######## design 1 ########
===== config.mk =====
export PLATFORM = sky130hd
export DESIGN_NAME = sprite_mem_writer
export DESIGN_NICKNAME = d
export VERILOG_FILES = /design/src/rtl/sprite_mem_writer.sv
export SDC_FILE = /design/constraint.sdc
export NUM_CORES = 1
export LEC_CHECK = 0
export ABC_AREA = 1
export CAP_MARGIN = 20
export CORE_UTILIZATION = 62
export CTS_BUF_LIST = sky130_fd_sc_hd__clkbuf_16
export CTS_CLUSTER_DIAMETER = 150
export DETAILED_ROUTE_END_ITERATION = 7
export PLACE_DENSITY = 0.91
export SYNTH_ARGS = -nofsm -noshare
export SYNTH_HDL_FRONTEND = slang
export SYNTH_SLANG_ARGS = --single-unit

===== constraint.sdc =====
create_clock -name clk -period 3.9 [get_ports clk]
set_input_delay 0.78 -clock clk [delete_from_list [all_inputs] [get_ports clk]]
set_output_delay 0.78 -clock clk [all_outputs]
set_load 0.05 [all_outputs]

===== src/rtl/sprite_mem_writer.sv =====
// Sprite attribute shadow table. Entries are staged at any time while the block is idle.
// On vblank the dirty entries are flushed to the sprite register bus, one byte per granted cycle.
module sprite_mem_writer #(
  parameter int NUM_SPRITES = 8
) (
  input  logic        clk,
  input  logic        rst_n,
  input  logic        stage_valid,
  output logic        stage_ready,
  input  logic [2:0]  stage_idx,
  input  logic [7:0]  stage_x,
  input  logic [7:0]  stage_y,
  input  logic [7:0]  stage_num_flip,
  input  logic [7:0]  stage_palette,
  input  logic        vblank_start,
  output logic        bus_req,
  input  logic        bus_gnt,
  output logic [15:0] RAM_addr,
  output logic        wr_en,
  output logic [7:0]  sprite_RAM_dout,
  output logic        busy,
  output logic        flush_done,
  output logic        overrun
);

  typedef enum logic [1:0] {
    S_IDLE  = 2'd0,
    S_REQ   = 2'd1,
    S_WRITE = 2'd2,
    S_DONE  = 2'd3
  } state_t;

  state_t                 r_state;
  logic [2:0]             r_idx;
  logic [1:0]             r_byte;
  logic [NUM_SPRITES-1:0] r_dirty;
  logic [7:0]             r_num_flip [NUM_SPRITES];
  logic [7:0]             r_palette  [NUM_SPRITES];
  logic [7:0]             r_x        [NUM_SPRITES];
  logic [7:0]             r_y        [NUM_SPRITES];

  logic                   w_stage_acc;
  logic                   w_write;
  logic [NUM_SPRITES-1:0] w_rest;
  logic [15:0]            w_addr;
  logic [7:0]             w_data;

  // Lowest-numbered set bit; callers guarantee at least one bit is set.
  function automatic logic [2:0] first_dirty(input logic [NUM_SPRITES-1:0] d);
    logic [2:0] idx;
    idx = 3'd0;
    for (int i = NUM_SPRITES - 1; i >= 0; i--) begin
      if (d[i]) idx = 3'(i);
    end
    return idx;
  endfunction

  assign busy        = (r_state != S_IDLE);
  assign stage_ready = !busy;
  assign w_stage_acc = stage_valid && stage_ready;
  assign bus_req     = (r_state == S_REQ) || (r_state == S_WRITE);
  assign wr_en       = (r_state == S_WRITE) && bus_gnt;
  assign w_write     = wr_en;
  assign flush_done  = (r_state == S_DONE);
  assign overrun     = vblank_start && busy;

  // Entries below r_idx are already written, so the remaining dirty set is the next work list.
  assign w_rest = r_dirty & ~({{(NUM_SPRITES-1){1'b0}}, 1'b1} << r_idx);

  // Address and data are a pure decode of the byte pointer, so they hold whenever the pointer stalls.
  always_comb begin
    w_addr = (r_byte[1] ? 16'h5060 : 16'h4FF0) + {12'd0, r_idx, r_byte[0]};
    case (r_byte)
      2'd0:    w_data = r_num_flip[r_idx];
      2'd1:    w_data = r_palette[r_idx];
      2'd2:    w_data = r_x[r_idx];
      default: w_data = r_y[r_idx];
    endcase
    if (r_state == S_IDLE) begin
      RAM_addr        = 16'd0;
      sprite_RAM_dout = 8'd0;
    end else begin
      RAM_addr        = w_addr;
      sprite_RAM_dout = w_data;
    end
  end

  // Shadow table, dirty bits and the flush state machine.
  always_ff @(posedge clk or negedge rst_n) begin
    if (!rst_n) begin
      r_state <= S_IDLE;
      r_idx   <= 3'd0;
      r_byte  <= 2'd0;
      r_dirty <= '0;
      for (int i = 0; i < NUM_SPRITES; i++) begin
        r_num_flip[i] <= 8'd0;
        r_palette[i]  <= 8'd0;
        r_x[i]        <= 8'd0;
        r_y[i]        <= 8'd0;
      end
    end else begin
      if (w_stage_acc) begin
        r_num_flip[stage_idx] <= stage_num_flip;
        r_palette[stage_idx]  <= stage_palette;
        r_x[stage_idx]        <= stage_x;
        r_y[stage_idx]        <= stage_y;
        r_dirty[stage_idx]    <= 1'b1;
      end
      case (r_state)
        S_IDLE: begin
          r_byte <= 2'd0;
          if (vblank_start && ((|r_dirty) || w_stage_acc)) begin
            r_state <= S_REQ;
          end
        end
        S_REQ: begin
          r_byte <= 2'd0;
          r_idx  <= first_dirty(r_dirty);
          if (bus_gnt) begin
            r_state <= S_WRITE;
          end
        end
        S_WRITE: begin
          if (w_write) begin
            if (r_byte == 2'd3) begin
              r_dirty[r_idx] <= 1'b0;
              r_byte         <= 2'd0;
              if (|w_rest) begin
                r_idx <= first_dirty(w_rest);
              end else begin
                r_state <= S_DONE;
              end
            end else begin
              r_byte <= r_byte + 2'd1;
            end
          end
        end
        S_DONE: begin
          r_state <= S_IDLE;
        end
        default: begin
          r_state <= S_IDLE;
        end
      endcase
    end
  end

endmodule


######## design 2 ########
### src/rtl/extbus_mport_regfile.sv
// Multi-port register file for the 72-bit external bus: registered reads, lowest-index-wins
// write arbitration, collision flags and counter. Define EXTBUS_WR_BYPASS_EN for write-to-read forwarding.

module extbus_mport_lane #(
  parameter int W = 72
) (
  input  logic         clk,
  input  logic         reset,
  input  logic         en,
  input  logic         we,
  input  logic [W-1:0] wdata,
  input  logic [W-1:0] rword,
  output logic [W-1:0] rdata
);
  // A writing port echoes its own data; a disabled port holds its last value.
  always_ff @(posedge clk) begin
    if (reset)   rdata <= '0;
    else if (en) rdata <= we ? wdata : rword;
  end
endmodule

module extbus_mport_regfile #(
  parameter int W      = 72,
  parameter int DEPTH  = 4,
  parameter int NPORTS = 4,
  parameter int CW     = 16,
  localparam int AW    = (DEPTH > 1) ? $clog2(DEPTH) : 1
) (
  input  logic                 clk,
  input  logic                 reset,
  input  logic [NPORTS-1:0]    port_en,
  input  logic [NPORTS-1:0]    port_we,
  input  logic [NPORTS*AW-1:0] port_addr,
  input  logic [NPORTS*W-1:0]  port_wdata,
  output logic [NPORTS*W-1:0]  port_rdata,
  output logic [NPORTS-1:0]    wr_conflict,
  output logic [CW-1:0]        conflict_cnt
);
  localparam logic [AW:0] DEPTH_L = (AW+1)'(DEPTH);

  logic [W-1:0] mem [DEPTH];

  logic [NPORTS-1:0][AW-1:0] addr;
  logic [NPORTS-1:0][W-1:0]  wdata;
  logic [NPORTS-1:0][W-1:0]  rword;
  logic [NPORTS-1:0]         in_range, wr_req, lose, wr_win;

  always_comb begin
    lose = '0;
    for (int i = 0; i < NPORTS; i++) begin
      addr[i]     = port_addr[i*AW +: AW];
      wdata[i]    = port_wdata[i*W +: W];
      in_range[i] = ({1'b0, addr[i]} < DEPTH_L);
      wr_req[i]   = port_en[i] & port_we[i] & in_range[i];
    end
    // Any lower-index writer to the same word takes priority.
    for (int i = 1; i < NPORTS; i++)
      for (int j = 0; j < i; j++)
        if (wr_req[i] && wr_req[j] && addr[i] == addr[j]) lose[i] = 1'b1;
    wr_win = wr_req & ~lose;
  end

  always_comb begin
    for (int i = 0; i < NPORTS; i++) begin
      rword[i] = '0;
      if (in_range[i]) rword[i] = mem[addr[i]];
`ifdef EXTBUS_WR_BYPASS_EN
      for (int j = 0; j < NPORTS; j++)
        if (wr_win[j] && addr[j] == addr[i]) rword[i] = wdata[j];
`endif
    end
  end

  // Winners address distinct words, so the loop order never matters.
  always_ff @(posedge clk) begin
    if (reset) begin
      for (int k = 0; k < DEPTH; k++) mem[k] <= '0;
    end else begin
      for (int i = 0; i < NPORTS; i++)
        if (wr_win[i]) mem[addr[i]] <= wdata[i];
    end
  end

  always_ff @(posedge clk) begin
    if (reset) begin
      wr_conflict  <= '0;
      conflict_cnt <= '0;
    end else begin
      wr_conflict <= lose;
      if (|lose && conflict_cnt != {CW{1'b1}}) conflict_cnt <= conflict_cnt + CW'(1);
    end
  end

  for (genvar i = 0; i < NPORTS; i++) begin : g_lane
    extbus_mport_lane #(.W(W)) u_lane (
      .clk   (clk),
      .reset (reset),
      .en    (port_en[i]),
      .we    (port_we[i]),
      .wdata (wdata[i]),
      .rword (rword[i]),
      .rdata (port_rdata[i*W +: W])
    );
  end
endmodule

### config.mk
export PLATFORM = sky130hd
export DESIGN_NAME = extbus_mport_regfile
export DESIGN_NICKNAME = d
export VERILOG_FILES = /design/src/rtl/extbus_mport_regfile.sv
export SDC_FILE = /design/constraint.sdc
export NUM_CORES = 2
export LEC_CHECK = 0
export CAP_MARGIN = 5
export CORE_MARGIN = 2
export CORE_UTILIZATION = 25
export DETAILED_ROUTE_END_ITERATION = 12
export PLACE_DENSITY = 0.47
export SKIP_LAST_GASP = 1
export SYNTH_ARGS = -nofsm -noshare
export SYNTH_HDL_FRONTEND = slang
export SYNTH_HIERARCHICAL = 1
export SYNTH_SLANG_ARGS = --single-unit
### constraint.sdc
create_clock -name clk -period 26.4 [get_ports clk]
set_input_delay 6.6 -clock clk [delete_from_list [all_inputs] [get_ports clk]]
set_output_delay 6.6 -clock clk [all_outputs]
set_load 0.05 [all_outputs]
######## design 3 ########
File: config.mk
export PLATFORM = sky130hd
export DESIGN_NAME = somador_serial_flat
export DESIGN_NICKNAME = d
export VERILOG_FILES = /design/src/rtl/somador_serial_if.sv /design/src/rtl/somador_serial.sv /design/src/flat_wrapper.sv
export SDC_FILE = /design/constraint.sdc
export NUM_CORES = 1
export LEC_CHECK = 0
export ABC_AREA = 0
export CAP_MARGIN = 30
export CORE_MARGIN = 2
export CORE_UTILIZATION = 52
export CTS_CLUSTER_DIAMETER = 40
export DETAILED_ROUTE_END_ITERATION = 10
export PLACE_DENSITY_LB_ADDON = 0.25
export SKIP_LAST_GASP = 1
export SYNTH_ARGS = -nofsm -noshare
export SYNTH_HDL_FRONTEND = slang
export SYNTH_HIERARCHICAL = 1
export SYNTH_SLANG_ARGS = --single-unit
File: constraint.sdc
create_clock -name clk -period 2 [get_ports clk]
set_clock_uncertainty 0.2 [all_clocks]
set_input_delay 0.5 -clock clk [delete_from_list [all_inputs] [get_ports clk]]
set_output_delay 0.5 -clock clk [all_outputs]
set_load 0.01 [all_outputs]
File: src/rtl/somador_serial_if.sv
// Request/result bundle for somador_serial.
// When SOMADOR_SERIAL_OVF_EN is defined, the bundle also carries the ovf signed-overflow flag.
interface somador_serial_if #(
    parameter int WIDTH = 8
);
    logic             start;
    logic [WIDTH-1:0] a;
    logic [WIDTH-1:0] b;
    logic             sub;
    logic             ci;
    logic             busy;
    logic             done;
    logic [WIDTH-1:0] soma;
    logic             co;
`ifdef SOMADOR_SERIAL_OVF_EN
    logic             ovf;
`endif

    modport master (
        output start, a, b, sub, ci,
`ifdef SOMADOR_SERIAL_OVF_EN
        input  ovf,
`endif
        input  busy, done, soma, co
    );

    modport slave (
        input  start, a, b, sub, ci,
`ifdef SOMADOR_SERIAL_OVF_EN
        output ovf,
`endif
        output busy, done, soma, co
    );
endinterface

File: src/rtl/somador_serial.sv
// Multi-cycle serial adder/subtractor: LSB-first, DIGIT bits per clock through one adder slice.
// Optional SOMADOR_SERIAL_OVF_EN adds a registered two's-complement overflow flag (ovf).
module somador_serial_fa (
    input  logic x,
    input  logic y,
    input  logic cin,
    output logic s,
    output logic cout
);
    assign s    = x ^ y ^ cin;
    assign cout = (x & y) | (cin & (x ^ y));
endmodule

module somador_serial #(
    parameter int WIDTH = 8,
    parameter int DIGIT = 1
) (
    input  logic           clk,
    input  logic           rst_n,
    somador_serial_if.slave bus
);
    localparam int N  = WIDTH / DIGIT;
    localparam int CW = (N > 1) ? $clog2(N) : 1;
    localparam logic [CW-1:0] LAST = CW'(N - 1);

    typedef enum logic [1:0] {IDLE, CALC, DONE} state_t;

    state_t           state;
    logic [WIDTH-1:0] ra;
    logic [WIDTH-1:0] rb;
    logic [WIDTH-1:0] nres;
    logic [DIGIT-1:0] sum;
    logic [DIGIT:0]   cc;
    logic             carry;
    logic [CW-1:0]    cnt;

    // Ripple slice; cc[DIGIT-1] is the carry into the slice MSB, which on the
    // last digit is the carry into the word MSB (used for signed overflow).
    assign cc[0] = carry;
    for (genvar i = 0; i < DIGIT; i++) begin : g_slice
        somador_serial_fa u_fa (
            .x    (ra[i]),
            .y    (rb[i]),
            .cin  (cc[i]),
            .s    (sum[i]),
            .cout (cc[i+1])
        );
    end

    // Partial result fills from the top; the newest digit lands in the MSBs.
    if (DIGIT == WIDTH) begin : g_one
        assign nres = sum;
    end else begin : g_multi
        logic [WIDTH-DIGIT-1:0] rres;
        assign nres = {sum, rres};
        always_ff @(posedge clk) begin
            if (!rst_n)
                rres <= '0;
            else if (state == CALC)
                rres <= nres[WIDTH-1:DIGIT];
        end
    end

    always_ff @(posedge clk) begin
        if (!rst_n) begin
            state    <= IDLE;
            ra       <= '0;
            rb       <= '0;
            carry    <= 1'b0;
            cnt      <= '0;
            bus.busy <= 1'b0;
            bus.done <= 1'b0;
            bus.soma <= '0;
            bus.co   <= 1'b0;
`ifdef SOMADOR_SERIAL_OVF_EN
            bus.ovf  <= 1'b0;
`endif
        end else begin
            case (state)
                IDLE: begin
                    bus.done <= 1'b0;
                    if (bus.start) begin
                        ra       <= bus.a;
                        rb       <= bus.sub ? ~bus.b : bus.b;
                        carry    <= bus.sub | bus.ci;
                        cnt      <= '0;
                        bus.busy <= 1'b1;
                        state    <= CALC;
                    end
                end
                CALC: begin
                    ra    <= ra >> DIGIT;
                    rb    <= rb >> DIGIT;
                    carry <= cc[DIGIT];
                    cnt   <= cnt + 1'b1;
                    if (cnt == LAST) begin
                        bus.soma <= nres;
                        bus.co   <= cc[DIGIT];
`ifdef SOMADOR_SERIAL_OVF_EN
                        bus.ovf  <= cc[DIGIT] ^ cc[DIGIT-1];
`endif
                        bus.busy <= 1'b0;
                        bus.done <= 1'b1;
                        state    <= DONE;
                    end
                end
                DONE: begin
                    bus.done <= 1'b0;
                    state    <= IDLE;
                end
                default: begin
                    bus.busy <= 1'b0;
                    bus.done <= 1'b0;
                    state    <= IDLE;
                end
            endcase
        end
    end
endmodule

File: src/flat_wrapper.sv
// flat-port wrapper written by rule: the top's interface ports become plain ports
module somador_serial_flat 
#(
    parameter int WIDTH = 8,
    parameter int DIGIT = 1
)
  (clk, rst_n, bus_start, bus_a, bus_b, bus_sub, bus_ci, bus_busy, bus_done, bus_soma, bus_co);
  somador_serial_if #(.WIDTH(WIDTH)) bus_i ();
  input  logic clk;
  input  logic rst_n;
  input wire logic [$bits(bus_i.start)-1:0] bus_start;
  input wire logic [$bits(bus_i.a)-1:0] bus_a;
  input wire logic [$bits(bus_i.b)-1:0] bus_b;
  input wire logic [$bits(bus_i.sub)-1:0] bus_sub;
  input wire logic [$bits(bus_i.ci)-1:0] bus_ci;
  output wire logic [$bits(bus_i.busy)-1:0] bus_busy;
  output wire logic [$bits(bus_i.done)-1:0] bus_done;
  output wire logic [$bits(bus_i.soma)-1:0] bus_soma;
  output wire logic [$bits(bus_i.co)-1:0] bus_co;
  assign bus_i.start = bus_start;
  assign bus_i.a = bus_a;
  assign bus_i.b = bus_b;
  assign bus_i.sub = bus_sub;
  assign bus_i.ci = bus_ci;
  assign bus_busy = bus_i.busy;
  assign bus_done = bus_i.done;
  assign bus_soma = bus_i.soma;
  assign bus_co = bus_i.co;
  somador_serial #(.WIDTH(WIDTH), .DIGIT(DIGIT)) u_core (.clk(clk), .rst_n(rst_n), .bus(bus_i));
endmodule
######## design 4 ########
### config.mk
export PLATFORM = sky130hd
export DESIGN_NAME = clct_subkey_decoder
export DESIGN_NICKNAME = d
export VERILOG_FILES = /design/src/rtl/clct_subkey_decoder.sv
export SDC_FILE = /design/constraint.sdc
export NUM_CORES = 1
export LEC_CHECK = 0
export ABC_AREA = 0
export CAP_MARGIN = 20
export CORE_UTILIZATION = 30
export CTS_CLUSTER_DIAMETER = 50
export DETAILED_ROUTE_END_ITERATION = 6
export PLACE_DENSITY = 0.54
export SYNTH_ARGS = -nofsm -noshare
export SYNTH_HDL_FRONTEND = slang
export SYNTH_SLANG_ARGS = --single-unit
### constraint.sdc
create_clock -name clock -period 11.7 [get_ports clock]
set_clock_uncertainty 0.05 [all_clocks]
set_input_delay 2.34 -clock clock [delete_from_list [all_inputs] [get_ports clock]]
set_output_delay 2.34 -clock clock [all_outputs]
set_load 0.01 [all_outputs]
### src/rtl/clct_subkey_decoder.sv
// Unpacks sorted CLCT subkeys into CFEB / half-strip / quarter- and eighth-strip fields
// and buffers the decoded words in a first-word-fall-through FIFO toward readout.
module clct_subkey_decoder #(
    parameter int MXPATB     = 4,
    parameter int MXKEYBX    = 8,
    parameter int MXXKYB     = 10,
    parameter int MXBNDB     = 5,
    parameter int MXPATC     = 12,
    parameter int MXKEYMAX   = 223,
    parameter int FIFO_DEPTH = 8
) (
    input  logic               clock,
    input  logic               reset,
    input  logic               clct_vld,
    input  logic               clct_bsy,
    input  logic [MXPATB-1:0]  clct_pat,
    input  logic [MXXKYB-1:0]  clct_subkey,
    input  logic [MXBNDB-1:0]  clct_bend,
    input  logic [MXPATC-1:0]  clct_carry,
    output logic               out_valid,
    input  logic               out_ready,
    output logic [2:0]         out_cfeb,
    output logic [4:0]         out_hs,
    output logic [MXKEYBX-1:0] out_key,
    output logic               out_qs,
    output logic               out_es,
    output logic [MXPATB-1:0]  out_pat,
    output logic [MXBNDB-1:0]  out_bend,
    output logic [MXPATC-1:0]  out_carry,
    output logic               out_rng_err,
    output logic               fifo_full,
    output logic [15:0]        ovf_cnt
);

    localparam int AW     = $clog2(FIFO_DEPTH);
    localparam int WORD_W = 1 + MXKEYBX + 2 + MXPATB + MXBNDB + MXPATC;
    localparam logic [AW:0]        FULL_CNT = (AW+1)'(FIFO_DEPTH);
    localparam logic [MXKEYBX-1:0] KEY_MAX  = MXKEYBX'(MXKEYMAX);

    function automatic logic [15:0] sat_inc(input logic [15:0] v);
        return (v == 16'hFFFF) ? v : v + 16'd1;
    endfunction

    // Stage 1: register accepted sorter output
    logic               vld_p1;
    logic [MXPATB-1:0]  pat_p1;
    logic [MXXKYB-1:0]  subkey_p1;
    logic [MXBNDB-1:0]  bend_p1;
    logic [MXPATC-1:0]  carry_p1;

    always_ff @(posedge clock) begin
        if (reset) vld_p1 <= 1'b0;
        else       vld_p1 <= clct_vld & ~clct_bsy;
    end

    always_ff @(posedge clock) begin
        pat_p1    <= clct_pat;
        subkey_p1 <= clct_subkey;
        bend_p1   <= clct_bend;
        carry_p1  <= clct_carry;
    end

    // Stage 2: decode; low subkey bits carry the offset code biased by +1
    logic [MXKEYBX-1:0] key_p1;
    logic [1:0]         es_code_p1;
    logic               vld_p2;
    logic [WORD_W-1:0]  word_p2;

    assign key_p1     = subkey_p1[MXXKYB-1:2];
    assign es_code_p1 = subkey_p1[1:0] - 2'd1;

    always_ff @(posedge clock) begin
        if (reset) vld_p2 <= 1'b0;
        else       vld_p2 <= vld_p1;
    end

    always_ff @(posedge clock) begin
        word_p2 <= {key_p1 > KEY_MAX, key_p1, es_code_p1[1], es_code_p1[0],
                    pat_p1, bend_p1, carry_p1};
    end

    // Stage 3: FIFO write; a pop frees the slot being written when full
    logic [WORD_W-1:0] mem [FIFO_DEPTH];
    logic [AW-1:0]     wr_ptr, rd_ptr;
    logic [AW:0]       count;
    logic              pop, wr_en;
    logic [WORD_W-1:0] head;

    assign out_valid = (count != '0);
    assign fifo_full = (count == FULL_CNT);
    assign pop       = out_valid & out_ready;
    assign wr_en     = vld_p2 & (~fifo_full | pop);

    always_ff @(posedge clock) begin
        if (reset) begin
            wr_ptr  <= '0;
            rd_ptr  <= '0;
            count   <= '0;
            ovf_cnt <= '0;
        end else begin
            if (wr_en) wr_ptr <= wr_ptr + AW'(1);
            if (pop)   rd_ptr <= rd_ptr + AW'(1);
            unique case ({wr_en, pop})
                2'b10:   count <= count + (AW+1)'(1);
                2'b01:   count <= count - (AW+1)'(1);
                default: count <= count;
            endcase
            if (vld_p2 && !wr_en) ovf_cnt <= sat_inc(ovf_cnt);
        end
    end

    always_ff @(posedge clock) begin
        if (wr_en) mem[wr_ptr] <= word_p2;
    end

    // Head word is forced to zero while empty so stale entries never appear
    assign head = out_valid ? mem[rd_ptr] : '0;
    assign {out_rng_err, out_key, out_qs, out_es, out_pat, out_bend, out_carry} = head;
    assign out_cfeb = out_key[MXKEYBX-1 -: 3];
    assign out_hs   = out_key[4:0];

endmodule

Design 4, signal wires on met1:
Scale bar: 50 um.
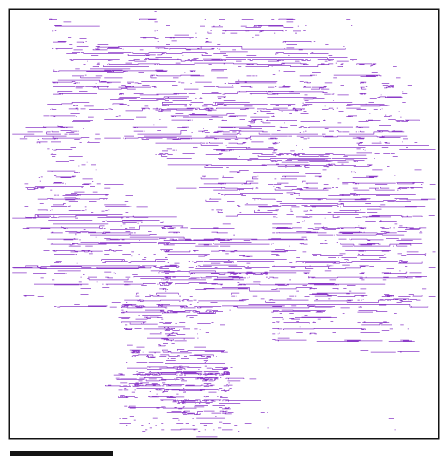
longest straight run: 59.8 um
share of all routed wire: 43%
drt total wl: 26,000 um
GR Layer Usage met1: 15.8%
via count: 6,294

==> results.yml, design 4 <==
# physical design summary
yosys:
  synthArstFlopShare_pct: 0
  netlist_area_sq_um: 12700
  ys_cells: 684
  synth_chip_area_sq_um: 12700
  synthCells: 684
cells_and_area:
  fillers: 3760
  comb_area_sq_um: 2960
  drive_gt1_share_pct: 21.3
worst_setup_path:
  cp_cell_sequence: "buf_4 -> mux4_2 -> mux2i_1 -> nor2_1 -> clkdlybuf4s50_1"
  crit_path_start_kind: "register"
  cp-end-kind: "primary output"
  r2r_slack_ns: 9.03
  crit_fanout: 46
  critical-path-top-delay-family: "buffers and inverters"
  cp.arrival_ns: 3.45
power:
  leakagePower_nw: 5.05
timing:
  fin_hold_ws_ns: 0.275
  rsz0062_at_grt: "false"
  fmax_mhz: 171
  fin_crit_sh_pct: 49.9
outcome:
  status: "completed"
clock_network:
  path_clk_slew_ns: 0.06
  clock-sinks: 350
  numCtsBuffers: 44
route:
  drt_pass1_iterations: 4
  routedWlPerCell_um: 19.0
place:
  place_ws_ns: 6.35
floorplan:
  die_area_sq_um: 43100
  fp_util_pct: 30.8
  die_h_um: 208
grt:
  grt_max_degree: 65
design 4: path summary, 6_finish.rpt:
kind              cells past startpoint                   end                  start
setup / recovery                      5          out_carry[7]               register
hold / removal                        0   word_p2[19]$_DFF_P_      pat_p1[2]$_DFF_P_
setup reg to reg                      5  mem[2][16]$_DFFE_PP_  count[0]$_SDFFE_PP0P_
hold reg to reg                       0   word_p2[19]$_DFF_P_      pat_p1[2]$_DFF_P_
design 4: routing by layer:
| metal | global-route usage (%) | vias up | routed length, um |
|---|---|---|---|
| met2 | 20.4 | 148 | 12900 |
| met5 | 0 | - | 0 |
| li1 | - | 2907 | - |
| met4 | 5.02 | 0 | 640 |
| met1 | 15.8 | 3192 | 11100 |
| met3 | 2.60 | 47 | 1310 |
design 4: report_power, final:
group          internal, mW  switching [mW]
clock network         0.883           0.532
registers              1.36          0.0512
logic                 0.340           0.288
design 4: flip-flops by register name (all words and copies together) (netlist names), named ones only:
name and flops:
carry_p1 12, subkey_p1 10, rd_ptr 3, mem 256, word_p2 32, pat_p1 4
vld_p2 1, bend_p1 5, ovf_cnt 16, wr_ptr 3, count 4, vld_p1 1
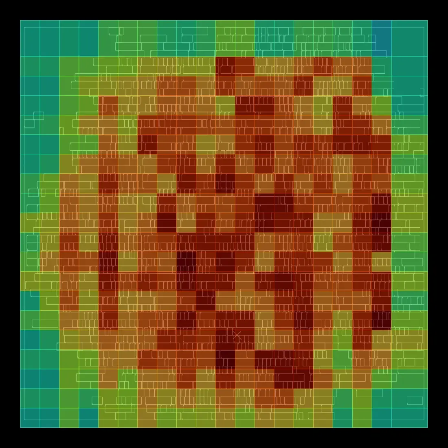
Design 1: track usage over the die
Avg WL per Cell: 19.7 um
post-layout util: 72.3%
GR Layer Usage met1: 45.1%
most crowded layer after global routing: met2

==> results.yml, design 1 <==
# physical design summary
grt:
  grt_pass1_vias: 11100
  grt_overflow: 0
  track_usage_pct: 35.2
power:
  p_seq_mw: 4.73
  comb_power_share_pct: 42.0
outcome:
  status: "finished, violations left"
  violations: "design-rule violations"
cells_and_area:
  drive_gt1_share_pct: 7.06
timing:
  tns_ns: 0
  fmax_mhz: 269
  setup_ws_ns: 0.189
route:
  drcViolationCount: 1
  drtIter0Drc: 1442
  ant_nets: 0
yosys:
  synth_flop_count: 271
  synth.distinct_cells: 37
clock_network:
  cts_resized: 0
  insertion_delay_ns: 0.54
  htreeDepth: 1
  path_clk_slew_ns: 0.06
worst_setup_path:
  critical_path.startpoint: "r_idx[0]$_DFFE_PN0P_"
  ff2ff_path_depth: 9
floorplan:
  fp_util_pct: 63.7
[design 1: per-layer routing]
metal	vias to the layer above	global-route usage, %	wire [um]
met5	-	0	0
met4	0	21.4	1980
met3	186	7.16	3790
met2	788	55.2	16500
met1	5293	45.1	12800
li1	4896	-	-
[design 1: critical path: cells and delay by family (launching register included)]
family	cells	cell delay, ns
AND/OR/NAND/NOR	7	1.00
buffers and inverters	2	0.60
AND-OR/OR-AND	1	0.22
flip-flops	1	0.56
[design 1: flip-flops by register name, summed over array words and instances, names as in the netlist]
name	cells
r_byte	2
r_dirty	8
r_idx	3
r_num_flip	64
r_palette	64
r_state	2
r_x	64
r_y	64
[design 1: cell type report]
| cell class | count | area (sq um) |
|---|---|---|
| clock inverters | 18 | 160 |
| repair buffers | 96 | 1050 |
| inverters | 107 | 403 |
| multi-input cells | 997 | 4760 |
| clock buffers | 27 | 676 |
| well taps | 265 | 332 |
| flip-flops and latches | 271 | 6780 |
| fillers | 1359 | 5430 |
[design 1: stage by stage]
stage,std cells,area (sq um)
after floorplan,1478,12500
after global placement,1736,13300
after detailed placement,1736,13300
after CTS,1781,14200
after global routing,1781,14200
final,1781,14200
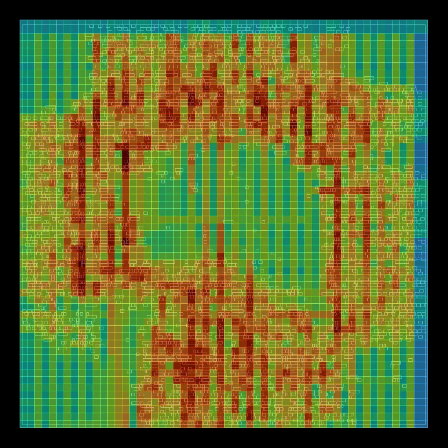
Design 2: track usage over the die
most crowded layer after global routing: met2
met3 usage: 5.55%
post-layout util: 32.1%

==> results.yml, design 2 <==
# physical design summary
outcome:
  status: "completed"
power:
  p_clk_share_pct: 37.5
  pg_comb_mw: 0.692
  netSwitchingFraction_pct: 32.3
  power_frac_seq_pct: 38.8
  p_int_mw: 1.98
  power_clock_mw: 1.09
route:
  drcViolationCount: 0
  routedWlPerCell_um: 32.1
worst_setup_path:
  crit_fanout: 45
  cp_cell_sequence: "buf_4 -> xor2_1 -> nor3_1 -> nor2_1 -> nand3_4 -> nand3_4 -> buf_4"
  r2r-start: "conflict_cnt[3]$_SDFFE_PP0P_"
  cp_num_cells: 7
  ff2ff_path_depth: 7
cells_and_area:
  lay_top_count: "clkdlybuf4s50_1"
  comb_area_sq_um: 19800
  seq_area_sq_um: 14800
  largestClassByArea: "logic gates"
  comb_area_share_pct: 42.8
  layout.cells.non_filler: 5623
timing:
  min_period_ns: 10.61
  report.final.slew_viol_count: 0
  setup_viol: 0
  fmax_mhz: 94.2
  tns_ns: 0
yosys:
  ys_top_logic_family: "multiplexers"
  mux_area_share_pct: 26.0
  area_leaders: "edfxtp_1 (24%), mux4_2 (18%), dfxtp_1 (17%)"
  synthArstFlopShare_pct: 0
  ys.flop_type: "dfxtp_1"
  ys_sh_aoi_pct: 19.7
  synth_flop_count: 595
  synth-edff-count: 288
floorplan:
  die_w_um: 385
  die_h_um: 385
clock_network:
  post_cts_buffers: 0
  cts-root-buf: "clkbuf_16"
  htreeDepth: 3
  clock-sinks: 595
place:
  hpwlAfterDp_um: 115000
  dp_cells: 5454
worst_hold_path:
  holdPathStages: 2
grt:
  grt_max_degree: 82
  antenna_found_initial: 34
[design 2: per-layer routing]
| layer | GRT usage, % | wire (um) |
|---|---|---|
| met2 | 37.1 | 83500 |
| met3 | 5.55 | 16900 |
| met4 | 9.55 | 6100 |
| met5 | 0 | 64 |
| met1 | 31.3 | 74200 |
[design 2: cell families (layout without fill, tap and decap cells)]
group / count (synthesis) / count (layout)
AOI/OAI and AO/OA: 985 / 985
adders and majority gates: 1 / 1
muxes: 584 / 584
DFF: 595 / 595
and+or+nand+nor: 692 / 692
xor gates and xnor gates: 13 / 13
buffers and inverters: 372 / 821
other: 1 / 29
[design 2: through the flow]
stage / instance area [sq um] / utilization (%) / setup WS, ns
floorplan: 36300 / - / 13.21
global placement: 43600 / 30.3 / 15.20
detailed placement: 43600 / 30.3 / 15.11
CTS: 46100 / 32.0 / 15.88
global route: 46200 / 32.1 / 15.67
finish: 46200 / 32.1 / 15.79
[design 2: sequential cells by signal (all words and copies together), names as in the netlist]
name	count
conflict_cnt	16
g_lane.u_lane/rdata	288
wr_conflict	3
mem	288
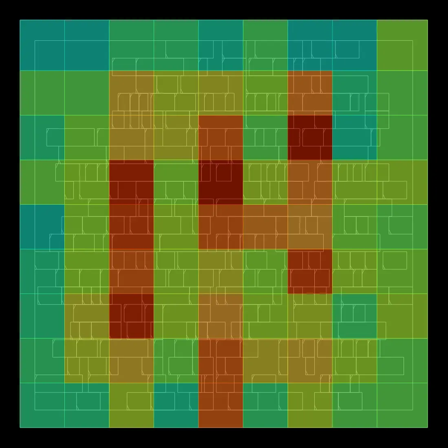
Design 3: track usage over the die
GR Layer Usage met1: 25.3%
met3 usage: 4.32%
Avg WL per Cell: 13.2 um

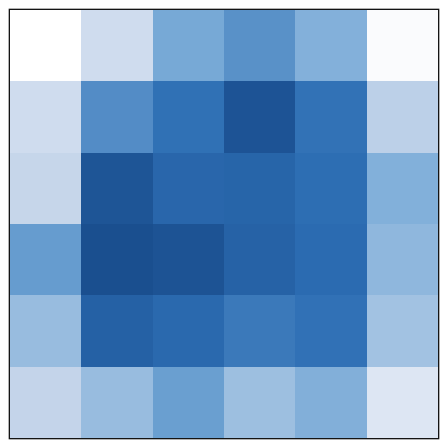
Design 3: cell area per tile
The die is cut into 6 by 6 equal tiles; white is low, dark blue is high, 0 to 100% covered.
mean over tiles: 54%
tiles over 75% full: 31%
fullest tile: 88%
densest ninth of the die: centre
emptiest ninth of the die: north-west
nearly empty tiles: 2.8%
Core Util at FP: 54.3%
post-layout util: 66.0%
total core area: 3340 sq um

==> results.yml, design 3 <==
# physical design summary
route:
  wl_um: 3670
  num_vias: 1515
  ant_nets: 0
yosys:
  synth.distinct_cells: 35
  synthCells: 199
  yosys.area.top_type: "dfxtp_1"
  syn-num-nets: 223
  ys_top_logic_family: "AND-OR/OR-AND gates"
  top_cell: "dfxtp_1"
  synthArstFlopShare_pct: 0
  yosysTopAreaCellShare_pct: 44.2
  simple_gate_area_share_pct: 18.2
  ys_warn_count: 6
  synth_flop_count: 40
  synth-seq-area-share_pct: 44.2
  ys.flop_type: "dfxtp_1"
  synth-edff-count: 0
  netlist_area_sq_um: 1810
grt:
  antenna_found_initial: 0
  grt_pass1_wl_um: 6530
  track_usage_pct: 20.5
  grt_overflow: 0
  grt_max_degree: 18
cells_and_area:
  lay_top_count: "dfxtp_1"
  drive_gt1_share_pct: 15.1
clock_network:
  post_cts_buffers: 0
  clockBufferDepth: 2
  path_clk_slew_ns: 0.10
  numCtsBuffers: 5
  htreeDepth: 2
worst_setup_path:
  cp.arrival_ns: 1.23
  r2r_slack_ns: 0.27
  path_buffers: 1
  cp-end-kind: "primary output"
  crit_path_start_kind: "register"
  critical-path-top-delay-family: "buffers and inverters"
  ff2ff_path_depth: 3
floorplan:
  die_w_um: 63.0
  die_area_sq_um: 3970
timing:
  fin_hold_ws_ns: 0.274
  slew_headroom_pct: 45.3
worst_hold_path:
  holdPathStages: 2
outcome:
  status: "completed"
==> design 3: layout make-up <==
type / instances / area (sq um)
sequential: 40 / 801
multi-input combinational: 140 / 876
fill: 291 / 1130
tap: 46 / 57.6
inverter: 4 / 15.0
timing repair buffer: 40 / 395
clock buffer: 8 / 58.8
==> design 3: report_power, final <==
group	internal (mW)	total [mW]	switching (mW)
Combinational	0.104	0.211	0.107
Clock	0.174	0.428	0.255
Sequential	0.834	0.860	0.0265
Total	1.11	1.50	0.388
==> design 3: registers in the layout, summed over array words and instances (netlist names) <==
| signal | cells |
|---|---|
| u_core/bus.busy | 1 |
| u_core/bus.co | 1 |
| u_core/bus.done | 1 |
| u_core/bus.soma | 8 |
| u_core/carry | 1 |
| u_core/cnt | 3 |
| u_core/g_multi.rres | 7 |
| u_core/ra | 8 |
| u_core/rb | 8 |
| u_core/state | 2 |
==> design 3: layer usage <==
layer  routed length (um)  track usage (%)
met1                 1710             25.3
met2                 1770             33.8
met3                  111             4.32
met4                   78             10.0
met5                    0                0

==> layout pictures side by side <==
Signal wires on met3.
image #1
Scale bar: 20 um.
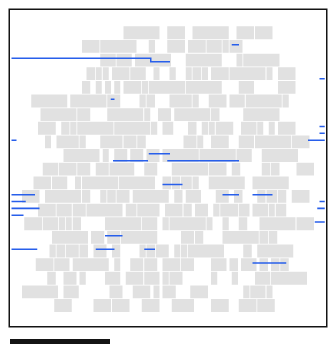
image #2
Scale bar: 50 um.
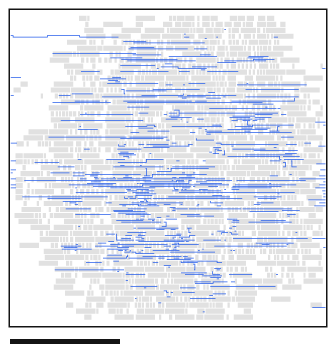
image #3
Scale bar: 50 um.
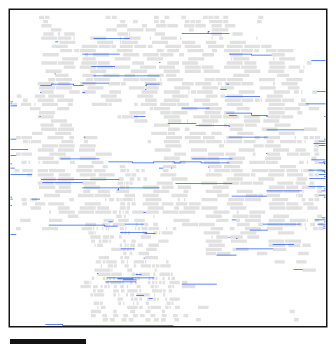
image #4
Scale bar: 100 um.
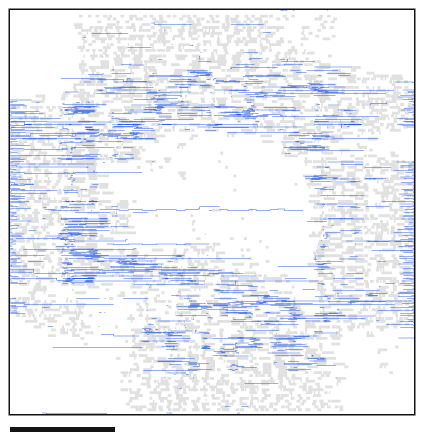
- design 3 = image #1
- design 4 = image #3
- design 1 = image #2
- design 2 = image #4


######## design 5 ########
Design 5, signal wires on met3:
Scale bar: 20 um.
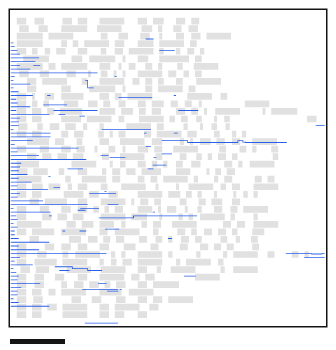

<file path="config.mk">
export PLATFORM = sky130hd
export DESIGN_NAME = core_select_sequencer
export DESIGN_NICKNAME = d
export VERILOG_FILES = /design/src/rtl/core_sel_pkg.sv /design/src/rtl/core_out_mux.sv /design/src/rtl/core_select_sequencer.sv
export SDC_FILE = /design/constraint.sdc
export NUM_CORES = 1
export LEC_CHECK = 0
export CAP_MARGIN = 20
export CELL_PAD_IN_SITES_DETAIL_PLACEMENT = 2
export CELL_PAD_IN_SITES_GLOBAL_PLACEMENT = 2
export CORE_MARGIN = 2
export CORE_UTILIZATION = 26
export CTS_CLUSTER_SIZE = 16
export DETAILED_ROUTE_END_ITERATION = 6
export GPL_ROUTABILITY_DRIVEN = 0
export PLACE_DENSITY = 0.79
export SYNTH_ARGS = -nofsm -noshare
export SYNTH_HDL_FRONTEND = slang
export SYNTH_HIERARCHICAL = 1
export SYNTH_SLANG_ARGS = --single-unit
export TNS_END_PERCENT = 5
</file>
<file path="constraint.sdc">
create_clock -name clk -period 3.39 [get_ports clk]
set_clock_uncertainty 0.1 [all_clocks]
set_input_delay 1.017 -clock clk [delete_from_list [all_inputs] [get_ports clk]]
set_output_delay 1.017 -clock clk [all_outputs]
set_load 0.05 [all_outputs]
</file>
<file path="src/rtl/core_sel_pkg.sv">
// core_sel_pkg: shared types, idle levels and helpers
// for the core select sequencer.
package core_sel_pkg;

  typedef enum logic [1:0] {
    RUN,
    DRAIN,
    RESET,
    WAIT_SYNC
  } state_t;

  typedef struct packed {
    logic [1:0] r;
    logic [1:0] g;
    logic [1:0] b;
    logic       hs;
    logic       vs;
    logic       hblank;
    logic       vblank;
    logic       cepix;
  } vid_t;

  typedef struct packed {
    logic sd_cs;
    logic sd_mosi;
    logic sd_sck;
    logic drive_led;
    logic txd;
  } per_t;

  localparam logic [1:0] IDLE_RGB    = 2'b00;
  localparam logic       IDLE_HS     = 1'b0;
  localparam logic       IDLE_VS     = 1'b0;
  localparam logic       IDLE_HBLANK = 1'b1;
  localparam logic       IDLE_VBLANK = 1'b1;
  localparam logic       IDLE_CEPIX  = 1'b0;
  localparam logic       IDLE_SDCS   = 1'b1;
  localparam logic       IDLE_SDMOSI = 1'b0;
  localparam logic       IDLE_SDSCK  = 1'b0;
  localparam logic       IDLE_LED    = 1'b1;
  localparam logic       IDLE_TXD    = 1'b1;

  localparam vid_t VID_IDLE = '{
    r:      IDLE_RGB,
    g:      IDLE_RGB,
    b:      IDLE_RGB,
    hs:     IDLE_HS,
    vs:     IDLE_VS,
    hblank: IDLE_HBLANK,
    vblank: IDLE_VBLANK,
    cepix:  IDLE_CEPIX
  };

  localparam per_t PER_IDLE = '{
    sd_cs:     IDLE_SDCS,
    sd_mosi:   IDLE_SDMOSI,
    sd_sck:    IDLE_SDSCK,
    drive_led: IDLE_LED,
    txd:       IDLE_TXD
  };

  function automatic logic [1:0] col_slice(
    input logic [31:0] bus,
    input logic [3:0]  i
  );
    return bus[{i, 1'b0} +: 2];
  endfunction

endpackage

</file>
<file path="src/rtl/core_out_mux.sv">
// core_out_mux: registered N-to-1 mux of per-core video,
// SD, UART and LED bundles with idle overrides.
module core_out_mux
  import core_sel_pkg::*;
#(
  parameter int NUM_CORES = 4,
  parameter int SEL_W     = 4
) (
  input  logic                   clk,
  input  logic                   rst_n,
  input  logic [SEL_W-1:0]       sel,
  input  logic                   force_idle_video,
  input  logic                   force_idle_periph,
  input  logic [2*NUM_CORES-1:0] core_r,
  input  logic [2*NUM_CORES-1:0] core_g,
  input  logic [2*NUM_CORES-1:0] core_b,
  input  logic [NUM_CORES-1:0]   core_hs,
  input  logic [NUM_CORES-1:0]   core_vs,
  input  logic [NUM_CORES-1:0]   core_hblank,
  input  logic [NUM_CORES-1:0]   core_vblank,
  input  logic [NUM_CORES-1:0]   core_cepix,
  input  logic [NUM_CORES-1:0]   core_sdcs,
  input  logic [NUM_CORES-1:0]   core_sdmosi,
  input  logic [NUM_CORES-1:0]   core_sdsck,
  input  logic [NUM_CORES-1:0]   core_led,
  input  logic [NUM_CORES-1:0]   core_txd,
  output vid_t                   vid,
  output per_t                   per
);

  localparam int IW =
    (NUM_CORES > 1) ? $clog2(NUM_CORES) : 1;

  logic [IW-1:0] idx;
  logic          all_idle;
  vid_t          vid_d;
  per_t          per_d;

  assign idx      = IW'(sel);
  assign all_idle = force_idle_video & force_idle_periph;

  always_comb begin
    vid_d.r      = col_slice(32'(core_r), 4'(idx));
    vid_d.g      = col_slice(32'(core_g), 4'(idx));
    vid_d.b      = col_slice(32'(core_b), 4'(idx));
    vid_d.hs     = core_hs[idx];
    vid_d.vs     = core_vs[idx];
    vid_d.hblank = core_hblank[idx];
    vid_d.vblank = core_vblank[idx];
    vid_d.cepix  = core_cepix[idx];
    per_d.sd_cs     = core_sdcs[idx];
    per_d.sd_mosi   = core_sdmosi[idx];
    per_d.sd_sck    = core_sdsck[idx];
    per_d.drive_led = core_led[idx];
    per_d.txd       = core_txd[idx];
    // cepix and LED only go idle when both bundles are forced
    if (force_idle_video) begin
      vid_d.r      = VID_IDLE.r;
      vid_d.g      = VID_IDLE.g;
      vid_d.b      = VID_IDLE.b;
      vid_d.hs     = VID_IDLE.hs;
      vid_d.vs     = VID_IDLE.vs;
      vid_d.hblank = VID_IDLE.hblank;
      vid_d.vblank = VID_IDLE.vblank;
    end
    if (force_idle_periph) begin
      per_d.sd_cs   = PER_IDLE.sd_cs;
      per_d.sd_mosi = PER_IDLE.sd_mosi;
      per_d.sd_sck  = PER_IDLE.sd_sck;
      per_d.txd     = PER_IDLE.txd;
    end
    if (all_idle) begin
      vid_d.cepix     = VID_IDLE.cepix;
      per_d.drive_led = PER_IDLE.drive_led;
    end
  end

  always_ff @(posedge clk or negedge rst_n) begin
    if (!rst_n) begin
      vid <= VID_IDLE;
      per <= PER_IDLE;
    end else begin
      vid <= vid_d;
      per <= per_d;
    end
  end

endmodule

</file>
<file path="src/rtl/core_select_sequencer.sv">
// core_select_sequencer: picks one core, muxes its outputs
// and sequences drain / reset / resync on every change.
module core_select_sequencer
  import core_sel_pkg::*;
#(
  parameter int NUM_CORES    = 4,
  parameter int SEL_W        = 4,
  parameter int DRAIN_CYCLES = 64,
  parameter int RESET_CYCLES = 1024,
  parameter int SYNC_TIMEOUT = 2000000
) (
  input  logic                   clk,
  input  logic                   N_RESET,
  input  logic [SEL_W-1:0]       sel_req,
  input  logic                   ext_reset,
  input  logic [2*NUM_CORES-1:0] core_r,
  input  logic [2*NUM_CORES-1:0] core_g,
  input  logic [2*NUM_CORES-1:0] core_b,
  input  logic [NUM_CORES-1:0]   core_hs,
  input  logic [NUM_CORES-1:0]   core_vs,
  input  logic [NUM_CORES-1:0]   core_hblank,
  input  logic [NUM_CORES-1:0]   core_vblank,
  input  logic [NUM_CORES-1:0]   core_cepix,
  input  logic [NUM_CORES-1:0]   core_sdcs,
  input  logic [NUM_CORES-1:0]   core_sdmosi,
  input  logic [NUM_CORES-1:0]   core_sdsck,
  input  logic [NUM_CORES-1:0]   core_led,
  input  logic [NUM_CORES-1:0]   core_txd,
  output logic [NUM_CORES-1:0]   core_nreset,
  output logic [NUM_CORES-1:0]   core_en,
  output logic [1:0]             r,
  output logic [1:0]             g,
  output logic [1:0]             b,
  output logic                   hs,
  output logic                   vs,
  output logic                   hblank,
  output logic                   vblank,
  output logic                   cepix,
  output logic                   sd_cs,
  output logic                   sd_mosi,
  output logic                   sd_sck,
  output logic                   drive_led,
  output logic                   txd,
  output logic [SEL_W-1:0]       active_sel,
  output logic                   switching
);

  localparam int MAX_DR =
    (DRAIN_CYCLES > RESET_CYCLES) ? DRAIN_CYCLES : RESET_CYCLES;
  localparam int MAX_C =
    (MAX_DR > SYNC_TIMEOUT) ? MAX_DR : SYNC_TIMEOUT;
  localparam int CW = $clog2(MAX_C) + 1;
  localparam int IW =
    (NUM_CORES > 1) ? $clog2(NUM_CORES) : 1;

  localparam logic [CW-1:0] DRAIN_LAST = CW'(DRAIN_CYCLES - 1);
  localparam logic [CW-1:0] RESET_LAST = CW'(RESET_CYCLES - 1);
  localparam logic [CW-1:0] SYNC_LAST  = CW'(SYNC_TIMEOUT - 1);

  state_t               state;
  state_t               state_nxt;
  logic [SEL_W-1:0]     target;
  logic [SEL_W-1:0]     target_nxt;
  logic [SEL_W-1:0]     active_sel_nxt;
  logic [CW-1:0]        cnt;
  logic [CW-1:0]        cnt_nxt;
  logic [CW-1:0]        cnt_inc;
  logic                 vs_q;
  logic                 vs_cur;
  logic                 vs_rise;
  logic                 req_valid;
  logic                 req_new;
  logic [NUM_CORES-1:0] nreset_nxt;
  logic [NUM_CORES-1:0] en_nxt;
  logic                 switching_nxt;
  logic                 idle_video;
  logic                 idle_periph;
  vid_t                 vid;
  per_t                 per;

  assign vs_cur    = core_vs[IW'(active_sel)];
  assign vs_rise   = vs_cur & ~vs_q;
  assign cnt_inc   = (&cnt) ? cnt : cnt + 1'b1;
  assign req_valid =
    {1'b0, sel_req} < (SEL_W + 1)'(NUM_CORES);
  // target always equals active_sel while running
  assign req_new   = req_valid && (sel_req != target);

  always_ff @(posedge clk or negedge N_RESET) begin
    if (!N_RESET) begin
      state       <= RESET;
      target      <= '0;
      active_sel  <= '0;
      cnt         <= '0;
      vs_q        <= 1'b0;
      core_nreset <= '0;
      core_en     <= NUM_CORES'(1);
      switching   <= 1'b1;
    end else begin
      state       <= state_nxt;
      target      <= target_nxt;
      active_sel  <= active_sel_nxt;
      cnt         <= cnt_nxt;
      vs_q        <= vs_cur;
      core_nreset <= nreset_nxt;
      core_en     <= en_nxt;
      switching   <= switching_nxt;
    end
  end

  always_comb begin
    state_nxt  = state;
    target_nxt = target;
    cnt_nxt    = cnt_inc;
    if (ext_reset) begin
      state_nxt = RESET;
      cnt_nxt   = '0;
      if (state == RUN) target_nxt = active_sel;
    end else if (req_new) begin
      state_nxt  = DRAIN;
      target_nxt = sel_req;
      cnt_nxt    = '0;
    end else begin
      case (state)
        DRAIN: if (cnt == DRAIN_LAST) begin
          state_nxt = RESET;
          cnt_nxt   = '0;
        end
        RESET: if (cnt == RESET_LAST) begin
          state_nxt = WAIT_SYNC;
          cnt_nxt   = '0;
        end
        WAIT_SYNC: if (vs_rise || cnt == SYNC_LAST) begin
          state_nxt = RUN;
          cnt_nxt   = '0;
        end
        default: cnt_nxt = '0;
      endcase
    end
    active_sel_nxt =
      (state_nxt == RESET) ? target_nxt : active_sel;
  end

  // decoded from next state so outputs align with state
  always_comb begin
    en_nxt        = NUM_CORES'(1) << IW'(active_sel_nxt);
    nreset_nxt    = (state_nxt == RESET) ? '0 : en_nxt;
    switching_nxt = (state_nxt != RUN);
    idle_video    = (state_nxt == RESET) ||
                    (state_nxt == WAIT_SYNC);
    idle_periph   = (state_nxt == RESET) ||
                    (state_nxt == DRAIN);
  end

  core_out_mux #(
    .NUM_CORES (NUM_CORES),
    .SEL_W     (SEL_W)
  ) u_mux (
    .clk               (clk),
    .rst_n             (N_RESET),
    .sel               (active_sel_nxt),
    .force_idle_video  (idle_video),
    .force_idle_periph (idle_periph),
    .core_r            (core_r),
    .core_g            (core_g),
    .core_b            (core_b),
    .core_hs           (core_hs),
    .core_vs           (core_vs),
    .core_hblank       (core_hblank),
    .core_vblank       (core_vblank),
    .core_cepix        (core_cepix),
    .core_sdcs         (core_sdcs),
    .core_sdmosi       (core_sdmosi),
    .core_sdsck        (core_sdsck),
    .core_led          (core_led),
    .core_txd          (core_txd),
    .vid               (vid),
    .per               (per)
  );

  assign r         = vid.r;
  assign g         = vid.g;
  assign b         = vid.b;
  assign hs        = vid.hs;
  assign vs        = vid.vs;
  assign hblank    = vid.hblank;
  assign vblank    = vid.vblank;
  assign cepix     = vid.cepix;
  assign sd_cs     = per.sd_cs;
  assign sd_mosi   = per.sd_mosi;
  assign sd_sck    = per.sd_sck;
  assign drive_led = per.drive_led;
  assign txd       = per.txd;

endmodule

</file>
######## design 6 ########
===== config.mk =====
export PLATFORM = sky130hd
export DESIGN_NAME = dmem_arbiter
export DESIGN_NICKNAME = d
export VERILOG_FILES = /design/src/rtl/dmem_arbiter.sv
export SDC_FILE = /design/constraint.sdc
export NUM_CORES = 1
export LEC_CHECK = 0
export ABC_AREA = 1
export CAP_MARGIN = 20
export CORE_AREA = 3 3 119 121
export DETAILED_ROUTE_END_ITERATION = 8
export DIE_AREA = 0 0 122 124
export PLACE_DENSITY = 0.7
export SLEW_MARGIN = 15
export SYNTH_ARGS = -nofsm -noshare
export SYNTH_HDL_FRONTEND = slang
export SYNTH_SLANG_ARGS = --single-unit
export TNS_END_PERCENT = 10

===== constraint.sdc =====
create_clock -name clk -period 1.9 [get_ports clk]
set_input_delay 0.57 -clock clk [delete_from_list [all_inputs] [get_ports clk]]
set_output_delay 0.57 -clock clk [all_outputs]
set_load 0.01 [all_outputs]

===== src/rtl/dmem_arbiter.sv =====
// Shares one data memory between the CPU load/store port and a debug port.
// Writes complete in the grant cycle; reads return data one cycle later.
module dmem_arbiter #(
    parameter int AW = 32,
    parameter int DW = 32
) (
    input  logic            clk,
    input  logic            rst,
    input  logic            cpu_req,
    input  logic            cpu_we,
    input  logic [AW-1:0]   cpu_addr,
    input  logic [DW-1:0]   cpu_wdata,
    input  logic [DW/8-1:0] cpu_be,
    output logic            cpu_stall,
    output logic [DW-1:0]   cpu_rdata,
    output logic            cpu_rvalid,
    input  logic            dbg_req,
    input  logic            dbg_we,
    input  logic [AW-1:0]   dbg_addr,
    input  logic [DW-1:0]   dbg_wdata,
    input  logic [DW/8-1:0] dbg_be,
    output logic            dbg_gnt,
    output logic [DW-1:0]   dbg_rdata,
    output logic            dbg_rvalid,
    output logic            mem_en,
    output logic            mem_we,
    output logic [AW-1:0]   mem_addr,
    output logic [DW-1:0]   mem_wdata,
    output logic [DW/8-1:0] mem_be,
    input  logic [DW-1:0]   mem_rdata
);

    typedef enum logic [1:0] {
        IDLE,
        RD_CPU,
        RD_DBG
    } state_t;

    state_t        state;
    state_t        state_nx;
    logic          last_owner;
    logic          last_nx;
    logic          cpu_win;
    logic          dbg_win;
    logic [DW-1:0] cpu_hold;
    logic [DW-1:0] dbg_hold;

    always_comb begin
        state_nx = state;
        last_nx  = last_owner;
        cpu_win  = 1'b0;
        dbg_win  = 1'b0;
        unique case (state)
            IDLE: begin
                // last_owner = 1 means DBG went last, so CPU wins a tie
                cpu_win = cpu_req & (~dbg_req | last_owner);
                dbg_win = dbg_req & ~cpu_win;
                if (cpu_win) begin
                    last_nx = 1'b0;
                    if (!cpu_we) state_nx = RD_CPU;
                end else if (dbg_win) begin
                    last_nx = 1'b1;
                    if (!dbg_we) state_nx = RD_DBG;
                end
            end
            RD_CPU:  state_nx = IDLE;
            RD_DBG:  state_nx = IDLE;
            default: state_nx = IDLE;
        endcase
    end

    always_comb begin
        mem_en    = rst & (cpu_win | dbg_win);
        mem_we    = mem_en & (dbg_win ? dbg_we : cpu_we);
        mem_addr  = dbg_win ? dbg_addr  : cpu_addr;
        mem_wdata = dbg_win ? dbg_wdata : cpu_wdata;
        mem_be    = dbg_win ? dbg_be    : cpu_be;
    end

    assign cpu_rvalid = (state == RD_CPU);
    assign dbg_rvalid = (state == RD_DBG);
    assign cpu_rdata  = cpu_rvalid ? mem_rdata : cpu_hold;
    assign dbg_rdata  = dbg_rvalid ? mem_rdata : dbg_hold;

    assign cpu_stall = rst & cpu_req & ~((cpu_win & cpu_we) | cpu_rvalid);
    assign dbg_gnt   = rst & dbg_win;

    always_ff @(posedge clk or negedge rst) begin
        if (!rst) begin
            state      <= IDLE;
            last_owner <= 1'b1;
            cpu_hold   <= '0;
            dbg_hold   <= '0;
        end else begin
            state      <= state_nx;
            last_owner <= last_nx;
            if (cpu_rvalid) cpu_hold <= mem_rdata;
            if (dbg_rvalid) dbg_hold <= mem_rdata;
        end
    end

endmodule


######## design 7 ########
==> src/rtl/pixel_pkg.sv <==
`default_nettype none
// ============================================================================
// Module   : pixel_pkg
// Purpose  : Shared widths, opcode/state encodings and packet layout for the
//            SPI-to-pixel command decoder.
// Revision : 1.0 - initial release
// ============================================================================
package pixel_pkg;

    localparam int COORD_W = 6;
    localparam int COLOR_W = 12;

    typedef enum logic [1:0] {
        OP_PIXEL = 2'b00,
        OP_FILL  = 2'b01,
        OP_ROW   = 2'b10,
        OP_RSVD  = 2'b11
    } opcode_t;

    typedef struct packed {
        opcode_t              op;
        logic [COORD_W-1:0]   x;
        logic [COORD_W-1:0]   y;
        logic [COLOR_W-1:0]   color;
    } packet_t;

    typedef enum logic [0:0] {
        IDLE = 1'b0,
        RUN  = 1'b1
    } state_t;

endpackage
`default_nettype wire

==> src/rtl/pixel_packet_assembler.sv <==
`default_nettype none
// ============================================================================
// Module   : pixel_packet_assembler
// Purpose  : Collects 4-byte command packets from the SPI byte strobe, with
//            frame_sync realignment; the packet is presented with byte 3.
// Revision : 1.0 - initial release
// ============================================================================
module pixel_packet_assembler
    import pixel_pkg::*;
(
    input  logic          clk,
    input  logic          rst,
    input  logic          i_byte_valid,
    input  logic [7:0]    i_byte_data,
    input  logic          i_frame_sync,
    output logic          o_pkt_valid,
    output packet_t       o_pkt
);

    logic [1:0]          r_idx;
    logic [7:0]          r_byte0;
    logic [COORD_W-1:0]  r_y;
    logic [7:0]          r_byte2;
    logic [1:0]          w_idx;

    // A byte arriving together with frame_sync is treated as byte 0.
    assign w_idx = i_frame_sync ? 2'd0 : r_idx;

    always_ff @(posedge clk or posedge rst) begin
        if (rst) begin
            r_idx   <= 2'd0;
            r_byte0 <= 8'd0;
            r_y     <= '0;
            r_byte2 <= 8'd0;
        end else if (i_byte_valid) begin
            r_idx <= w_idx + 2'd1;
            case (w_idx)
                2'd0:    r_byte0 <= i_byte_data;
                2'd1:    r_y     <= i_byte_data[COORD_W-1:0];
                2'd2:    r_byte2 <= i_byte_data;
                default: ;
            endcase
        end else if (i_frame_sync) begin
            r_idx <= 2'd0;
        end
    end

    // Byte 3 is forwarded directly so the write can be registered in the
    // same edge that receives it.
    assign o_pkt_valid = i_byte_valid && (w_idx == 2'd3);
    assign o_pkt.op    = opcode_t'(r_byte0[7:6]);
    assign o_pkt.x     = r_byte0[COORD_W-1:0];
    assign o_pkt.y     = r_y;
    assign o_pkt.color = {r_byte2, i_byte_data[7:4]};

endmodule
`default_nettype wire

==> src/rtl/pixel_cmd_decoder.sv <==
`default_nettype none
// ============================================================================
// Module   : pixel_cmd_decoder
// Purpose  : Turns SPI command packets into display pixel writes: single
//            pixels, row fills and full-screen fills, one write per clock.
// Revision : 1.0 - initial release
// ============================================================================
module pixel_cmd_decoder
    import pixel_pkg::*;
(
    input  logic                 clk_in,
    input  logic                 reset,
    input  logic                 byte_valid,
    input  logic [7:0]           byte_data,
    input  logic                 frame_sync,
    output logic                 write_en,
    output logic [COORD_W-1:0]   write_x,
    output logic [COORD_W-1:0]   write_y,
    output logic [COLOR_W-1:0]   write_color,
    output logic                 busy,
    output logic                 overflow
);

    localparam logic [COORD_W-1:0] c_coord_max = '1;
    localparam logic [COORD_W-1:0] c_coord_one = COORD_W'(1);

    logic                 w_pkt_valid;
    packet_t              w_pkt;

    state_t               r_state;
    logic                 r_pend_valid;
    packet_t              r_pend;
    logic                 r_run_fill;
    logic [COORD_W-1:0]   r_x;
    logic [COORD_W-1:0]   r_y;
    logic [COLOR_W-1:0]   r_color;

    logic                 r_write_en;
    logic [COORD_W-1:0]   r_write_x;
    logic [COORD_W-1:0]   r_write_y;
    logic [COLOR_W-1:0]   r_write_color;
    logic                 r_busy;
    logic                 r_overflow;

    logic                 w_start_valid;
    packet_t              w_start_pkt;
    logic                 w_run_last;

    pixel_packet_assembler u_assembler (
        .clk          (clk_in),
        .rst          (reset),
        .i_byte_valid (byte_valid),
        .i_byte_data  (byte_data),
        .i_frame_sync (frame_sync),
        .o_pkt_valid  (w_pkt_valid),
        .o_pkt        (w_pkt)
    );

    // When idle, the pending packet always has priority over a new arrival.
    always_comb begin
        w_start_valid = 1'b0;
        w_start_pkt   = w_pkt;
        if (r_state == IDLE) begin
            if (r_pend_valid) begin
                w_start_valid = 1'b1;
                w_start_pkt   = r_pend;
            end else begin
                w_start_valid = w_pkt_valid;
            end
        end
    end

    assign w_run_last = (r_x == c_coord_max) && (!r_run_fill || (r_y == c_coord_max));

    always_ff @(posedge clk_in or posedge reset) begin
        if (reset) begin
            r_state       <= IDLE;
            r_pend_valid  <= 1'b0;
            r_pend        <= '0;
            r_run_fill    <= 1'b0;
            r_x           <= '0;
            r_y           <= '0;
            r_color       <= '0;
            r_write_en    <= 1'b0;
            r_write_x     <= '0;
            r_write_y     <= '0;
            r_write_color <= '0;
            r_busy        <= 1'b0;
            r_overflow    <= 1'b0;
        end else begin
            r_write_en <= 1'b0;
            r_busy     <= 1'b0;

            // Pending slot: drained and refilled in the same cycle when idle.
            if (r_state == IDLE) begin
                if (r_pend_valid) begin
                    r_pend_valid <= w_pkt_valid;
                    r_pend       <= w_pkt;
                end
            end else if (w_pkt_valid) begin
                if (!r_pend_valid) begin
                    r_pend_valid <= 1'b1;
                    r_pend       <= w_pkt;
                end else begin
                    r_overflow <= 1'b1;
                end
            end

            case (r_state)
                IDLE: begin
                    if (w_start_valid) begin
                        case (w_start_pkt.op)
                            OP_PIXEL: begin
                                r_write_en    <= 1'b1;
                                r_write_x     <= w_start_pkt.x;
                                r_write_y     <= w_start_pkt.y;
                                r_write_color <= w_start_pkt.color;
                            end
                            OP_FILL: begin
                                r_write_en    <= 1'b1;
                                r_busy        <= 1'b1;
                                r_write_x     <= '0;
                                r_write_y     <= '0;
                                r_write_color <= w_start_pkt.color;
                                r_x           <= c_coord_one;
                                r_y           <= '0;
                                r_color       <= w_start_pkt.color;
                                r_run_fill    <= 1'b1;
                                r_state       <= RUN;
                            end
                            OP_ROW: begin
                                r_write_en    <= 1'b1;
                                r_busy        <= 1'b1;
                                r_write_x     <= w_start_pkt.x;
                                r_write_y     <= w_start_pkt.y;
                                r_write_color <= w_start_pkt.color;
                                // A row starting at the last column is a single write.
                                if (w_start_pkt.x != c_coord_max) begin
                                    r_x        <= w_start_pkt.x + c_coord_one;
                                    r_y        <= w_start_pkt.y;
                                    r_color    <= w_start_pkt.color;
                                    r_run_fill <= 1'b0;
                                    r_state    <= RUN;
                                end
                            end
                            default: ;
                        endcase
                    end
                end
                RUN: begin
                    r_write_en    <= 1'b1;
                    r_busy        <= 1'b1;
                    r_write_x     <= r_x;
                    r_write_y     <= r_y;
                    r_write_color <= r_color;
                    r_x           <= r_x + c_coord_one;
                    if (r_run_fill && (r_x == c_coord_max)) begin
                        r_y <= r_y + c_coord_one;
                    end
                    if (w_run_last) begin
                        r_state <= IDLE;
                    end
                end
                default: r_state <= IDLE;
            endcase
        end
    end

    assign write_en    = r_write_en;
    assign write_x     = r_write_x;
    assign write_y     = r_write_y;
    assign write_color = r_write_color;
    assign busy        = r_busy;
    assign overflow    = r_overflow;

endmodule
`default_nettype wire

==> config.mk <==
export PLATFORM = sky130hd
export DESIGN_NAME = pixel_cmd_decoder
export DESIGN_NICKNAME = d
export VERILOG_FILES = /design/src/rtl/pixel_pkg.sv /design/src/rtl/pixel_packet_assembler.sv /design/src/rtl/pixel_cmd_decoder.sv
export SDC_FILE = /design/constraint.sdc
export NUM_CORES = 1
export LEC_CHECK = 0
export CAP_MARGIN = 10
export CELL_PAD_IN_SITES_DETAIL_PLACEMENT = 1
export CELL_PAD_IN_SITES_GLOBAL_PLACEMENT = 1
export CORE_MARGIN = 1
export CORE_UTILIZATION = 40
export CTS_CLUSTER_SIZE = 30
export DETAILED_ROUTE_END_ITERATION = 10
export GPL_TIMING_DRIVEN = 0
export PLACE_DENSITY = 0.73
export SLEW_MARGIN = 0
export SYNTH_ARGS = -nofsm -noshare
export SYNTH_HDL_FRONTEND = slang
export SYNTH_SLANG_ARGS = --single-unit
==> constraint.sdc <==
create_clock -name clk_in -period 3.1 [get_ports clk_in]
set_input_delay 0.31 -clock clk_in [delete_from_list [all_inputs] [get_ports clk_in]]
set_output_delay 0.31 -clock clk_in [all_outputs]
set_load 0.03 [all_outputs]
Design 7, signal wires on met1:
Scale bar: 20 um.
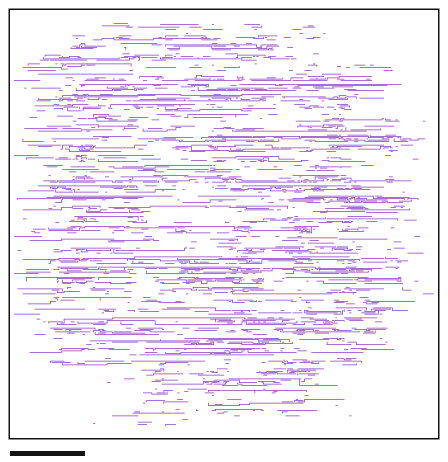
main direction: horizontal
nets with wire on the layer: 511
wire length on this layer: 6,560 um
longest straight run: 38.2 um
share of all routed wire: 47%
via count: 3,877
GR Layer Usage met1: 30.4%
drt total wl: 13,900 um

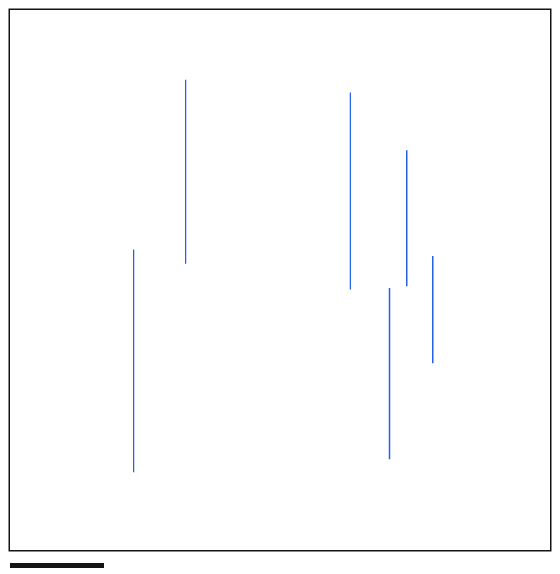
Design 7: the metal 4 layer
Scale bar: 20 um.
share of all routed wire: 1.5%
longest straight run: 46.9 um
nets with wire on the layer: 4
wire length on this layer: 214 um

==> results.yml, design 7 <==
# physical design summary
outcome:
  status: "completed"
route:
  dr_wl_met2_um: 6830
  routedWlPerCell_um: 19.6
clock_network:
  cts-root-buf: "clkbuf_16"
  path_clk_slew_ns: 0.07
  tritoncts: "yes"
cells_and_area:
  non_clock_inverter_count: 15
  fillers: 1343
yosys:
  yosysTopAreaCellShare_pct: 51.3
  top_cell: "dfrtp_1"
  ys.flop_type: "dfrtp_1"
worst_setup_path:
  critical-path-top-delay-family: "buffers and inverters"
  cp_num_cells: 9
  crit_fanout: 10
  cp-end-kind: "register"
  r2r-start: "r_state$_DFF_PP0_"
grt:
  grtUsageMet2_pct: 39.4
  grt_pass1_vias: 4160
place:
  dp_cells: 690
floorplan:
  die_area_sq_um: 13100
  core_area_sq_um: 12200
timing:
  finClkSkew_ns: 0.0102
  report.final.slew_viol_count: 0
  fin_hold_ws_ns: 0.264
power:
  p_seq_mw: 2.30
  power_switching_mw: 2.24
  top_power_group: "registers"
worst_hold_path:
  min_to: "u_assembler.r_idx[0]$_DFF_PP0_"
-- design 7: layout by cell type, fill, tap and decap left out, types with 2 or more instances in the layout --
cell               n
a21oi_1           34
nor2_1            18
nand2b_1           2
nor3_1            14
o21ai_2            3
buf_2             14
and3_1             4
buf_6              2
clkbuf_2           3
clkbuf_8           2
ha_1              10
a221o_1            2
a21o_1             4
mux2_2            48
o22ai_1            6
nor2b_1            2
xor2_1             3
dfrtp_1          104
inv_6              2
clkinv_2           2
o21ai_0           51
clkbuf_1           7
nand2_1           58
mux2i_1           31
inv_1             13
clkdlybuf4s50_1   37
a211oi_1           8
xnor2_1            7
clkbuf_16          9
o32a_1             2
nand3_1           13
-- design 7: cell families after synthesis --
kind of cell,after synthesis,synth area share (%)
AND-OR/OR-AND,120,13.7
flip-flops,104,51.3
buffers and inverters,44,3.85
AND/OR/NAND/NOR,117,10.1
multiplexers,79,16.8
XOR/XNOR,10,1.73
adder cells (fa/ha/maj),10,2.47
-- design 7: timing repair --
| item | in CTS | in global routing |
|---|---|---|
| resized | 10 | 5 |
| setup endpoints to repair | 48 | 22 |
| hold buffers | 0 | 0 |
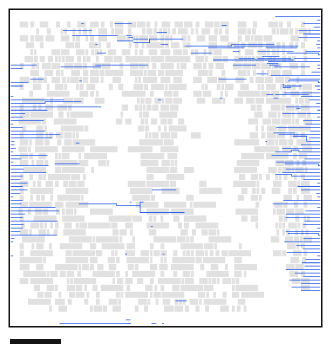
Design 6: signal wires on met3
Scale bar: 20 um.
share of all routed wire: 8.7%
longest straight run: 35.2 um
nets with wire on the layer: 168
wire length on this layer: 1,550 um
main direction: horizontal
met3 usage: 5.50%
drt total wl: 17,800 um

==> results.yml, design 6 <==
# physical design summary
timing:
  min_period_ns: 2.29
  setup_ws_ns: -0.392
  finClkSkew_ns: 0.00808
  setup_viol: 138
  fin_hold_ws_ns: 0.167
clock_network:
  tritoncts: "yes"
  clockBufferDepth: 2
  cts-root-buf: "clkbuf_16"
  htreeDepth: 3
  clock-sinks: 67
  path_clk_slew_ns: 0.06
yosys:
  synthCells: 501
  syn-num-nets: 675
  synth-edff-count: 0
  synth_chip_area_sq_um: 3520
  ys_sh_xor_pct: 0
  ys_warn_count: 0
route:
  route.met3.wl_um: 1550
  topRoutingLayerUsed: "met4"
  ant_nets: 0
power:
  pg_comb_mw: 4.21
  finalPower_mw: 8.02
  p_int_mw: 5.12
  power_clock_mw: 1.65
  power_frac_seq_pct: 26.9
worst_setup_path:
  endpoint: "mem_wdata[31]"
  r2r_end: "state[1]$_DFFE_PN0P_"
  crit_fanout: 10
  path_buffers: 4
grt:
  met1_usage_pct: 25.2
  grt_overflow: 0
outcome:
  violations: "negative setup slack"
  status: "finished, violations left"
cells_and_area:
  final-clk-cell-share_pct: 3.82
  comb_area_sq_um: 1950
  area_delta_synth_final_pct: 123
  fin_area_sq_um: 7850
  bufAreaShareNonClock_pct: 45.0
  non_clock_inverter_count: 45
  drive_gt1_share_pct: 39.5
  largestClassByArea: "buffers"
floorplan:
  core_area_sq_um: 13200
worst_hold_path:
  hold_class: "primary input to asynchronous set/reset pin"
## design 6: logic make-up (layout without fill, tap and decap cells)
logic type | after synthesis | in the layout
compound gates | 68 | 68
buf+inv | 81 | 443
flops | 67 | 67
simple gates | 285 | 286
## design 6: timing repair
item                                    in CTS  in global routing
endpoints found under the setup margin     138                138
pin swaps                                   12                 12
gates resized                              647                153
setup buffers                                5                 12
gates cloned                                 5                  8
## design 6: placed cells by master (no fill, tap or decap)
master,instances
nand3_1,56
buf_8,4
a21oi_2,1
buf_16,6
clkdlybuf4s15_2,6
dfrtp_1,64
dlygate4sd2_1,1
buf_4,40
inv_2,3
nand2_2,30
nand2_4,3
dfstp_2,1
clkinv_2,1
clkdlybuf4s50_1,170
nand3_2,16
clkinvlp_4,3
buf_6,29
nor2_1,1
o21ai_0,1
buf_12,9
dfrtp_2,2
inv_1,42
nor2_2,3
nand2_1,173
a21oi_4,1
o21ai_2,50
o21ai_1,14
nand2_8,3
inv_6,2
buf_2,110
clkbuf_16,16
nor2_4,1
a21oi_1,1
bufinv_16,1
## design 6: registers in the layout, indices dropped and copies added, names as in the netlist
signal / flops
dbg_hold: 32
cpu_hold: 32
last_owner: 1
state: 2
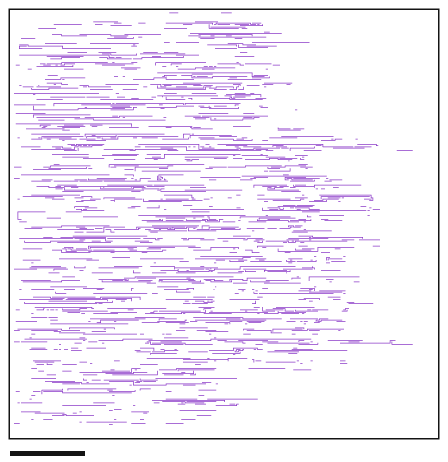
Design 5: signal wires on met1
Scale bar: 20 um.
nets with wire on the layer: 451
share of all routed wire: 40%
longest straight run: 30.8 um
main direction: horizontal
wire length on this layer: 5,760 um
GR Layer Usage met1: 22.5%
via count: 3,080

## Picture notes: 'signal wires on met3' of design 5
longest straight run: 34.3 um
wire length on this layer: 748 um
drt total wl: 14,500 um
met3 usage: 6.30%

==> results.yml, design 5 <==
# physical design summary
timing:
  rsz0062_at_grt: "true"
  setup_viol: 16
  fin_crit_sh_pct: 109
  setup_ws_ns: -0.305
power:
  top_power_group: "combinational cells"
  power_clock_mw: 0.934
cells_and_area:
  n_antenna_cell: 0
  utilization_pct: 42.5
  logic_gate_count: 198
clock_network:
  cts-root-buf: "clkbuf_16"
yosys:
  top_cell: "dfrtp_1"
  area_leaders: "dfrtp_1 (40%), dfstp_2 (6.7%), mux2i_1 (6.0%)"
  synth_chip_area_sq_um: 3160
  synth_flop_count: 58
outcome:
  violations: "negative setup slack"
  status: "finished, violations left"
worst_setup_path:
  cp-end-kind: "register"
worst_hold_path:
  min_to: "target[2]$_DFF_PN0_"
  hold_class: "register to register"
flow_run:
  drv_cap: 0
floorplan:
  io_pins: 100
design 5: per-stage QoR:
step                setup slack [ns]  setup TNS, ns  hold WS [ns]
finish                        -0.305          -2.93         0.443
global route                  -0.367          -4.22         0.474
CTS                           -0.130          -1.09         0.451
global placement              -0.665         -10.25         0.414
floorplan                     -0.369          -4.66         0.385
detailed placement            -0.792         -12.89         0.428
design 5: logic make-up (layout without fill, tap and decap cells):
group	after synthesis	count (layout)	share of synthesized area (%)
muxes	29	29	13.3
AOI/OAI and AO/OA	53	53	12.3
and+or+nand+nor	93	93	16.8
buffers and inverters	26	171	4.44
xor gates and xnor gates	19	19	5.27
adders and majority gates	4	4	1.59
DFF	58	58	46.3
design 5: repair_timing:
item	CTS	global route
buffers inserted	7	2
endpoints found under the setup margin	20	16
cloned	1	0
gates resized	50	15
hold buffers	0	0
pin swaps	9	7
design 5: sequential cells by signal (all words and copies together), names as in the netlist:
signal       flops
cnt             22
u_mux/vid       11
u_mux/per        5
active_sel       4
core_en          4
core_nreset      4
target           4
state            2
switching        1
vs_q             1

######## design 8 ########
Design 8, signal wires on met3:
Scale bar: 20 um.
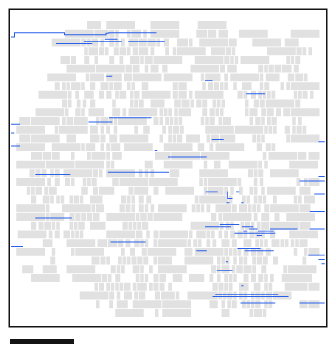

$ cat config.mk
export PLATFORM = sky130hd
export DESIGN_NAME = button_event_ctrl
export DESIGN_NICKNAME = d
export VERILOG_FILES = /design/src/rtl/btn_evt_pkg.sv /design/src/rtl/btn_debounce_chan.sv /design/src/rtl/button_event_ctrl.sv
export SDC_FILE = /design/constraint.sdc
export NUM_CORES = 1
export LEC_CHECK = 0
export ABC_AREA = 1
export CAP_MARGIN = 15
export CORE_MARGIN = 1.5
export CORE_UTILIZATION = 56
export DETAILED_ROUTE_END_ITERATION = 10
export PLACE_DENSITY = 0.74
export SYNTH_ARGS = -nofsm -noshare
export SYNTH_HDL_FRONTEND = slang
export SYNTH_SLANG_ARGS = --single-unit
$ cat constraint.sdc
create_clock -name clk -period 2.2 [get_ports clk]
set_input_delay 0.44 -clock clk [delete_from_list [all_inputs] [get_ports clk]]
set_output_delay 0.44 -clock clk [all_outputs]
set_load 0.02 [all_outputs]
$ cat src/rtl/btn_evt_pkg.sv
// Shared types and helpers for the button event controller.
package btn_evt_pkg;

  typedef enum logic [1:0] {
    EVT_NONE    = 2'd0,
    EVT_PRESS   = 2'd1,
    EVT_RELEASE = 2'd2,
    EVT_HOLD    = 2'd3
  } evt_kind_e;

  // Bits needed to hold values 0..max_val (never less than one bit).
  function automatic int unsigned cnt_width(input int unsigned max_val);
    return (max_val < 1) ? 1 : $clog2(max_val + 1);
  endfunction

endpackage

$ cat src/rtl/btn_debounce_chan.sv
// One button channel: 2-flop synchroniser, tick-based debounce of the level,
// hold timer, and a one-cycle event pulse aligned with the state toggle.
module btn_debounce_chan
  import btn_evt_pkg::*;
#(
  parameter int unsigned DEB_TICKS  = 16,
  parameter int unsigned HOLD_TICKS = 500
) (
  input  logic      clk,
  input  logic      resetn,
  input  logic      raw,
  input  logic      tick,
  output logic      state,
  output evt_kind_e evt
);

  localparam int unsigned DW = cnt_width(DEB_TICKS - 1);
  localparam int unsigned HW = cnt_width(HOLD_TICKS);
  localparam logic [DW-1:0] DEB_LAST = DW'(DEB_TICKS - 1);
  localparam logic [HW-1:0] HOLD_MAX = HW'(HOLD_TICKS);

  logic [1:0]    sync_q, sync_d;
  logic          state_q, state_d;
  logic [DW-1:0] deb_cnt_q, deb_cnt_d;
  logic [HW-1:0] hold_cnt_q, hold_cnt_d;
  evt_kind_e     evt_q, evt_d;

  // Next-state: synchroniser shift, debounce counter, hold timer, event pulse.
  always_comb begin
    sync_d     = {sync_q[0], raw};
    state_d    = state_q;
    deb_cnt_d  = deb_cnt_q;
    hold_cnt_d = hold_cnt_q;
    evt_d      = EVT_NONE;

    if (sync_q[1] == state_q) begin
      deb_cnt_d = '0;
    end else if (tick) begin
      if (deb_cnt_q == DEB_LAST) begin
        state_d   = ~state_q;
        deb_cnt_d = '0;
        evt_d     = state_q ? EVT_RELEASE : EVT_PRESS;
      end else begin
        deb_cnt_d = deb_cnt_q + 1'b1;
      end
    end

    // A release landing on the same tick as the hold expiry keeps the release.
    if (!state_q) begin
      hold_cnt_d = '0;
    end else if (tick && (hold_cnt_q != HOLD_MAX)) begin
      hold_cnt_d = hold_cnt_q + 1'b1;
      if ((hold_cnt_q == HOLD_MAX - 1'b1) && (evt_d == EVT_NONE)) begin
        evt_d = EVT_HOLD;
      end
    end
  end

  // Channel state registers.
  always_ff @(posedge clk or negedge resetn) begin
    if (!resetn) begin
      sync_q     <= '0;
      state_q    <= 1'b0;
      deb_cnt_q  <= '0;
      hold_cnt_q <= '0;
      evt_q      <= EVT_NONE;
    end else begin
      sync_q     <= sync_d;
      state_q    <= state_d;
      deb_cnt_q  <= deb_cnt_d;
      hold_cnt_q <= hold_cnt_d;
      evt_q      <= evt_d;
    end
  end

  assign state = state_q;
  assign evt   = evt_q;

endmodule

$ cat src/rtl/button_event_ctrl.sv
// Debounce controller: shared tick prescaler, per-channel debouncers,
// one pending event slot per channel, round-robin arbitration onto a
// registered valid/ready event stream, sticky overflow on dropped events.
module button_event_ctrl
  import btn_evt_pkg::*;
#(
  parameter int unsigned N_BTN      = 4,
  parameter int unsigned TICK_DIV   = 1000,
  parameter int unsigned DEB_TICKS  = 16,
  parameter int unsigned HOLD_TICKS = 500
) (
  input  logic                     clk,
  input  logic                     resetn,
  input  logic [N_BTN-1:0]         btn_raw,
  output logic [N_BTN-1:0]         btn_state,
  output logic                     evt_valid,
  input  logic                     evt_ready,
  output logic [$clog2(N_BTN)-1:0] evt_id,
  output logic [1:0]               evt_kind,
  output logic                     overflow,
  input  logic                     clear_ovf
);

  localparam int unsigned IW = $clog2(N_BTN);
  localparam int unsigned PW = cnt_width(TICK_DIV - 1);
  localparam logic [PW-1:0] TICK_LAST = PW'(TICK_DIV - 1);

  logic [PW-1:0] pre_cnt_q, pre_cnt_d;
  logic          tick;

  evt_kind_e     chan_evt [N_BTN];
  evt_kind_e     slot_q [N_BTN];
  evt_kind_e     slot_d [N_BTN];

  logic [IW-1:0] rr_ptr_q, rr_ptr_d;
  logic          evt_valid_q, evt_valid_d;
  logic [IW-1:0] evt_id_q, evt_id_d;
  evt_kind_e     evt_kind_q, evt_kind_d;
  logic          overflow_q, overflow_d;

  logic          load;
  logic          grant_hit;
  logic [IW-1:0] grant_id;
  logic [IW-1:0] scan_id;
  logic [N_BTN-1:0] grant_vec;

  // Prescaler: free-running 0..TICK_DIV-1, tick on the last count.
  always_comb begin
    tick      = (pre_cnt_q == TICK_LAST);
    pre_cnt_d = tick ? '0 : pre_cnt_q + 1'b1;
  end

  for (genvar g = 0; g < N_BTN; g++) begin : g_chan
    btn_debounce_chan #(
      .DEB_TICKS  (DEB_TICKS),
      .HOLD_TICKS (HOLD_TICKS)
    ) u_chan (
      .clk    (clk),
      .resetn (resetn),
      .raw    (btn_raw[g]),
      .tick   (tick),
      .state  (btn_state[g]),
      .evt    (chan_evt[g])
    );
  end

  // Round-robin search: first pending slot after rr_ptr, wrapping.
  always_comb begin
    grant_hit = 1'b0;
    grant_id  = '0;
    scan_id   = '0;
    for (int unsigned k = 1; k <= N_BTN; k++) begin
      scan_id = IW'((32'(rr_ptr_q) + k) % N_BTN);
      if (!grant_hit && (slot_q[scan_id] != EVT_NONE)) begin
        grant_hit = 1'b1;
        grant_id  = scan_id;
      end
    end
  end

  // Output register: reload when empty or when the current event is taken.
  always_comb begin
    load        = !evt_valid_q || evt_ready;
    evt_valid_d = evt_valid_q;
    evt_id_d    = evt_id_q;
    evt_kind_d  = evt_kind_q;
    rr_ptr_d    = rr_ptr_q;
    grant_vec   = '0;
    if (load) begin
      if (grant_hit) begin
        evt_valid_d         = 1'b1;
        evt_id_d            = grant_id;
        evt_kind_d          = slot_q[grant_id];
        rr_ptr_d            = grant_id;
        grant_vec[grant_id] = 1'b1;
      end else begin
        evt_valid_d = 1'b0;
        evt_id_d    = '0;
        evt_kind_d  = EVT_NONE;
      end
    end
  end

  // Pending slots and overflow; a new event overrides a same-cycle grant clear,
  // and a drop overrides a same-cycle clear_ovf.
  always_comb begin
    overflow_d = overflow_q;
    if (clear_ovf) begin
      overflow_d = 1'b0;
    end
    for (int unsigned i = 0; i < N_BTN; i++) begin
      slot_d[i] = slot_q[i];
      if (grant_vec[i]) begin
        slot_d[i] = EVT_NONE;
      end
      if (chan_evt[i] != EVT_NONE) begin
        if ((slot_q[i] == EVT_NONE) || grant_vec[i]) begin
          slot_d[i] = chan_evt[i];
        end else begin
          overflow_d = 1'b1;
        end
      end
    end
  end

  // Top-level state registers.
  always_ff @(posedge clk or negedge resetn) begin
    if (!resetn) begin
      pre_cnt_q   <= '0;
      rr_ptr_q    <= '0;
      evt_valid_q <= 1'b0;
      evt_id_q    <= '0;
      evt_kind_q  <= EVT_NONE;
      overflow_q  <= 1'b0;
      for (int unsigned i = 0; i < N_BTN; i++) begin
        slot_q[i] <= EVT_NONE;
      end
    end else begin
      pre_cnt_q   <= pre_cnt_d;
      rr_ptr_q    <= rr_ptr_d;
      evt_valid_q <= evt_valid_d;
      evt_id_q    <= evt_id_d;
      evt_kind_q  <= evt_kind_d;
      overflow_q  <= overflow_d;
      for (int unsigned i = 0; i < N_BTN; i++) begin
        slot_q[i] <= slot_d[i];
      end
    end
  end

  assign evt_valid = evt_valid_q;
  assign evt_id    = evt_id_q;
  assign evt_kind  = evt_kind_q;
  assign overflow  = overflow_q;

endmodule

######## design 9 ########
**src/rtl/des_key_schedule.sv**
```systemverilog
// des_key_schedule: iterative DES key schedule, one 48-bit subkey per handshake.
//   clk, rst_n        : clock, synchronous active-low reset
//   key_in, decrypt   : 64-bit key (DES bit 1 = key_in[63]) and mode, taken with key_valid
//   key_valid/ready   : key load handshake (ready only while idle)
//   subkey, round_idx : current PC-2 subkey and its 0..15 emission position
//   subkey_valid/last : subkey present / this is the 16th subkey
//   subkey_ready      : consumer takes the current subkey
//   key_err           : odd-parity violation on the last loaded key (PARITY_CHECK=1)
module des_key_schedule #(
    parameter bit PARITY_CHECK = 1'b0
) (
    input  logic        clk,
    input  logic        rst_n,
    input  logic [63:0] key_in,
    input  logic        decrypt,
    input  logic        key_valid,
    output logic        key_ready,
    output logic [47:0] subkey,
    output logic [3:0]  round_idx,
    output logic        subkey_valid,
    output logic        subkey_last,
    input  logic        subkey_ready,
    output logic        key_err
);
    typedef enum logic {IDLE, RUN} state_t;

    localparam int PC1 [56] = '{
        57, 49, 41, 33, 25, 17,  9,  1, 58, 50, 42, 34, 26, 18,
        10,  2, 59, 51, 43, 35, 27, 19, 11,  3, 60, 52, 44, 36,
        63, 55, 47, 39, 31, 23, 15,  7, 62, 54, 46, 38, 30, 22,
        14,  6, 61, 53, 45, 37, 29, 21, 13,  5, 28, 20, 12,  4};

    localparam int PC2 [48] = '{
        14, 17, 11, 24,  1,  5,  3, 28, 15,  6, 21, 10,
        23, 19, 12,  4, 26,  8, 16,  7, 27, 20, 13,  2,
        41, 52, 31, 37, 47, 55, 30, 40, 51, 45, 33, 48,
        44, 49, 39, 56, 34, 53, 46, 42, 50, 36, 29, 32};

    // Table entries are 1-based DES bit numbers counted from the MSB.
    function automatic logic [55:0] pc1(input logic [63:0] k);
        logic [55:0] r;
        r = '0;
        for (int i = 0; i < 56; i++) r[6'(55 - i)] = k[6'(64 - PC1[i])];
        return r;
    endfunction

    function automatic logic [47:0] pc2(input logic [55:0] cd);
        logic [47:0] r;
        r = '0;
        for (int i = 0; i < 48; i++) r[6'(47 - i)] = cd[6'(56 - PC2[i])];
        return r;
    endfunction

    function automatic logic [27:0] rot(input logic [27:0] x, input logic right, input logic two);
        return right ? (two ? {x[1:0], x[27:2]} : {x[0], x[27:1]})
                     : (two ? {x[25:0], x[27:26]} : {x[26:0], x[27]});
    endfunction

    function automatic logic even_byte(input logic [63:0] k);
        logic bad;
        bad = 1'b0;
        for (int b = 0; b < 8; b++) bad |= ~^k[6'(8 * b) +: 8];
        return bad;
    endfunction

    state_t      state_q, state_d;
    logic [55:0] cd_q, cd_d, pc1_key;
    logic        dec_q, dec_d;
    logic [3:0]  idx_q, idx_d;
    logic        err_q, err_d;
    logic        load, adv, two;
    logic [4:0]  n;

    always_ff @(posedge clk) begin
        if (!rst_n) begin
            state_q <= IDLE;
            cd_q    <= '0;
            dec_q   <= 1'b0;
            idx_q   <= '0;
            err_q   <= 1'b0;
        end else begin
            state_q <= state_d;
            cd_q    <= cd_d;
            dec_q   <= dec_d;
            idx_q   <= idx_d;
            err_q   <= err_d;
        end
    end

    always_comb begin
        load    = state_q == IDLE && key_valid;
        adv     = state_q == RUN && subkey_ready;
        state_d = load ? RUN : (adv && idx_q == 4'd15) ? IDLE : state_q;
    end

    // n is the DES shift-schedule number (1..16) used for the step leaving round idx_q;
    // only rounds 1, 2, 9 and 16 shift by one.
    always_comb begin
        n       = dec_q ? 5'd16 - {1'b0, idx_q} : {1'b0, idx_q} + 5'd2;
        two     = !(n == 5'd1 || n == 5'd2 || n == 5'd9 || n == 5'd16);
        pc1_key = pc1(key_in);
        cd_d    = cd_q;
        dec_d   = dec_q;
        idx_d   = idx_q;
        err_d   = err_q;
        if (load) begin
            // Decrypt starts from C0/D0, which equals C16/D16 after the full 28-bit rotation.
            cd_d  = decrypt ? pc1_key : {rot(pc1_key[55:28], 1'b0, 1'b0), rot(pc1_key[27:0], 1'b0, 1'b0)};
            dec_d = decrypt;
            idx_d = '0;
            err_d = PARITY_CHECK && even_byte(key_in);
        end else if (adv) begin
            cd_d  = {rot(cd_q[55:28], dec_q, two), rot(cd_q[27:0], dec_q, two)};
            idx_d = idx_q + 4'd1;
        end
    end

    always_comb begin
        key_ready    = state_q == IDLE;
        subkey_valid = state_q == RUN;
        subkey_last  = state_q == RUN && idx_q == 4'd15;
        subkey       = pc2(cd_q);
        round_idx    = idx_q;
        key_err      = err_q;
    end
endmodule
```
**config.mk**
```make
export PLATFORM = sky130hd
export DESIGN_NAME = des_key_schedule
export DESIGN_NICKNAME = d
export VERILOG_FILES = /design/src/rtl/des_key_schedule.sv
export SDC_FILE = /design/constraint.sdc
export NUM_CORES = 1
export LEC_CHECK = 0
export ABC_AREA = 1
export CORE_MARGIN = 4
export CORE_UTILIZATION = 30
export CTS_CLUSTER_SIZE = 8
export DETAILED_ROUTE_END_ITERATION = 8
export SLEW_MARGIN = 20
export SYNTH_ARGS = -nofsm -noshare
export SYNTH_HDL_FRONTEND = slang
export SYNTH_SLANG_ARGS = --single-unit
```
**constraint.sdc**
```tcl
create_clock -name clk -period 4.05 [get_ports clk]
set_clock_uncertainty 0.1 [all_clocks]
set_input_delay 1.0125 -clock clk [delete_from_list [all_inputs] [get_ports clk]]
set_output_delay 1.0125 -clock clk [all_outputs]
set_load 0.01 [all_outputs]
```
######## design 10 ########
===== src/rtl/logic_unit_if.sv =====
// logic_unit_if: operand/result handshake bundle for logic_unit_pipe.
//   WIDTH       operand/result width
//   in_valid    producer -> unit, operand beat valid
//   in_ready    unit -> producer, beat can be accepted
//   A, B, op    operand beat (op selects the bitwise function)
//   out_valid   unit -> consumer, result beat valid
//   out_ready   consumer -> unit, result accepted
//   Y, zero     result beat and its all-zero flag
interface logic_unit_if #(parameter int WIDTH = 8);
    logic             in_valid;
    logic             in_ready;
    logic [WIDTH-1:0] A;
    logic [WIDTH-1:0] B;
    logic [2:0]       op;
    logic             out_valid;
    logic             out_ready;
    logic [WIDTH-1:0] Y;
    logic             zero;
    modport master (
        output in_valid, A, B, op, out_ready,
        input  in_ready, out_valid, Y, zero
    );
    modport slave (
        input  in_valid, A, B, op, out_ready,
        output in_ready, out_valid, Y, zero
    );
endinterface


===== src/rtl/logic_unit_pipe.sv =====
// logic_unit_pipe: registered 8-op bitwise unit with valid/ready handshakes and a 2-entry skid buffer.
//   clk        rising-edge clock
//   rst_n      asynchronous active-low reset
//   bus        logic_unit_if.slave (in_valid/in_ready/A/B/op, out_valid/out_ready/Y/zero)
//   txn_count  completed output transfers, saturating; only counts when
//              LOGIC_UNIT_TXN_COUNT_EN is defined, otherwise tied to 0
//   op: 000 AND, 001 OR, 010 NOR, 011 NAND, 100 XOR, 101 XNOR, 110 NOT A, 111 PASS A
module logic_unit_pipe #(
    parameter int WIDTH = 8,
    parameter int CNT_W = 16
) (
    input  logic             clk,
    input  logic             rst_n,
    logic_unit_if.slave      bus,
    output logic [CNT_W-1:0] txn_count
);
    logic [WIDTH-1:0] res, r0, r1;
    logic             r0_v, r1_v, rdy, push, pop;
    logic [1:0]       occ_n;

    // The result is computed at acceptance, so op is effectively captured with its beat.
    always_comb begin
        res = bus.op == 3'd0 ? bus.A & bus.B :
              bus.op == 3'd1 ? bus.A | bus.B :
              bus.op == 3'd2 ? ~(bus.A | bus.B) :
              bus.op == 3'd3 ? ~(bus.A & bus.B) :
              bus.op == 3'd4 ? bus.A ^ bus.B :
              bus.op == 3'd5 ? ~(bus.A ^ bus.B) :
              bus.op == 3'd6 ? ~bus.A : bus.A;
    end

    assign push  = bus.in_valid & rdy;
    assign pop   = r0_v & bus.out_ready;
    // push implies occupancy < 2, so the next occupancy never exceeds 2
    assign occ_n = {1'b0, r0_v} + {1'b0, r1_v} + {1'b0, push} - {1'b0, pop};

    // in_ready is registered from the next occupancy, so out_ready never reaches it combinationally.
    always_ff @(posedge clk or negedge rst_n) begin
        if (!rst_n) begin
            r0   <= '0;
            r1   <= '0;
            r0_v <= 1'b0;
            r1_v <= 1'b0;
            rdy  <= 1'b0;
        end else begin
            rdy <= occ_n < 2'd2;
            if (pop && r1_v) begin
                r0   <= r1;
                r1_v <= 1'b0;
            end else if (pop || !r0_v) begin
                if (push) r0 <= res;
                r0_v <= push;
            end else if (push) begin
                r1   <= res;
                r1_v <= 1'b1;
            end
        end
    end

    assign bus.in_ready  = rdy;
    assign bus.out_valid = r0_v;
    assign bus.Y         = r0;
    assign bus.zero      = ~|r0;

`ifdef LOGIC_UNIT_TXN_COUNT_EN
    logic [CNT_W-1:0] cnt;
    always_ff @(posedge clk or negedge rst_n) begin
        if (!rst_n) cnt <= '0;
        else if (pop && cnt != {CNT_W{1'b1}}) cnt <= cnt + 1'b1;
    end
    assign txn_count = cnt;
`else
    assign txn_count = '0;
`endif
endmodule


===== src/flat_wrapper.sv =====
// flat-port wrapper written by rule: the top's interface ports become plain ports
module logic_unit_pipe_flat 
#(
    parameter int WIDTH = 8,
    parameter int CNT_W = 16
)
  (clk, rst_n, txn_count, bus_in_valid, bus_A, bus_B, bus_op, bus_out_ready, bus_in_ready, bus_out_valid, bus_Y, bus_zero);
  logic_unit_if #(.WIDTH(WIDTH)) bus_i ();
  input  logic clk;
  input  logic rst_n;
  output logic [CNT_W-1:0] txn_count;
  input wire logic [$bits(bus_i.in_valid)-1:0] bus_in_valid;
  input wire logic [$bits(bus_i.A)-1:0] bus_A;
  input wire logic [$bits(bus_i.B)-1:0] bus_B;
  input wire logic [$bits(bus_i.op)-1:0] bus_op;
  input wire logic [$bits(bus_i.out_ready)-1:0] bus_out_ready;
  output wire logic [$bits(bus_i.in_ready)-1:0] bus_in_ready;
  output wire logic [$bits(bus_i.out_valid)-1:0] bus_out_valid;
  output wire logic [$bits(bus_i.Y)-1:0] bus_Y;
  output wire logic [$bits(bus_i.zero)-1:0] bus_zero;
  assign bus_i.in_valid = bus_in_valid;
  assign bus_i.A = bus_A;
  assign bus_i.B = bus_B;
  assign bus_i.op = bus_op;
  assign bus_i.out_ready = bus_out_ready;
  assign bus_in_ready = bus_i.in_ready;
  assign bus_out_valid = bus_i.out_valid;
  assign bus_Y = bus_i.Y;
  assign bus_zero = bus_i.zero;
  logic_unit_pipe #(.WIDTH(WIDTH), .CNT_W(CNT_W)) u_core (.clk(clk), .rst_n(rst_n), .bus(bus_i), .txn_count(txn_count));
endmodule

===== config.mk =====
export PLATFORM = sky130hd
export DESIGN_NAME = logic_unit_pipe_flat
export DESIGN_NICKNAME = d
export VERILOG_FILES = /design/src/rtl/logic_unit_if.sv /design/src/rtl/logic_unit_pipe.sv /design/src/flat_wrapper.sv
export SDC_FILE = /design/constraint.sdc
export NUM_CORES = 1
export LEC_CHECK = 0
export ABC_AREA = 1
export CAP_MARGIN = 20
export CORE_MARGIN = 3
export CORE_UTILIZATION = 25
export CTS_BUF_LIST = sky130_fd_sc_hd__clkbuf_4 sky130_fd_sc_hd__clkbuf_8
export DETAILED_ROUTE_END_ITERATION = 6
export SETUP_SLACK_MARGIN = 0.15
export SYNTH_ARGS = -nofsm -noshare
export SYNTH_HDL_FRONTEND = slang
export SYNTH_SLANG_ARGS = --single-unit

===== constraint.sdc =====
create_clock -name clk -period 1.85 [get_ports clk]
set_input_delay 0.555 -clock clk [delete_from_list [all_inputs] [get_ports clk]]
set_output_delay 0.555 -clock clk [all_outputs]
set_load 0.02 [all_outputs]

######## design 11 ########
<file path="config.mk">
export PLATFORM = sky130hd
export DESIGN_NAME = lc3_reg_dump
export DESIGN_NICKNAME = d
export VERILOG_FILES = /design/src/rtl/lc3_reg_dump.sv
export SDC_FILE = /design/constraint.sdc
export NUM_CORES = 1
export LEC_CHECK = 0
export CAP_MARGIN = 15
export CORE_UTILIZATION = 44
export CTS_CLUSTER_SIZE = 25
export DETAILED_ROUTE_END_ITERATION = 10
export MAX_ROUTING_LAYER = met4
export PLACE_DENSITY = 0.67
export SETUP_SLACK_MARGIN = 0.3
export SYNTH_ARGS = -nofsm -noshare
export SYNTH_HDL_FRONTEND = slang
export SYNTH_SLANG_ARGS = --single-unit
</file>
<file path="constraint.sdc">
create_clock -name clk -period 3.1 [get_ports clk]
set_input_delay 0.62 -clock clk [delete_from_list [all_inputs] [get_ports clk]]
set_output_delay 0.62 -clock clk [all_outputs]
set_load 0.1 [all_outputs]
</file>
<file path="src/rtl/lc3_reg_dump.sv">
// lc3_reg_dump: walks the register file display port through R0..R(RLEN-1)
// and streams a framed dump (header, two bytes per register MSB first,
// XOR checksum of the data bytes) to a byte sink.
//
// Byte stream handshake: a byte moves on a rising edge where tx_valid and
// tx_ready are both high. Once tx_valid rises it stays high and tx_data
// stays stable until that transfer happens. tx_ready is don't-care while
// tx_valid is low.
module lc3_reg_dump #(
  parameter int           RLEN     = 8,      // 1..8 (dis_sel bit 3 is always 0)
  parameter logic [7:0]   HDR_BYTE = 8'hA5
) (
  input  logic        clk,
  input  logic        rst_n,
  input  logic        start,
  output logic [3:0]  dis_sel,
  input  logic [15:0] dis_data,
  output logic [7:0]  tx_data,
  output logic        tx_valid,
  input  logic        tx_ready,
  output logic        busy,
  output logic        done,
  output logic [2:0]  dbg_state_o
);

  typedef enum logic [2:0] {
    S_IDLE    = 3'd0,
    S_HDR     = 3'd1,
    S_SAMPLE  = 3'd2,
    S_SEND_HI = 3'd3,
    S_SEND_LO = 3'd4,
    S_CSUM    = 3'd5,
    S_DONE    = 3'd6
  } state_t;

  localparam logic [2:0] LAST_IDX = 3'(RLEN - 1);

  state_t      state_q;
  logic [2:0]  idx_q;
  logic [15:0] shadow_q;
  logic [7:0]  csum_q;
  logic [3:0]  dis_sel_q;
  logic [7:0]  tx_data_q;
  logic        tx_valid_q;
  logic        busy_q;
  logic        done_q;
  logic        fire;

  // A byte is handed over this cycle.
  assign fire = tx_valid_q & tx_ready;

  // Frame sequencer; every output is a register updated here.
  always_ff @(posedge clk or negedge rst_n) begin
    if (!rst_n) begin
      state_q    <= S_IDLE;
      idx_q      <= 3'd0;
      shadow_q   <= 16'h0000;
      csum_q     <= 8'h00;
      dis_sel_q  <= 4'd0;
      tx_data_q  <= 8'h00;
      tx_valid_q <= 1'b0;
      busy_q     <= 1'b0;
      done_q     <= 1'b0;
    end else begin
      done_q <= 1'b0;
      case (state_q)
        S_IDLE: begin
          if (start) begin
            state_q    <= S_HDR;
            csum_q     <= 8'h00;
            idx_q      <= 3'd0;
            busy_q     <= 1'b1;
            tx_valid_q <= 1'b1;
            tx_data_q  <= HDR_BYTE;
          end
        end
        S_HDR: begin
          if (fire) begin
            // Select goes out a full cycle ahead of the capture edge.
            state_q    <= S_SAMPLE;
            dis_sel_q  <= {1'b0, idx_q};
            tx_valid_q <= 1'b0;
          end
        end
        S_SAMPLE: begin
          // Capture the register as presented right now; later writes miss this frame.
          shadow_q   <= dis_data;
          tx_data_q  <= dis_data[15:8];
          tx_valid_q <= 1'b1;
          state_q    <= S_SEND_HI;
        end
        S_SEND_HI: begin
          if (fire) begin
            csum_q    <= csum_q ^ shadow_q[15:8];
            tx_data_q <= shadow_q[7:0];
            state_q   <= S_SEND_LO;
          end
        end
        S_SEND_LO: begin
          if (fire) begin
            csum_q <= csum_q ^ shadow_q[7:0];
            if (idx_q != LAST_IDX) begin
              idx_q      <= idx_q + 3'd1;
              dis_sel_q  <= {1'b0, idx_q + 3'd1};
              tx_valid_q <= 1'b0;
              state_q    <= S_SAMPLE;
            end else begin
              // Checksum includes the byte just sent; tx_valid stays high.
              tx_data_q <= csum_q ^ shadow_q[7:0];
              state_q   <= S_CSUM;
            end
          end
        end
        S_CSUM: begin
          if (fire) begin
            tx_valid_q <= 1'b0;
            dis_sel_q  <= 4'd0;
            done_q     <= 1'b1;
            state_q    <= S_DONE;
          end
        end
        S_DONE: begin
          // start is not looked at here, so a request in this cycle is dropped.
          busy_q  <= 1'b0;
          state_q <= S_IDLE;
        end
        default: begin
          state_q    <= S_IDLE;
          tx_valid_q <= 1'b0;
          busy_q     <= 1'b0;
          dis_sel_q  <= 4'd0;
        end
      endcase
    end
  end

  assign dis_sel     = dis_sel_q;
  assign tx_data     = tx_data_q;
  assign tx_valid    = tx_valid_q;
  assign busy        = busy_q;
  assign done        = done_q;
  assign dbg_state_o = state_q;

endmodule

</file>
Design 10, signal wires on met1:
Scale bar: 20 um.
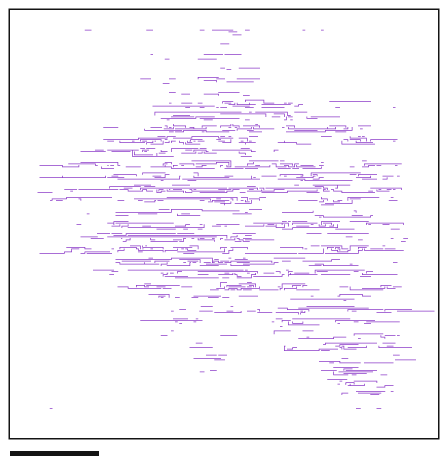
share of all routed wire: 45%
main direction: horizontal
longest straight run: 25.8 um
drt total wl: 5450 um
GR Layer Usage met1: 14.8%
via count: 2,137

==> results.yml, design 10 <==
# physical design summary
timing:
  setup_ws_ns: 0.0403
  fin_crit_sh_pct: 97.8
  report.final.slew_viol_count: 0
  min_period_ns: 1.81
yosys:
  syn_avg_cell_area_sq_um: 6.53
  synth_chip_area_sq_um: 2020
  synth_flop_count: 19
cells_and_area:
  drive_gt1_share_pct: 31.3
  utilization_pct: 40.0
route:
  ant_nets: 0
  drt_pass1_iterations: 4
  drcViolationCount: 0
clock_network:
  cts-root-buf: "clkbuf_8"
outcome:
  status: "completed"
flow_run:
  warnings: 38
worst_setup_path:
  crit_type: "register to primary output"
  crit_path_start_kind: "register"
design 10: state kept, by name, indices dropped and copies added (netlist names):
name	count
u_core.r1	8
u_core.bus.out_valid	1
u_core.bus.Y	8
u_core.r1_v	1
u_core.bus.in_ready	1
design 10: logic make-up (layout without fill, tap and decap cells):
logic type | Yosys count | after routing | share of synthesized area, %
and+or+nand+nor | 167 | 167 | 35.4
other | 1 | 16 | 0.186
xor gates and xnor gates | 1 | 1 | 0.434
adders and majority gates | 19 | 19 | 11.8
DFF | 19 | 19 | 23.6
buffers and inverters | 59 | 131 | 15.8
AOI/OAI and AO/OA | 43 | 43 | 12.8
design 10: repair_timing:
item                                    CTS  global route
gates cloned                              0             1
pin swaps                                12             7
endpoints found under the setup margin   29            19
buffers inserted                          0             5
resized                                  63            37
design 10: worst max-delay path, stage by stage (launching register included):
cell,delay (ns)
dfrtp_1,0.39
nor4_2,0.26
nand2_1,0.09
nor3_2,0.10
buf_4,0.16
design 10: layout make-up:
class,count,area [sq um]
Tap cell,102,128
Multi-Input combinational cell,246,1510
Fill cell,836,4660
Clock buffer,3,41.3
Inverter,34,138
Clock inverter,1,5.00
Timing Repair Buffer,93,811
Sequential cell,19,477
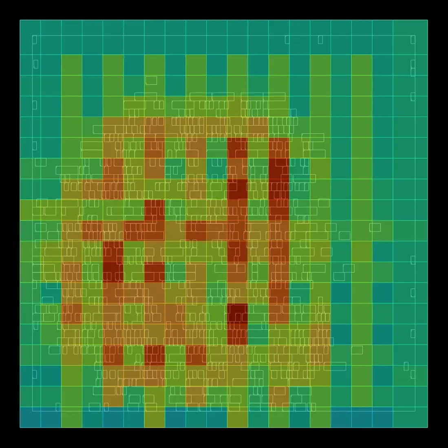
Design 9: track usage over the die
met3 usage: 1.82%
Avg WL per Cell: 12.9 um
most crowded layer after global routing: met2

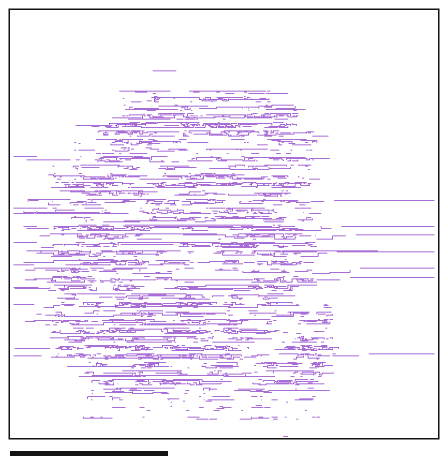
Design 9: signal wires on met1
Scale bar: 50 um.
longest straight run: 40.5 um
main direction: horizontal
via count: 4,802
drt total wl: 13,000 um
GR Layer Usage met1: 20.6%

==> results.yml, design 9 <==
# physical design summary
place:
  io_buffer_count: 53
  place_ws_ns: 0.932
worst_setup_path:
  cp.arrival_ns: 1.82
  path_buffers: 2
  endpoint: "subkey_last"
  r2r-start: "round_idx[0]$_SDFFE_PP0P_"
  crit_type: "register to primary output"
  cp-end-kind: "primary output"
  critical_path.startpoint: "round_idx[0]$_SDFFE_PP0P_"
clock_network:
  post_cts_buffers: 0
  insertion_delay_ns: 0.33
  cts-root-buf: "clkbuf_16"
cells_and_area:
  nets: 860
  regMostFlops: "cd_q"
  lay_top_cells: "nand2_1 (219), nand3_1 (123), inv_1 (82)"
timing:
  setup_ws_ns: 1.12
  min_period_ns: 2.93
  hold_violations: 0
  tns_ns: 0
yosys:
  synth-seq-area-share_pct: 25.4
  area_leaders: "dfxtp_1 (25%), nand2_1 (17%), nand3_1 (13%)"
floorplan:
  die_h_um: 136
worst_hold_path:
  min_to: "cd_q[50]$_SDFFE_PN0P_"
route:
  ant_nets: 0
outcome:
  status: "completed"
grt:
  grt_pass1_vias: 4294
-- design 9: power breakdown --
part,internal (mW),leakage (nW),switching [mW]
Clock,0.421,0.128,0.264
Combinational,0.168,1.77,0.298
Sequential,0.642,0.505,0.0326
-- design 9: routing by layer --
metal / up-vias / global-route usage (%) / share of wire (%)
met5: - / 0 / 0
met4: 0 / 5.60 / 1.7
met3: 15 / 1.82 / 5.4
met2: 148 / 21.4 / 43
met1: 2157 / 20.6 / 50
li1: 2482 / - / -
-- design 9: area by class of cell --
cell class | instances | area, sq um | area share, %
clock inverter | 2 | 10.0 | 0.184
sequential | 62 | 1240 | 22.8
multi-input combinational | 560 | 2710 | 49.8
inverter | 85 | 319 | 5.87
timing repair buffer | 68 | 643 | 11.8
clock buffer | 12 | 246 | 4.53
tap | 216 | 270 | 4.97
-- design 9: cell families (layout without fill, tap and decap cells) --
| family | after synthesis | after routing | share of synthesized area (%) |
|---|---|---|---|
| flops | 62 | 62 | 25.4 |
| simple gates | 406 | 406 | 39.1 |
| fa+ha+maj | 5 | 5 | 1.28 |
| compound gates | 126 | 126 | 13.2 |
| other cells | 1 | 23 | 0.0766 |
| buf+inv | 185 | 167 | 21.0 |
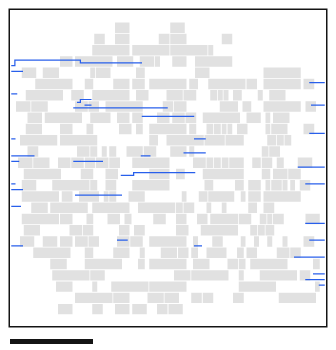
Design 11: signal wires on met3
Scale bar: 20 um.
share of all routed wire: 3.5%
main direction: horizontal
wire length on this layer: 186 um
met3 usage: 3.83%
via count: 1,896
drt total wl: 5270 um

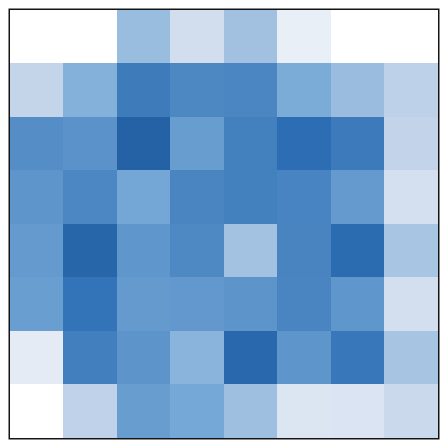
Design 11: cell area per tile
The die is cut into 8 by 8 equal tiles; white is low, dark blue is high, 0 to 100% covered.
tiles over 75% full: 7.8%
nearly empty tiles: 7.8%
emptiest ninth of the die: north-east
mean over tiles: 47%
fullest tile: 80%
total core area: 5200 sq um
Core Util at FP: 46.8%
post-layout util: 54.4%

==> results.yml, design 11 <==
# physical design summary
place:
  dpl_cell_area_sq_um: 2760
  hpwlAfterDp_um: 3440
  dp_cells: 316
power:
  power_density_nw_per_um2: 954
  netSwitchingFraction_pct: 46.6
  p_seq_mw: 1.05
  vdd_drop_max_v: 0.000562
  top_power_group: "combinational cells"
  leakagePower_nw: 1.20
clock_network:
  numCtsBuffers: 5
  clockBufferDepth: 2
  cts_resized: 0
grt:
  grt_pass1_vias: 1938
  grt_overflow: 0
  antenna_found_initial: 0
timing:
  fin_crit_sh_pct: 71.8
  min_period_ns: 2.23
  finClkSkew_ns: 0.00843
  setup_ws_ns: 0.873
  rsz0062_at_grt: "false"
outcome:
  status: "completed"
yosys:
  netlist_area_sq_um: 2430
  synthArstFlopShare_pct: 100
  syn-num-nets: 246
  synth_flop_count: 44
worst_setup_path:
  cp-end-kind: "register"
  endpoint: "dis_sel[2]$_DFFE_PN0P_"
  crit_type: "primary input to register"
cells_and_area:
  clock_buffers: 6
  logic_gate_count: 156
  final-clk-cell-share_pct: 2.74
  non_clock_inverter_count: 7
  drive_gt1_share_pct: 22.1
floorplan:
  rows: 26
-- design 11: per-layer routing --
layer / vias up / share of wire, % / GRT usage (%)
met4: 0 / 0.91 / 8.08
met3: 5 / 3.5 / 3.83
met2: 42 / 49 / 33.7
met5: - / 0 / -
met1: 959 / 47 / 25.3
li1: 890 / - / -
-- design 11: cells in the final DEF (no fill, tap or decap), types with 2 or more instances in the layout --
cell type and n:
mux2_2 23, o22a_1 8, xnor2_1 4, clkbuf_8 5
o21ai_0 10, o32ai_1 2, nor3_1 3, a21oi_1 11
o211ai_1 2, nor2_1 9, o221ai_1 7, inv_1 7
mux2i_1 5, a2bb2oi_1 4, o22ai_1 4, o21bai_1 2
dfrtp_1 44, nand2b_1 3, nor2b_1 4, buf_4 20
xor2_1 4, nand3_1 2, nand2_1 12, a22oi_1 15
clkdlybuf4s50_1 18, ha_1 2
-- design 11: logic make-up after synthesis --
kind of cell / Yosys count
flip-flops: 44
other: 1
AND-OR/OR-AND: 69
adder cells (fa/ha/maj): 2
XOR/XNOR: 8
multiplexers: 29
AND/OR/NAND/NOR: 47
buffers and inverters: 24
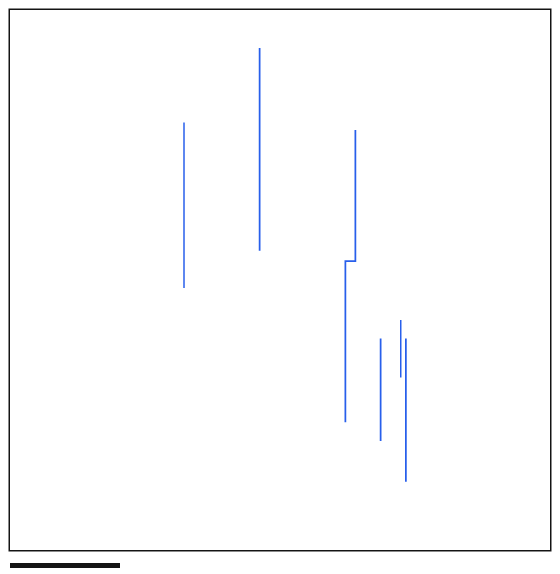
Design 8: the metal 4 layer
Scale bar: 20 um.
wire length on this layer: 176 um
nets with wire on the layer: 5
via count: 4,248
drt total wl: 9910 um

About 'signal wires on met3' of design 8:
nets with wire on the layer: 42
wire length on this layer: 359 um
longest straight run: 23.5 um
met3 usage: 3.33%

==> results.yml, design 8 <==
# physical design summary
worst_hold_path:
  hold_class: "primary input to asynchronous set/reset pin"
cells_and_area:
  lay_top_cells: "nand2_1 (149), inv_1 (98), dfrtp_1 (96)"
  utilization_pct: 65.1
  regMostFlops: "g_chan.u_chan.hold_cnt_q"
  reg.largest.list: "g_chan.u_chan.hold_cnt_q: 36 flops, g_chan.u_chan.deb_cnt_q: 16 flops, pre_cnt_q: 10 flops"
  n_antenna_cell: 0
  nets: 700
  lay_top_count: "nand2_1"
clock_network:
  tritoncts: "yes"
  hold_buffers: 0
  numCtsBuffers: 9
  path_clk_slew_ns: 0.10
yosys:
  synthAdderAreaFrac_pct: 3.18
  synth.distinct_cells: 40
  syn-num-nets: 662
  synth-edff-count: 0
  top_cell: "nand2_1"
  ys_cells: 641
  ys_top_logic_family: "simple AND/OR/NAND/NOR gates"
  yosys.area.top_type: "dfrtp_1"
  syn_avg_cell_area_sq_um: 7.97
place:
  dp_cells: 770
  hpwlAfterDp_um: 7420
worst_setup_path:
  cpMostUsedCell: "nand2_1"
  r2r-start: "slot_q[0]$_DFF_PN0_"
  cp-end-kind: "register"
  cp_slowest_cell: "dfrtp_1"
grt:
  grt_max_degree: 48
  grtUsageMet2_pct: 37.2
floorplan:
  io_pins: 18
outcome:
  status: "completed"
route:
  vias_per_cell: 5.36
timing:
  min_period_ns: 1.99
  report.final.slew_viol_count: 0
power:
  power_density_nw_per_um2: 703
## design 8: repair_timing
action | in CTS | in global routing
gates cloned | 0 | 0
setup endpoints to repair | 2 | 27
resized | 1 | 2
buffers inserted | 0 | 6
## design 8: cell type report
cell class                 instances  area share [%]
clock inverter                     6           0.878
timing repair buffer              39            6.06
inverter                         101            6.65
tap                              108            2.37
clock buffer                      10            2.41
multi-input combinational        430            38.6
sequential                        98            43.1
## design 8: power breakdown
part	switching (mW)	internal, mW	total, mW
clock network	0.654	0.453	1.11
logic	0.581	0.360	0.940
registers	0.0825	1.88	1.96
## design 8: cells by family (layout without fill, tap and decap cells)
group / count (synthesis) / in the layout
fa+ha+maj: 13 / 13
buf+inv: 113 / 156
xor+xnor: 20 / 20
compound gates: 96 / 96
flops: 98 / 98
simple gates: 301 / 301
## design 8: worst max-delay path: cells and delay by family, from the launching register on
family | cells | cell delay, ns
compound gates | 1 | 0.13
buf+inv | 3 | 0.27
simple gates | 8 | 1.02
flops | 1 | 0.45
## design 8: per-stage QoR
step	instance area, sq um	total power [mW]
CTS	5650	3.97
global placement	5460	2.83
finish	5700	4.01
floorplan	5110	2.61
global route	5700	4.23
detailed placement	5460	2.86

==> screenshots <==
The metal 2 layer.
shot_01.png
Scale bar: 20 um.
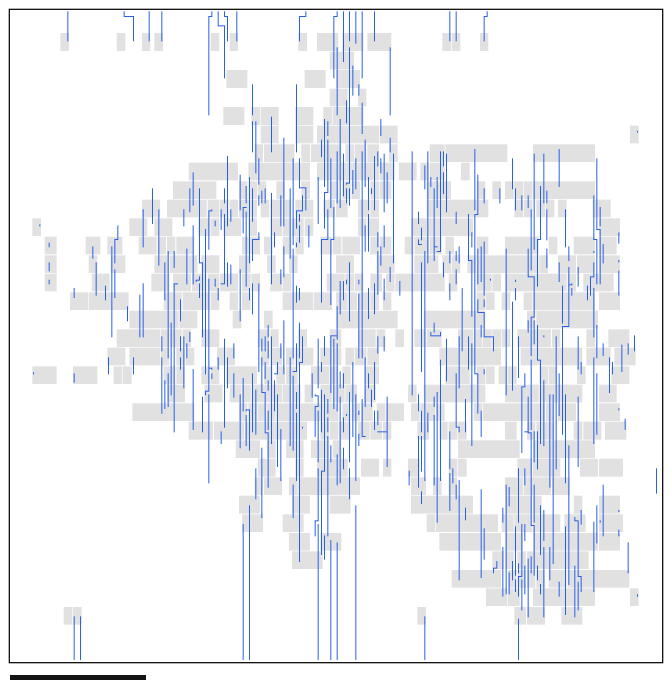
shot_02.png
Scale bar: 20 um.
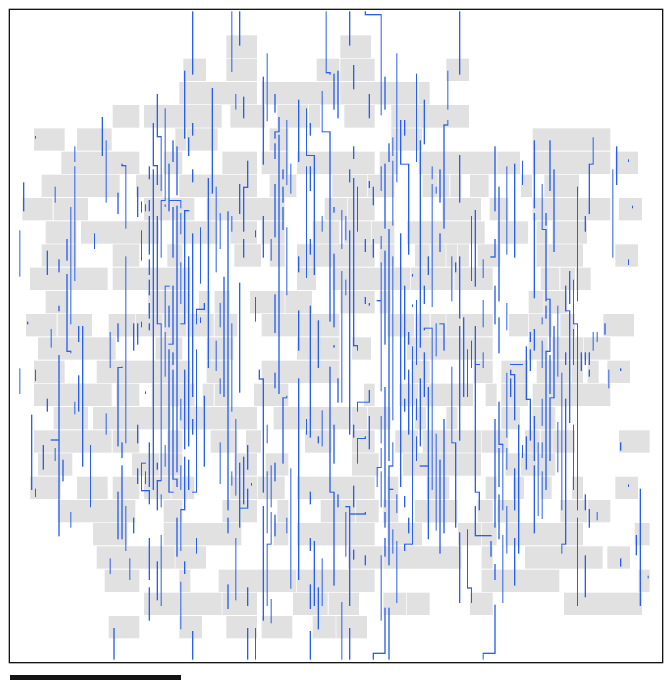
shot_03.png
Scale bar: 50 um.
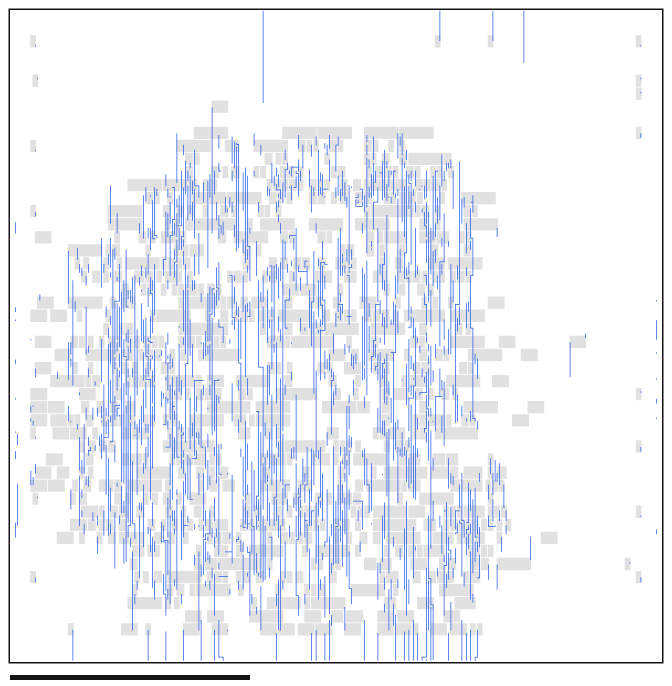
shot_04.png
Scale bar: 20 um.
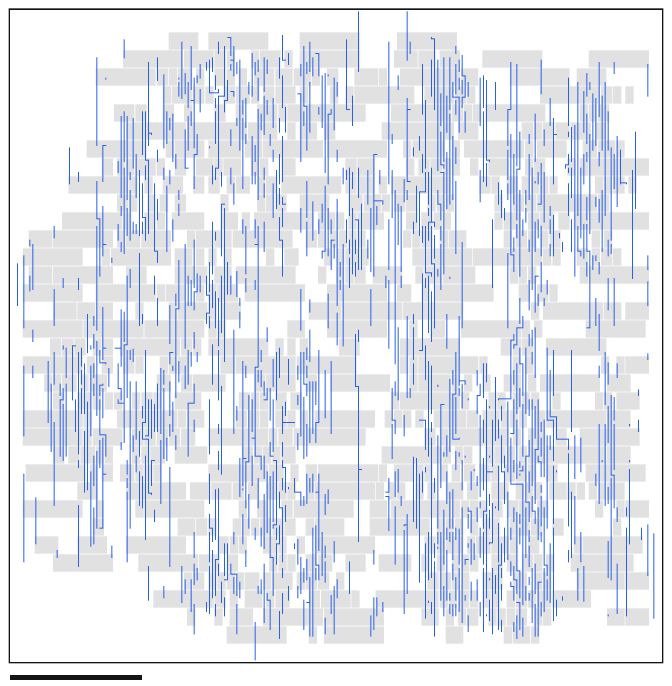
design 11 -> shot_02.png
design 10 -> shot_01.png
design 8 -> shot_04.png
design 9 -> shot_03.png


######## design 12 ########
## src/rtl/run_sequencer_if.sv

```systemverilog
// Control/status bundle between the cpu run controller and whoever drives it.
// The master side issues start/step requests and forwards the cpu halt flag;
// the slave side (the sequencer) reports reset/enable and run status.
interface run_sequencer_if #(
  parameter int CNT_W = 16
);
  logic             start;
  logic             step_mode;
  logic             step;
  logic             halt;
  logic             cpu_reset;
  logic             cpu_en;
  logic [CNT_W-1:0] cycle_count;
  logic             busy;
  logic             done;
  logic             timeout;

  modport master (
    output start, step_mode, step, halt,
    input  cpu_reset, cpu_en, cycle_count, busy, done, timeout
  );

  modport slave (
    input  start, step_mode, step, halt,
    output cpu_reset, cpu_en, cycle_count, busy, done, timeout
  );
endinterface

```

## src/rtl/run_sequencer.sv

```systemverilog
// Run controller for the cpu core: holds cpu reset for RESET_CYCLES after a
// start, then gates the cpu clock enable either free-running or one cycle per
// step pulse, stopping on halt or when MAX_CYCLES enabled cycles are used up.
module run_sequencer #(
  parameter int RESET_CYCLES = 2,
  parameter int MAX_CYCLES   = 100,
  parameter int CNT_W        = 16
) (
  input  logic           clk,
  input  logic           reset,
  run_sequencer_if.slave bus
);

  localparam int HOLD_W = $clog2(RESET_CYCLES + 1);
  localparam logic [HOLD_W-1:0] HOLD_LOAD = HOLD_W'(RESET_CYCLES - 1);
  localparam logic [CNT_W-1:0]  LAST_CNT  = CNT_W'(MAX_CYCLES - 1);

  typedef enum logic [2:0] {
    S_IDLE,
    S_HOLD,
    S_RUN,
    S_PAUSE,
    S_STEP,
    S_DONE
  } state_e;

  state_e           state_q, state_d;
  logic [HOLD_W-1:0] hold_q, hold_d;
  logic [CNT_W-1:0] cycle_count_q, cycle_count_d;
  logic             done_q, done_d;
  logic             timeout_q, timeout_d;
  logic             cpu_reset_q, cpu_en_q, busy_q;

  // Next-state and counter/flag update rules.
  always_comb begin
    // NOTE: every signal gets a default first so no path leaves it unassigned
    // (which would infer a latch).
    state_d       = state_q;
    hold_d        = hold_q;
    cycle_count_d = cycle_count_q;
    done_d        = done_q;
    timeout_d     = timeout_q;

    case (state_q)
      S_IDLE, S_DONE: begin
        if (bus.start) begin
          state_d       = S_HOLD;
          hold_d        = HOLD_LOAD;
          cycle_count_d = '0;
          done_d        = 1'b0;
          timeout_d     = 1'b0;
        end
      end
      S_HOLD: begin
        if (hold_q == '0) state_d = bus.step_mode ? S_PAUSE : S_RUN;
        else              hold_d  = hold_q - 1'b1;
      end
      S_RUN, S_STEP: begin
        // The current enabled cycle always counts, whatever comes next.
        cycle_count_d = cycle_count_q + 1'b1;
        if (bus.halt) begin
          state_d   = S_DONE;
          done_d    = 1'b1;
          timeout_d = 1'b0;
        end else if (cycle_count_q == LAST_CNT) begin
          state_d   = S_DONE;
          done_d    = 1'b1;
          timeout_d = 1'b1;
        end else if (state_q == S_STEP || bus.step_mode) begin
          state_d = S_PAUSE;
        end
      end
      S_PAUSE: begin
        if (bus.step)            state_d = S_STEP;
        else if (!bus.step_mode) state_d = S_RUN;
      end
      default: state_d = S_IDLE;
    endcase
  end

  // State register; outputs are decoded from the next state so they are
  // registered and carry no combinational path from the inputs.
  always_ff @(posedge clk) begin
    // NOTE: non-blocking assignments so every register samples pre-edge values.
    if (!reset) begin
      state_q       <= S_IDLE;
      hold_q        <= '0;
      cycle_count_q <= '0;
      done_q        <= 1'b0;
      timeout_q     <= 1'b0;
      cpu_reset_q   <= 1'b1;
      cpu_en_q      <= 1'b0;
      busy_q        <= 1'b0;
    end else begin
      state_q       <= state_d;
      hold_q        <= hold_d;
      cycle_count_q <= cycle_count_d;
      done_q        <= done_d;
      timeout_q     <= timeout_d;
      cpu_reset_q   <= (state_d == S_IDLE) || (state_d == S_HOLD);
      cpu_en_q      <= (state_d == S_RUN)  || (state_d == S_STEP);
      busy_q        <= (state_d != S_IDLE) && (state_d != S_DONE);
    end
  end

  assign bus.cpu_reset   = cpu_reset_q;
  assign bus.cpu_en      = cpu_en_q;
  assign bus.cycle_count = cycle_count_q;
  assign bus.busy        = busy_q;
  assign bus.done        = done_q;
  assign bus.timeout     = timeout_q;

endmodule
```

## src/flat_wrapper.sv

```systemverilog
// flat-port wrapper written by rule: the top's interface ports become plain ports
module run_sequencer_flat 
#(
  parameter int RESET_CYCLES = 2,
  parameter int MAX_CYCLES   = 100,
  parameter int CNT_W        = 16
)
  (clk, reset, bus_start, bus_step_mode, bus_step, bus_halt, bus_cpu_reset, bus_cpu_en, bus_cycle_count, bus_busy, bus_done, bus_timeout);
  run_sequencer_if #(.CNT_W(CNT_W)) bus_i ();
  input  logic clk;
  input  logic reset;
  input wire logic [$bits(bus_i.start)-1:0] bus_start;
  input wire logic [$bits(bus_i.step_mode)-1:0] bus_step_mode;
  input wire logic [$bits(bus_i.step)-1:0] bus_step;
  input wire logic [$bits(bus_i.halt)-1:0] bus_halt;
  output wire logic [$bits(bus_i.cpu_reset)-1:0] bus_cpu_reset;
  output wire logic [$bits(bus_i.cpu_en)-1:0] bus_cpu_en;
  output wire logic [$bits(bus_i.cycle_count)-1:0] bus_cycle_count;
  output wire logic [$bits(bus_i.busy)-1:0] bus_busy;
  output wire logic [$bits(bus_i.done)-1:0] bus_done;
  output wire logic [$bits(bus_i.timeout)-1:0] bus_timeout;
  assign bus_i.start = bus_start;
  assign bus_i.step_mode = bus_step_mode;
  assign bus_i.step = bus_step;
  assign bus_i.halt = bus_halt;
  assign bus_cpu_reset = bus_i.cpu_reset;
  assign bus_cpu_en = bus_i.cpu_en;
  assign bus_cycle_count = bus_i.cycle_count;
  assign bus_busy = bus_i.busy;
  assign bus_done = bus_i.done;
  assign bus_timeout = bus_i.timeout;
  run_sequencer #(.RESET_CYCLES(RESET_CYCLES), .MAX_CYCLES(MAX_CYCLES), .CNT_W(CNT_W)) u_core (.clk(clk), .reset(reset), .bus(bus_i));
endmodule
```

## config.mk

```make
export PLATFORM = sky130hd
export DESIGN_NAME = run_sequencer_flat
export DESIGN_NICKNAME = d
export VERILOG_FILES = /design/src/rtl/run_sequencer_if.sv /design/src/rtl/run_sequencer.sv /design/src/flat_wrapper.sv
export SDC_FILE = /design/constraint.sdc
export NUM_CORES = 1
export LEC_CHECK = 0
export CAP_MARGIN = 10
export CORE_ASPECT_RATIO = 1.2
export CORE_MARGIN = 2
export CORE_UTILIZATION = 45
export CTS_CLUSTER_SIZE = 8
export DETAILED_ROUTE_END_ITERATION = 6
export HOLD_SLACK_MARGIN = 0.1
export PLACE_DENSITY = 0.77
export RECOVER_POWER = 100
export SLEW_MARGIN = 10
export SYNTH_ARGS = -nofsm -noshare
export SYNTH_HDL_FRONTEND = slang
export SYNTH_SLANG_ARGS = --single-unit
```

## constraint.sdc

```tcl
create_clock -name clk -period 1.94 [get_ports clk]
set_input_delay 0.291 -clock clk [delete_from_list [all_inputs] [get_ports clk]]
set_output_delay 0.291 -clock clk [all_outputs]
set_load 0.03 [all_outputs]
```

######## design 13 ########
**config.mk**
```make
export PLATFORM = sky130hd
export DESIGN_NAME = pc_fetch_unit_flat
export DESIGN_NICKNAME = d
export VERILOG_FILES = /design/src/rtl/pc_fetch_unit_if.sv /design/src/rtl/pc_fetch_unit.sv /design/src/flat_wrapper.sv
export SDC_FILE = /design/constraint.sdc
export NUM_CORES = 1
export LEC_CHECK = 0
export CORE_ASPECT_RATIO = 1.5
export CORE_UTILIZATION = 40
export CTS_BUF_LIST = sky130_fd_sc_hd__clkbuf_8
export CTS_CLUSTER_SIZE = 10
export DETAILED_ROUTE_END_ITERATION = 8
export GPL_TIMING_DRIVEN = 0
export PLACE_DENSITY = 0.71
export SLEW_MARGIN = 20
export SYNTH_ARGS = -nofsm -noshare
export SYNTH_HDL_FRONTEND = slang
export SYNTH_SLANG_ARGS = --single-unit
```
**constraint.sdc**
```tcl
create_clock -name clk -period 6.1 [get_ports clk]
set_input_delay 1.83 -clock clk [delete_from_list [all_inputs] [get_ports clk]]
set_output_delay 1.83 -clock clk [all_outputs]
set_load 0.02 [all_outputs]
```
**src/rtl/pc_fetch_unit_if.sv**
```systemverilog
// pc_fetch_unit_if: groups the fetch unit's redirect, instruction-memory and decoder signals.
//   master : the fetch unit (drives IMEM_ADDR/IMEM_REQ and the decoder-side outputs)
//   slave  : the surrounding system (imem, decoder, R15 writeback)
// Signals:
//   PCSrc, Result            redirect strobe and target
//   IMEM_ADDR, IMEM_REQ      fetch address / request
//   IMEM_RDATA, IMEM_ACK     fetched word / one-cycle completion pulse
//   INSTR, INSTR_VALID       instruction to decoder and its valid
//   INSTR_READY              decoder accepts
//   PC, PC_PLUS4, PC_PLUS8   address of INSTR and its increments (PC_PLUS8 feeds R15)
//   FETCH_ERR                sticky fetch timeout flag
interface pc_fetch_unit_if;
    logic        PCSrc;
    logic [31:0] Result;
    logic [31:0] IMEM_ADDR;
    logic        IMEM_REQ;
    logic [31:0] IMEM_RDATA;
    logic        IMEM_ACK;
    logic [31:0] INSTR;
    logic        INSTR_VALID;
    logic        INSTR_READY;
    logic [31:0] PC;
    logic [31:0] PC_PLUS4;
    logic [31:0] PC_PLUS8;
    logic        FETCH_ERR;

    modport master (
        input  PCSrc, Result, IMEM_RDATA, IMEM_ACK, INSTR_READY,
        output IMEM_ADDR, IMEM_REQ, INSTR, INSTR_VALID, PC, PC_PLUS4, PC_PLUS8, FETCH_ERR
    );

    modport slave (
        output PCSrc, Result, IMEM_RDATA, IMEM_ACK, INSTR_READY,
        input  IMEM_ADDR, IMEM_REQ, INSTR, INSTR_VALID, PC, PC_PLUS4, PC_PLUS8, FETCH_ERR
    );
endinterface

```
**src/rtl/pc_fetch_unit.sv**
```systemverilog
// pc_fetch_unit: program counter and single-outstanding instruction fetch stage.
// Issues one word fetch at a time (REQ/ACK), presents the instruction with VALID/READY, and
// supplies PC+8 for R15. A write to R15 (PCSrc) redirects fetch; a redirect that arrives while a
// fetch is outstanding is remembered and the in-flight data is dropped when it returns.
// Ports:
//   clk    clock, rising edge
//   rst_n  asynchronous active-low reset
//   bus    pc_fetch_unit_if.master (redirect, imem handshake, decoder handshake, PC outputs)
// Parameters:
//   RESET_VECTOR    first fetch address after reset (word aligned)
//   TIMEOUT_CYCLES  IMEM_ACK wait limit, only used with FETCH_TIMEOUT_EN
// Build option: define FETCH_TIMEOUT_EN to add the ACK timeout counter and sticky ERROR state.
module pc_fetch_unit #(
    parameter logic [31:0] RESET_VECTOR   = 32'h0000_0000,
    parameter int unsigned TIMEOUT_CYCLES = 16
) (
    input logic             clk,
    input logic             rst_n,
    pc_fetch_unit_if.master bus
);

    typedef enum logic [1:0] {
        StIdle,
        StFetch,
        StHold
`ifdef FETCH_TIMEOUT_EN
        , StError
`endif
    } state_e;

    state_e      state_q, state_d;
    logic [31:0] addr_q, addr_d;
    logic [31:0] instr_q, instr_d;
    logic [31:0] pc_q, pc_d;
    logic        pend_q, pend_d;
    logic [31:0] tgt_q, tgt_d;
    logic [31:0] redir_tgt;
    logic        timeout_hit;

    assign redir_tgt = {bus.Result[31:2], 2'b00};

`ifdef FETCH_TIMEOUT_EN
    localparam int unsigned CntW = (TIMEOUT_CYCLES > 1) ? $clog2(TIMEOUT_CYCLES) : 1;

    logic [CntW-1:0] cnt_q, cnt_d;

    // Counts FETCH cycles spent without ACK; any ACK or leaving FETCH restarts it.
    always_comb begin
        cnt_d = '0;
        if (state_q == StFetch && !bus.IMEM_ACK) begin
            cnt_d = cnt_q + 1'b1;
        end
    end

    assign timeout_hit = (state_q == StFetch) && !bus.IMEM_ACK &&
                         (cnt_q == CntW'(TIMEOUT_CYCLES - 1));

    always_ff @(posedge clk or negedge rst_n) begin
        if (!rst_n) begin
            cnt_q <= '0;
        end else begin
            cnt_q <= cnt_d;
        end
    end
`else
    logic unused_cfg;
    assign timeout_hit = 1'b0;
    assign unused_cfg  = (TIMEOUT_CYCLES == 0);
`endif

    logic unused_bits;
    assign unused_bits = ^bus.Result[1:0];

    always_comb begin
        state_d = state_q;
        addr_d  = addr_q;
        instr_d = instr_q;
        pc_d    = pc_q;
        pend_d  = pend_q;
        tgt_d   = tgt_q;
        unique case (state_q)
            StIdle: begin
                state_d = StFetch;
                addr_d  = bus.PCSrc ? redir_tgt : RESET_VECTOR;
            end
            StFetch: begin
                if (bus.IMEM_ACK) begin
                    if (bus.PCSrc || pend_q) begin
                        // Data belongs to the old path: drop it and refetch at the latest target.
                        addr_d = bus.PCSrc ? redir_tgt : tgt_q;
                        pend_d = 1'b0;
                    end else begin
                        state_d = StHold;
                        instr_d = bus.IMEM_RDATA;
                        pc_d    = addr_q;
                    end
                end else if (timeout_hit) begin
`ifdef FETCH_TIMEOUT_EN
                    state_d = StError;
`endif
                    pend_d  = 1'b0;
                end else if (bus.PCSrc) begin
                    // Request stays outstanding; remember where to go once it completes.
                    pend_d = 1'b1;
                    tgt_d  = redir_tgt;
                end
            end
            StHold: begin
                if (bus.PCSrc) begin
                    state_d = StFetch;
                    addr_d  = redir_tgt;
                end else if (bus.INSTR_READY) begin
                    state_d = StFetch;
                    addr_d  = pc_q + 32'd4;
                end
            end
`ifdef FETCH_TIMEOUT_EN
            StError: begin
                state_d = StError;
            end
`endif
            default: begin
                state_d = StIdle;
            end
        endcase
    end

    always_ff @(posedge clk or negedge rst_n) begin
        if (!rst_n) begin
            state_q <= StIdle;
            addr_q  <= RESET_VECTOR;
            instr_q <= '0;
            pc_q    <= RESET_VECTOR;
            pend_q  <= 1'b0;
            tgt_q   <= '0;
        end else begin
            state_q <= state_d;
            addr_q  <= addr_d;
            instr_q <= instr_d;
            pc_q    <= pc_d;
            pend_q  <= pend_d;
            tgt_q   <= tgt_d;
        end
    end

    assign bus.IMEM_ADDR   = addr_q;
    assign bus.IMEM_REQ    = (state_q == StFetch);
    assign bus.INSTR       = instr_q;
    assign bus.INSTR_VALID = (state_q == StHold);
    assign bus.PC          = pc_q;
    assign bus.PC_PLUS4    = pc_q + 32'd4;
    assign bus.PC_PLUS8    = pc_q + 32'd8;
`ifdef FETCH_TIMEOUT_EN
    assign bus.FETCH_ERR   = (state_q == StError);
`else
    assign bus.FETCH_ERR   = 1'b0;
`endif

endmodule

```
**src/flat_wrapper.sv**
```systemverilog
// flat-port wrapper written by rule: the top's interface ports become plain ports
module pc_fetch_unit_flat 
#(
    parameter logic [31:0] RESET_VECTOR   = 32'h0000_0000,
    parameter int unsigned TIMEOUT_CYCLES = 16
)
  (clk, rst_n, bus_PCSrc, bus_Result, bus_IMEM_RDATA, bus_IMEM_ACK, bus_INSTR_READY, bus_IMEM_ADDR, bus_IMEM_REQ, bus_INSTR, bus_INSTR_VALID, bus_PC, bus_PC_PLUS4, bus_PC_PLUS8, bus_FETCH_ERR);
  pc_fetch_unit_if bus_i ();
  input logic clk;
  input logic rst_n;
  input wire logic [$bits(bus_i.PCSrc)-1:0] bus_PCSrc;
  input wire logic [$bits(bus_i.Result)-1:0] bus_Result;
  input wire logic [$bits(bus_i.IMEM_RDATA)-1:0] bus_IMEM_RDATA;
  input wire logic [$bits(bus_i.IMEM_ACK)-1:0] bus_IMEM_ACK;
  input wire logic [$bits(bus_i.INSTR_READY)-1:0] bus_INSTR_READY;
  output wire logic [$bits(bus_i.IMEM_ADDR)-1:0] bus_IMEM_ADDR;
  output wire logic [$bits(bus_i.IMEM_REQ)-1:0] bus_IMEM_REQ;
  output wire logic [$bits(bus_i.INSTR)-1:0] bus_INSTR;
  output wire logic [$bits(bus_i.INSTR_VALID)-1:0] bus_INSTR_VALID;
  output wire logic [$bits(bus_i.PC)-1:0] bus_PC;
  output wire logic [$bits(bus_i.PC_PLUS4)-1:0] bus_PC_PLUS4;
  output wire logic [$bits(bus_i.PC_PLUS8)-1:0] bus_PC_PLUS8;
  output wire logic [$bits(bus_i.FETCH_ERR)-1:0] bus_FETCH_ERR;
  assign bus_i.PCSrc = bus_PCSrc;
  assign bus_i.Result = bus_Result;
  assign bus_i.IMEM_RDATA = bus_IMEM_RDATA;
  assign bus_i.IMEM_ACK = bus_IMEM_ACK;
  assign bus_i.INSTR_READY = bus_INSTR_READY;
  assign bus_IMEM_ADDR = bus_i.IMEM_ADDR;
  assign bus_IMEM_REQ = bus_i.IMEM_REQ;
  assign bus_INSTR = bus_i.INSTR;
  assign bus_INSTR_VALID = bus_i.INSTR_VALID;
  assign bus_PC = bus_i.PC;
  assign bus_PC_PLUS4 = bus_i.PC_PLUS4;
  assign bus_PC_PLUS8 = bus_i.PC_PLUS8;
  assign bus_FETCH_ERR = bus_i.FETCH_ERR;
  pc_fetch_unit #(.RESET_VECTOR(RESET_VECTOR), .TIMEOUT_CYCLES(TIMEOUT_CYCLES)) u_core (.clk(clk), .rst_n(rst_n), .bus(bus_i));
endmodule
```
######## design 14 ########
===== config.mk =====
export PLATFORM = sky130hd
export DESIGN_NAME = fifomult_driver
export DESIGN_NICKNAME = d
export VERILOG_FILES = /design/src/rtl/fifomult_driver.sv
export SDC_FILE = /design/constraint.sdc
export NUM_CORES = 1
export LEC_CHECK = 0
export CELL_PAD_IN_SITES_DETAIL_PLACEMENT = 1
export CELL_PAD_IN_SITES_GLOBAL_PLACEMENT = 1
export CORE_MARGIN = 2
export CORE_UTILIZATION = 42
export DETAILED_ROUTE_END_ITERATION = 7
export GPL_TIMING_DRIVEN = 0
export PLACE_DENSITY_LB_ADDON = 0.05
export SLEW_MARGIN = 10
export SYNTH_ARGS = -nofsm -noshare
export SYNTH_HDL_FRONTEND = slang
export SYNTH_SLANG_ARGS = --single-unit

===== constraint.sdc =====
create_clock -name clk -period 2.2 [get_ports clk]
set_clock_uncertainty 0.1 [all_clocks]
set_input_delay 0.22 -clock clk [delete_from_list [all_inputs] [get_ports clk]]
set_output_delay 0.22 -clock clk [all_outputs]
set_load 0.02 [all_outputs]

===== src/rtl/fifomult_driver.sv =====
// Transmit-side driver for the fifomult2024 multiplier. Operand pairs are buffered in a small FIFO,
// sent as two parity-protected words, and one response per pair is collected with a timeout.
module fifomult_driver #(
  parameter int DATA_W  = 16,
  parameter int RES_W   = 32,
  parameter int DEPTH   = 4,
  parameter int TIMEOUT = 64
) (
  input  logic              clk,
  input  logic              rst_n,
  input  logic [DATA_W-1:0] op_a,
  input  logic [DATA_W-1:0] op_b,
  input  logic              op_inj_err,
  input  logic              op_valid,
  output logic              op_ready,
  output logic [DATA_W-1:0] data_in,
  output logic              data_in_parity,
  output logic              data_in_valid,
  input  logic              busy_out,
  input  logic [RES_W-1:0]  data_out,
  input  logic              data_out_parity,
  input  logic              data_out_valid,
  input  logic              data_in_parity_error,
  output logic [RES_W-1:0]  res_data,
  output logic              res_valid,
  output logic              res_par_ok,
  output logic              err_pulse,
  output logic              timeout_pulse,
  output logic              idle
);

  localparam int AW = $clog2(DEPTH);
  localparam int CW = $clog2(TIMEOUT) + 1;

  typedef struct packed {
    logic [DATA_W-1:0] a;
    logic [DATA_W-1:0] b;
    logic              inj;
  } pair_t;

  typedef enum logic [1:0] {S_IDLE, S_SEND_B, S_WAIT} state_t;

  pair_t             mem_q [DEPTH];
  logic [AW:0]       wr_ptr_q, rd_ptr_q;
  logic              full, empty, push, pop;
  pair_t             head;

  state_t            state_q;
  logic [CW-1:0]     cnt_q;
  logic [DATA_W-1:0] b_q;
  logic [DATA_W-1:0] data_in_q;
  logic              data_in_par_q, data_in_vld_q;
  logic [RES_W-1:0]  res_data_q;
  logic              res_vld_q, res_ok_q, err_q, to_q;

  // Extra pointer bit separates full from empty; ready depends only on registered pointers.
  assign empty = (wr_ptr_q == rd_ptr_q);
  assign full  = (wr_ptr_q[AW] != rd_ptr_q[AW]) && (wr_ptr_q[AW-1:0] == rd_ptr_q[AW-1:0]);
  assign push  = op_valid && !full;
  assign pop   = (state_q == S_IDLE) && !empty && !busy_out;
  assign head  = mem_q[rd_ptr_q[AW-1:0]];

  always_ff @(posedge clk) begin
    if (push) mem_q[wr_ptr_q[AW-1:0]] <= '{a: op_a, b: op_b, inj: op_inj_err};
  end

  always_ff @(posedge clk or negedge rst_n) begin
    if (!rst_n) begin
      wr_ptr_q <= '0;
      rd_ptr_q <= '0;
    end else begin
      if (push) wr_ptr_q <= wr_ptr_q + (AW+1)'(1);
      if (pop)  rd_ptr_q <= rd_ptr_q + (AW+1)'(1);
    end
  end

  always_ff @(posedge clk or negedge rst_n) begin
    if (!rst_n) begin
      state_q       <= S_IDLE;
      cnt_q         <= '0;
      b_q           <= '0;
      data_in_q     <= '0;
      data_in_par_q <= 1'b0;
      data_in_vld_q <= 1'b0;
      res_data_q    <= '0;
      res_vld_q     <= 1'b0;
      res_ok_q      <= 1'b0;
      err_q         <= 1'b0;
      to_q          <= 1'b0;
    end else begin
      data_in_vld_q <= 1'b0;
      res_vld_q     <= 1'b0;
      err_q         <= 1'b0;
      to_q          <= 1'b0;
      case (state_q)
        S_IDLE: begin
          if (pop) begin
            data_in_q     <= head.a;
            data_in_par_q <= (^head.a) ^ head.inj;
            data_in_vld_q <= 1'b1;
            b_q           <= head.b;
            state_q       <= S_SEND_B;
          end
        end
        S_SEND_B: begin
          if (!busy_out) begin
            data_in_q     <= b_q;
            data_in_par_q <= ^b_q;
            data_in_vld_q <= 1'b1;
            cnt_q         <= '0;
            state_q       <= S_WAIT;
          end
        end
        S_WAIT: begin
          cnt_q <= cnt_q + CW'(1);
          // A product and an error in the same cycle both get reported.
          if (data_out_valid || data_in_parity_error) begin
            if (data_out_valid) begin
              res_vld_q  <= 1'b1;
              res_data_q <= data_out;
              res_ok_q   <= ((^data_out) == data_out_parity);
            end
            err_q   <= data_in_parity_error;
            state_q <= S_IDLE;
          end else if (cnt_q == CW'(TIMEOUT-1)) begin
            to_q    <= 1'b1;
            state_q <= S_IDLE;
          end
        end
        default: state_q <= S_IDLE;
      endcase
    end
  end

  assign op_ready       = !full;
  assign idle           = empty && (state_q == S_IDLE);
  assign data_in        = data_in_q;
  assign data_in_parity = data_in_par_q;
  assign data_in_valid  = data_in_vld_q;
  assign res_data       = res_data_q;
  assign res_valid      = res_vld_q;
  assign res_par_ok     = res_ok_q;
  assign err_pulse      = err_q;
  assign timeout_pulse  = to_q;

endmodule


######## design 15 ########
`src/rtl/div_8por4_bits.sv`:
```
// div_8por4_bits: sequential restoring divider, one quotient bit per clock, with divide-by-zero flag
module div_8por4_bits #(
    parameter int DIVIDEND_WIDTH = 8,
    parameter int DIVISOR_WIDTH  = 4
) (
    input  logic                      clk_i,
    input  logic                      rst_i,
    input  logic [DIVIDEND_WIDTH-1:0] A_i,
    input  logic [DIVISOR_WIDTH-1:0]  B_i,
    input  logic                      en_i,
    output logic [2:0]                estado_o,
    output logic [DIVIDEND_WIDTH-1:0] Q_o,
    output logic [DIVISOR_WIDTH-1:0]  R_o,
    output logic                      fim_o,
    output logic                      erro_o
);
    localparam int CW = $clog2(DIVIDEND_WIDTH) + 1;
    localparam logic [CW-1:0] LAST = CW'(DIVIDEND_WIDTH - 1);
    typedef enum logic [2:0] {ST_IDLE = 3'd0, ST_CALC = 3'd1, ST_END = 3'd2, ST_DIVZ = 3'd3} state_t;
    state_t state;
    logic [DIVIDEND_WIDTH-1:0] dvd, new_dvd;
    logic [DIVISOR_WIDTH-1:0]  dvs;
    logic [DIVISOR_WIDTH:0]    rem, new_rem;
    logic [DIVISOR_WIDTH+1:0]  rem_sh, trial;
    logic [CW-1:0]             cnt;
    logic                      ge;
    // The extra top bit of trial is the borrow: clear means the subtraction fits
    assign rem_sh   = {rem, dvd[DIVIDEND_WIDTH-1]};
    assign trial    = rem_sh - {2'b00, dvs};
    assign ge       = ~trial[DIVISOR_WIDTH+1];
    assign new_rem  = ge ? trial[DIVISOR_WIDTH:0] : rem_sh[DIVISOR_WIDTH:0];
    assign new_dvd  = {dvd[DIVIDEND_WIDTH-2:0], ge};
    assign estado_o = state;
    always_ff @(posedge clk_i) begin
        if (rst_i) begin
            state  <= ST_IDLE;
            dvd    <= '0;
            dvs    <= '0;
            rem    <= '0;
            cnt    <= '0;
            Q_o    <= '0;
            R_o    <= '0;
            fim_o  <= 1'b0;
            erro_o <= 1'b0;
        end else begin
            case (state)
                ST_IDLE: if (en_i) begin
                    if (B_i != '0) begin
                        dvd   <= A_i;
                        dvs   <= B_i;
                        rem   <= '0;
                        cnt   <= '0;
                        Q_o   <= '0;
                        R_o   <= '0;
                        state <= ST_CALC;
                    end else begin
                        Q_o    <= '1;
                        R_o    <= '0;
                        fim_o  <= 1'b1;
                        erro_o <= 1'b1;
                        state  <= ST_DIVZ;
                    end
                end
                ST_CALC: begin
                    dvd <= new_dvd;
                    rem <= new_rem;
                    cnt <= cnt + 1'b1;
                    if (cnt == LAST) begin
                        Q_o   <= new_dvd;
                        R_o   <= new_rem[DIVISOR_WIDTH-1:0];
                        fim_o <= 1'b1;
                        state <= ST_END;
                    end
                end
                ST_END: if (!en_i) begin
                    fim_o <= 1'b0;
                    state <= ST_IDLE;
                end
                ST_DIVZ: if (!en_i) begin
                    fim_o  <= 1'b0;
                    erro_o <= 1'b0;
                    state  <= ST_IDLE;
                end
                default: begin
                    fim_o  <= 1'b0;
                    erro_o <= 1'b0;
                    state  <= ST_IDLE;
                end
            endcase
        end
    end
endmodule

```
`config.mk`:
```
export PLATFORM = sky130hd
export DESIGN_NAME = div_8por4_bits
export DESIGN_NICKNAME = d
export VERILOG_FILES = /design/src/rtl/div_8por4_bits.sv
export SDC_FILE = /design/constraint.sdc
export NUM_CORES = 1
export LEC_CHECK = 0
export ABC_AREA = 1
export ABC_CLOCK_PERIOD_IN_PS = 3100
export CAP_MARGIN = 20
export CELL_PAD_IN_SITES_DETAIL_PLACEMENT = 1
export CELL_PAD_IN_SITES_GLOBAL_PLACEMENT = 2
export CORE_AREA = 2 2 80 82
export CTS_CLUSTER_DIAMETER = 150
export DETAILED_ROUTE_END_ITERATION = 8
export DIE_AREA = 0 0 82 84
export PLACE_DENSITY_LB_ADDON = 0.1
export SLEW_MARGIN = 0
export SYNTH_ARGS = -nofsm -noshare
export SYNTH_HDL_FRONTEND = slang
export SYNTH_SLANG_ARGS = --single-unit
```
`constraint.sdc`:
```
create_clock -name clk_i -period 3.1 [get_ports clk_i]
set_input_delay 0.775 -clock clk_i [delete_from_list [all_inputs] [get_ports clk_i]]
set_output_delay 0.775 -clock clk_i [all_outputs]
set_load 0.1 [all_outputs]
```
Design 15, signal wires on met1:
Scale bar: 20 um.
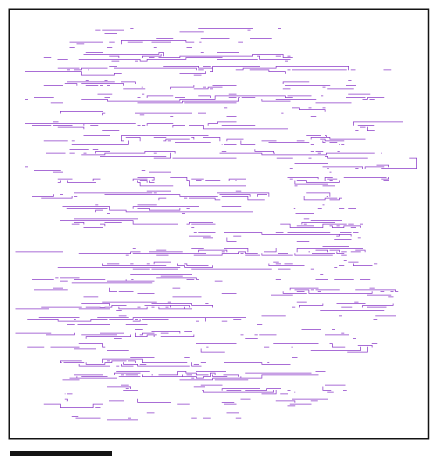
main direction: horizontal
share of all routed wire: 50%
nets with wire on the layer: 278
via count: 1,739
drt total wl: 4920 um

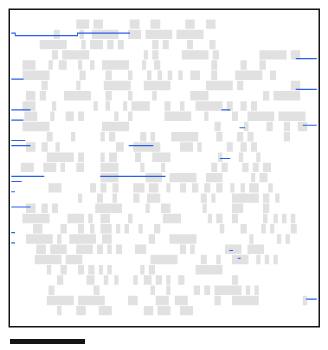
Design 15: signal wires on met3
Scale bar: 20 um.
longest straight run: 17.0 um
main direction: horizontal
met3 usage: 3.79%

==> results.yml, design 15 <==
# physical design summary
outcome:
  status: "completed"
route:
  route.met3.wl_um: 116
  ant_nets: 0
timing:
  tns_ns: 0
  fin_hold_ws_ns: 0.450
  rsz0062_at_grt: "false"
  finClkSkew_ns: 0.0117
grt:
  antenna_found_initial: 0
cells_and_area:
  n_antenna_cell: 0
  clock_buffers: 6
  final-clk-cell-share_pct: 4.04
  logic_gate_count: 176
  non_clock_inverter_count: 25
yosys:
  ys_sh_aoi_pct: 20.5
  ys.flop_type: "dfxtp_1"
  ys_top_logic_family: "simple AND/OR/NAND/NOR gates"
clock_network:
  path_clk_slew_ns: 0.08
[design 15: through the flow]
step                area (sq um)  std cells  util, %
floorplan                   1820        248        -
detailed placement          2140        348     35.1
finish                      2230        355     36.6
CTS                         2230        355     36.6
global route                2230        355     36.6
global placement            2140        348     35.1
[design 15: registers in the layout (all words and copies together) (netlist names)]
| name | flops |
|---|---|
| Q_o | 8 |
| dvd | 8 |
| rem | 5 |
| R_o | 4 |
| cnt | 4 |
| dvs | 4 |
| estado_o | 2 |
| erro_o | 1 |
| fim_o | 1 |
[design 15: worst paths after layout]
kind,slack [ns],depth (start not counted),end,start
max,0.93,7,dvd[1]$_SDFFE_PP0P_,en_i
min,0.45,2,erro_o$_SDFFE_PP0P_,erro_o$_SDFFE_PP0P_
max reg2reg,0.99,8,dvd[1]$_SDFFE_PP0P_,estado_o[1]$_SDFFE_PP0P_
min reg2reg,0.45,2,erro_o$_SDFFE_PP0P_,erro_o$_SDFFE_PP0P_
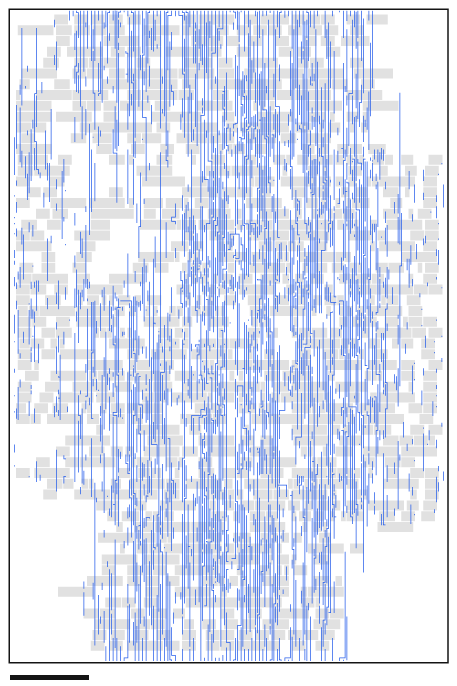
Design 13: the metal 2 layer
Scale bar: 20 um.
longest straight run: 64.6 um
wire length on this layer: 12,000 um
nets with wire on the layer: 892
main direction: vertical
GR Layer Usage met2: 44.2%
drt total wl: 23,000 um

==> results.yml, design 13 <==
# physical design summary
outcome:
  status: "completed"
route:
  num_vias: 6408
  drtIter0Drc: 357
cells_and_area:
  non_clock_inverter_count: 8
  flops: 131
  fillers: 1561
  bufAreaShareNonClock_pct: 25.8
  final-clk-cell-share_pct: 4.41
  utilization_pct: 58.2
  seq_area_sq_um: 3280
  sh_seq_area_pct: 32.6
  drive_gt1_share_pct: 17.3
  n_antenna_cell: 4
yosys:
  ys_top_logic_family: "multiplexers"
  syn-num-nets: 748
worst_setup_path:
  ff2ff_path_depth: 7
  cp_cell_sequence: "ha_1 -> nand4_2 -> nor4_1 -> nand3_1 -> xnor2_1 -> clkdlybuf4s50_1"
  r2r-start: "u_core.state_q[1]$_DFFE_PN0P_"
  r2r_end: "u_core.bus.PC[30]$_DFFE_PN0P_"
  r2r_slack_ns: 3.18
  crit_required_ns: 4.27
  cp-end-kind: "primary output"
  crit_path_start_kind: "register"
  crit_fanout: 8
  critPathMaxStageDelay_ns: 0.84
grt:
  grt_max_degree: 69
  antenna_found_initial: 3
  grt_pass1_vias: 6329
  grt_overflow: 0
clock_network:
  path_clk_slew_ns: 0.08
timing:
  fin_hold_ws_ns: 0.501
  setup_viol: 0
  finClkSkew_ns: 0.00752
place:
  dpl_cell_area_sq_um: 9600
  dp_cells: 1115
  place.gp.congestion: 0.866
  io_buffer_count: 228
worst_hold_path:
  holdPathStages: 1
  worstHoldStart: "u_core.tgt_q[0]$_DFFE_PN0P_"
## design 13: synthesized netlist by cell type, types with 10 or more instances
| cell | count | area [sq um] |
|---|---|---|
| nor2_1 | 43 | 161 |
| a22o_1 | 11 | 96.3 |
| mux2_2 | 95 | 1070 |
| xnor2_1 | 24 | 210 |
| and3_1 | 10 | 62.6 |
| o21ai_0 | 29 | 145 |
| a221oi_1 | 18 | 158 |
| a21oi_1 | 23 | 115 |
| nor3_1 | 11 | 55.1 |
| buf_1 | 10 | 37.5 |
| dfrtp_1 | 131 | 3280 |
| xor2_1 | 27 | 236 |
| clkbuf_1 | 35 | 131 |
| nand2_1 | 63 | 236 |
| nand3_1 | 23 | 115 |
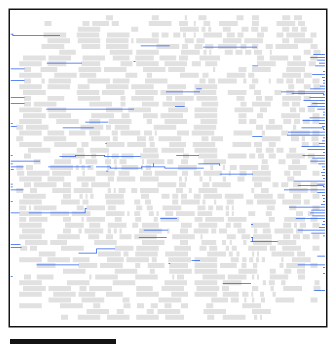
Design 14: signal wires on met3
Scale bar: 50 um.
main direction: horizontal
wire length on this layer: 916 um
share of all routed wire: 4.6%
nets with wire on the layer: 98
met3 usage: 3.15%
drt total wl: 19,700 um
via count: 4,845

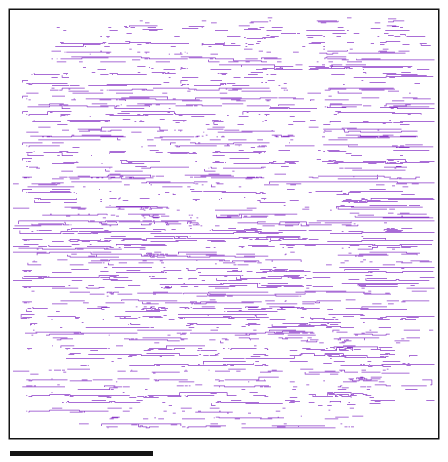
Design 14: signal wires on met1
Scale bar: 50 um.
wire length on this layer: 8,480 um
main direction: horizontal
longest straight run: 44.6 um
GR Layer Usage met1: 23.2%

==> results.yml, design 14 <==
# physical design summary
outcome:
  status: "finished, violations left"
  violations: "negative setup slack"
cells_and_area:
  fin_area_sq_um: 11700
  lay_top_count: "edfxtp_1"
  largestClassByArea: "sequential cells"
  comb_area_share_pct: 23.6
floorplan:
  rows: 53
  io_pins: 128
yosys:
  syn_avg_cell_area_sq_um: 17.8
worst_setup_path:
  path_buffers: 2
  cp-end-kind: "register"
timing:
  fin_crit_sh_pct: 109
  tightest_slew_ns: 0.589
  setup_ws_ns: -0.199
  setup_viol: 2
grt:
  grtUsageMet2_pct: 31.2
  grt.busiest_layer: "met2"
-- design 14: state kept, by name, summed over array words and instances (netlist names), 2 cells and up --
register / flops
b_q: 16
cnt_q: 7
data_in: 16
mem_q: 132
rd_ptr_q: 3
res_data: 32
state_q: 2
wr_ptr_q: 3
-- design 14: how the worst min path moves through the flow --
stage / startpoint / to / slack [ns] / cells past startpoint
after global routing: rst_n / timeout_pulse$_DFF_PN0_ / 0.20 / 2
after detailed placement: rst_n / timeout_pulse$_DFF_PN0_ / 0.16 / 1
after global placement: data_in[0]$_DFFE_PN0P_ / data_in[0]$_DFFE_PN0P_ / 0.37 / 2
after floorplan: rst_n / b_q[0]$_DFFE_PN0P_ / -0.18 / 0
final: rst_n / timeout_pulse$_DFF_PN0_ / 0.16 / 2
after CTS: rst_n / timeout_pulse$_DFF_PN0_ / 0.17 / 2
-- design 14: cells by family (layout without fill, tap and decap cells) --
family | Yosys count | in the layout | synth area share (%)
xor+xnor | 68 | 68 | 7.30
fa+ha+maj | 6 | 6 | 0.848
compound gates | 29 | 29 | 1.75
buf+inv | 23 | 210 | 1.46
flops | 217 | 217 | 68.8
simple gates | 56 | 56 | 3.15
mux | 98 | 98 | 16.7
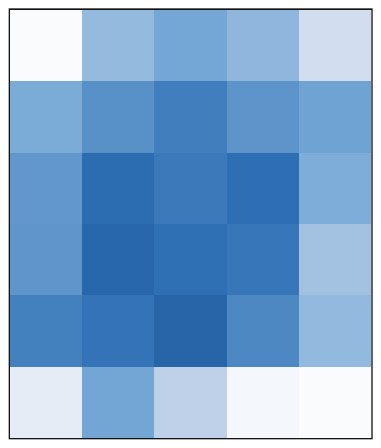
Design 12: cell area per tile
The die is cut into 5 by 6 equal tiles; white is low, dark blue is high, 0 to 100% covered.
densest ninth of the die: centre
emptiest ninth of the die: south-east
mean over tiles: 51%
tiles over 75% full: 10%
total core area: 2790 sq um
post-layout util: 62.4%
Core Util at FP: 46.8%

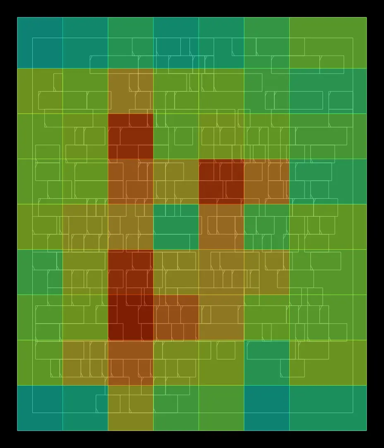
Design 12: track usage over the die
Avg WL per Cell: 13.4 um
most crowded layer after global routing: met2
GRT Total Usage: 20.2%
GR Layer Usage met2: 34.7%
GR Layer Usage met1: 25.6%

==> results.yml, design 12 <==
# physical design summary
outcome:
  status: "completed"
timing:
  report.final.slew_viol_count: 0
floorplan:
  tap_cells: 34
cells_and_area:
  largestClassByArea: "logic gates"
  area_delta_synth_final_pct: 33.2
  lay_top_count: "dfxtp_1"
  drive_gt1_share_pct: 13.5
worst_setup_path:
  endpoint: "bus_cycle_count[12]"
  cp_slowest_cell: "dlygate4sd3_1"
  cp-end-kind: "primary output"
clock_network:
  insertion_delay_ns: 0.31
route:
  wl_um: 3050
  wl_met1_um: 1330
yosys:
  synthAdderAreaFrac_pct: 1.92
place:
  dpl_cell_area_sq_um: 1700
-- design 12: registers in the layout, indices dropped and copies added (netlist names) --
signal	flops
u_core.bus.busy	1
u_core.bus.cpu_en	1
u_core.state_q	3
u_core.bus.timeout	1
u_core.bus.done	1
u_core.bus.cpu_reset	1
u_core.bus.cycle_count	16
u_core.hold_q	2
-- design 12: routing by layer --
layer | vias up | track usage (%)
met5 | - | 0
met4 | 0 | 4.17
met3 | 4 | 3.83
met2 | 30 | 34.7
met1 | 581 | 25.6
li1 | 631 | -
-- design 12: synthesized netlist by cell type, types with 2 or more instances --
cell / instances / area [sq um]
dfxtp_1: 26 / 521
nor2_1: 18 / 67.6
nand4_1: 5 / 31.3
a211oi_1: 3 / 22.5
nand2b_1: 5 / 31.3
nor4_1: 4 / 25.0
clkbuf_1: 3 / 11.3
and2_1: 3 / 18.8
o21ai_0: 8 / 40.0
a21oi_1: 10 / 50.1
nor3_1: 4 / 20.0
nand3_1: 5 / 25.0
inv_1: 7 / 26.3
and3_1: 3 / 18.8
ha_1: 2 / 25.0
xor2_1: 9 / 78.8
or3_1: 5 / 31.3
nand2_1: 11 / 41.3

######## design 16 ########
Design 16, the metal 2 layer:
Scale bar: 10 um.
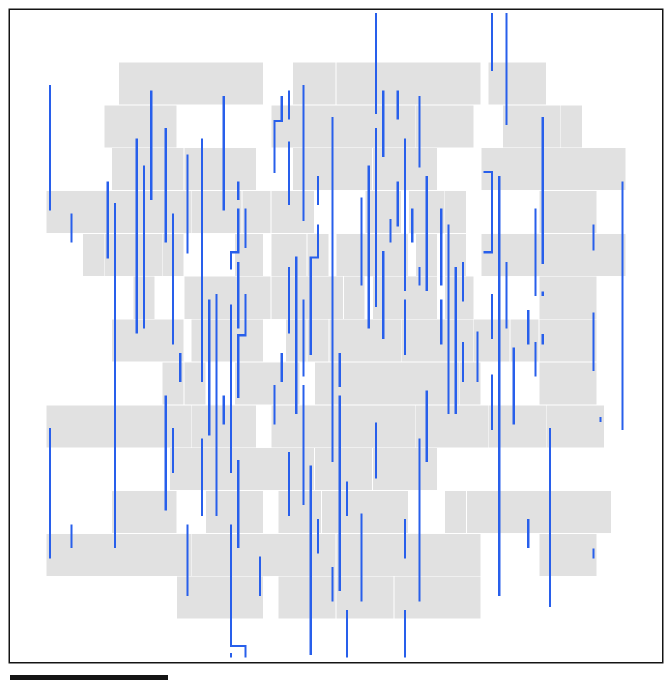

`src/rtl/tdm_pkg.sv`:
```
// Shared definitions for the TDM channel mux/demux path.
// Slot numbering here is the same one the transmit-side channel mux uses.
package tdm_pkg;
  localparam int SLOTS = 4;

  typedef logic [1:0] slot_idx_t;

  typedef enum logic {
    HUNT   = 1'b0,
    LOCKED = 1'b1
  } tdm_state_e;
endpackage

```
`src/rtl/tdm_slot_counter.sv`:
```
// Mod-4 slot counter for the demux.
// load0 takes priority over en: after a slot-0 accept, the next expected slot is always 1.
module tdm_slot_counter
  import tdm_pkg::*;
(
  input  logic       clk,
  input  logic       rst,
  input  logic       en,
  input  logic       load0,
  output logic [1:0] cnt
);

  slot_idx_t cnt_q, cnt_d;

  always_comb begin
    cnt_d = cnt_q;
    if (load0) begin
      cnt_d = slot_idx_t'(1);
    end else if (en) begin
      if (cnt_q == slot_idx_t'(SLOTS - 1)) cnt_d = '0;
      else                                 cnt_d = cnt_q + slot_idx_t'(1);
    end
  end

  always_ff @(posedge clk or posedge rst) begin
    if (rst) cnt_q <= '0;
    else     cnt_q <= cnt_d;
  end

  assign cnt = cnt_q;

endmodule

```
`src/rtl/tdm_demux_4ch.sv`:
```
// Receive-side 4-channel TDM demultiplexer: locks on sync, gathers slots 0..2 in shadow
// registers and publishes a whole frame on the slot-3 accept.
//
// state  | meaning
// HUNT   | no alignment; discard samples until one arrives with sync
// LOCKED | aligned; cnt is the slot expected for the next valid sample
module tdm_demux_4ch
  import tdm_pkg::*;
#(
  parameter int WIDTH = 1
) (
  input  logic             clk,
  input  logic             rst,
  input  logic [WIDTH-1:0] din,
  input  logic             din_valid,
  input  logic             sync,
  output logic [WIDTH-1:0] a,
  output logic [WIDTH-1:0] b,
  output logic [WIDTH-1:0] c,
  output logic [WIDTH-1:0] d,
  output logic             s0,
  output logic             s1,
  output logic             frame_valid,
  output logic             locked,
  output logic             sync_err
);

  tdm_state_e       state_q, state_d;
  slot_idx_t        slot_q, slot_d;
  slot_idx_t        cnt;
  logic             fv_q, fv_d;
  logic             err_q, err_d;
  logic             cnt_en, cnt_load0;
  logic [2:0]       sh_we;
  logic             out_we;
  logic [WIDTH-1:0] sh0_q, sh1_q, sh2_q;
  logic [WIDTH-1:0] a_q, b_q, c_q, d_q;

  tdm_slot_counter u_cnt (
    .clk   (clk),
    .rst   (rst),
    .en    (cnt_en),
    .load0 (cnt_load0),
    .cnt   (cnt)
  );

  always_comb begin
    state_d   = state_q;
    slot_d    = slot_q;
    fv_d      = 1'b0;
    err_d     = 1'b0;
    cnt_en    = 1'b0;
    cnt_load0 = 1'b0;
    sh_we     = 3'b000;
    out_we    = 1'b0;
    if (din_valid) begin
      case (state_q)
        HUNT: begin
          if (sync) begin
            state_d   = LOCKED;
            cnt_load0 = 1'b1;
            sh_we[0]  = 1'b1;
            slot_d    = '0;
          end
        end
        LOCKED: begin
          if (sync && cnt != 2'd0) begin
            // Early sync: restart the frame on this sample rather than dropping lock.
            err_d     = 1'b1;
            cnt_load0 = 1'b1;
            sh_we[0]  = 1'b1;
            slot_d    = '0;
          end else if (!sync && cnt == 2'd0) begin
            err_d   = 1'b1;
            state_d = HUNT;
          end else begin
            cnt_en = 1'b1;
            slot_d = cnt;
            case (cnt)
              2'd0:    sh_we[0] = 1'b1;
              2'd1:    sh_we[1] = 1'b1;
              2'd2:    sh_we[2] = 1'b1;
              default: begin
                out_we = 1'b1;
                fv_d   = 1'b1;
              end
            endcase
          end
        end
        default: state_d = HUNT;
      endcase
    end
  end

  always_ff @(posedge clk or posedge rst) begin
    if (rst) begin
      state_q <= HUNT;
      slot_q  <= '0;
      fv_q    <= 1'b0;
      err_q   <= 1'b0;
      sh0_q   <= '0;
      sh1_q   <= '0;
      sh2_q   <= '0;
      a_q     <= '0;
      b_q     <= '0;
      c_q     <= '0;
      d_q     <= '0;
    end else begin
      state_q <= state_d;
      slot_q  <= slot_d;
      fv_q    <= fv_d;
      err_q   <= err_d;
      if (sh_we[0]) sh0_q <= din;
      if (sh_we[1]) sh1_q <= din;
      if (sh_we[2]) sh2_q <= din;
      if (out_we) begin
        a_q <= sh0_q;
        b_q <= sh1_q;
        c_q <= sh2_q;
        d_q <= din;
      end
    end
  end

  assign a           = a_q;
  assign b           = b_q;
  assign c           = c_q;
  assign d           = d_q;
  assign s0          = slot_q[0];
  assign s1          = slot_q[1];
  assign frame_valid = fv_q;
  assign sync_err    = err_q;
  assign locked      = (state_q == LOCKED);

endmodule

```
`config.mk`:
```
export PLATFORM = sky130hd
export DESIGN_NAME = tdm_demux_4ch
export DESIGN_NICKNAME = d
export VERILOG_FILES = /design/src/rtl/tdm_pkg.sv /design/src/rtl/tdm_slot_counter.sv /design/src/rtl/tdm_demux_4ch.sv
export SDC_FILE = /design/constraint.sdc
export NUM_CORES = 1
export LEC_CHECK = 0
export ABC_CLOCK_PERIOD_IN_PS = 2500
export CAP_MARGIN = 5
export CORE_MARGIN = 2
export CORE_UTILIZATION = 53
export DETAILED_ROUTE_END_ITERATION = 7
export PLACE_DENSITY = 0.81
export SYNTH_ARGS = -nofsm -noshare
export SYNTH_HDL_FRONTEND = slang
export SYNTH_SLANG_ARGS = --single-unit
export TNS_END_PERCENT = 5
```
`constraint.sdc`:
```
create_clock -name clk -period 2.5 [get_ports clk]
set_input_delay 0.5 -clock clk [delete_from_list [all_inputs] [get_ports clk]]
set_output_delay 0.5 -clock clk [all_outputs]
set_load 0.02 [all_outputs]
```
######## design 17 ########
<file path="src/rtl/lcd_pkg.sv">
// Shared types and constants for the HD44780 4-bit write engine.
package lcd_pkg;

    // Default timing in SYS_CLK_50M cycles.
    localparam int unsigned T_PWR_DEF  = 750000;
    localparam int unsigned T_AS_DEF   = 2;
    localparam int unsigned T_EH_DEF   = 12;
    localparam int unsigned T_NIB_DEF  = 50;
    localparam int unsigned T_CMD_DEF  = 2000;
    localparam int unsigned T_LONG_DEF = 82000;
    localparam int unsigned CNT_W_DEF  = 20;

    // Instructions that need the long execution wait.
    localparam logic [7:0] CMD_CLEAR = 8'h01;
    localparam logic [7:0] CMD_HOME  = 8'h02;

    typedef enum logic [2:0] {
        PWRUP,
        IDLE,
        H_SET,
        H_PUL,
        GAP,
        L_SET,
        L_PUL,
        WAIT
    } lcd_state_e;

    // Byte latched at the accept handshake.
    typedef struct packed {
        logic       rs;
        logic       nib_only;
        logic [7:0] data;
    } lcd_byte_t;

    // Clear display and return home take far longer than other instructions.
    function automatic logic is_long_cmd(input lcd_byte_t b);
        return (!b.rs) && ((b.data == CMD_CLEAR) || (b.data == CMD_HOME));
    endfunction

endpackage

</file>
<file path="src/rtl/lcd_nibble_tx.sv">
// HD44780 4-bit write engine: one byte per handshake, timing from cycle counters.
module lcd_nibble_tx
    import lcd_pkg::*;
#(
    parameter int unsigned T_PWR  = T_PWR_DEF,
    parameter int unsigned T_AS   = T_AS_DEF,
    parameter int unsigned T_EH   = T_EH_DEF,
    parameter int unsigned T_NIB  = T_NIB_DEF,
    parameter int unsigned T_CMD  = T_CMD_DEF,
    parameter int unsigned T_LONG = T_LONG_DEF,
    parameter int unsigned CNT_W  = CNT_W_DEF
) (
    input  logic       SYS_CLK_50M,
    input  logic       SYS_RST_N,
    input  logic       in_valid,
    output logic       in_ready,
    input  logic       in_rs,
    input  logic [7:0] in_data,
    input  logic       in_nib_only,
    output logic       busy,
    output logic       LCD_RS,
    output logic       LCD_RW,
    output logic       LCD_E,
    output logic [3:0] LCD_DATA
);

    // Counter load value for a phase lasting n cycles (n >= 1).
    function automatic logic [CNT_W-1:0] ld(input int unsigned n);
        return CNT_W'(n - 1);
    endfunction

    lcd_state_e       state_q, state_d;
    logic [CNT_W-1:0] cnt_q, cnt_d;
    lcd_byte_t        byte_q, byte_d;
    logic             e_q, e_d;
    logic             rs_q, rs_d;
    logic [3:0]       data_q, data_d;
    logic             ready_q, ready_d;
    logic             busy_q, busy_d;
    logic             cnt_zero;
    logic [CNT_W-1:0] wait_ld;

    assign cnt_zero = (cnt_q == '0);
    assign wait_ld  = is_long_cmd(byte_q) ? ld(T_LONG) : ld(T_CMD);

    // State register and registered outputs; reset drops E immediately.
    always_ff @(posedge SYS_CLK_50M or negedge SYS_RST_N) begin
        if (!SYS_RST_N) begin
            state_q <= PWRUP;
            cnt_q   <= ld(T_PWR);
            byte_q  <= '0;
            e_q     <= 1'b0;
            rs_q    <= 1'b0;
            data_q  <= 4'h0;
            ready_q <= 1'b0;
            busy_q  <= 1'b1;
        end else begin
            state_q <= state_d;
            cnt_q   <= cnt_d;
            byte_q  <= byte_d;
            e_q     <= e_d;
            rs_q    <= rs_d;
            data_q  <= data_d;
            ready_q <= ready_d;
            busy_q  <= busy_d;
        end
    end

    // Next-state and next-output logic; each phase ends when the counter hits zero.
    always_comb begin
        state_d = state_q;
        cnt_d   = cnt_zero ? cnt_q : cnt_q - CNT_W'(1);
        byte_d  = byte_q;
        e_d     = e_q;
        rs_d    = rs_q;
        data_d  = data_q;
        ready_d = 1'b0;

        case (state_q)
            PWRUP: begin
                if (cnt_zero) begin
                    state_d = IDLE;
                    ready_d = 1'b1;
                end
            end
            IDLE: begin
                ready_d = 1'b1;
                if (in_valid && ready_q) begin
                    byte_d  = '{rs: in_rs, nib_only: in_nib_only, data: in_data};
                    rs_d    = in_rs;
                    data_d  = in_data[7:4];
                    state_d = H_SET;
                    cnt_d   = ld(T_AS);
                    ready_d = 1'b0;
                end
            end
            H_SET: begin
                if (cnt_zero) begin
                    state_d = H_PUL;
                    e_d     = 1'b1;
                    cnt_d   = ld(T_EH);
                end
            end
            H_PUL: begin
                if (cnt_zero) begin
                    e_d = 1'b0;
                    if (byte_q.nib_only) begin
                        state_d = WAIT;
                        cnt_d   = wait_ld;
                    end else begin
                        state_d = GAP;
                        cnt_d   = ld(T_NIB);
                    end
                end
            end
            GAP: begin
                if (cnt_zero) begin
                    data_d  = byte_q.data[3:0];
                    state_d = L_SET;
                    cnt_d   = ld(T_AS);
                end
            end
            L_SET: begin
                if (cnt_zero) begin
                    state_d = L_PUL;
                    e_d     = 1'b1;
                    cnt_d   = ld(T_EH);
                end
            end
            L_PUL: begin
                if (cnt_zero) begin
                    e_d     = 1'b0;
                    state_d = WAIT;
                    cnt_d   = wait_ld;
                end
            end
            WAIT: begin
                if (cnt_zero) begin
                    state_d = IDLE;
                    ready_d = 1'b1;
                end
            end
            default: begin
                state_d = PWRUP;
                cnt_d   = ld(T_PWR);
                e_d     = 1'b0;
            end
        endcase

        busy_d = (state_d != IDLE);
    end

    assign in_ready = ready_q;
    assign busy     = busy_q;
    assign LCD_RS   = rs_q;
    assign LCD_RW   = 1'b0;
    assign LCD_E    = e_q;
    assign LCD_DATA = data_q;

endmodule
</file>
<file path="config.mk">
export PLATFORM = sky130hd
export DESIGN_NAME = lcd_nibble_tx
export DESIGN_NICKNAME = d
export VERILOG_FILES = /design/src/rtl/lcd_pkg.sv /design/src/rtl/lcd_nibble_tx.sv
export SDC_FILE = /design/constraint.sdc
export NUM_CORES = 1
export LEC_CHECK = 0
export CAP_MARGIN = 20
export CORE_AREA = 10 10 83 85
export DETAILED_ROUTE_END_ITERATION = 10
export DIE_AREA = 0 0 93 95
export SLEW_MARGIN = 5
export SYNTH_ARGS = -nofsm -noshare
export SYNTH_HDL_FRONTEND = slang
export SYNTH_SLANG_ARGS = --single-unit
</file>
<file path="constraint.sdc">
create_clock -name SYS_CLK_50M -period 2.6 [get_ports SYS_CLK_50M]
set_input_delay 0.78 -clock SYS_CLK_50M [delete_from_list [all_inputs] [get_ports SYS_CLK_50M]]
set_output_delay 0.78 -clock SYS_CLK_50M [all_outputs]
set_load 0.01 [all_outputs]
</file>

==> notes/layouts.md <==
Pictures saved along the way, in no particular order.

Cell area per tile.
panel A
The die is cut into 9 by 10 equal tiles; white is low, dark blue is high, 0 to 100% covered.
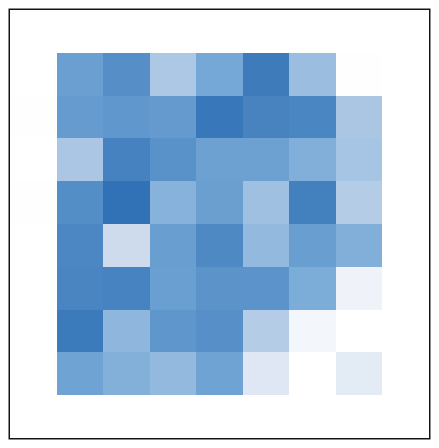
panel B
The die is cut into 8 by 8 equal tiles; white is low, dark blue is high, 0 to 100% covered.
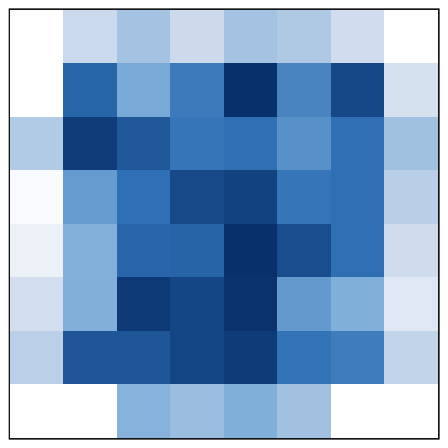
panel B -> design 16
panel A -> design 17

Design 16, signal wires on met3:
Scale bar: 10 um.
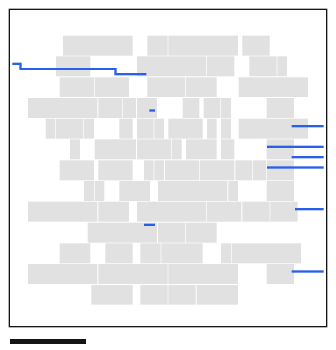
wire length on this layer: 49.4 um
longest straight run: 12.4 um
share of all routed wire: 4.1%
main direction: horizontal
nets with wire on the layer: 8
met3 usage: 3.19%
via count: 467

Notes on 'the metal 2 layer' of design 16 above:
nets with wire on the layer: 72
share of all routed wire: 49%
longest straight run: 26.5 um
main direction: vertical
wire length on this layer: 584 um
GR Layer Usage met2: 30.5%
drt total wl: 1190 um

==> results.yml, design 16 <==
# physical design summary
outcome:
  status: "completed"
clock_network:
  htreeDepth: 1
  numCtsBuffers: 3
  clock-sinks: 14
  path_clk_slew_ns: 0.08
  cts-root-buf: "clkbuf_4"
worst_setup_path:
  crit_fanout: 11
  crit_required_ns: 2.00
  cp_slowest_cell: "clkdlybuf4s50_1"
  cp_cell_sequence: "clkdlybuf4s50_1"
flow_run:
  warnings: 33
grt:
  track_usage_pct: 18.1
  grt_max_degree: 15
  met1_usage_pct: 22.9
  grt_pass1_vias: 451
  grt.busiest_layer: "met2"
yosys:
  ys_cells: 61
  synth_chip_area_sq_um: 741
  ys_sh_aoi_pct: 4.22
  ys_warn_count: 0
  top_cell: "dfrtp_1"
  simple_gate_area_share_pct: 10.3
  ys.flop_type: "dfrtp_1"
  ys_top_logic_family: "multiplexers"
cells_and_area:
  flops: 14
  layout.cells.non_filler: 92
  comb_area_sq_um: 357
timing:
  fmax_mhz: 506
  min_period_ns: 1.98
  report.final.slew_viol_count: 0
route:
  drtIter0Drc: 1
  routedWlPerCell_um: 13.0
  topRoutingLayerUsed: "met4"
  drt_pass1_iterations: 3
  dr_wl_met2_um: 583
place:
  dp_cells: 88
  place.gp.congestion: 0.729
  io_buffer_count: 13
power:
  p_int_mw: 0.662
  leakagePower_nw: 0.480
  top_power_group: "combinational cells"
  comb_power_share_pct: 45.9
design 16: stage by stage:
stage               hold slack, ns  power (mW)  area, sq um  setup slack, ns  util (%)
global placement             0.480       0.863          882            0.401      67.8
finish                       0.498        1.03          918            0.522      70.6
CTS                          0.507        1.05          918            0.505      70.6
floorplan                    0.389       0.704          741            0.779         -
detailed placement           0.487       0.884          882            0.380      67.8
global route                 0.531        1.11          918            0.430      70.6
design 16: worst paths after layout:
| path | from | to | slack (ns) |
|---|---|---|---|
| min | sh1_q$_DFFE_PP0P_ | sh1_q$_DFFE_PP0P_ | 0.50 |
| min reg2reg | sh1_q$_DFFE_PP0P_ | sh1_q$_DFFE_PP0P_ | 0.50 |
| max reg2reg | u_cnt.cnt[0]$_DFFE_PP0P_ | a$_DFFE_PP0P_ | 0.60 |
| max in group asynchronous | rst | u_cnt.cnt[1]$_DFFE_PP0P_ | 1.60 |
| max | locked$_DFFE_PP0P_ | locked | 0.52 |
| min in group asynchronous | rst | locked$_DFFE_PP0P_ | 0.55 |
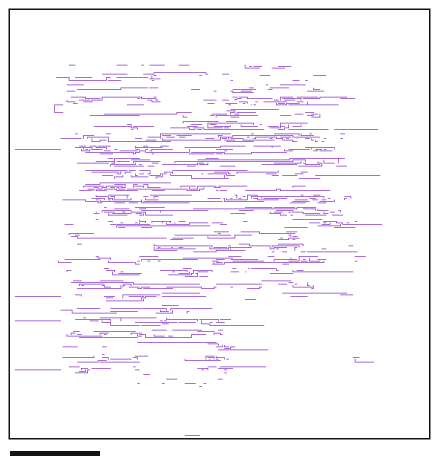
Design 17: signal wires on met1
Scale bar: 20 um.
longest straight run: 26.2 um
main direction: horizontal
wire length on this layer: 2,520 um
share of all routed wire: 47%
drt total wl: 5390 um
GR Layer Usage met1: 16.7%
via count: 1,868

==> results.yml, design 17 <==
# physical design summary
worst_setup_path:
  cp.arrival_ns: 2.46
  cp_slowest_cell: "and4_1"
  r2r_end: "cnt_q[3]$_DFF_PN1_"
  endpoint: "cnt_q[3]$_DFF_PN1_"
power:
  finalPower_mw: 2.93
place:
  hpwlAfterDp_um: 3940
  io_buffer_count: 20
grt:
  grt_max_degree: 41
route:
  ant_nets: 0
  drcViolationCount: 0
yosys:
  synthCells: 239
  yosys.area.top_type: "dfrtp_1"
  syn-num-nets: 255
clock_network:
  cts-root-buf: "clkbuf_8"
  tritoncts: "yes"
  clockBufferDepth: 2
outcome:
  status: "completed"
cells_and_area:
  drive_gt1_share_pct: 17.7
[design 17: worst min-delay path: cells and delay by family, from the launching register on]
family           cells  cell delay [ns]
flip-flops           1             0.35
AND/OR/NAND/NOR      2             0.11
[design 17: state kept, by name (all words and copies together), names as in the netlist]
signal	cells
LCD_RS	1
busy	1
cnt_q	20
LCD_E	1
state_q	3
LCD_DATA	4
in_ready	1
byte_q	9
[design 17: final cells by class]
cell class | instances | area share [%]
Timing Repair Buffer | 27 | 9.22
Inverter | 6 | 0.838
Tap cell | 72 | 3.35
Clock buffer | 5 | 2.56
Multi-Input combinational cell | 184 | 44.5
Clock inverter | 3 | 1.58
Sequential cell | 40 | 37.9
[design 17: power breakdown]
group	internal, mW	switching, mW	leakage (nW)	total [mW]
logic	0.532	0.581	0.563	1.11
clock network	0.284	0.230	0.0541	0.514
registers	0.969	0.335	0.474	1.30
[design 17: cell families (layout without fill, tap and decap cells)]
group	count (synthesis)	in the layout	synth area share, %
AOI/OAI and AO/OA	53	53	17.3
other	1	1	0.165
and+or+nand+nor	111	111	26.9
adders and majority gates	3	3	1.65
muxes	2	2	0.879
DFF	40	40	44.7
xor gates and xnor gates	14	14	5.38
buffers and inverters	15	41	3.02

######## design 18 ########
Design 18, track usage over the die:
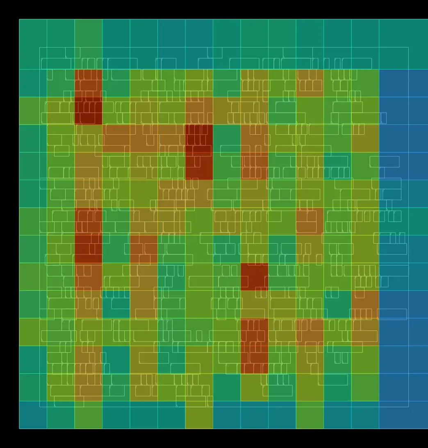

--- config.mk ---
export PLATFORM = sky130hd
export DESIGN_NAME = speed_ramp_controller
export DESIGN_NICKNAME = d
export VERILOG_FILES = /design/src/rtl/speed_ramp_controller.sv
export SDC_FILE = /design/constraint.sdc
export NUM_CORES = 1
export LEC_CHECK = 0
export ABC_AREA = 1
export CAP_MARGIN = 0
export CELL_PAD_IN_SITES_DETAIL_PLACEMENT = 0
export CELL_PAD_IN_SITES_GLOBAL_PLACEMENT = 1
export CORE_MARGIN = 5
export CORE_UTILIZATION = 42
export DETAILED_ROUTE_END_ITERATION = 8
export PLACE_DENSITY_LB_ADDON = 0.1
export SLEW_MARGIN = 15
export SYNTH_ARGS = -nofsm -noshare
export SYNTH_HDL_FRONTEND = slang
export SYNTH_SLANG_ARGS = --single-unit
export TNS_END_PERCENT = 5
--- constraint.sdc ---
create_clock -name clk -period 4.22 [get_ports clk]
set_input_delay 1.266 -clock clk [delete_from_list [all_inputs] [get_ports clk]]
set_output_delay 1.266 -clock clk [all_outputs]
set_load 0.005 [all_outputs]
--- src/rtl/speed_ramp_controller.sv ---
// Speed ramp controller: latches SPI speed commands, steps the applied speed toward
// the target at a fixed rate, drives a 16-slot PWM and trips a command watchdog.
module speed_ramp_controller #(
  parameter int RAMP_TICKS = 50000,
  parameter int PWM_DIV    = 16,
  parameter int WDT_TICKS  = 50000000
) (
  input  logic       clk,
  input  logic       reset,
  input  logic [3:0] cmd_data_in,
  input  logic       cmd_valid_in,
  input  logic       enable_in,
  output logic [3:0] speed_out,
  output logic [3:0] target_out,
  output logic       pwm_out,
  output logic       busy_out,
  output logic       timeout_out,
  output logic [7:0] cmd_count_out
);

  localparam int SW = $clog2(RAMP_TICKS);
  localparam int WW = $clog2(WDT_TICKS);
  localparam int DW = $clog2(PWM_DIV + 1);
  localparam logic [SW-1:0] STEP_LAST = SW'(RAMP_TICKS - 1);
  localparam logic [WW-1:0] WDT_LAST  = WW'(WDT_TICKS - 1);
  localparam logic [DW-1:0] DIV_LAST  = DW'(PWM_DIV - 1);

  typedef enum logic [1:0] {ST_IDLE, ST_UP, ST_DOWN, ST_HOLD} state_t;

  state_t        state_q, state_d;
  logic [3:0]    speed_q, speed_d;
  logic [3:0]    target_q, target_d;
  logic [SW-1:0] step_q, step_d;
  logic [WW-1:0] wdt_q, wdt_d;
  logic          timeout_q, timeout_d;
  logic [7:0]    cnt_q, cnt_d;
  logic [3:0]    slot_q, slot_d;
  logic [DW-1:0] div_q, div_d;
  logic          pwm_q, pwm_d;
  logic          busy_q, busy_d;

  always_comb begin
    state_d   = state_q;
    speed_d   = speed_q;
    target_d  = target_q;
    step_d    = step_q;
    wdt_d     = wdt_q;
    timeout_d = timeout_q;
    cnt_d     = cnt_q;
    slot_d    = slot_q;
    div_d     = div_q;

    if (div_q == DIV_LAST) begin
      div_d  = '0;
      slot_d = slot_q + 4'd1;
    end else begin
      div_d = div_q + DW'(1);
    end
    pwm_d = enable_in && (slot_q < speed_q);

    if (!enable_in) begin
      state_d  = ST_IDLE;
      speed_d  = '0;
      target_d = '0;
      step_d   = '0;
      wdt_d    = '0;
    end else begin
      // A command on the expiry edge takes precedence over the watchdog.
      if (cmd_valid_in) begin
        target_d  = cmd_data_in;
        cnt_d     = cnt_q + 8'd1;
        wdt_d     = '0;
        timeout_d = 1'b0;
      end else if (target_q != 4'd0) begin
        if (wdt_q == WDT_LAST) begin
          target_d  = '0;
          timeout_d = 1'b1;
          wdt_d     = '0;
        end else begin
          wdt_d = wdt_q + WW'(1);
        end
      end else begin
        wdt_d = '0;
      end

      // Step timer keeps running across retargets so a reversal never jumps speed.
      if (state_q == ST_UP || state_q == ST_DOWN) begin
        if (step_q == STEP_LAST) begin
          step_d = '0;
          if (speed_q < target_d)      speed_d = speed_q + 4'd1;
          else if (speed_q > target_d) speed_d = speed_q - 4'd1;
        end else begin
          step_d = step_q + SW'(1);
        end
      end else begin
        step_d = '0;
      end

      if (speed_d == target_d)     state_d = (target_d == 4'd0) ? ST_IDLE : ST_HOLD;
      else if (speed_d < target_d) state_d = ST_UP;
      else                         state_d = ST_DOWN;
    end

    busy_d = (state_d == ST_UP) || (state_d == ST_DOWN);
  end

  always_ff @(posedge clk) begin
    if (!reset) begin
      state_q   <= ST_IDLE;
      speed_q   <= '0;
      target_q  <= '0;
      step_q    <= '0;
      wdt_q     <= '0;
      timeout_q <= 1'b0;
      cnt_q     <= '0;
      slot_q    <= '0;
      div_q     <= '0;
      pwm_q     <= 1'b0;
      busy_q    <= 1'b0;
    end else begin
      state_q   <= state_d;
      speed_q   <= speed_d;
      target_q  <= target_d;
      step_q    <= step_d;
      wdt_q     <= wdt_d;
      timeout_q <= timeout_d;
      cnt_q     <= cnt_d;
      slot_q    <= slot_d;
      div_q     <= div_d;
      pwm_q     <= pwm_d;
      busy_q    <= busy_d;
    end
  end

  assign speed_out     = speed_q;
  assign target_out    = target_q;
  assign pwm_out       = pwm_q;
  assign busy_out      = busy_q;
  assign timeout_out   = timeout_q;
  assign cmd_count_out = cnt_q;

endmodule

######## design 19 ########
**src/rtl/uart_pkg.sv**
```systemverilog
// uart_pkg: frame-format encodings shared by the UART transmitter and receiver,
// the receiver state type and small helpers for bit decisions and config decoding.
package uart_pkg;
    localparam logic [1:0] PARITY_NONE = 2'b00;
    localparam logic [1:0] PARITY_EVEN = 2'b01;
    localparam logic [1:0] PARITY_ODD  = 2'b10;
    localparam logic [3:0] DATA_NUM_5  = 4'd5;
    localparam logic [3:0] DATA_NUM_6  = 4'd6;
    localparam logic [3:0] DATA_NUM_7  = 4'd7;
    localparam logic [3:0] DATA_NUM_8  = 4'd8;
    localparam logic [1:0] STOP_NUM_1  = 2'b00;
    localparam logic [1:0] STOP_NUM_15 = 2'b01;
    localparam logic [1:0] STOP_NUM_2  = 2'b10;

    typedef enum logic [2:0] {
        ST_IDLE, ST_START, ST_DATA, ST_PARITY, ST_STOP, ST_BREAK
    } rx_state_t;

    function automatic logic maj3(input logic a, input logic b, input logic c);
        return (a & b) | (a & c) | (b & c);
    endfunction

    // Out-of-range data-bit counts fall back to 8 bits.
    function automatic logic [3:0] data_bits(input logic [3:0] v);
        return (v >= DATA_NUM_5 && v <= DATA_NUM_8) ? v : DATA_NUM_8;
    endfunction
endpackage

```
**src/rtl/uart_rx_op_if.sv**
```systemverilog
// uart_rx_op_if: frame configuration and received-character status of the UART receiver.
//   data_bit_num_i/parity_type_i/stop_bit_num_i : frame format from the host
//   data_rx_o/valid_rx_o/parity_err_o/frame_err_o/busy_rx_o : character strobe and status
// master = host side (drives config, consumes characters); slave = receiver.
interface uart_rx_op_if;
    logic [3:0] data_bit_num_i;
    logic [1:0] parity_type_i;
    logic [1:0] stop_bit_num_i;
    logic [7:0] data_rx_o;
    logic       valid_rx_o;
    logic       parity_err_o;
    logic       frame_err_o;
    logic       busy_rx_o;

    modport master (
        output data_bit_num_i, parity_type_i, stop_bit_num_i,
        input  data_rx_o, valid_rx_o, parity_err_o, frame_err_o, busy_rx_o
    );
    modport slave (
        input  data_bit_num_i, parity_type_i, stop_bit_num_i,
        output data_rx_o, valid_rx_o, parity_err_o, frame_err_o, busy_rx_o
    );
endinterface

```
**src/rtl/uart_rx_sync.sv**
```systemverilog
// uart_rx_sync: 2-flop synchroniser for an asynchronous input, output resets to 1.
//   clk_i, reset_i (async, active-high) ; d_i asynchronous input ; q_o synchronised output
module uart_rx_sync (
    input  logic clk_i,
    input  logic reset_i,
    input  logic d_i,
    output logic q_o
);
    logic r_meta;

    always_ff @(posedge clk_i or posedge reset_i)
        if (reset_i) {r_meta, q_o} <= 2'b11;
        else         {r_meta, q_o} <= {d_i, r_meta};
endmodule

```
**src/rtl/uart_rx_op.sv**
```systemverilog
// uart_rx_op: UART receive engine with 16x oversampling, majority-of-3 bit decisions,
// runtime frame format and per-character parity/framing status.
//   clk_i, reset_i (async, active-high) ; clk_en_16x_i 16x-baud enable ; uart_rx_i serial line
//   rx_if (slave) : frame config in, received character strobe and status out
// stop_bit_num_i is ignored: only the first stop bit is checked.
module uart_rx_op
    import uart_pkg::*;
(
    input  logic         clk_i,
    input  logic         reset_i,
    input  logic         clk_en_16x_i,
    input  logic         uart_rx_i,
    uart_rx_op_if.slave  rx_if
);
    logic      w_rx;
    logic      w_bit;
    logic      w_mid;
    rx_state_t r_state;
    logic [3:0] r_tick;
    logic [2:0] r_samp;
    logic [2:0] r_bitcnt;
    logic [3:0] r_nbits;
    logic [1:0] r_ptype;
    logic [7:0] r_data;
    logic       r_perr;

    uart_rx_sync u_sync (.clk_i(clk_i), .reset_i(reset_i), .d_i(uart_rx_i), .q_o(w_rx));

    // Full-bit decisions use the three stored samples; the stop bit is decided at
    // tick 9, so its third sample is the live line.
    assign w_bit = maj3(r_samp[2], r_samp[1], r_samp[0]);
    assign w_mid = maj3(r_samp[1], r_samp[0], w_rx);

    always_ff @(posedge clk_i or posedge reset_i)
        if (reset_i) begin
            r_state            <= ST_IDLE;
            r_tick             <= 4'd0;
            r_samp             <= 3'b111;
            r_bitcnt           <= 3'd0;
            r_nbits            <= DATA_NUM_8;
            r_ptype            <= PARITY_NONE;
            r_data             <= 8'd0;
            r_perr             <= 1'b0;
            rx_if.data_rx_o    <= 8'd0;
            rx_if.valid_rx_o   <= 1'b0;
            rx_if.parity_err_o <= 1'b0;
            rx_if.frame_err_o  <= 1'b0;
            rx_if.busy_rx_o    <= 1'b0;
        end else begin
            rx_if.valid_rx_o <= 1'b0;
            if (clk_en_16x_i) begin
                r_tick <= r_tick + 4'd1;
                if (r_tick inside {4'd7, 4'd8, 4'd9}) r_samp <= {r_samp[1:0], w_rx};
                case (r_state)
                    ST_IDLE:
                        if (!w_rx) begin
                            r_state         <= ST_START;
                            r_tick          <= 4'd0;
                            r_nbits         <= data_bits(rx_if.data_bit_num_i);
                            r_ptype         <= rx_if.parity_type_i;
                            r_perr          <= 1'b0;
                            rx_if.busy_rx_o <= 1'b1;
                        end
                    ST_START:
                        if (r_tick == 4'd15) begin
                            r_state         <= w_bit ? ST_IDLE : ST_DATA;
                            rx_if.busy_rx_o <= ~w_bit;
                            r_bitcnt        <= 3'd0;
                            r_data          <= 8'd0;
                        end
                    ST_DATA:
                        if (r_tick == 4'd15) begin
                            r_data[r_bitcnt] <= w_bit;
                            r_bitcnt         <= r_bitcnt + 3'd1;
                            if ({1'b0, r_bitcnt} == r_nbits - 4'd1)
                                r_state <= (r_ptype == PARITY_EVEN || r_ptype == PARITY_ODD) ? ST_PARITY : ST_STOP;
                        end
                    ST_PARITY:
                        if (r_tick == 4'd15) begin
                            r_perr  <= w_bit != ((r_ptype == PARITY_ODD) ? ~^r_data : ^r_data);
                            r_state <= ST_STOP;
                        end
                    ST_STOP:
                        if (r_tick == 4'd9) begin
                            rx_if.data_rx_o    <= r_data;
                            rx_if.parity_err_o <= r_perr;
                            rx_if.frame_err_o  <= ~w_mid;
                            rx_if.valid_rx_o   <= 1'b1;
                            rx_if.busy_rx_o    <= ~w_mid;
                            r_state            <= w_mid ? ST_IDLE : ST_BREAK;
                        end
                    ST_BREAK:
                        if (w_rx) begin
                            r_state         <= ST_IDLE;
                            rx_if.busy_rx_o <= 1'b0;
                        end
                    default: r_state <= ST_IDLE;
                endcase
            end
        end
endmodule

```
**src/flat_wrapper.sv**
```systemverilog
// flat-port wrapper written by rule: the top's interface ports become plain ports
module uart_rx_op_flat import uart_pkg::*;
  (clk_i, reset_i, clk_en_16x_i, uart_rx_i, rx_if_data_bit_num_i, rx_if_parity_type_i, rx_if_stop_bit_num_i, rx_if_data_rx_o, rx_if_valid_rx_o, rx_if_parity_err_o, rx_if_frame_err_o, rx_if_busy_rx_o);
  uart_rx_op_if rx_if_i ();
  input  logic clk_i;
  input  logic reset_i;
  input  logic clk_en_16x_i;
  input  logic uart_rx_i;
  input wire logic [$bits(rx_if_i.data_bit_num_i)-1:0] rx_if_data_bit_num_i;
  input wire logic [$bits(rx_if_i.parity_type_i)-1:0] rx_if_parity_type_i;
  input wire logic [$bits(rx_if_i.stop_bit_num_i)-1:0] rx_if_stop_bit_num_i;
  output wire logic [$bits(rx_if_i.data_rx_o)-1:0] rx_if_data_rx_o;
  output wire logic [$bits(rx_if_i.valid_rx_o)-1:0] rx_if_valid_rx_o;
  output wire logic [$bits(rx_if_i.parity_err_o)-1:0] rx_if_parity_err_o;
  output wire logic [$bits(rx_if_i.frame_err_o)-1:0] rx_if_frame_err_o;
  output wire logic [$bits(rx_if_i.busy_rx_o)-1:0] rx_if_busy_rx_o;
  assign rx_if_i.data_bit_num_i = rx_if_data_bit_num_i;
  assign rx_if_i.parity_type_i = rx_if_parity_type_i;
  assign rx_if_i.stop_bit_num_i = rx_if_stop_bit_num_i;
  assign rx_if_data_rx_o = rx_if_i.data_rx_o;
  assign rx_if_valid_rx_o = rx_if_i.valid_rx_o;
  assign rx_if_parity_err_o = rx_if_i.parity_err_o;
  assign rx_if_frame_err_o = rx_if_i.frame_err_o;
  assign rx_if_busy_rx_o = rx_if_i.busy_rx_o;
  uart_rx_op u_core (.clk_i(clk_i), .reset_i(reset_i), .clk_en_16x_i(clk_en_16x_i), .uart_rx_i(uart_rx_i), .rx_if(rx_if_i));
endmodule
```
**config.mk**
```make
export PLATFORM = sky130hd
export DESIGN_NAME = uart_rx_op_flat
export DESIGN_NICKNAME = d
export VERILOG_FILES = /design/src/rtl/uart_pkg.sv /design/src/rtl/uart_rx_op_if.sv /design/src/rtl/uart_rx_sync.sv /design/src/rtl/uart_rx_op.sv /design/src/flat_wrapper.sv
export SDC_FILE = /design/constraint.sdc
export NUM_CORES = 1
export LEC_CHECK = 0
export CORE_ASPECT_RATIO = 1.75
export CORE_MARGIN = 1
export CORE_UTILIZATION = 50
export CTS_CLUSTER_DIAMETER = 120
export DETAILED_ROUTE_END_ITERATION = 7
export GPL_TIMING_DRIVEN = 0
export PLACE_DENSITY_LB_ADDON = 0.15
export SKIP_CTS_REPAIR_TIMING = 1
export SLEW_MARGIN = 40
export SYNTH_ARGS = -nofsm -noshare
export SYNTH_HDL_FRONTEND = slang
export SYNTH_SLANG_ARGS = --single-unit
```
**constraint.sdc**
```tcl
create_clock -name clk_i -period 2.6 [get_ports clk_i]
set_input_delay 0.78 -clock clk_i [delete_from_list [all_inputs] [get_ports clk_i]]
set_output_delay 0.78 -clock clk_i [all_outputs]
set_load 0.01 [all_outputs]
```
######## design 20 ########
## config.mk

```make
export PLATFORM = sky130hd
export DESIGN_NAME = ioread_hub
export DESIGN_NICKNAME = d
export VERILOG_FILES = /design/src/rtl/ioread_pkg.sv /design/src/rtl/ioread_sync.sv /design/src/rtl/ioread_hub.sv
export SDC_FILE = /design/constraint.sdc
export NUM_CORES = 1
export LEC_CHECK = 0
export CORE_MARGIN = 8
export CORE_UTILIZATION = 47
export DETAILED_ROUTE_END_ITERATION = 8
export GPL_ROUTABILITY_DRIVEN = 0
export PLACE_DENSITY = 0.76
export SLEW_MARGIN = 20
export SYNTH_ARGS = -nofsm -noshare
export SYNTH_HDL_FRONTEND = slang
export SYNTH_HIERARCHICAL = 1
export SYNTH_SLANG_ARGS = --single-unit
```

## constraint.sdc

```tcl
create_clock -name clk -period 2 [get_ports clk]
set_input_delay 0.2 -clock clk [delete_from_list [all_inputs] [get_ports clk]]
set_output_delay 0.2 -clock clk [all_outputs]
set_load 0.01 [all_outputs]
```

## src/rtl/ioread_pkg.sv

```systemverilog
// Shared types and select-decode helpers for the ioread hub.
package ioread_pkg;

  typedef enum logic [0:0] {
    IDLE = 1'b0,
    WAIT = 1'b1
  } state_e;

  // Helpers take a widened select vector so any channel count up to MAX_CH works.
  localparam int MAX_CH    = 64;
  localparam int MAX_IDX_W = 6;

  function automatic logic onehot_valid(input logic [MAX_CH-1:0] cs);
    logic [MAX_CH-1:0] one;
    one = {{(MAX_CH-1){1'b0}}, 1'b1};
    return (cs != '0) && ((cs & (cs - one)) == '0);
  endfunction

  function automatic logic [MAX_IDX_W-1:0] onehot_to_idx(input logic [MAX_CH-1:0] cs);
    logic [MAX_IDX_W-1:0] idx;
    idx = '0;
    for (int i = 0; i < MAX_CH; i++) begin
      if (cs[i]) idx = i[MAX_IDX_W-1:0];
    end
    return idx;
  endfunction

endpackage

```

## src/rtl/ioread_sync.sv

```systemverilog
// Multi-stage flop synchroniser for one peripheral data channel.
module ioread_sync #(
  parameter int DATA_W      = 16,
  parameter int SYNC_STAGES = 2
) (
  input  logic              clk,
  input  logic              reset,
  input  logic [DATA_W-1:0] d,
  output logic [DATA_W-1:0] q
);

  logic [DATA_W-1:0] stage_q [SYNC_STAGES];
  logic [DATA_W-1:0] stage_d [SYNC_STAGES];

  always_comb begin
    stage_d[0] = d;
    for (int i = 1; i < SYNC_STAGES; i++) begin
      stage_d[i] = stage_q[i-1];
    end
  end

  always_ff @(posedge clk) begin
    for (int i = 0; i < SYNC_STAGES; i++) begin
      if (reset) stage_q[i] <= '0;
      else       stage_q[i] <= stage_d[i];
    end
  end

  assign q = stage_q[SYNC_STAGES-1];

endmodule

```

## src/rtl/ioread_hub.sv

```systemverilog
// Multi-channel synchronised read port with per-channel wait states,
// serving one read per ior strobe to memorio.
module ioread_hub
  import ioread_pkg::*;
#(
  parameter int DATA_W      = 16,
  parameter int N_CH        = 4,
  parameter int SYNC_STAGES = 2,
  parameter int WAIT_W      = 3
) (
  input  logic                     clk,
  input  logic                     reset,
  input  logic                     ior,
  input  logic [N_CH-1:0]          cs,
  input  logic [N_CH*WAIT_W-1:0]   ch_wait,
  input  logic [N_CH*DATA_W-1:0]   ch_data,
  output logic [DATA_W-1:0]        ioread_data,
  output logic                     ioread_valid,
  output logic                     ioread_err,
  output logic                     busy,
  output logic                     drop
);

  localparam int IDX_W = (N_CH > 1) ? $clog2(N_CH) : 1;

  logic [DATA_W-1:0] sync_data [N_CH];
  logic [WAIT_W-1:0] wait_arr  [N_CH];

  for (genvar g = 0; g < N_CH; g++) begin : g_ch
    ioread_sync #(
      .DATA_W      (DATA_W),
      .SYNC_STAGES (SYNC_STAGES)
    ) u_sync (
      .clk   (clk),
      .reset (reset),
      .d     (ch_data[g*DATA_W +: DATA_W]),
      .q     (sync_data[g])
    );
    assign wait_arr[g] = ch_wait[g*WAIT_W +: WAIT_W];
  end

  state_e            state_q, state_d;
  logic [WAIT_W-1:0] cnt_q,   cnt_d;
  logic [IDX_W-1:0]  ch_q,    ch_d;
  logic [DATA_W-1:0] data_q,  data_d;
  logic              valid_q, valid_d;
  logic              err_q,   err_d;
  logic              drop_q,  drop_d;

  logic [MAX_CH-1:0]    cs_ext;
  logic [MAX_IDX_W-1:0] idx_full;
  logic [IDX_W-1:0]     sel_idx;
  logic                 sel_ok;

  always_comb begin
    cs_ext           = '0;
    cs_ext[N_CH-1:0] = cs;
    sel_ok           = onehot_valid(cs_ext);
    idx_full         = onehot_to_idx(cs_ext);
    sel_idx          = idx_full[IDX_W-1:0];
  end

  always_comb begin
    state_d = state_q;
    cnt_d   = cnt_q;
    ch_d    = ch_q;
    data_d  = data_q;
    valid_d = 1'b0;
    err_d   = 1'b0;
    drop_d  = 1'b0;

    case (state_q)
      IDLE: begin
        if (ior) begin
          if (sel_ok) begin
            ch_d  = sel_idx;
            cnt_d = wait_arr[sel_idx];
            if (wait_arr[sel_idx] == '0) begin
              data_d  = sync_data[sel_idx];
              valid_d = 1'b1;
            end else begin
              state_d = WAIT;
            end
          end else begin
            // Bad select still completes so memorio is never left waiting.
            data_d  = '0;
            valid_d = 1'b1;
            err_d   = 1'b1;
          end
        end
      end
      WAIT: begin
        drop_d = ior;
        if (cnt_q == WAIT_W'(1)) begin
          data_d  = sync_data[ch_q];
          valid_d = 1'b1;
          cnt_d   = '0;
          state_d = IDLE;
        end else begin
          cnt_d = cnt_q - WAIT_W'(1);
        end
      end
      default: state_d = IDLE;
    endcase
  end

  always_ff @(posedge clk) begin
    if (reset) begin
      state_q <= IDLE;
      cnt_q   <= '0;
      ch_q    <= '0;
      data_q  <= '0;
      valid_q <= 1'b0;
      err_q   <= 1'b0;
      drop_q  <= 1'b0;
    end else begin
      state_q <= state_d;
      cnt_q   <= cnt_d;
      ch_q    <= ch_d;
      data_q  <= data_d;
      valid_q <= valid_d;
      err_q   <= err_d;
      drop_q  <= drop_d;
    end
  end

  assign ioread_data  = data_q;
  assign ioread_valid = valid_q;
  assign ioread_err   = err_q;
  assign drop         = drop_q;
  assign busy         = (state_q == WAIT);

endmodule
```

######## design 21 ########
File: src/rtl/credit_link_tx_pkg.sv
// Shared definitions for the credit-based link transmitter.
//   DEF_CHANNEL_WIDTH  : flit width; the top bit is the flit-present bit
//   DEF_BUFFER_DEPTH   : downstream input-buffer slots (initial credit count)
//   DEF_FIFO_DEPTH     : local staging FIFO entries (power of 2, >= 2)
//   credit_op_e        : per-edge credit counter action
package credit_link_tx_pkg;

    localparam int DEF_CHANNEL_WIDTH = 16;
    localparam int FLIT_PRESENT_BIT  = DEF_CHANNEL_WIDTH - 1;
    localparam int DEF_BUFFER_DEPTH  = 5;
    localparam int DEF_FIFO_DEPTH    = 4;
    localparam int DEF_CNT_WIDTH     = $clog2(DEF_BUFFER_DEPTH + 1);

    typedef enum logic [1:0] {
        CRED_HOLD = 2'd0,
        CRED_DEC  = 2'd1,
        CRED_INC  = 2'd2,
        CRED_SAT  = 2'd3
    } credit_op_e;

endpackage

File: src/rtl/credit_link_tx_if.sv
// Link interface between local logic / downstream node and the transmitter.
//   flit_din, flit_valid_din, flit_ready_dout : local push handshake
//   channel_dout                              : registered flit to downstream
//   credit_in_din                             : returned-credit pulse
//   credits_dout, credit_overflow_dout        : credit status
// master = producer and downstream side, slave = the transmitter.
interface credit_link_tx_if
    import credit_link_tx_pkg::*;
#(
    parameter int CHANNEL_WIDTH = DEF_CHANNEL_WIDTH,
    parameter int CNT_WIDTH     = DEF_CNT_WIDTH
);
    logic [CHANNEL_WIDTH-1:0] flit_din;
    logic                     flit_valid_din;
    logic                     flit_ready_dout;
    logic [CHANNEL_WIDTH-1:0] channel_dout;
    logic                     credit_in_din;
    logic [CNT_WIDTH-1:0]     credits_dout;
    logic                     credit_overflow_dout;

    modport master (
        output flit_din, flit_valid_din, credit_in_din,
        input  flit_ready_dout, channel_dout, credits_dout, credit_overflow_dout
    );

    modport slave (
        input  flit_din, flit_valid_din, credit_in_din,
        output flit_ready_dout, channel_dout, credits_dout, credit_overflow_dout
    );
endinterface

File: src/rtl/credit_link_tx_sync_fifo.sv
// Synchronous staging FIFO with combinational head read.
//   clk, reset (active-low, synchronous)
//   push/din  : write an entry (ignored when full)
//   pop       : drop the head entry (ignored when empty)
//   dout      : current head entry
//   full, empty, count : occupancy status
module sync_fifo
    import credit_link_tx_pkg::*;
#(
    parameter int WIDTH = DEF_CHANNEL_WIDTH,
    parameter int DEPTH = DEF_FIFO_DEPTH,
    localparam int PTR_W = $clog2(DEPTH),
    localparam int CNT_W = $clog2(DEPTH + 1)
) (
    input  logic             clk,
    input  logic             reset,
    input  logic             push,
    input  logic             pop,
    input  logic [WIDTH-1:0] din,
    output logic [WIDTH-1:0] dout,
    output logic             full,
    output logic             empty,
    output logic [CNT_W-1:0] count
);
    localparam logic [CNT_W-1:0] FULL_CNT = CNT_W'(DEPTH);

    logic [WIDTH-1:0] mem [DEPTH];
    logic [PTR_W-1:0] wr_ptr;
    logic [PTR_W-1:0] rd_ptr;
    logic             do_push;
    logic             do_pop;

    assign full    = (count == FULL_CNT);
    assign empty   = (count == '0);
    assign do_push = push && !full;
    assign do_pop  = pop && !empty;
    assign dout    = mem[rd_ptr];

    // Storage carries data only, so it is not reset.
    always_ff @(posedge clk) begin
        if (do_push) begin
            mem[wr_ptr] <= din;
        end
    end

    // Pointers wrap naturally because DEPTH is a power of 2.
    always_ff @(posedge clk) begin
        if (!reset) begin
            wr_ptr <= '0;
            rd_ptr <= '0;
            count  <= '0;
        end else begin
            if (do_push) begin
                wr_ptr <= wr_ptr + 1'b1;
            end
            if (do_pop) begin
                rd_ptr <= rd_ptr + 1'b1;
            end
            case ({do_push, do_pop})
                2'b10:   count <= count + 1'b1;
                2'b01:   count <= count - 1'b1;
                default: count <= count;
            endcase
        end
    end
endmodule

File: src/rtl/credit_link_tx.sv
// Transmit end of the credit-based inter-node channel.
//   clk   : system clock
//   reset : synchronous, active-low
//   link  : credit_link_tx_if slave port carrying the push handshake, the
//           registered channel output, the credit return pulse and the
//           credit count / sticky overflow status.
// Flits are staged in a small FIFO and released one per cycle while credits
// remain; each sent flit occupies channel_dout for exactly one cycle.
module credit_link_tx
    import credit_link_tx_pkg::*;
#(
    parameter int CHANNEL_WIDTH = DEF_CHANNEL_WIDTH,
    parameter int BUFFER_DEPTH  = DEF_BUFFER_DEPTH,
    parameter int FIFO_DEPTH    = DEF_FIFO_DEPTH,
    parameter int CNT_WIDTH     = $clog2(BUFFER_DEPTH + 1)
) (
    input  logic             clk,
    input  logic             reset,
    credit_link_tx_if.slave  link
);
    localparam int FCNT_W = $clog2(FIFO_DEPTH + 1);
    localparam logic [CNT_WIDTH-1:0] CRED_MAX   = CNT_WIDTH'(BUFFER_DEPTH);
    localparam logic [FCNT_W-1:0]    FIFO_LIMIT = FCNT_W'(FIFO_DEPTH);

    logic [CHANNEL_WIDTH-1:0] head_p0;
    logic                     fifo_full;
    logic                     fifo_empty;
    logic [FCNT_W-1:0]        fifo_count;
    logic                     ready_p0;
    logic                     push_p0;
    logic                     send_p0;
    logic [CNT_WIDTH-1:0]     credits;
    logic                     overflow;
    logic [CHANNEL_WIDTH-1:0] chan_p1;

    // Credit counter action for one edge. A credit arriving at the maximum
    // count saturates unless a send consumes a slot on the same edge.
    function automatic credit_op_e credit_op(input logic send,
                                             input logic credit_in,
                                             input logic at_max);
        credit_op_e op;
        op = CRED_HOLD;
        if (send && !credit_in) begin
            op = CRED_DEC;
        end else if (!send && credit_in) begin
            op = at_max ? CRED_SAT : CRED_INC;
        end
        return op;
    endfunction

    // Stage p0: accept handshake and send decision from registered state.
    assign ready_p0 = reset && (fifo_count < FIFO_LIMIT);
    assign push_p0  = link.flit_valid_din && ready_p0 && !fifo_full;
    assign send_p0  = !fifo_empty && (credits != '0);

    sync_fifo #(
        .WIDTH (CHANNEL_WIDTH),
        .DEPTH (FIFO_DEPTH)
    ) u_fifo (
        .clk   (clk),
        .reset (reset),
        .push  (push_p0),
        .pop   (send_p0),
        .din   (link.flit_din),
        .dout  (head_p0),
        .full  (fifo_full),
        .empty (fifo_empty),
        .count (fifo_count)
    );

    // Stage p1: channel register and credit state.
    always_ff @(posedge clk) begin
        if (!reset) begin
            chan_p1  <= '0;
            credits  <= CRED_MAX;
            overflow <= 1'b0;
        end else begin
            chan_p1 <= send_p0 ? head_p0 : '0;
            case (credit_op(send_p0, link.credit_in_din, credits == CRED_MAX))
                CRED_DEC: credits  <= credits - 1'b1;
                CRED_INC: credits  <= credits + 1'b1;
                CRED_SAT: overflow <= 1'b1;
                default:  credits  <= credits;
            endcase
        end
    end

    assign link.flit_ready_dout      = ready_p0;
    assign link.channel_dout         = chan_p1;
    assign link.credits_dout         = credits;
    assign link.credit_overflow_dout = overflow;
endmodule

File: src/flat_wrapper.sv
// flat-port wrapper written by rule: the top's interface ports become plain ports
module credit_link_tx_flat import credit_link_tx_pkg::*;
#(
    parameter int CHANNEL_WIDTH = DEF_CHANNEL_WIDTH,
    parameter int BUFFER_DEPTH  = DEF_BUFFER_DEPTH,
    parameter int FIFO_DEPTH    = DEF_FIFO_DEPTH,
    parameter int CNT_WIDTH     = $clog2(BUFFER_DEPTH + 1)
)
  (clk, reset, link_flit_din, link_flit_valid_din, link_credit_in_din, link_flit_ready_dout, link_channel_dout, link_credits_dout, link_credit_overflow_dout);
  credit_link_tx_if #(.CHANNEL_WIDTH(CHANNEL_WIDTH), .CNT_WIDTH(CNT_WIDTH)) link_i ();
  input  logic clk;
  input  logic reset;
  input wire logic [$bits(link_i.flit_din)-1:0] link_flit_din;
  input wire logic [$bits(link_i.flit_valid_din)-1:0] link_flit_valid_din;
  input wire logic [$bits(link_i.credit_in_din)-1:0] link_credit_in_din;
  output wire logic [$bits(link_i.flit_ready_dout)-1:0] link_flit_ready_dout;
  output wire logic [$bits(link_i.channel_dout)-1:0] link_channel_dout;
  output wire logic [$bits(link_i.credits_dout)-1:0] link_credits_dout;
  output wire logic [$bits(link_i.credit_overflow_dout)-1:0] link_credit_overflow_dout;
  assign link_i.flit_din = link_flit_din;
  assign link_i.flit_valid_din = link_flit_valid_din;
  assign link_i.credit_in_din = link_credit_in_din;
  assign link_flit_ready_dout = link_i.flit_ready_dout;
  assign link_channel_dout = link_i.channel_dout;
  assign link_credits_dout = link_i.credits_dout;
  assign link_credit_overflow_dout = link_i.credit_overflow_dout;
  credit_link_tx #(.CHANNEL_WIDTH(CHANNEL_WIDTH), .BUFFER_DEPTH(BUFFER_DEPTH), .FIFO_DEPTH(FIFO_DEPTH), .CNT_WIDTH(CNT_WIDTH)) u_core (.clk(clk), .reset(reset), .link(link_i));
endmodule
File: config.mk
export PLATFORM = sky130hd
export DESIGN_NAME = credit_link_tx_flat
export DESIGN_NICKNAME = d
export VERILOG_FILES = /design/src/rtl/credit_link_tx_pkg.sv /design/src/rtl/credit_link_tx_if.sv /design/src/rtl/credit_link_tx_sync_fifo.sv /design/src/rtl/credit_link_tx.sv /design/src/flat_wrapper.sv
export SDC_FILE = /design/constraint.sdc
export NUM_CORES = 1
export LEC_CHECK = 0
export ABC_AREA = 1
export CORE_MARGIN = 5
export CORE_UTILIZATION = 50
export CTS_BUF_LIST = sky130_fd_sc_hd__clkbuf_8
export DETAILED_ROUTE_END_ITERATION = 10
export PLACE_DENSITY = 0.72
export SLEW_MARGIN = 20
export SYNTH_ARGS = -nofsm -noshare
export SYNTH_HDL_FRONTEND = slang
export SYNTH_HIERARCHICAL = 1
export SYNTH_SLANG_ARGS = --single-unit
File: constraint.sdc
create_clock -name clk -period 2.6 [get_ports clk]
set_clock_uncertainty 0.05 [all_clocks]
set_input_delay 0.65 -clock clk [delete_from_list [all_inputs] [get_ports clk]]
set_output_delay 0.65 -clock clk [all_outputs]
set_load 0.05 [all_outputs]

## Gallery

The metal 2 layer.
picture 1
Scale bar: 20 um.
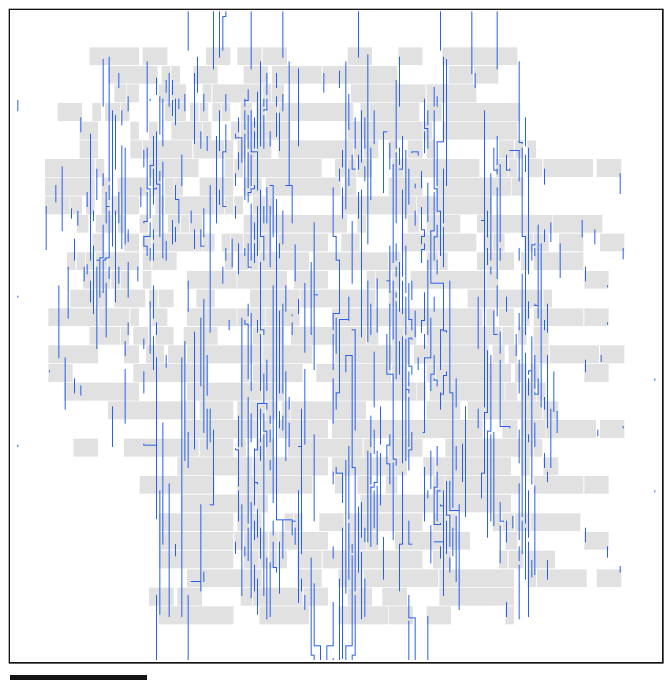
picture 2
Scale bar: 20 um.
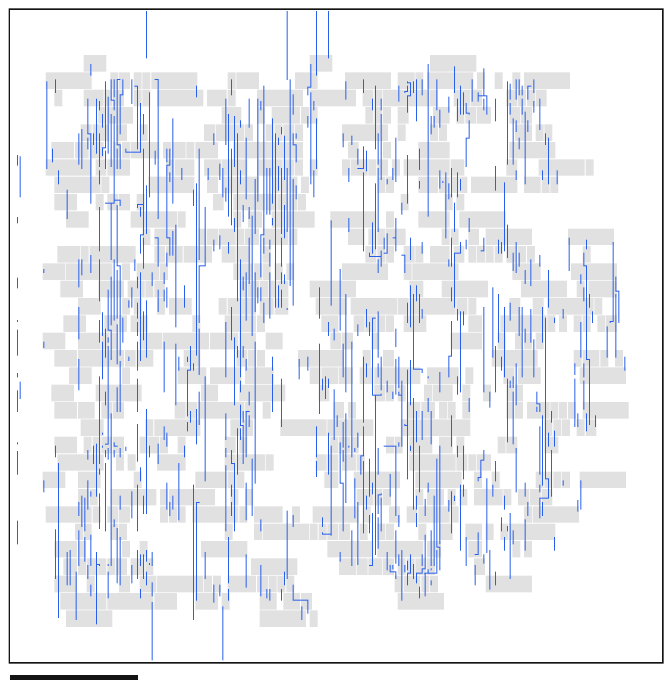
picture 3
Scale bar: 50 um.
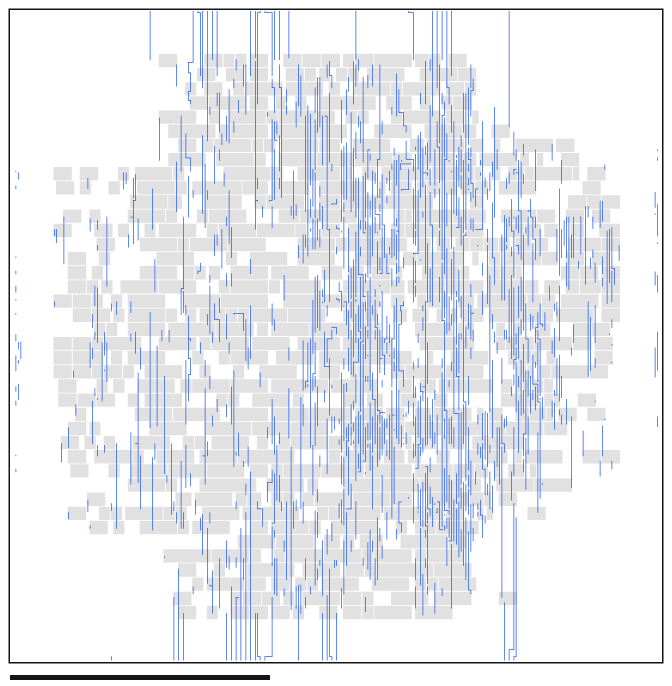
picture 4
Scale bar: 20 um.
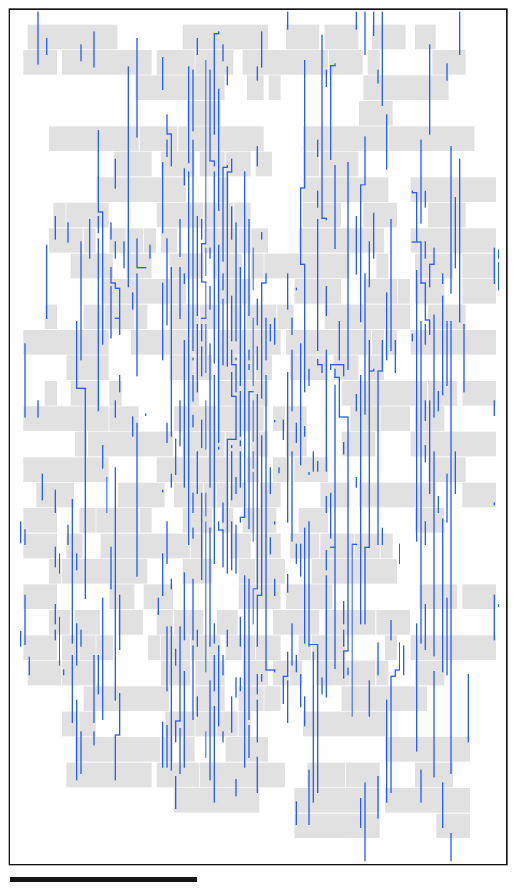
| picture | from |
|---|---|
| picture 4 | design 19 |
| picture 2 | design 18 |
| picture 3 | design 20 |
| picture 1 | design 21 |
- largest die: picture 3
- smallest die: picture 4

Key to picture 4:
wire length on this layer: 2,380 um
longest straight run: 48.3 um
nets with wire on the layer: 223

Design 18, signal wires on met1:
Scale bar: 20 um.
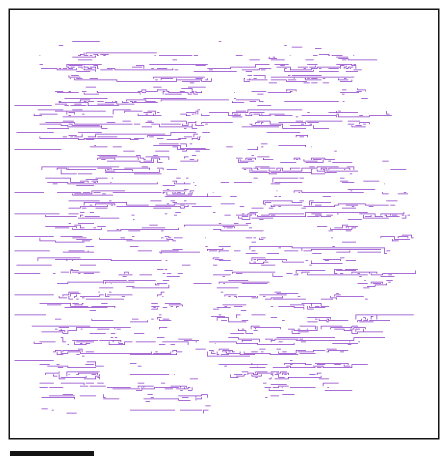
longest straight run: 22.1 um
wire length on this layer: 3,630 um
nets with wire on the layer: 532
share of all routed wire: 51%
main direction: horizontal
drt total wl: 7170 um
via count: 3,088
GR Layer Usage met1: 19.2%

## Picture notes: 'track usage over the die' of design 18
most crowded layer after global routing: met2
GRT Total Usage: 14.8%
GR Layer Usage met2: 23.8%
post-layout util: 51.2%
Avg WL per Cell: 11.2 um

==> results.yml, design 18 <==
# physical design summary
timing:
  tightest_slew_ns: 0.534
  slew_headroom_pct: 64.2
  finClkSkew_ns: 0.00960
  fin_hold_ws_ns: 0.452
  fmax_mhz: 263
clock_network:
  htreeDepth: 3
  clockBufferDepth: 2
yosys:
  area_leaders: "dfxtp_1 (40%), nand2_1 (10%), inv_1 (7.5%)"
  yosys.area.top_type: "dfxtp_1"
  ys_sh_xor_pct: 1.47
  synth_chip_area_sq_um: 3570
  synthCells: 493
route:
  dr_wl_met2_um: 3180
outcome:
  status: "completed"
worst_setup_path:
  crit_type: "primary input to register"
  critPathMaxStageDelay_ns: 0.42
  crit_required_ns: 4.47
  path_buffers: 8
  cp-end-kind: "register"
worst_hold_path:
  worstHoldStart: "wdt_q[0]$_SDFF_PP0_"
cells_and_area:
  seq_area_sq_um: 1440
[design 18: logic make-up (layout without fill, tap and decap cells)]
group | count (synthesis) | after routing
flip-flops | 72 | 72
AND/OR/NAND/NOR | 257 | 257
buffers and inverters | 79 | 124
AND-OR/OR-AND | 64 | 64
adder cells (fa/ha/maj) | 15 | 15
XOR/XNOR | 6 | 6
[design 18: where the power goes]
part	internal [mW]	switching [mW]	total [mW]	leakage [nW]
Combinational	0.0377	0.0519	0.0897	0.903
Sequential	0.689	0.00642	0.695	0.582
Clock	0.352	0.273	0.625	0.113
[design 18: worst register-to-register path, stage by stage, from the launching register on]
cell	delay, ns
dfxtp_1	0.36
ha_1	0.18
nand2_1	0.07
nor2_1	0.16
nand2_1	0.09
nor2_2	0.09
nand2_2	0.11
nand2_1	0.13
o21a_1	0.16
inv_1	0.08
ha_1	0.30
nand3_1	0.09
nor2_2	0.19
a21oi_4	0.08
o211ai_1	0.09
xor2_1	0.21
inv_1	0.07
ha_1	0.30
inv_1	0.07
a21oi_2	0.13
nand3_1	0.10
nand2_1	0.08
nand2_1	0.07
nand2_1	0.06
inv_1	0.03
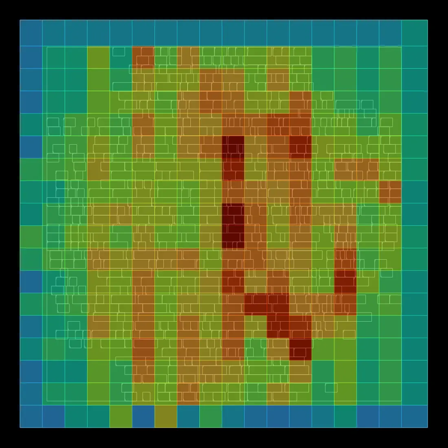
Design 20: track usage over the die
GRT Total Usage: 15.9%
GR Layer Usage met2: 25.2%

==> results.yml, design 20 <==
# physical design summary
route:
  topRoutingLayerUsed: "met4"
worst_setup_path:
  crit_type: "primary input to register"
  r2r_slack_ns: 0.30
  r2r_end: "ioread_data[4]$_SDFFE_PP0P_"
  critical_path.startpoint: "cs[1]"
floorplan:
  die_h_um: 125
yosys:
  ys.flop_type: "dfxtp_1"
  top_cell: "dfxtp_1"
  synthAdderAreaFrac_pct: 0.446
clock_network:
  cts-root-buf: "clkbuf_16"
  tritoncts: "yes"
  post_cts_buffers: 0
cells_and_area:
  sh_seq_area_pct: 40.6
  utilization_pct: 63.6
  nets: 695
flow_run:
  warnings: 29
outcome:
  status: "completed"
timing:
  tightest_slew_ns: 0.540
  setup_viol: 0
grt:
  grt_max_degree: 126
worst_hold_path:
  worstHoldStart: "reset"
==> design 20: critical path, cell delays in order <==
cell and delay (ns):
clkdlybuf4s50_1 0.53, mux2_2 0.36, a222oi_1 0.26, buf_4 0.19, a311oi_4 0.10, buf_4 0.20, o31ai_1 0.32, a21oi_2 0.04
==> design 20: per-stage QoR <==
step                TNS, ns  hold slack, ns  setup WS, ns  area, sq um
global route              0          0.0740       0.00459         7540
CTS                       0          0.0645        0.0838         7540
detailed placement    -5.62           0.420        -0.315         6890
global placement      -4.34           0.419        -0.251         6890
finish                    0          0.0869        0.0887         7540
floorplan                 0           0.272        0.0576         5620
==> design 20: layer usage <==
layer,GRT usage (%),vias to the layer above
met5,0,-
li1,-,1944
met1,19.5,1823
met4,6.23,0
met3,5.57,18
met2,25.2,179
==> design 20: flip-flops by register name, indices dropped and copies added, names as in the netlist <==
signal and flops:
busy 1, ch_q 2, cnt_q 3, drop 1, g_ch.u_sync/stage_q 128, ioread_data 16
ioread_err 1, ioread_valid 1
==> design 20: where the power goes <==
group          leakage [nW]  switching (mW)  total, mW  internal [mW]
clock network         0.306            1.23       3.43           2.20
registers              1.26          0.0812       3.30           3.22
logic                  1.28           0.366      0.847          0.481
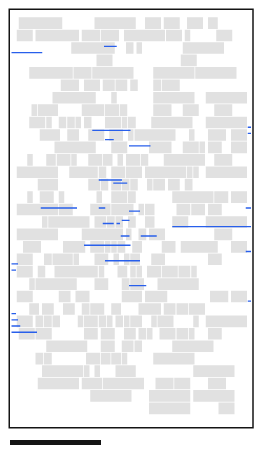
Design 19: signal wires on met3
Scale bar: 20 um.
longest straight run: 17.0 um
wire length on this layer: 101 um
met3 usage: 4.36%
via count: 1,682
drt total wl: 4320 um

==> results.yml, design 19 <==
# physical design summary
outcome:
  status: "completed"
worst_setup_path:
  r2r_end: "u_core.rx_if.busy_rx_o$_DFFE_PP0P_"
  cp-end-kind: "register"
  crit_required_ns: 2.79
power:
  p_int_mw: 1.51
  power_density_nw_per_um2: 917
yosys:
  area_leaders: "dfrtp_1 (40%), dfstp_2 (6.9%), mux2_2 (6.9%)"
  synth_flop_count: 42
  ys_cells: 213
route:
  drt_pass1_iterations: 4
grt:
  grt_pass1_wl_um: 7510
  track_usage_pct: 21.1
timing:
  slew_headroom_pct: 63.6
  setup_ws_ns: 0.177
cells_and_area:
  drive_gt1_share_pct: 16.1
  layout.cells.non_filler: 293
[design 19: layout make-up]
class	instances	area, sq um
plain buffers	11	47.5
flip-flops and latches	42	1060
clock buffers	6	82.6
inverters	11	43.8
multi-input cells	149	1130
well taps	51	63.8
repair buffers	21	210
clock inverters	2	12.5
fillers	404	1760
[design 19: state kept, by name (all words and copies together), names as in the netlist]
signal                     flops
u_core.r_bitcnt                3
u_core.r_data                  8
u_core.r_nbits                 4
u_core.r_perr                  1
u_core.r_ptype                 2
u_core.r_samp                  3
u_core.r_state                 3
u_core.r_tick                  4
u_core.rx_if.busy_rx_o         1
u_core.rx_if.data_rx_o         8
u_core.rx_if.frame_err_o       1
u_core.rx_if.parity_err_o      1
u_core.rx_if.valid_rx_o        1
u_core.u_sync.q_o              1
u_core.u_sync.r_meta           1
[design 19: logic make-up (layout without fill, tap and decap cells)]
group / count (synthesis) / count (layout) / synth area share [%]
XOR/XNOR: 17 / 17 / 7.14
adder cells (fa/ha/maj): 8 / 8 / 4.18
multiplexers: 21 / 21 / 10.0
AND-OR/OR-AND: 41 / 41 / 12.7
buffers and inverters: 22 / 51 / 3.90
AND/OR/NAND/NOR: 62 / 62 / 15.6
flip-flops: 42 / 42 / 46.5
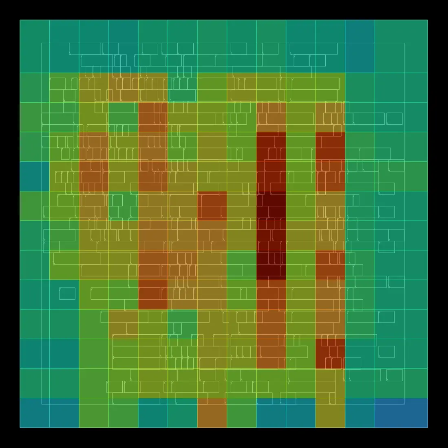
Design 21: track usage over the die
most crowded layer after global routing: met2
GRT Total Usage: 15.3%

==> results.yml, design 21 <==
# physical design summary
timing:
  hold_violations: 0
  setup_viol: 0
worst_setup_path:
  cp_cell_sequence: "inv_1 -> nand3_1 -> inv_1 -> a21oi_4 -> inv_1 -> nor2_1 -> ha_1 -> inv_1 -> fa_1 -> nand2_1 -> nand4_1 -> nand2_1 -> nor2_1"
  critical-path-top-delay-family: "simple AND/OR/NAND/NOR gates"
  crit_type: "register to register"
yosys:
  area_leaders: "edfxtp_1 (53%), dfxtp_1 (16%), nor2_1 (5.7%)"
  syn_avg_cell_area_sq_um: 11.5
  synth-edff-count: 64
  synthArstFlopShare_pct: 0
  ys_top_logic_family: "simple AND/OR/NAND/NOR gates"
  ys_sh_aoi_pct: 9.29
  synth_chip_area_sq_um: 3620
  netlist_top_cells_count: "edfxtp_1 (64), nor2_1 (55), inv_1 (42), dfxtp_1 (29), o21ai_1 (28)"
  mux_area_share_pct: 0
  syn-num-nets: 344
  yosys.area.top_type: "edfxtp_1"
  synthCells: 315
route:
  wl_met1_um: 2670
  route.met3.wl_um: 234
  routedWlPerCell_um: 13.4
  drt_pass1_iterations: 4
  ant_nets: 0
place:
  hpwlAfterDp_um: 4210
power:
  power_frac_seq_pct: 41.5
outcome:
  status: "completed"
cells_and_area:
  largestClassByArea: "sequential cells"
  non_clock_inverter_count: 45
  area_delta_synth_final_pct: 22.9
  flops: 93
grt:
  use_met3_pct: 3.24
floorplan:
  die_w_um: 95.1
-- design 21: path summary, 6_finish.rpt --
kind	to	slack [ns]	depth (start not counted)
max	u_core/u_fifo/count[2]$_SDFFE_PN0P_	0.25	13
max reg2reg	u_core/u_fifo/count[2]$_SDFFE_PN0P_	0.25	13
min	u_core/link.credit_overflow_dout$_SDFFE_PN0N_	0.45	2
min reg2reg	u_core/link.credit_overflow_dout$_SDFFE_PN0N_	0.45	2
-- design 21: power groups by stage --
| stage | logic [mW] | clock network, mW | registers, mW |
|---|---|---|---|
| after floorplan | 0.910 | 0 | 2.30 |
| after global placement | 1.72 | 0 | 1.94 |
| after detailed placement | 1.77 | 0 | 1.94 |
| after CTS | 1.77 | 0.944 | 1.91 |
| after global routing | 1.94 | 1.02 | 1.93 |
| final | 1.77 | 0.922 | 1.91 |
-- design 21: registers in the layout (all words and copies together) (netlist names), named ones only --
name and flops:
u_core/u_fifo/mem 64, u_core/link.credit_overflow_dout 1, u_core/u_fifo/count 3, u_core/u_fifo/wr_ptr 2, u_core/u_fifo/rd_ptr 2, u_core/link.credits_dout 3
u_core/link.channel_dout 16


==> layout pictures side by side <==
Track usage over the die.
Plate I
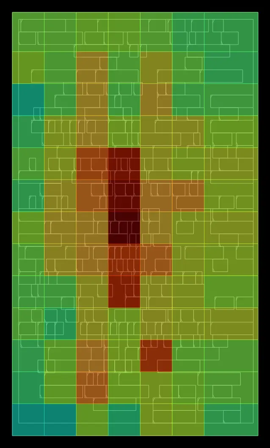
Plate II
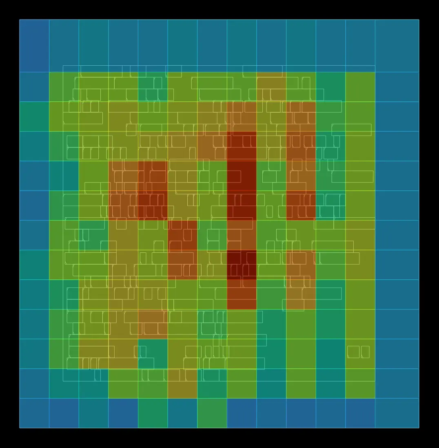
Plate III
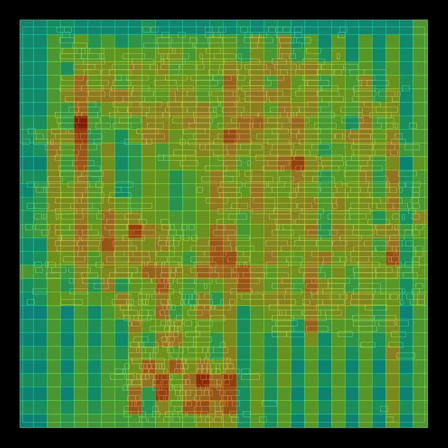
Plate IV
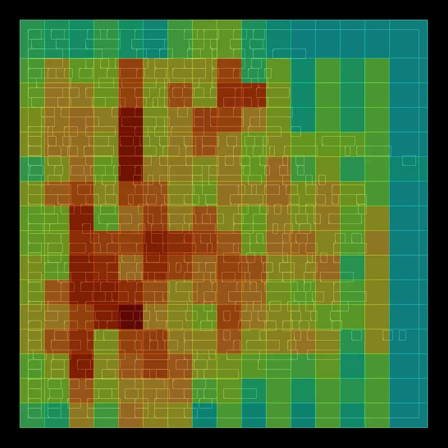
Plate V
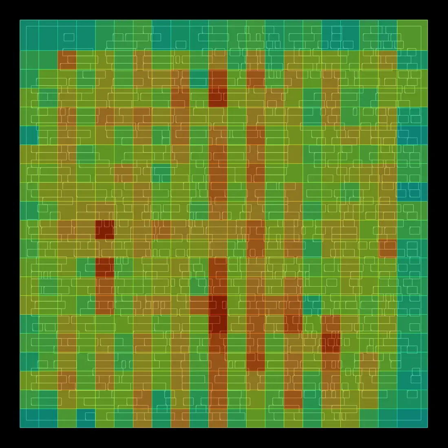
Plate VI
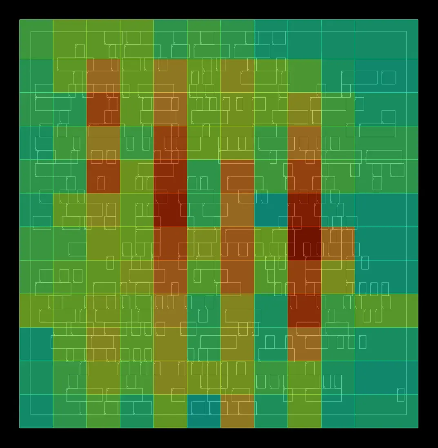
Design 5 is Plate IV.
Design 17 is Plate II.
Design 15 is Plate VI.
Design 19 is Plate I.
Design 14 is Plate V.
Design 4 is Plate III.
The one with the most wire per cell is Plate IV.


==> gallery <==
Track usage over the die.
(a)
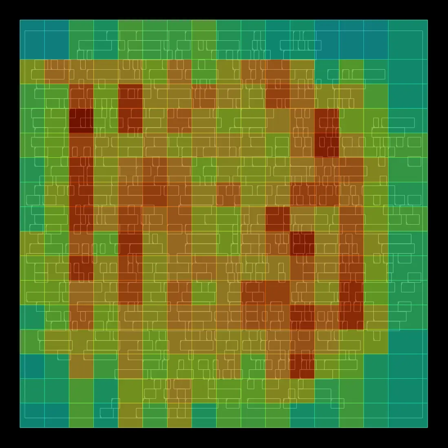
(b)
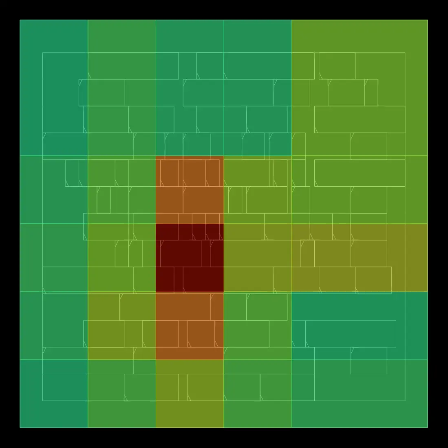
(c)
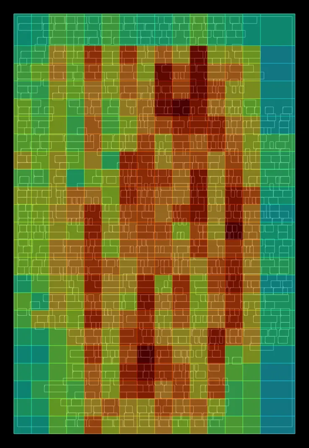
(d)
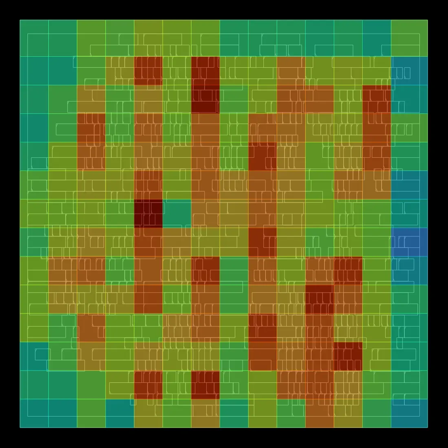
(e)
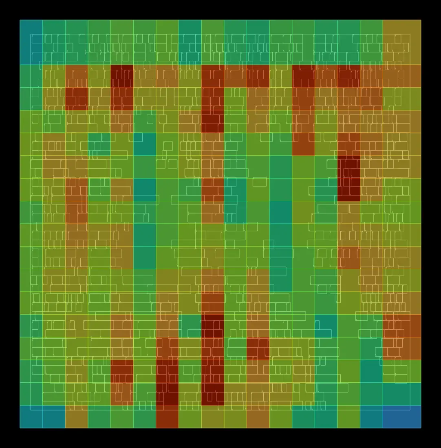
(f)
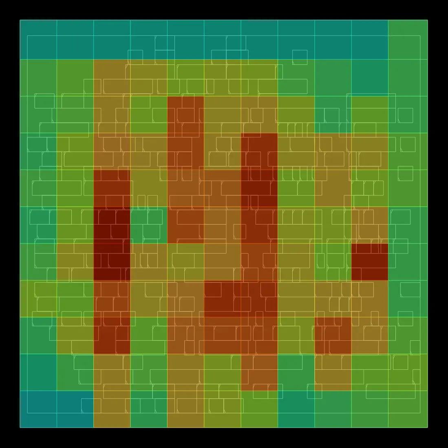
(f) -> design 11
(c) -> design 13
(a) -> design 7
(e) -> design 6
(b) -> design 16
(d) -> design 8

No activity file was given, so power comes from the tool's default toggle rates.
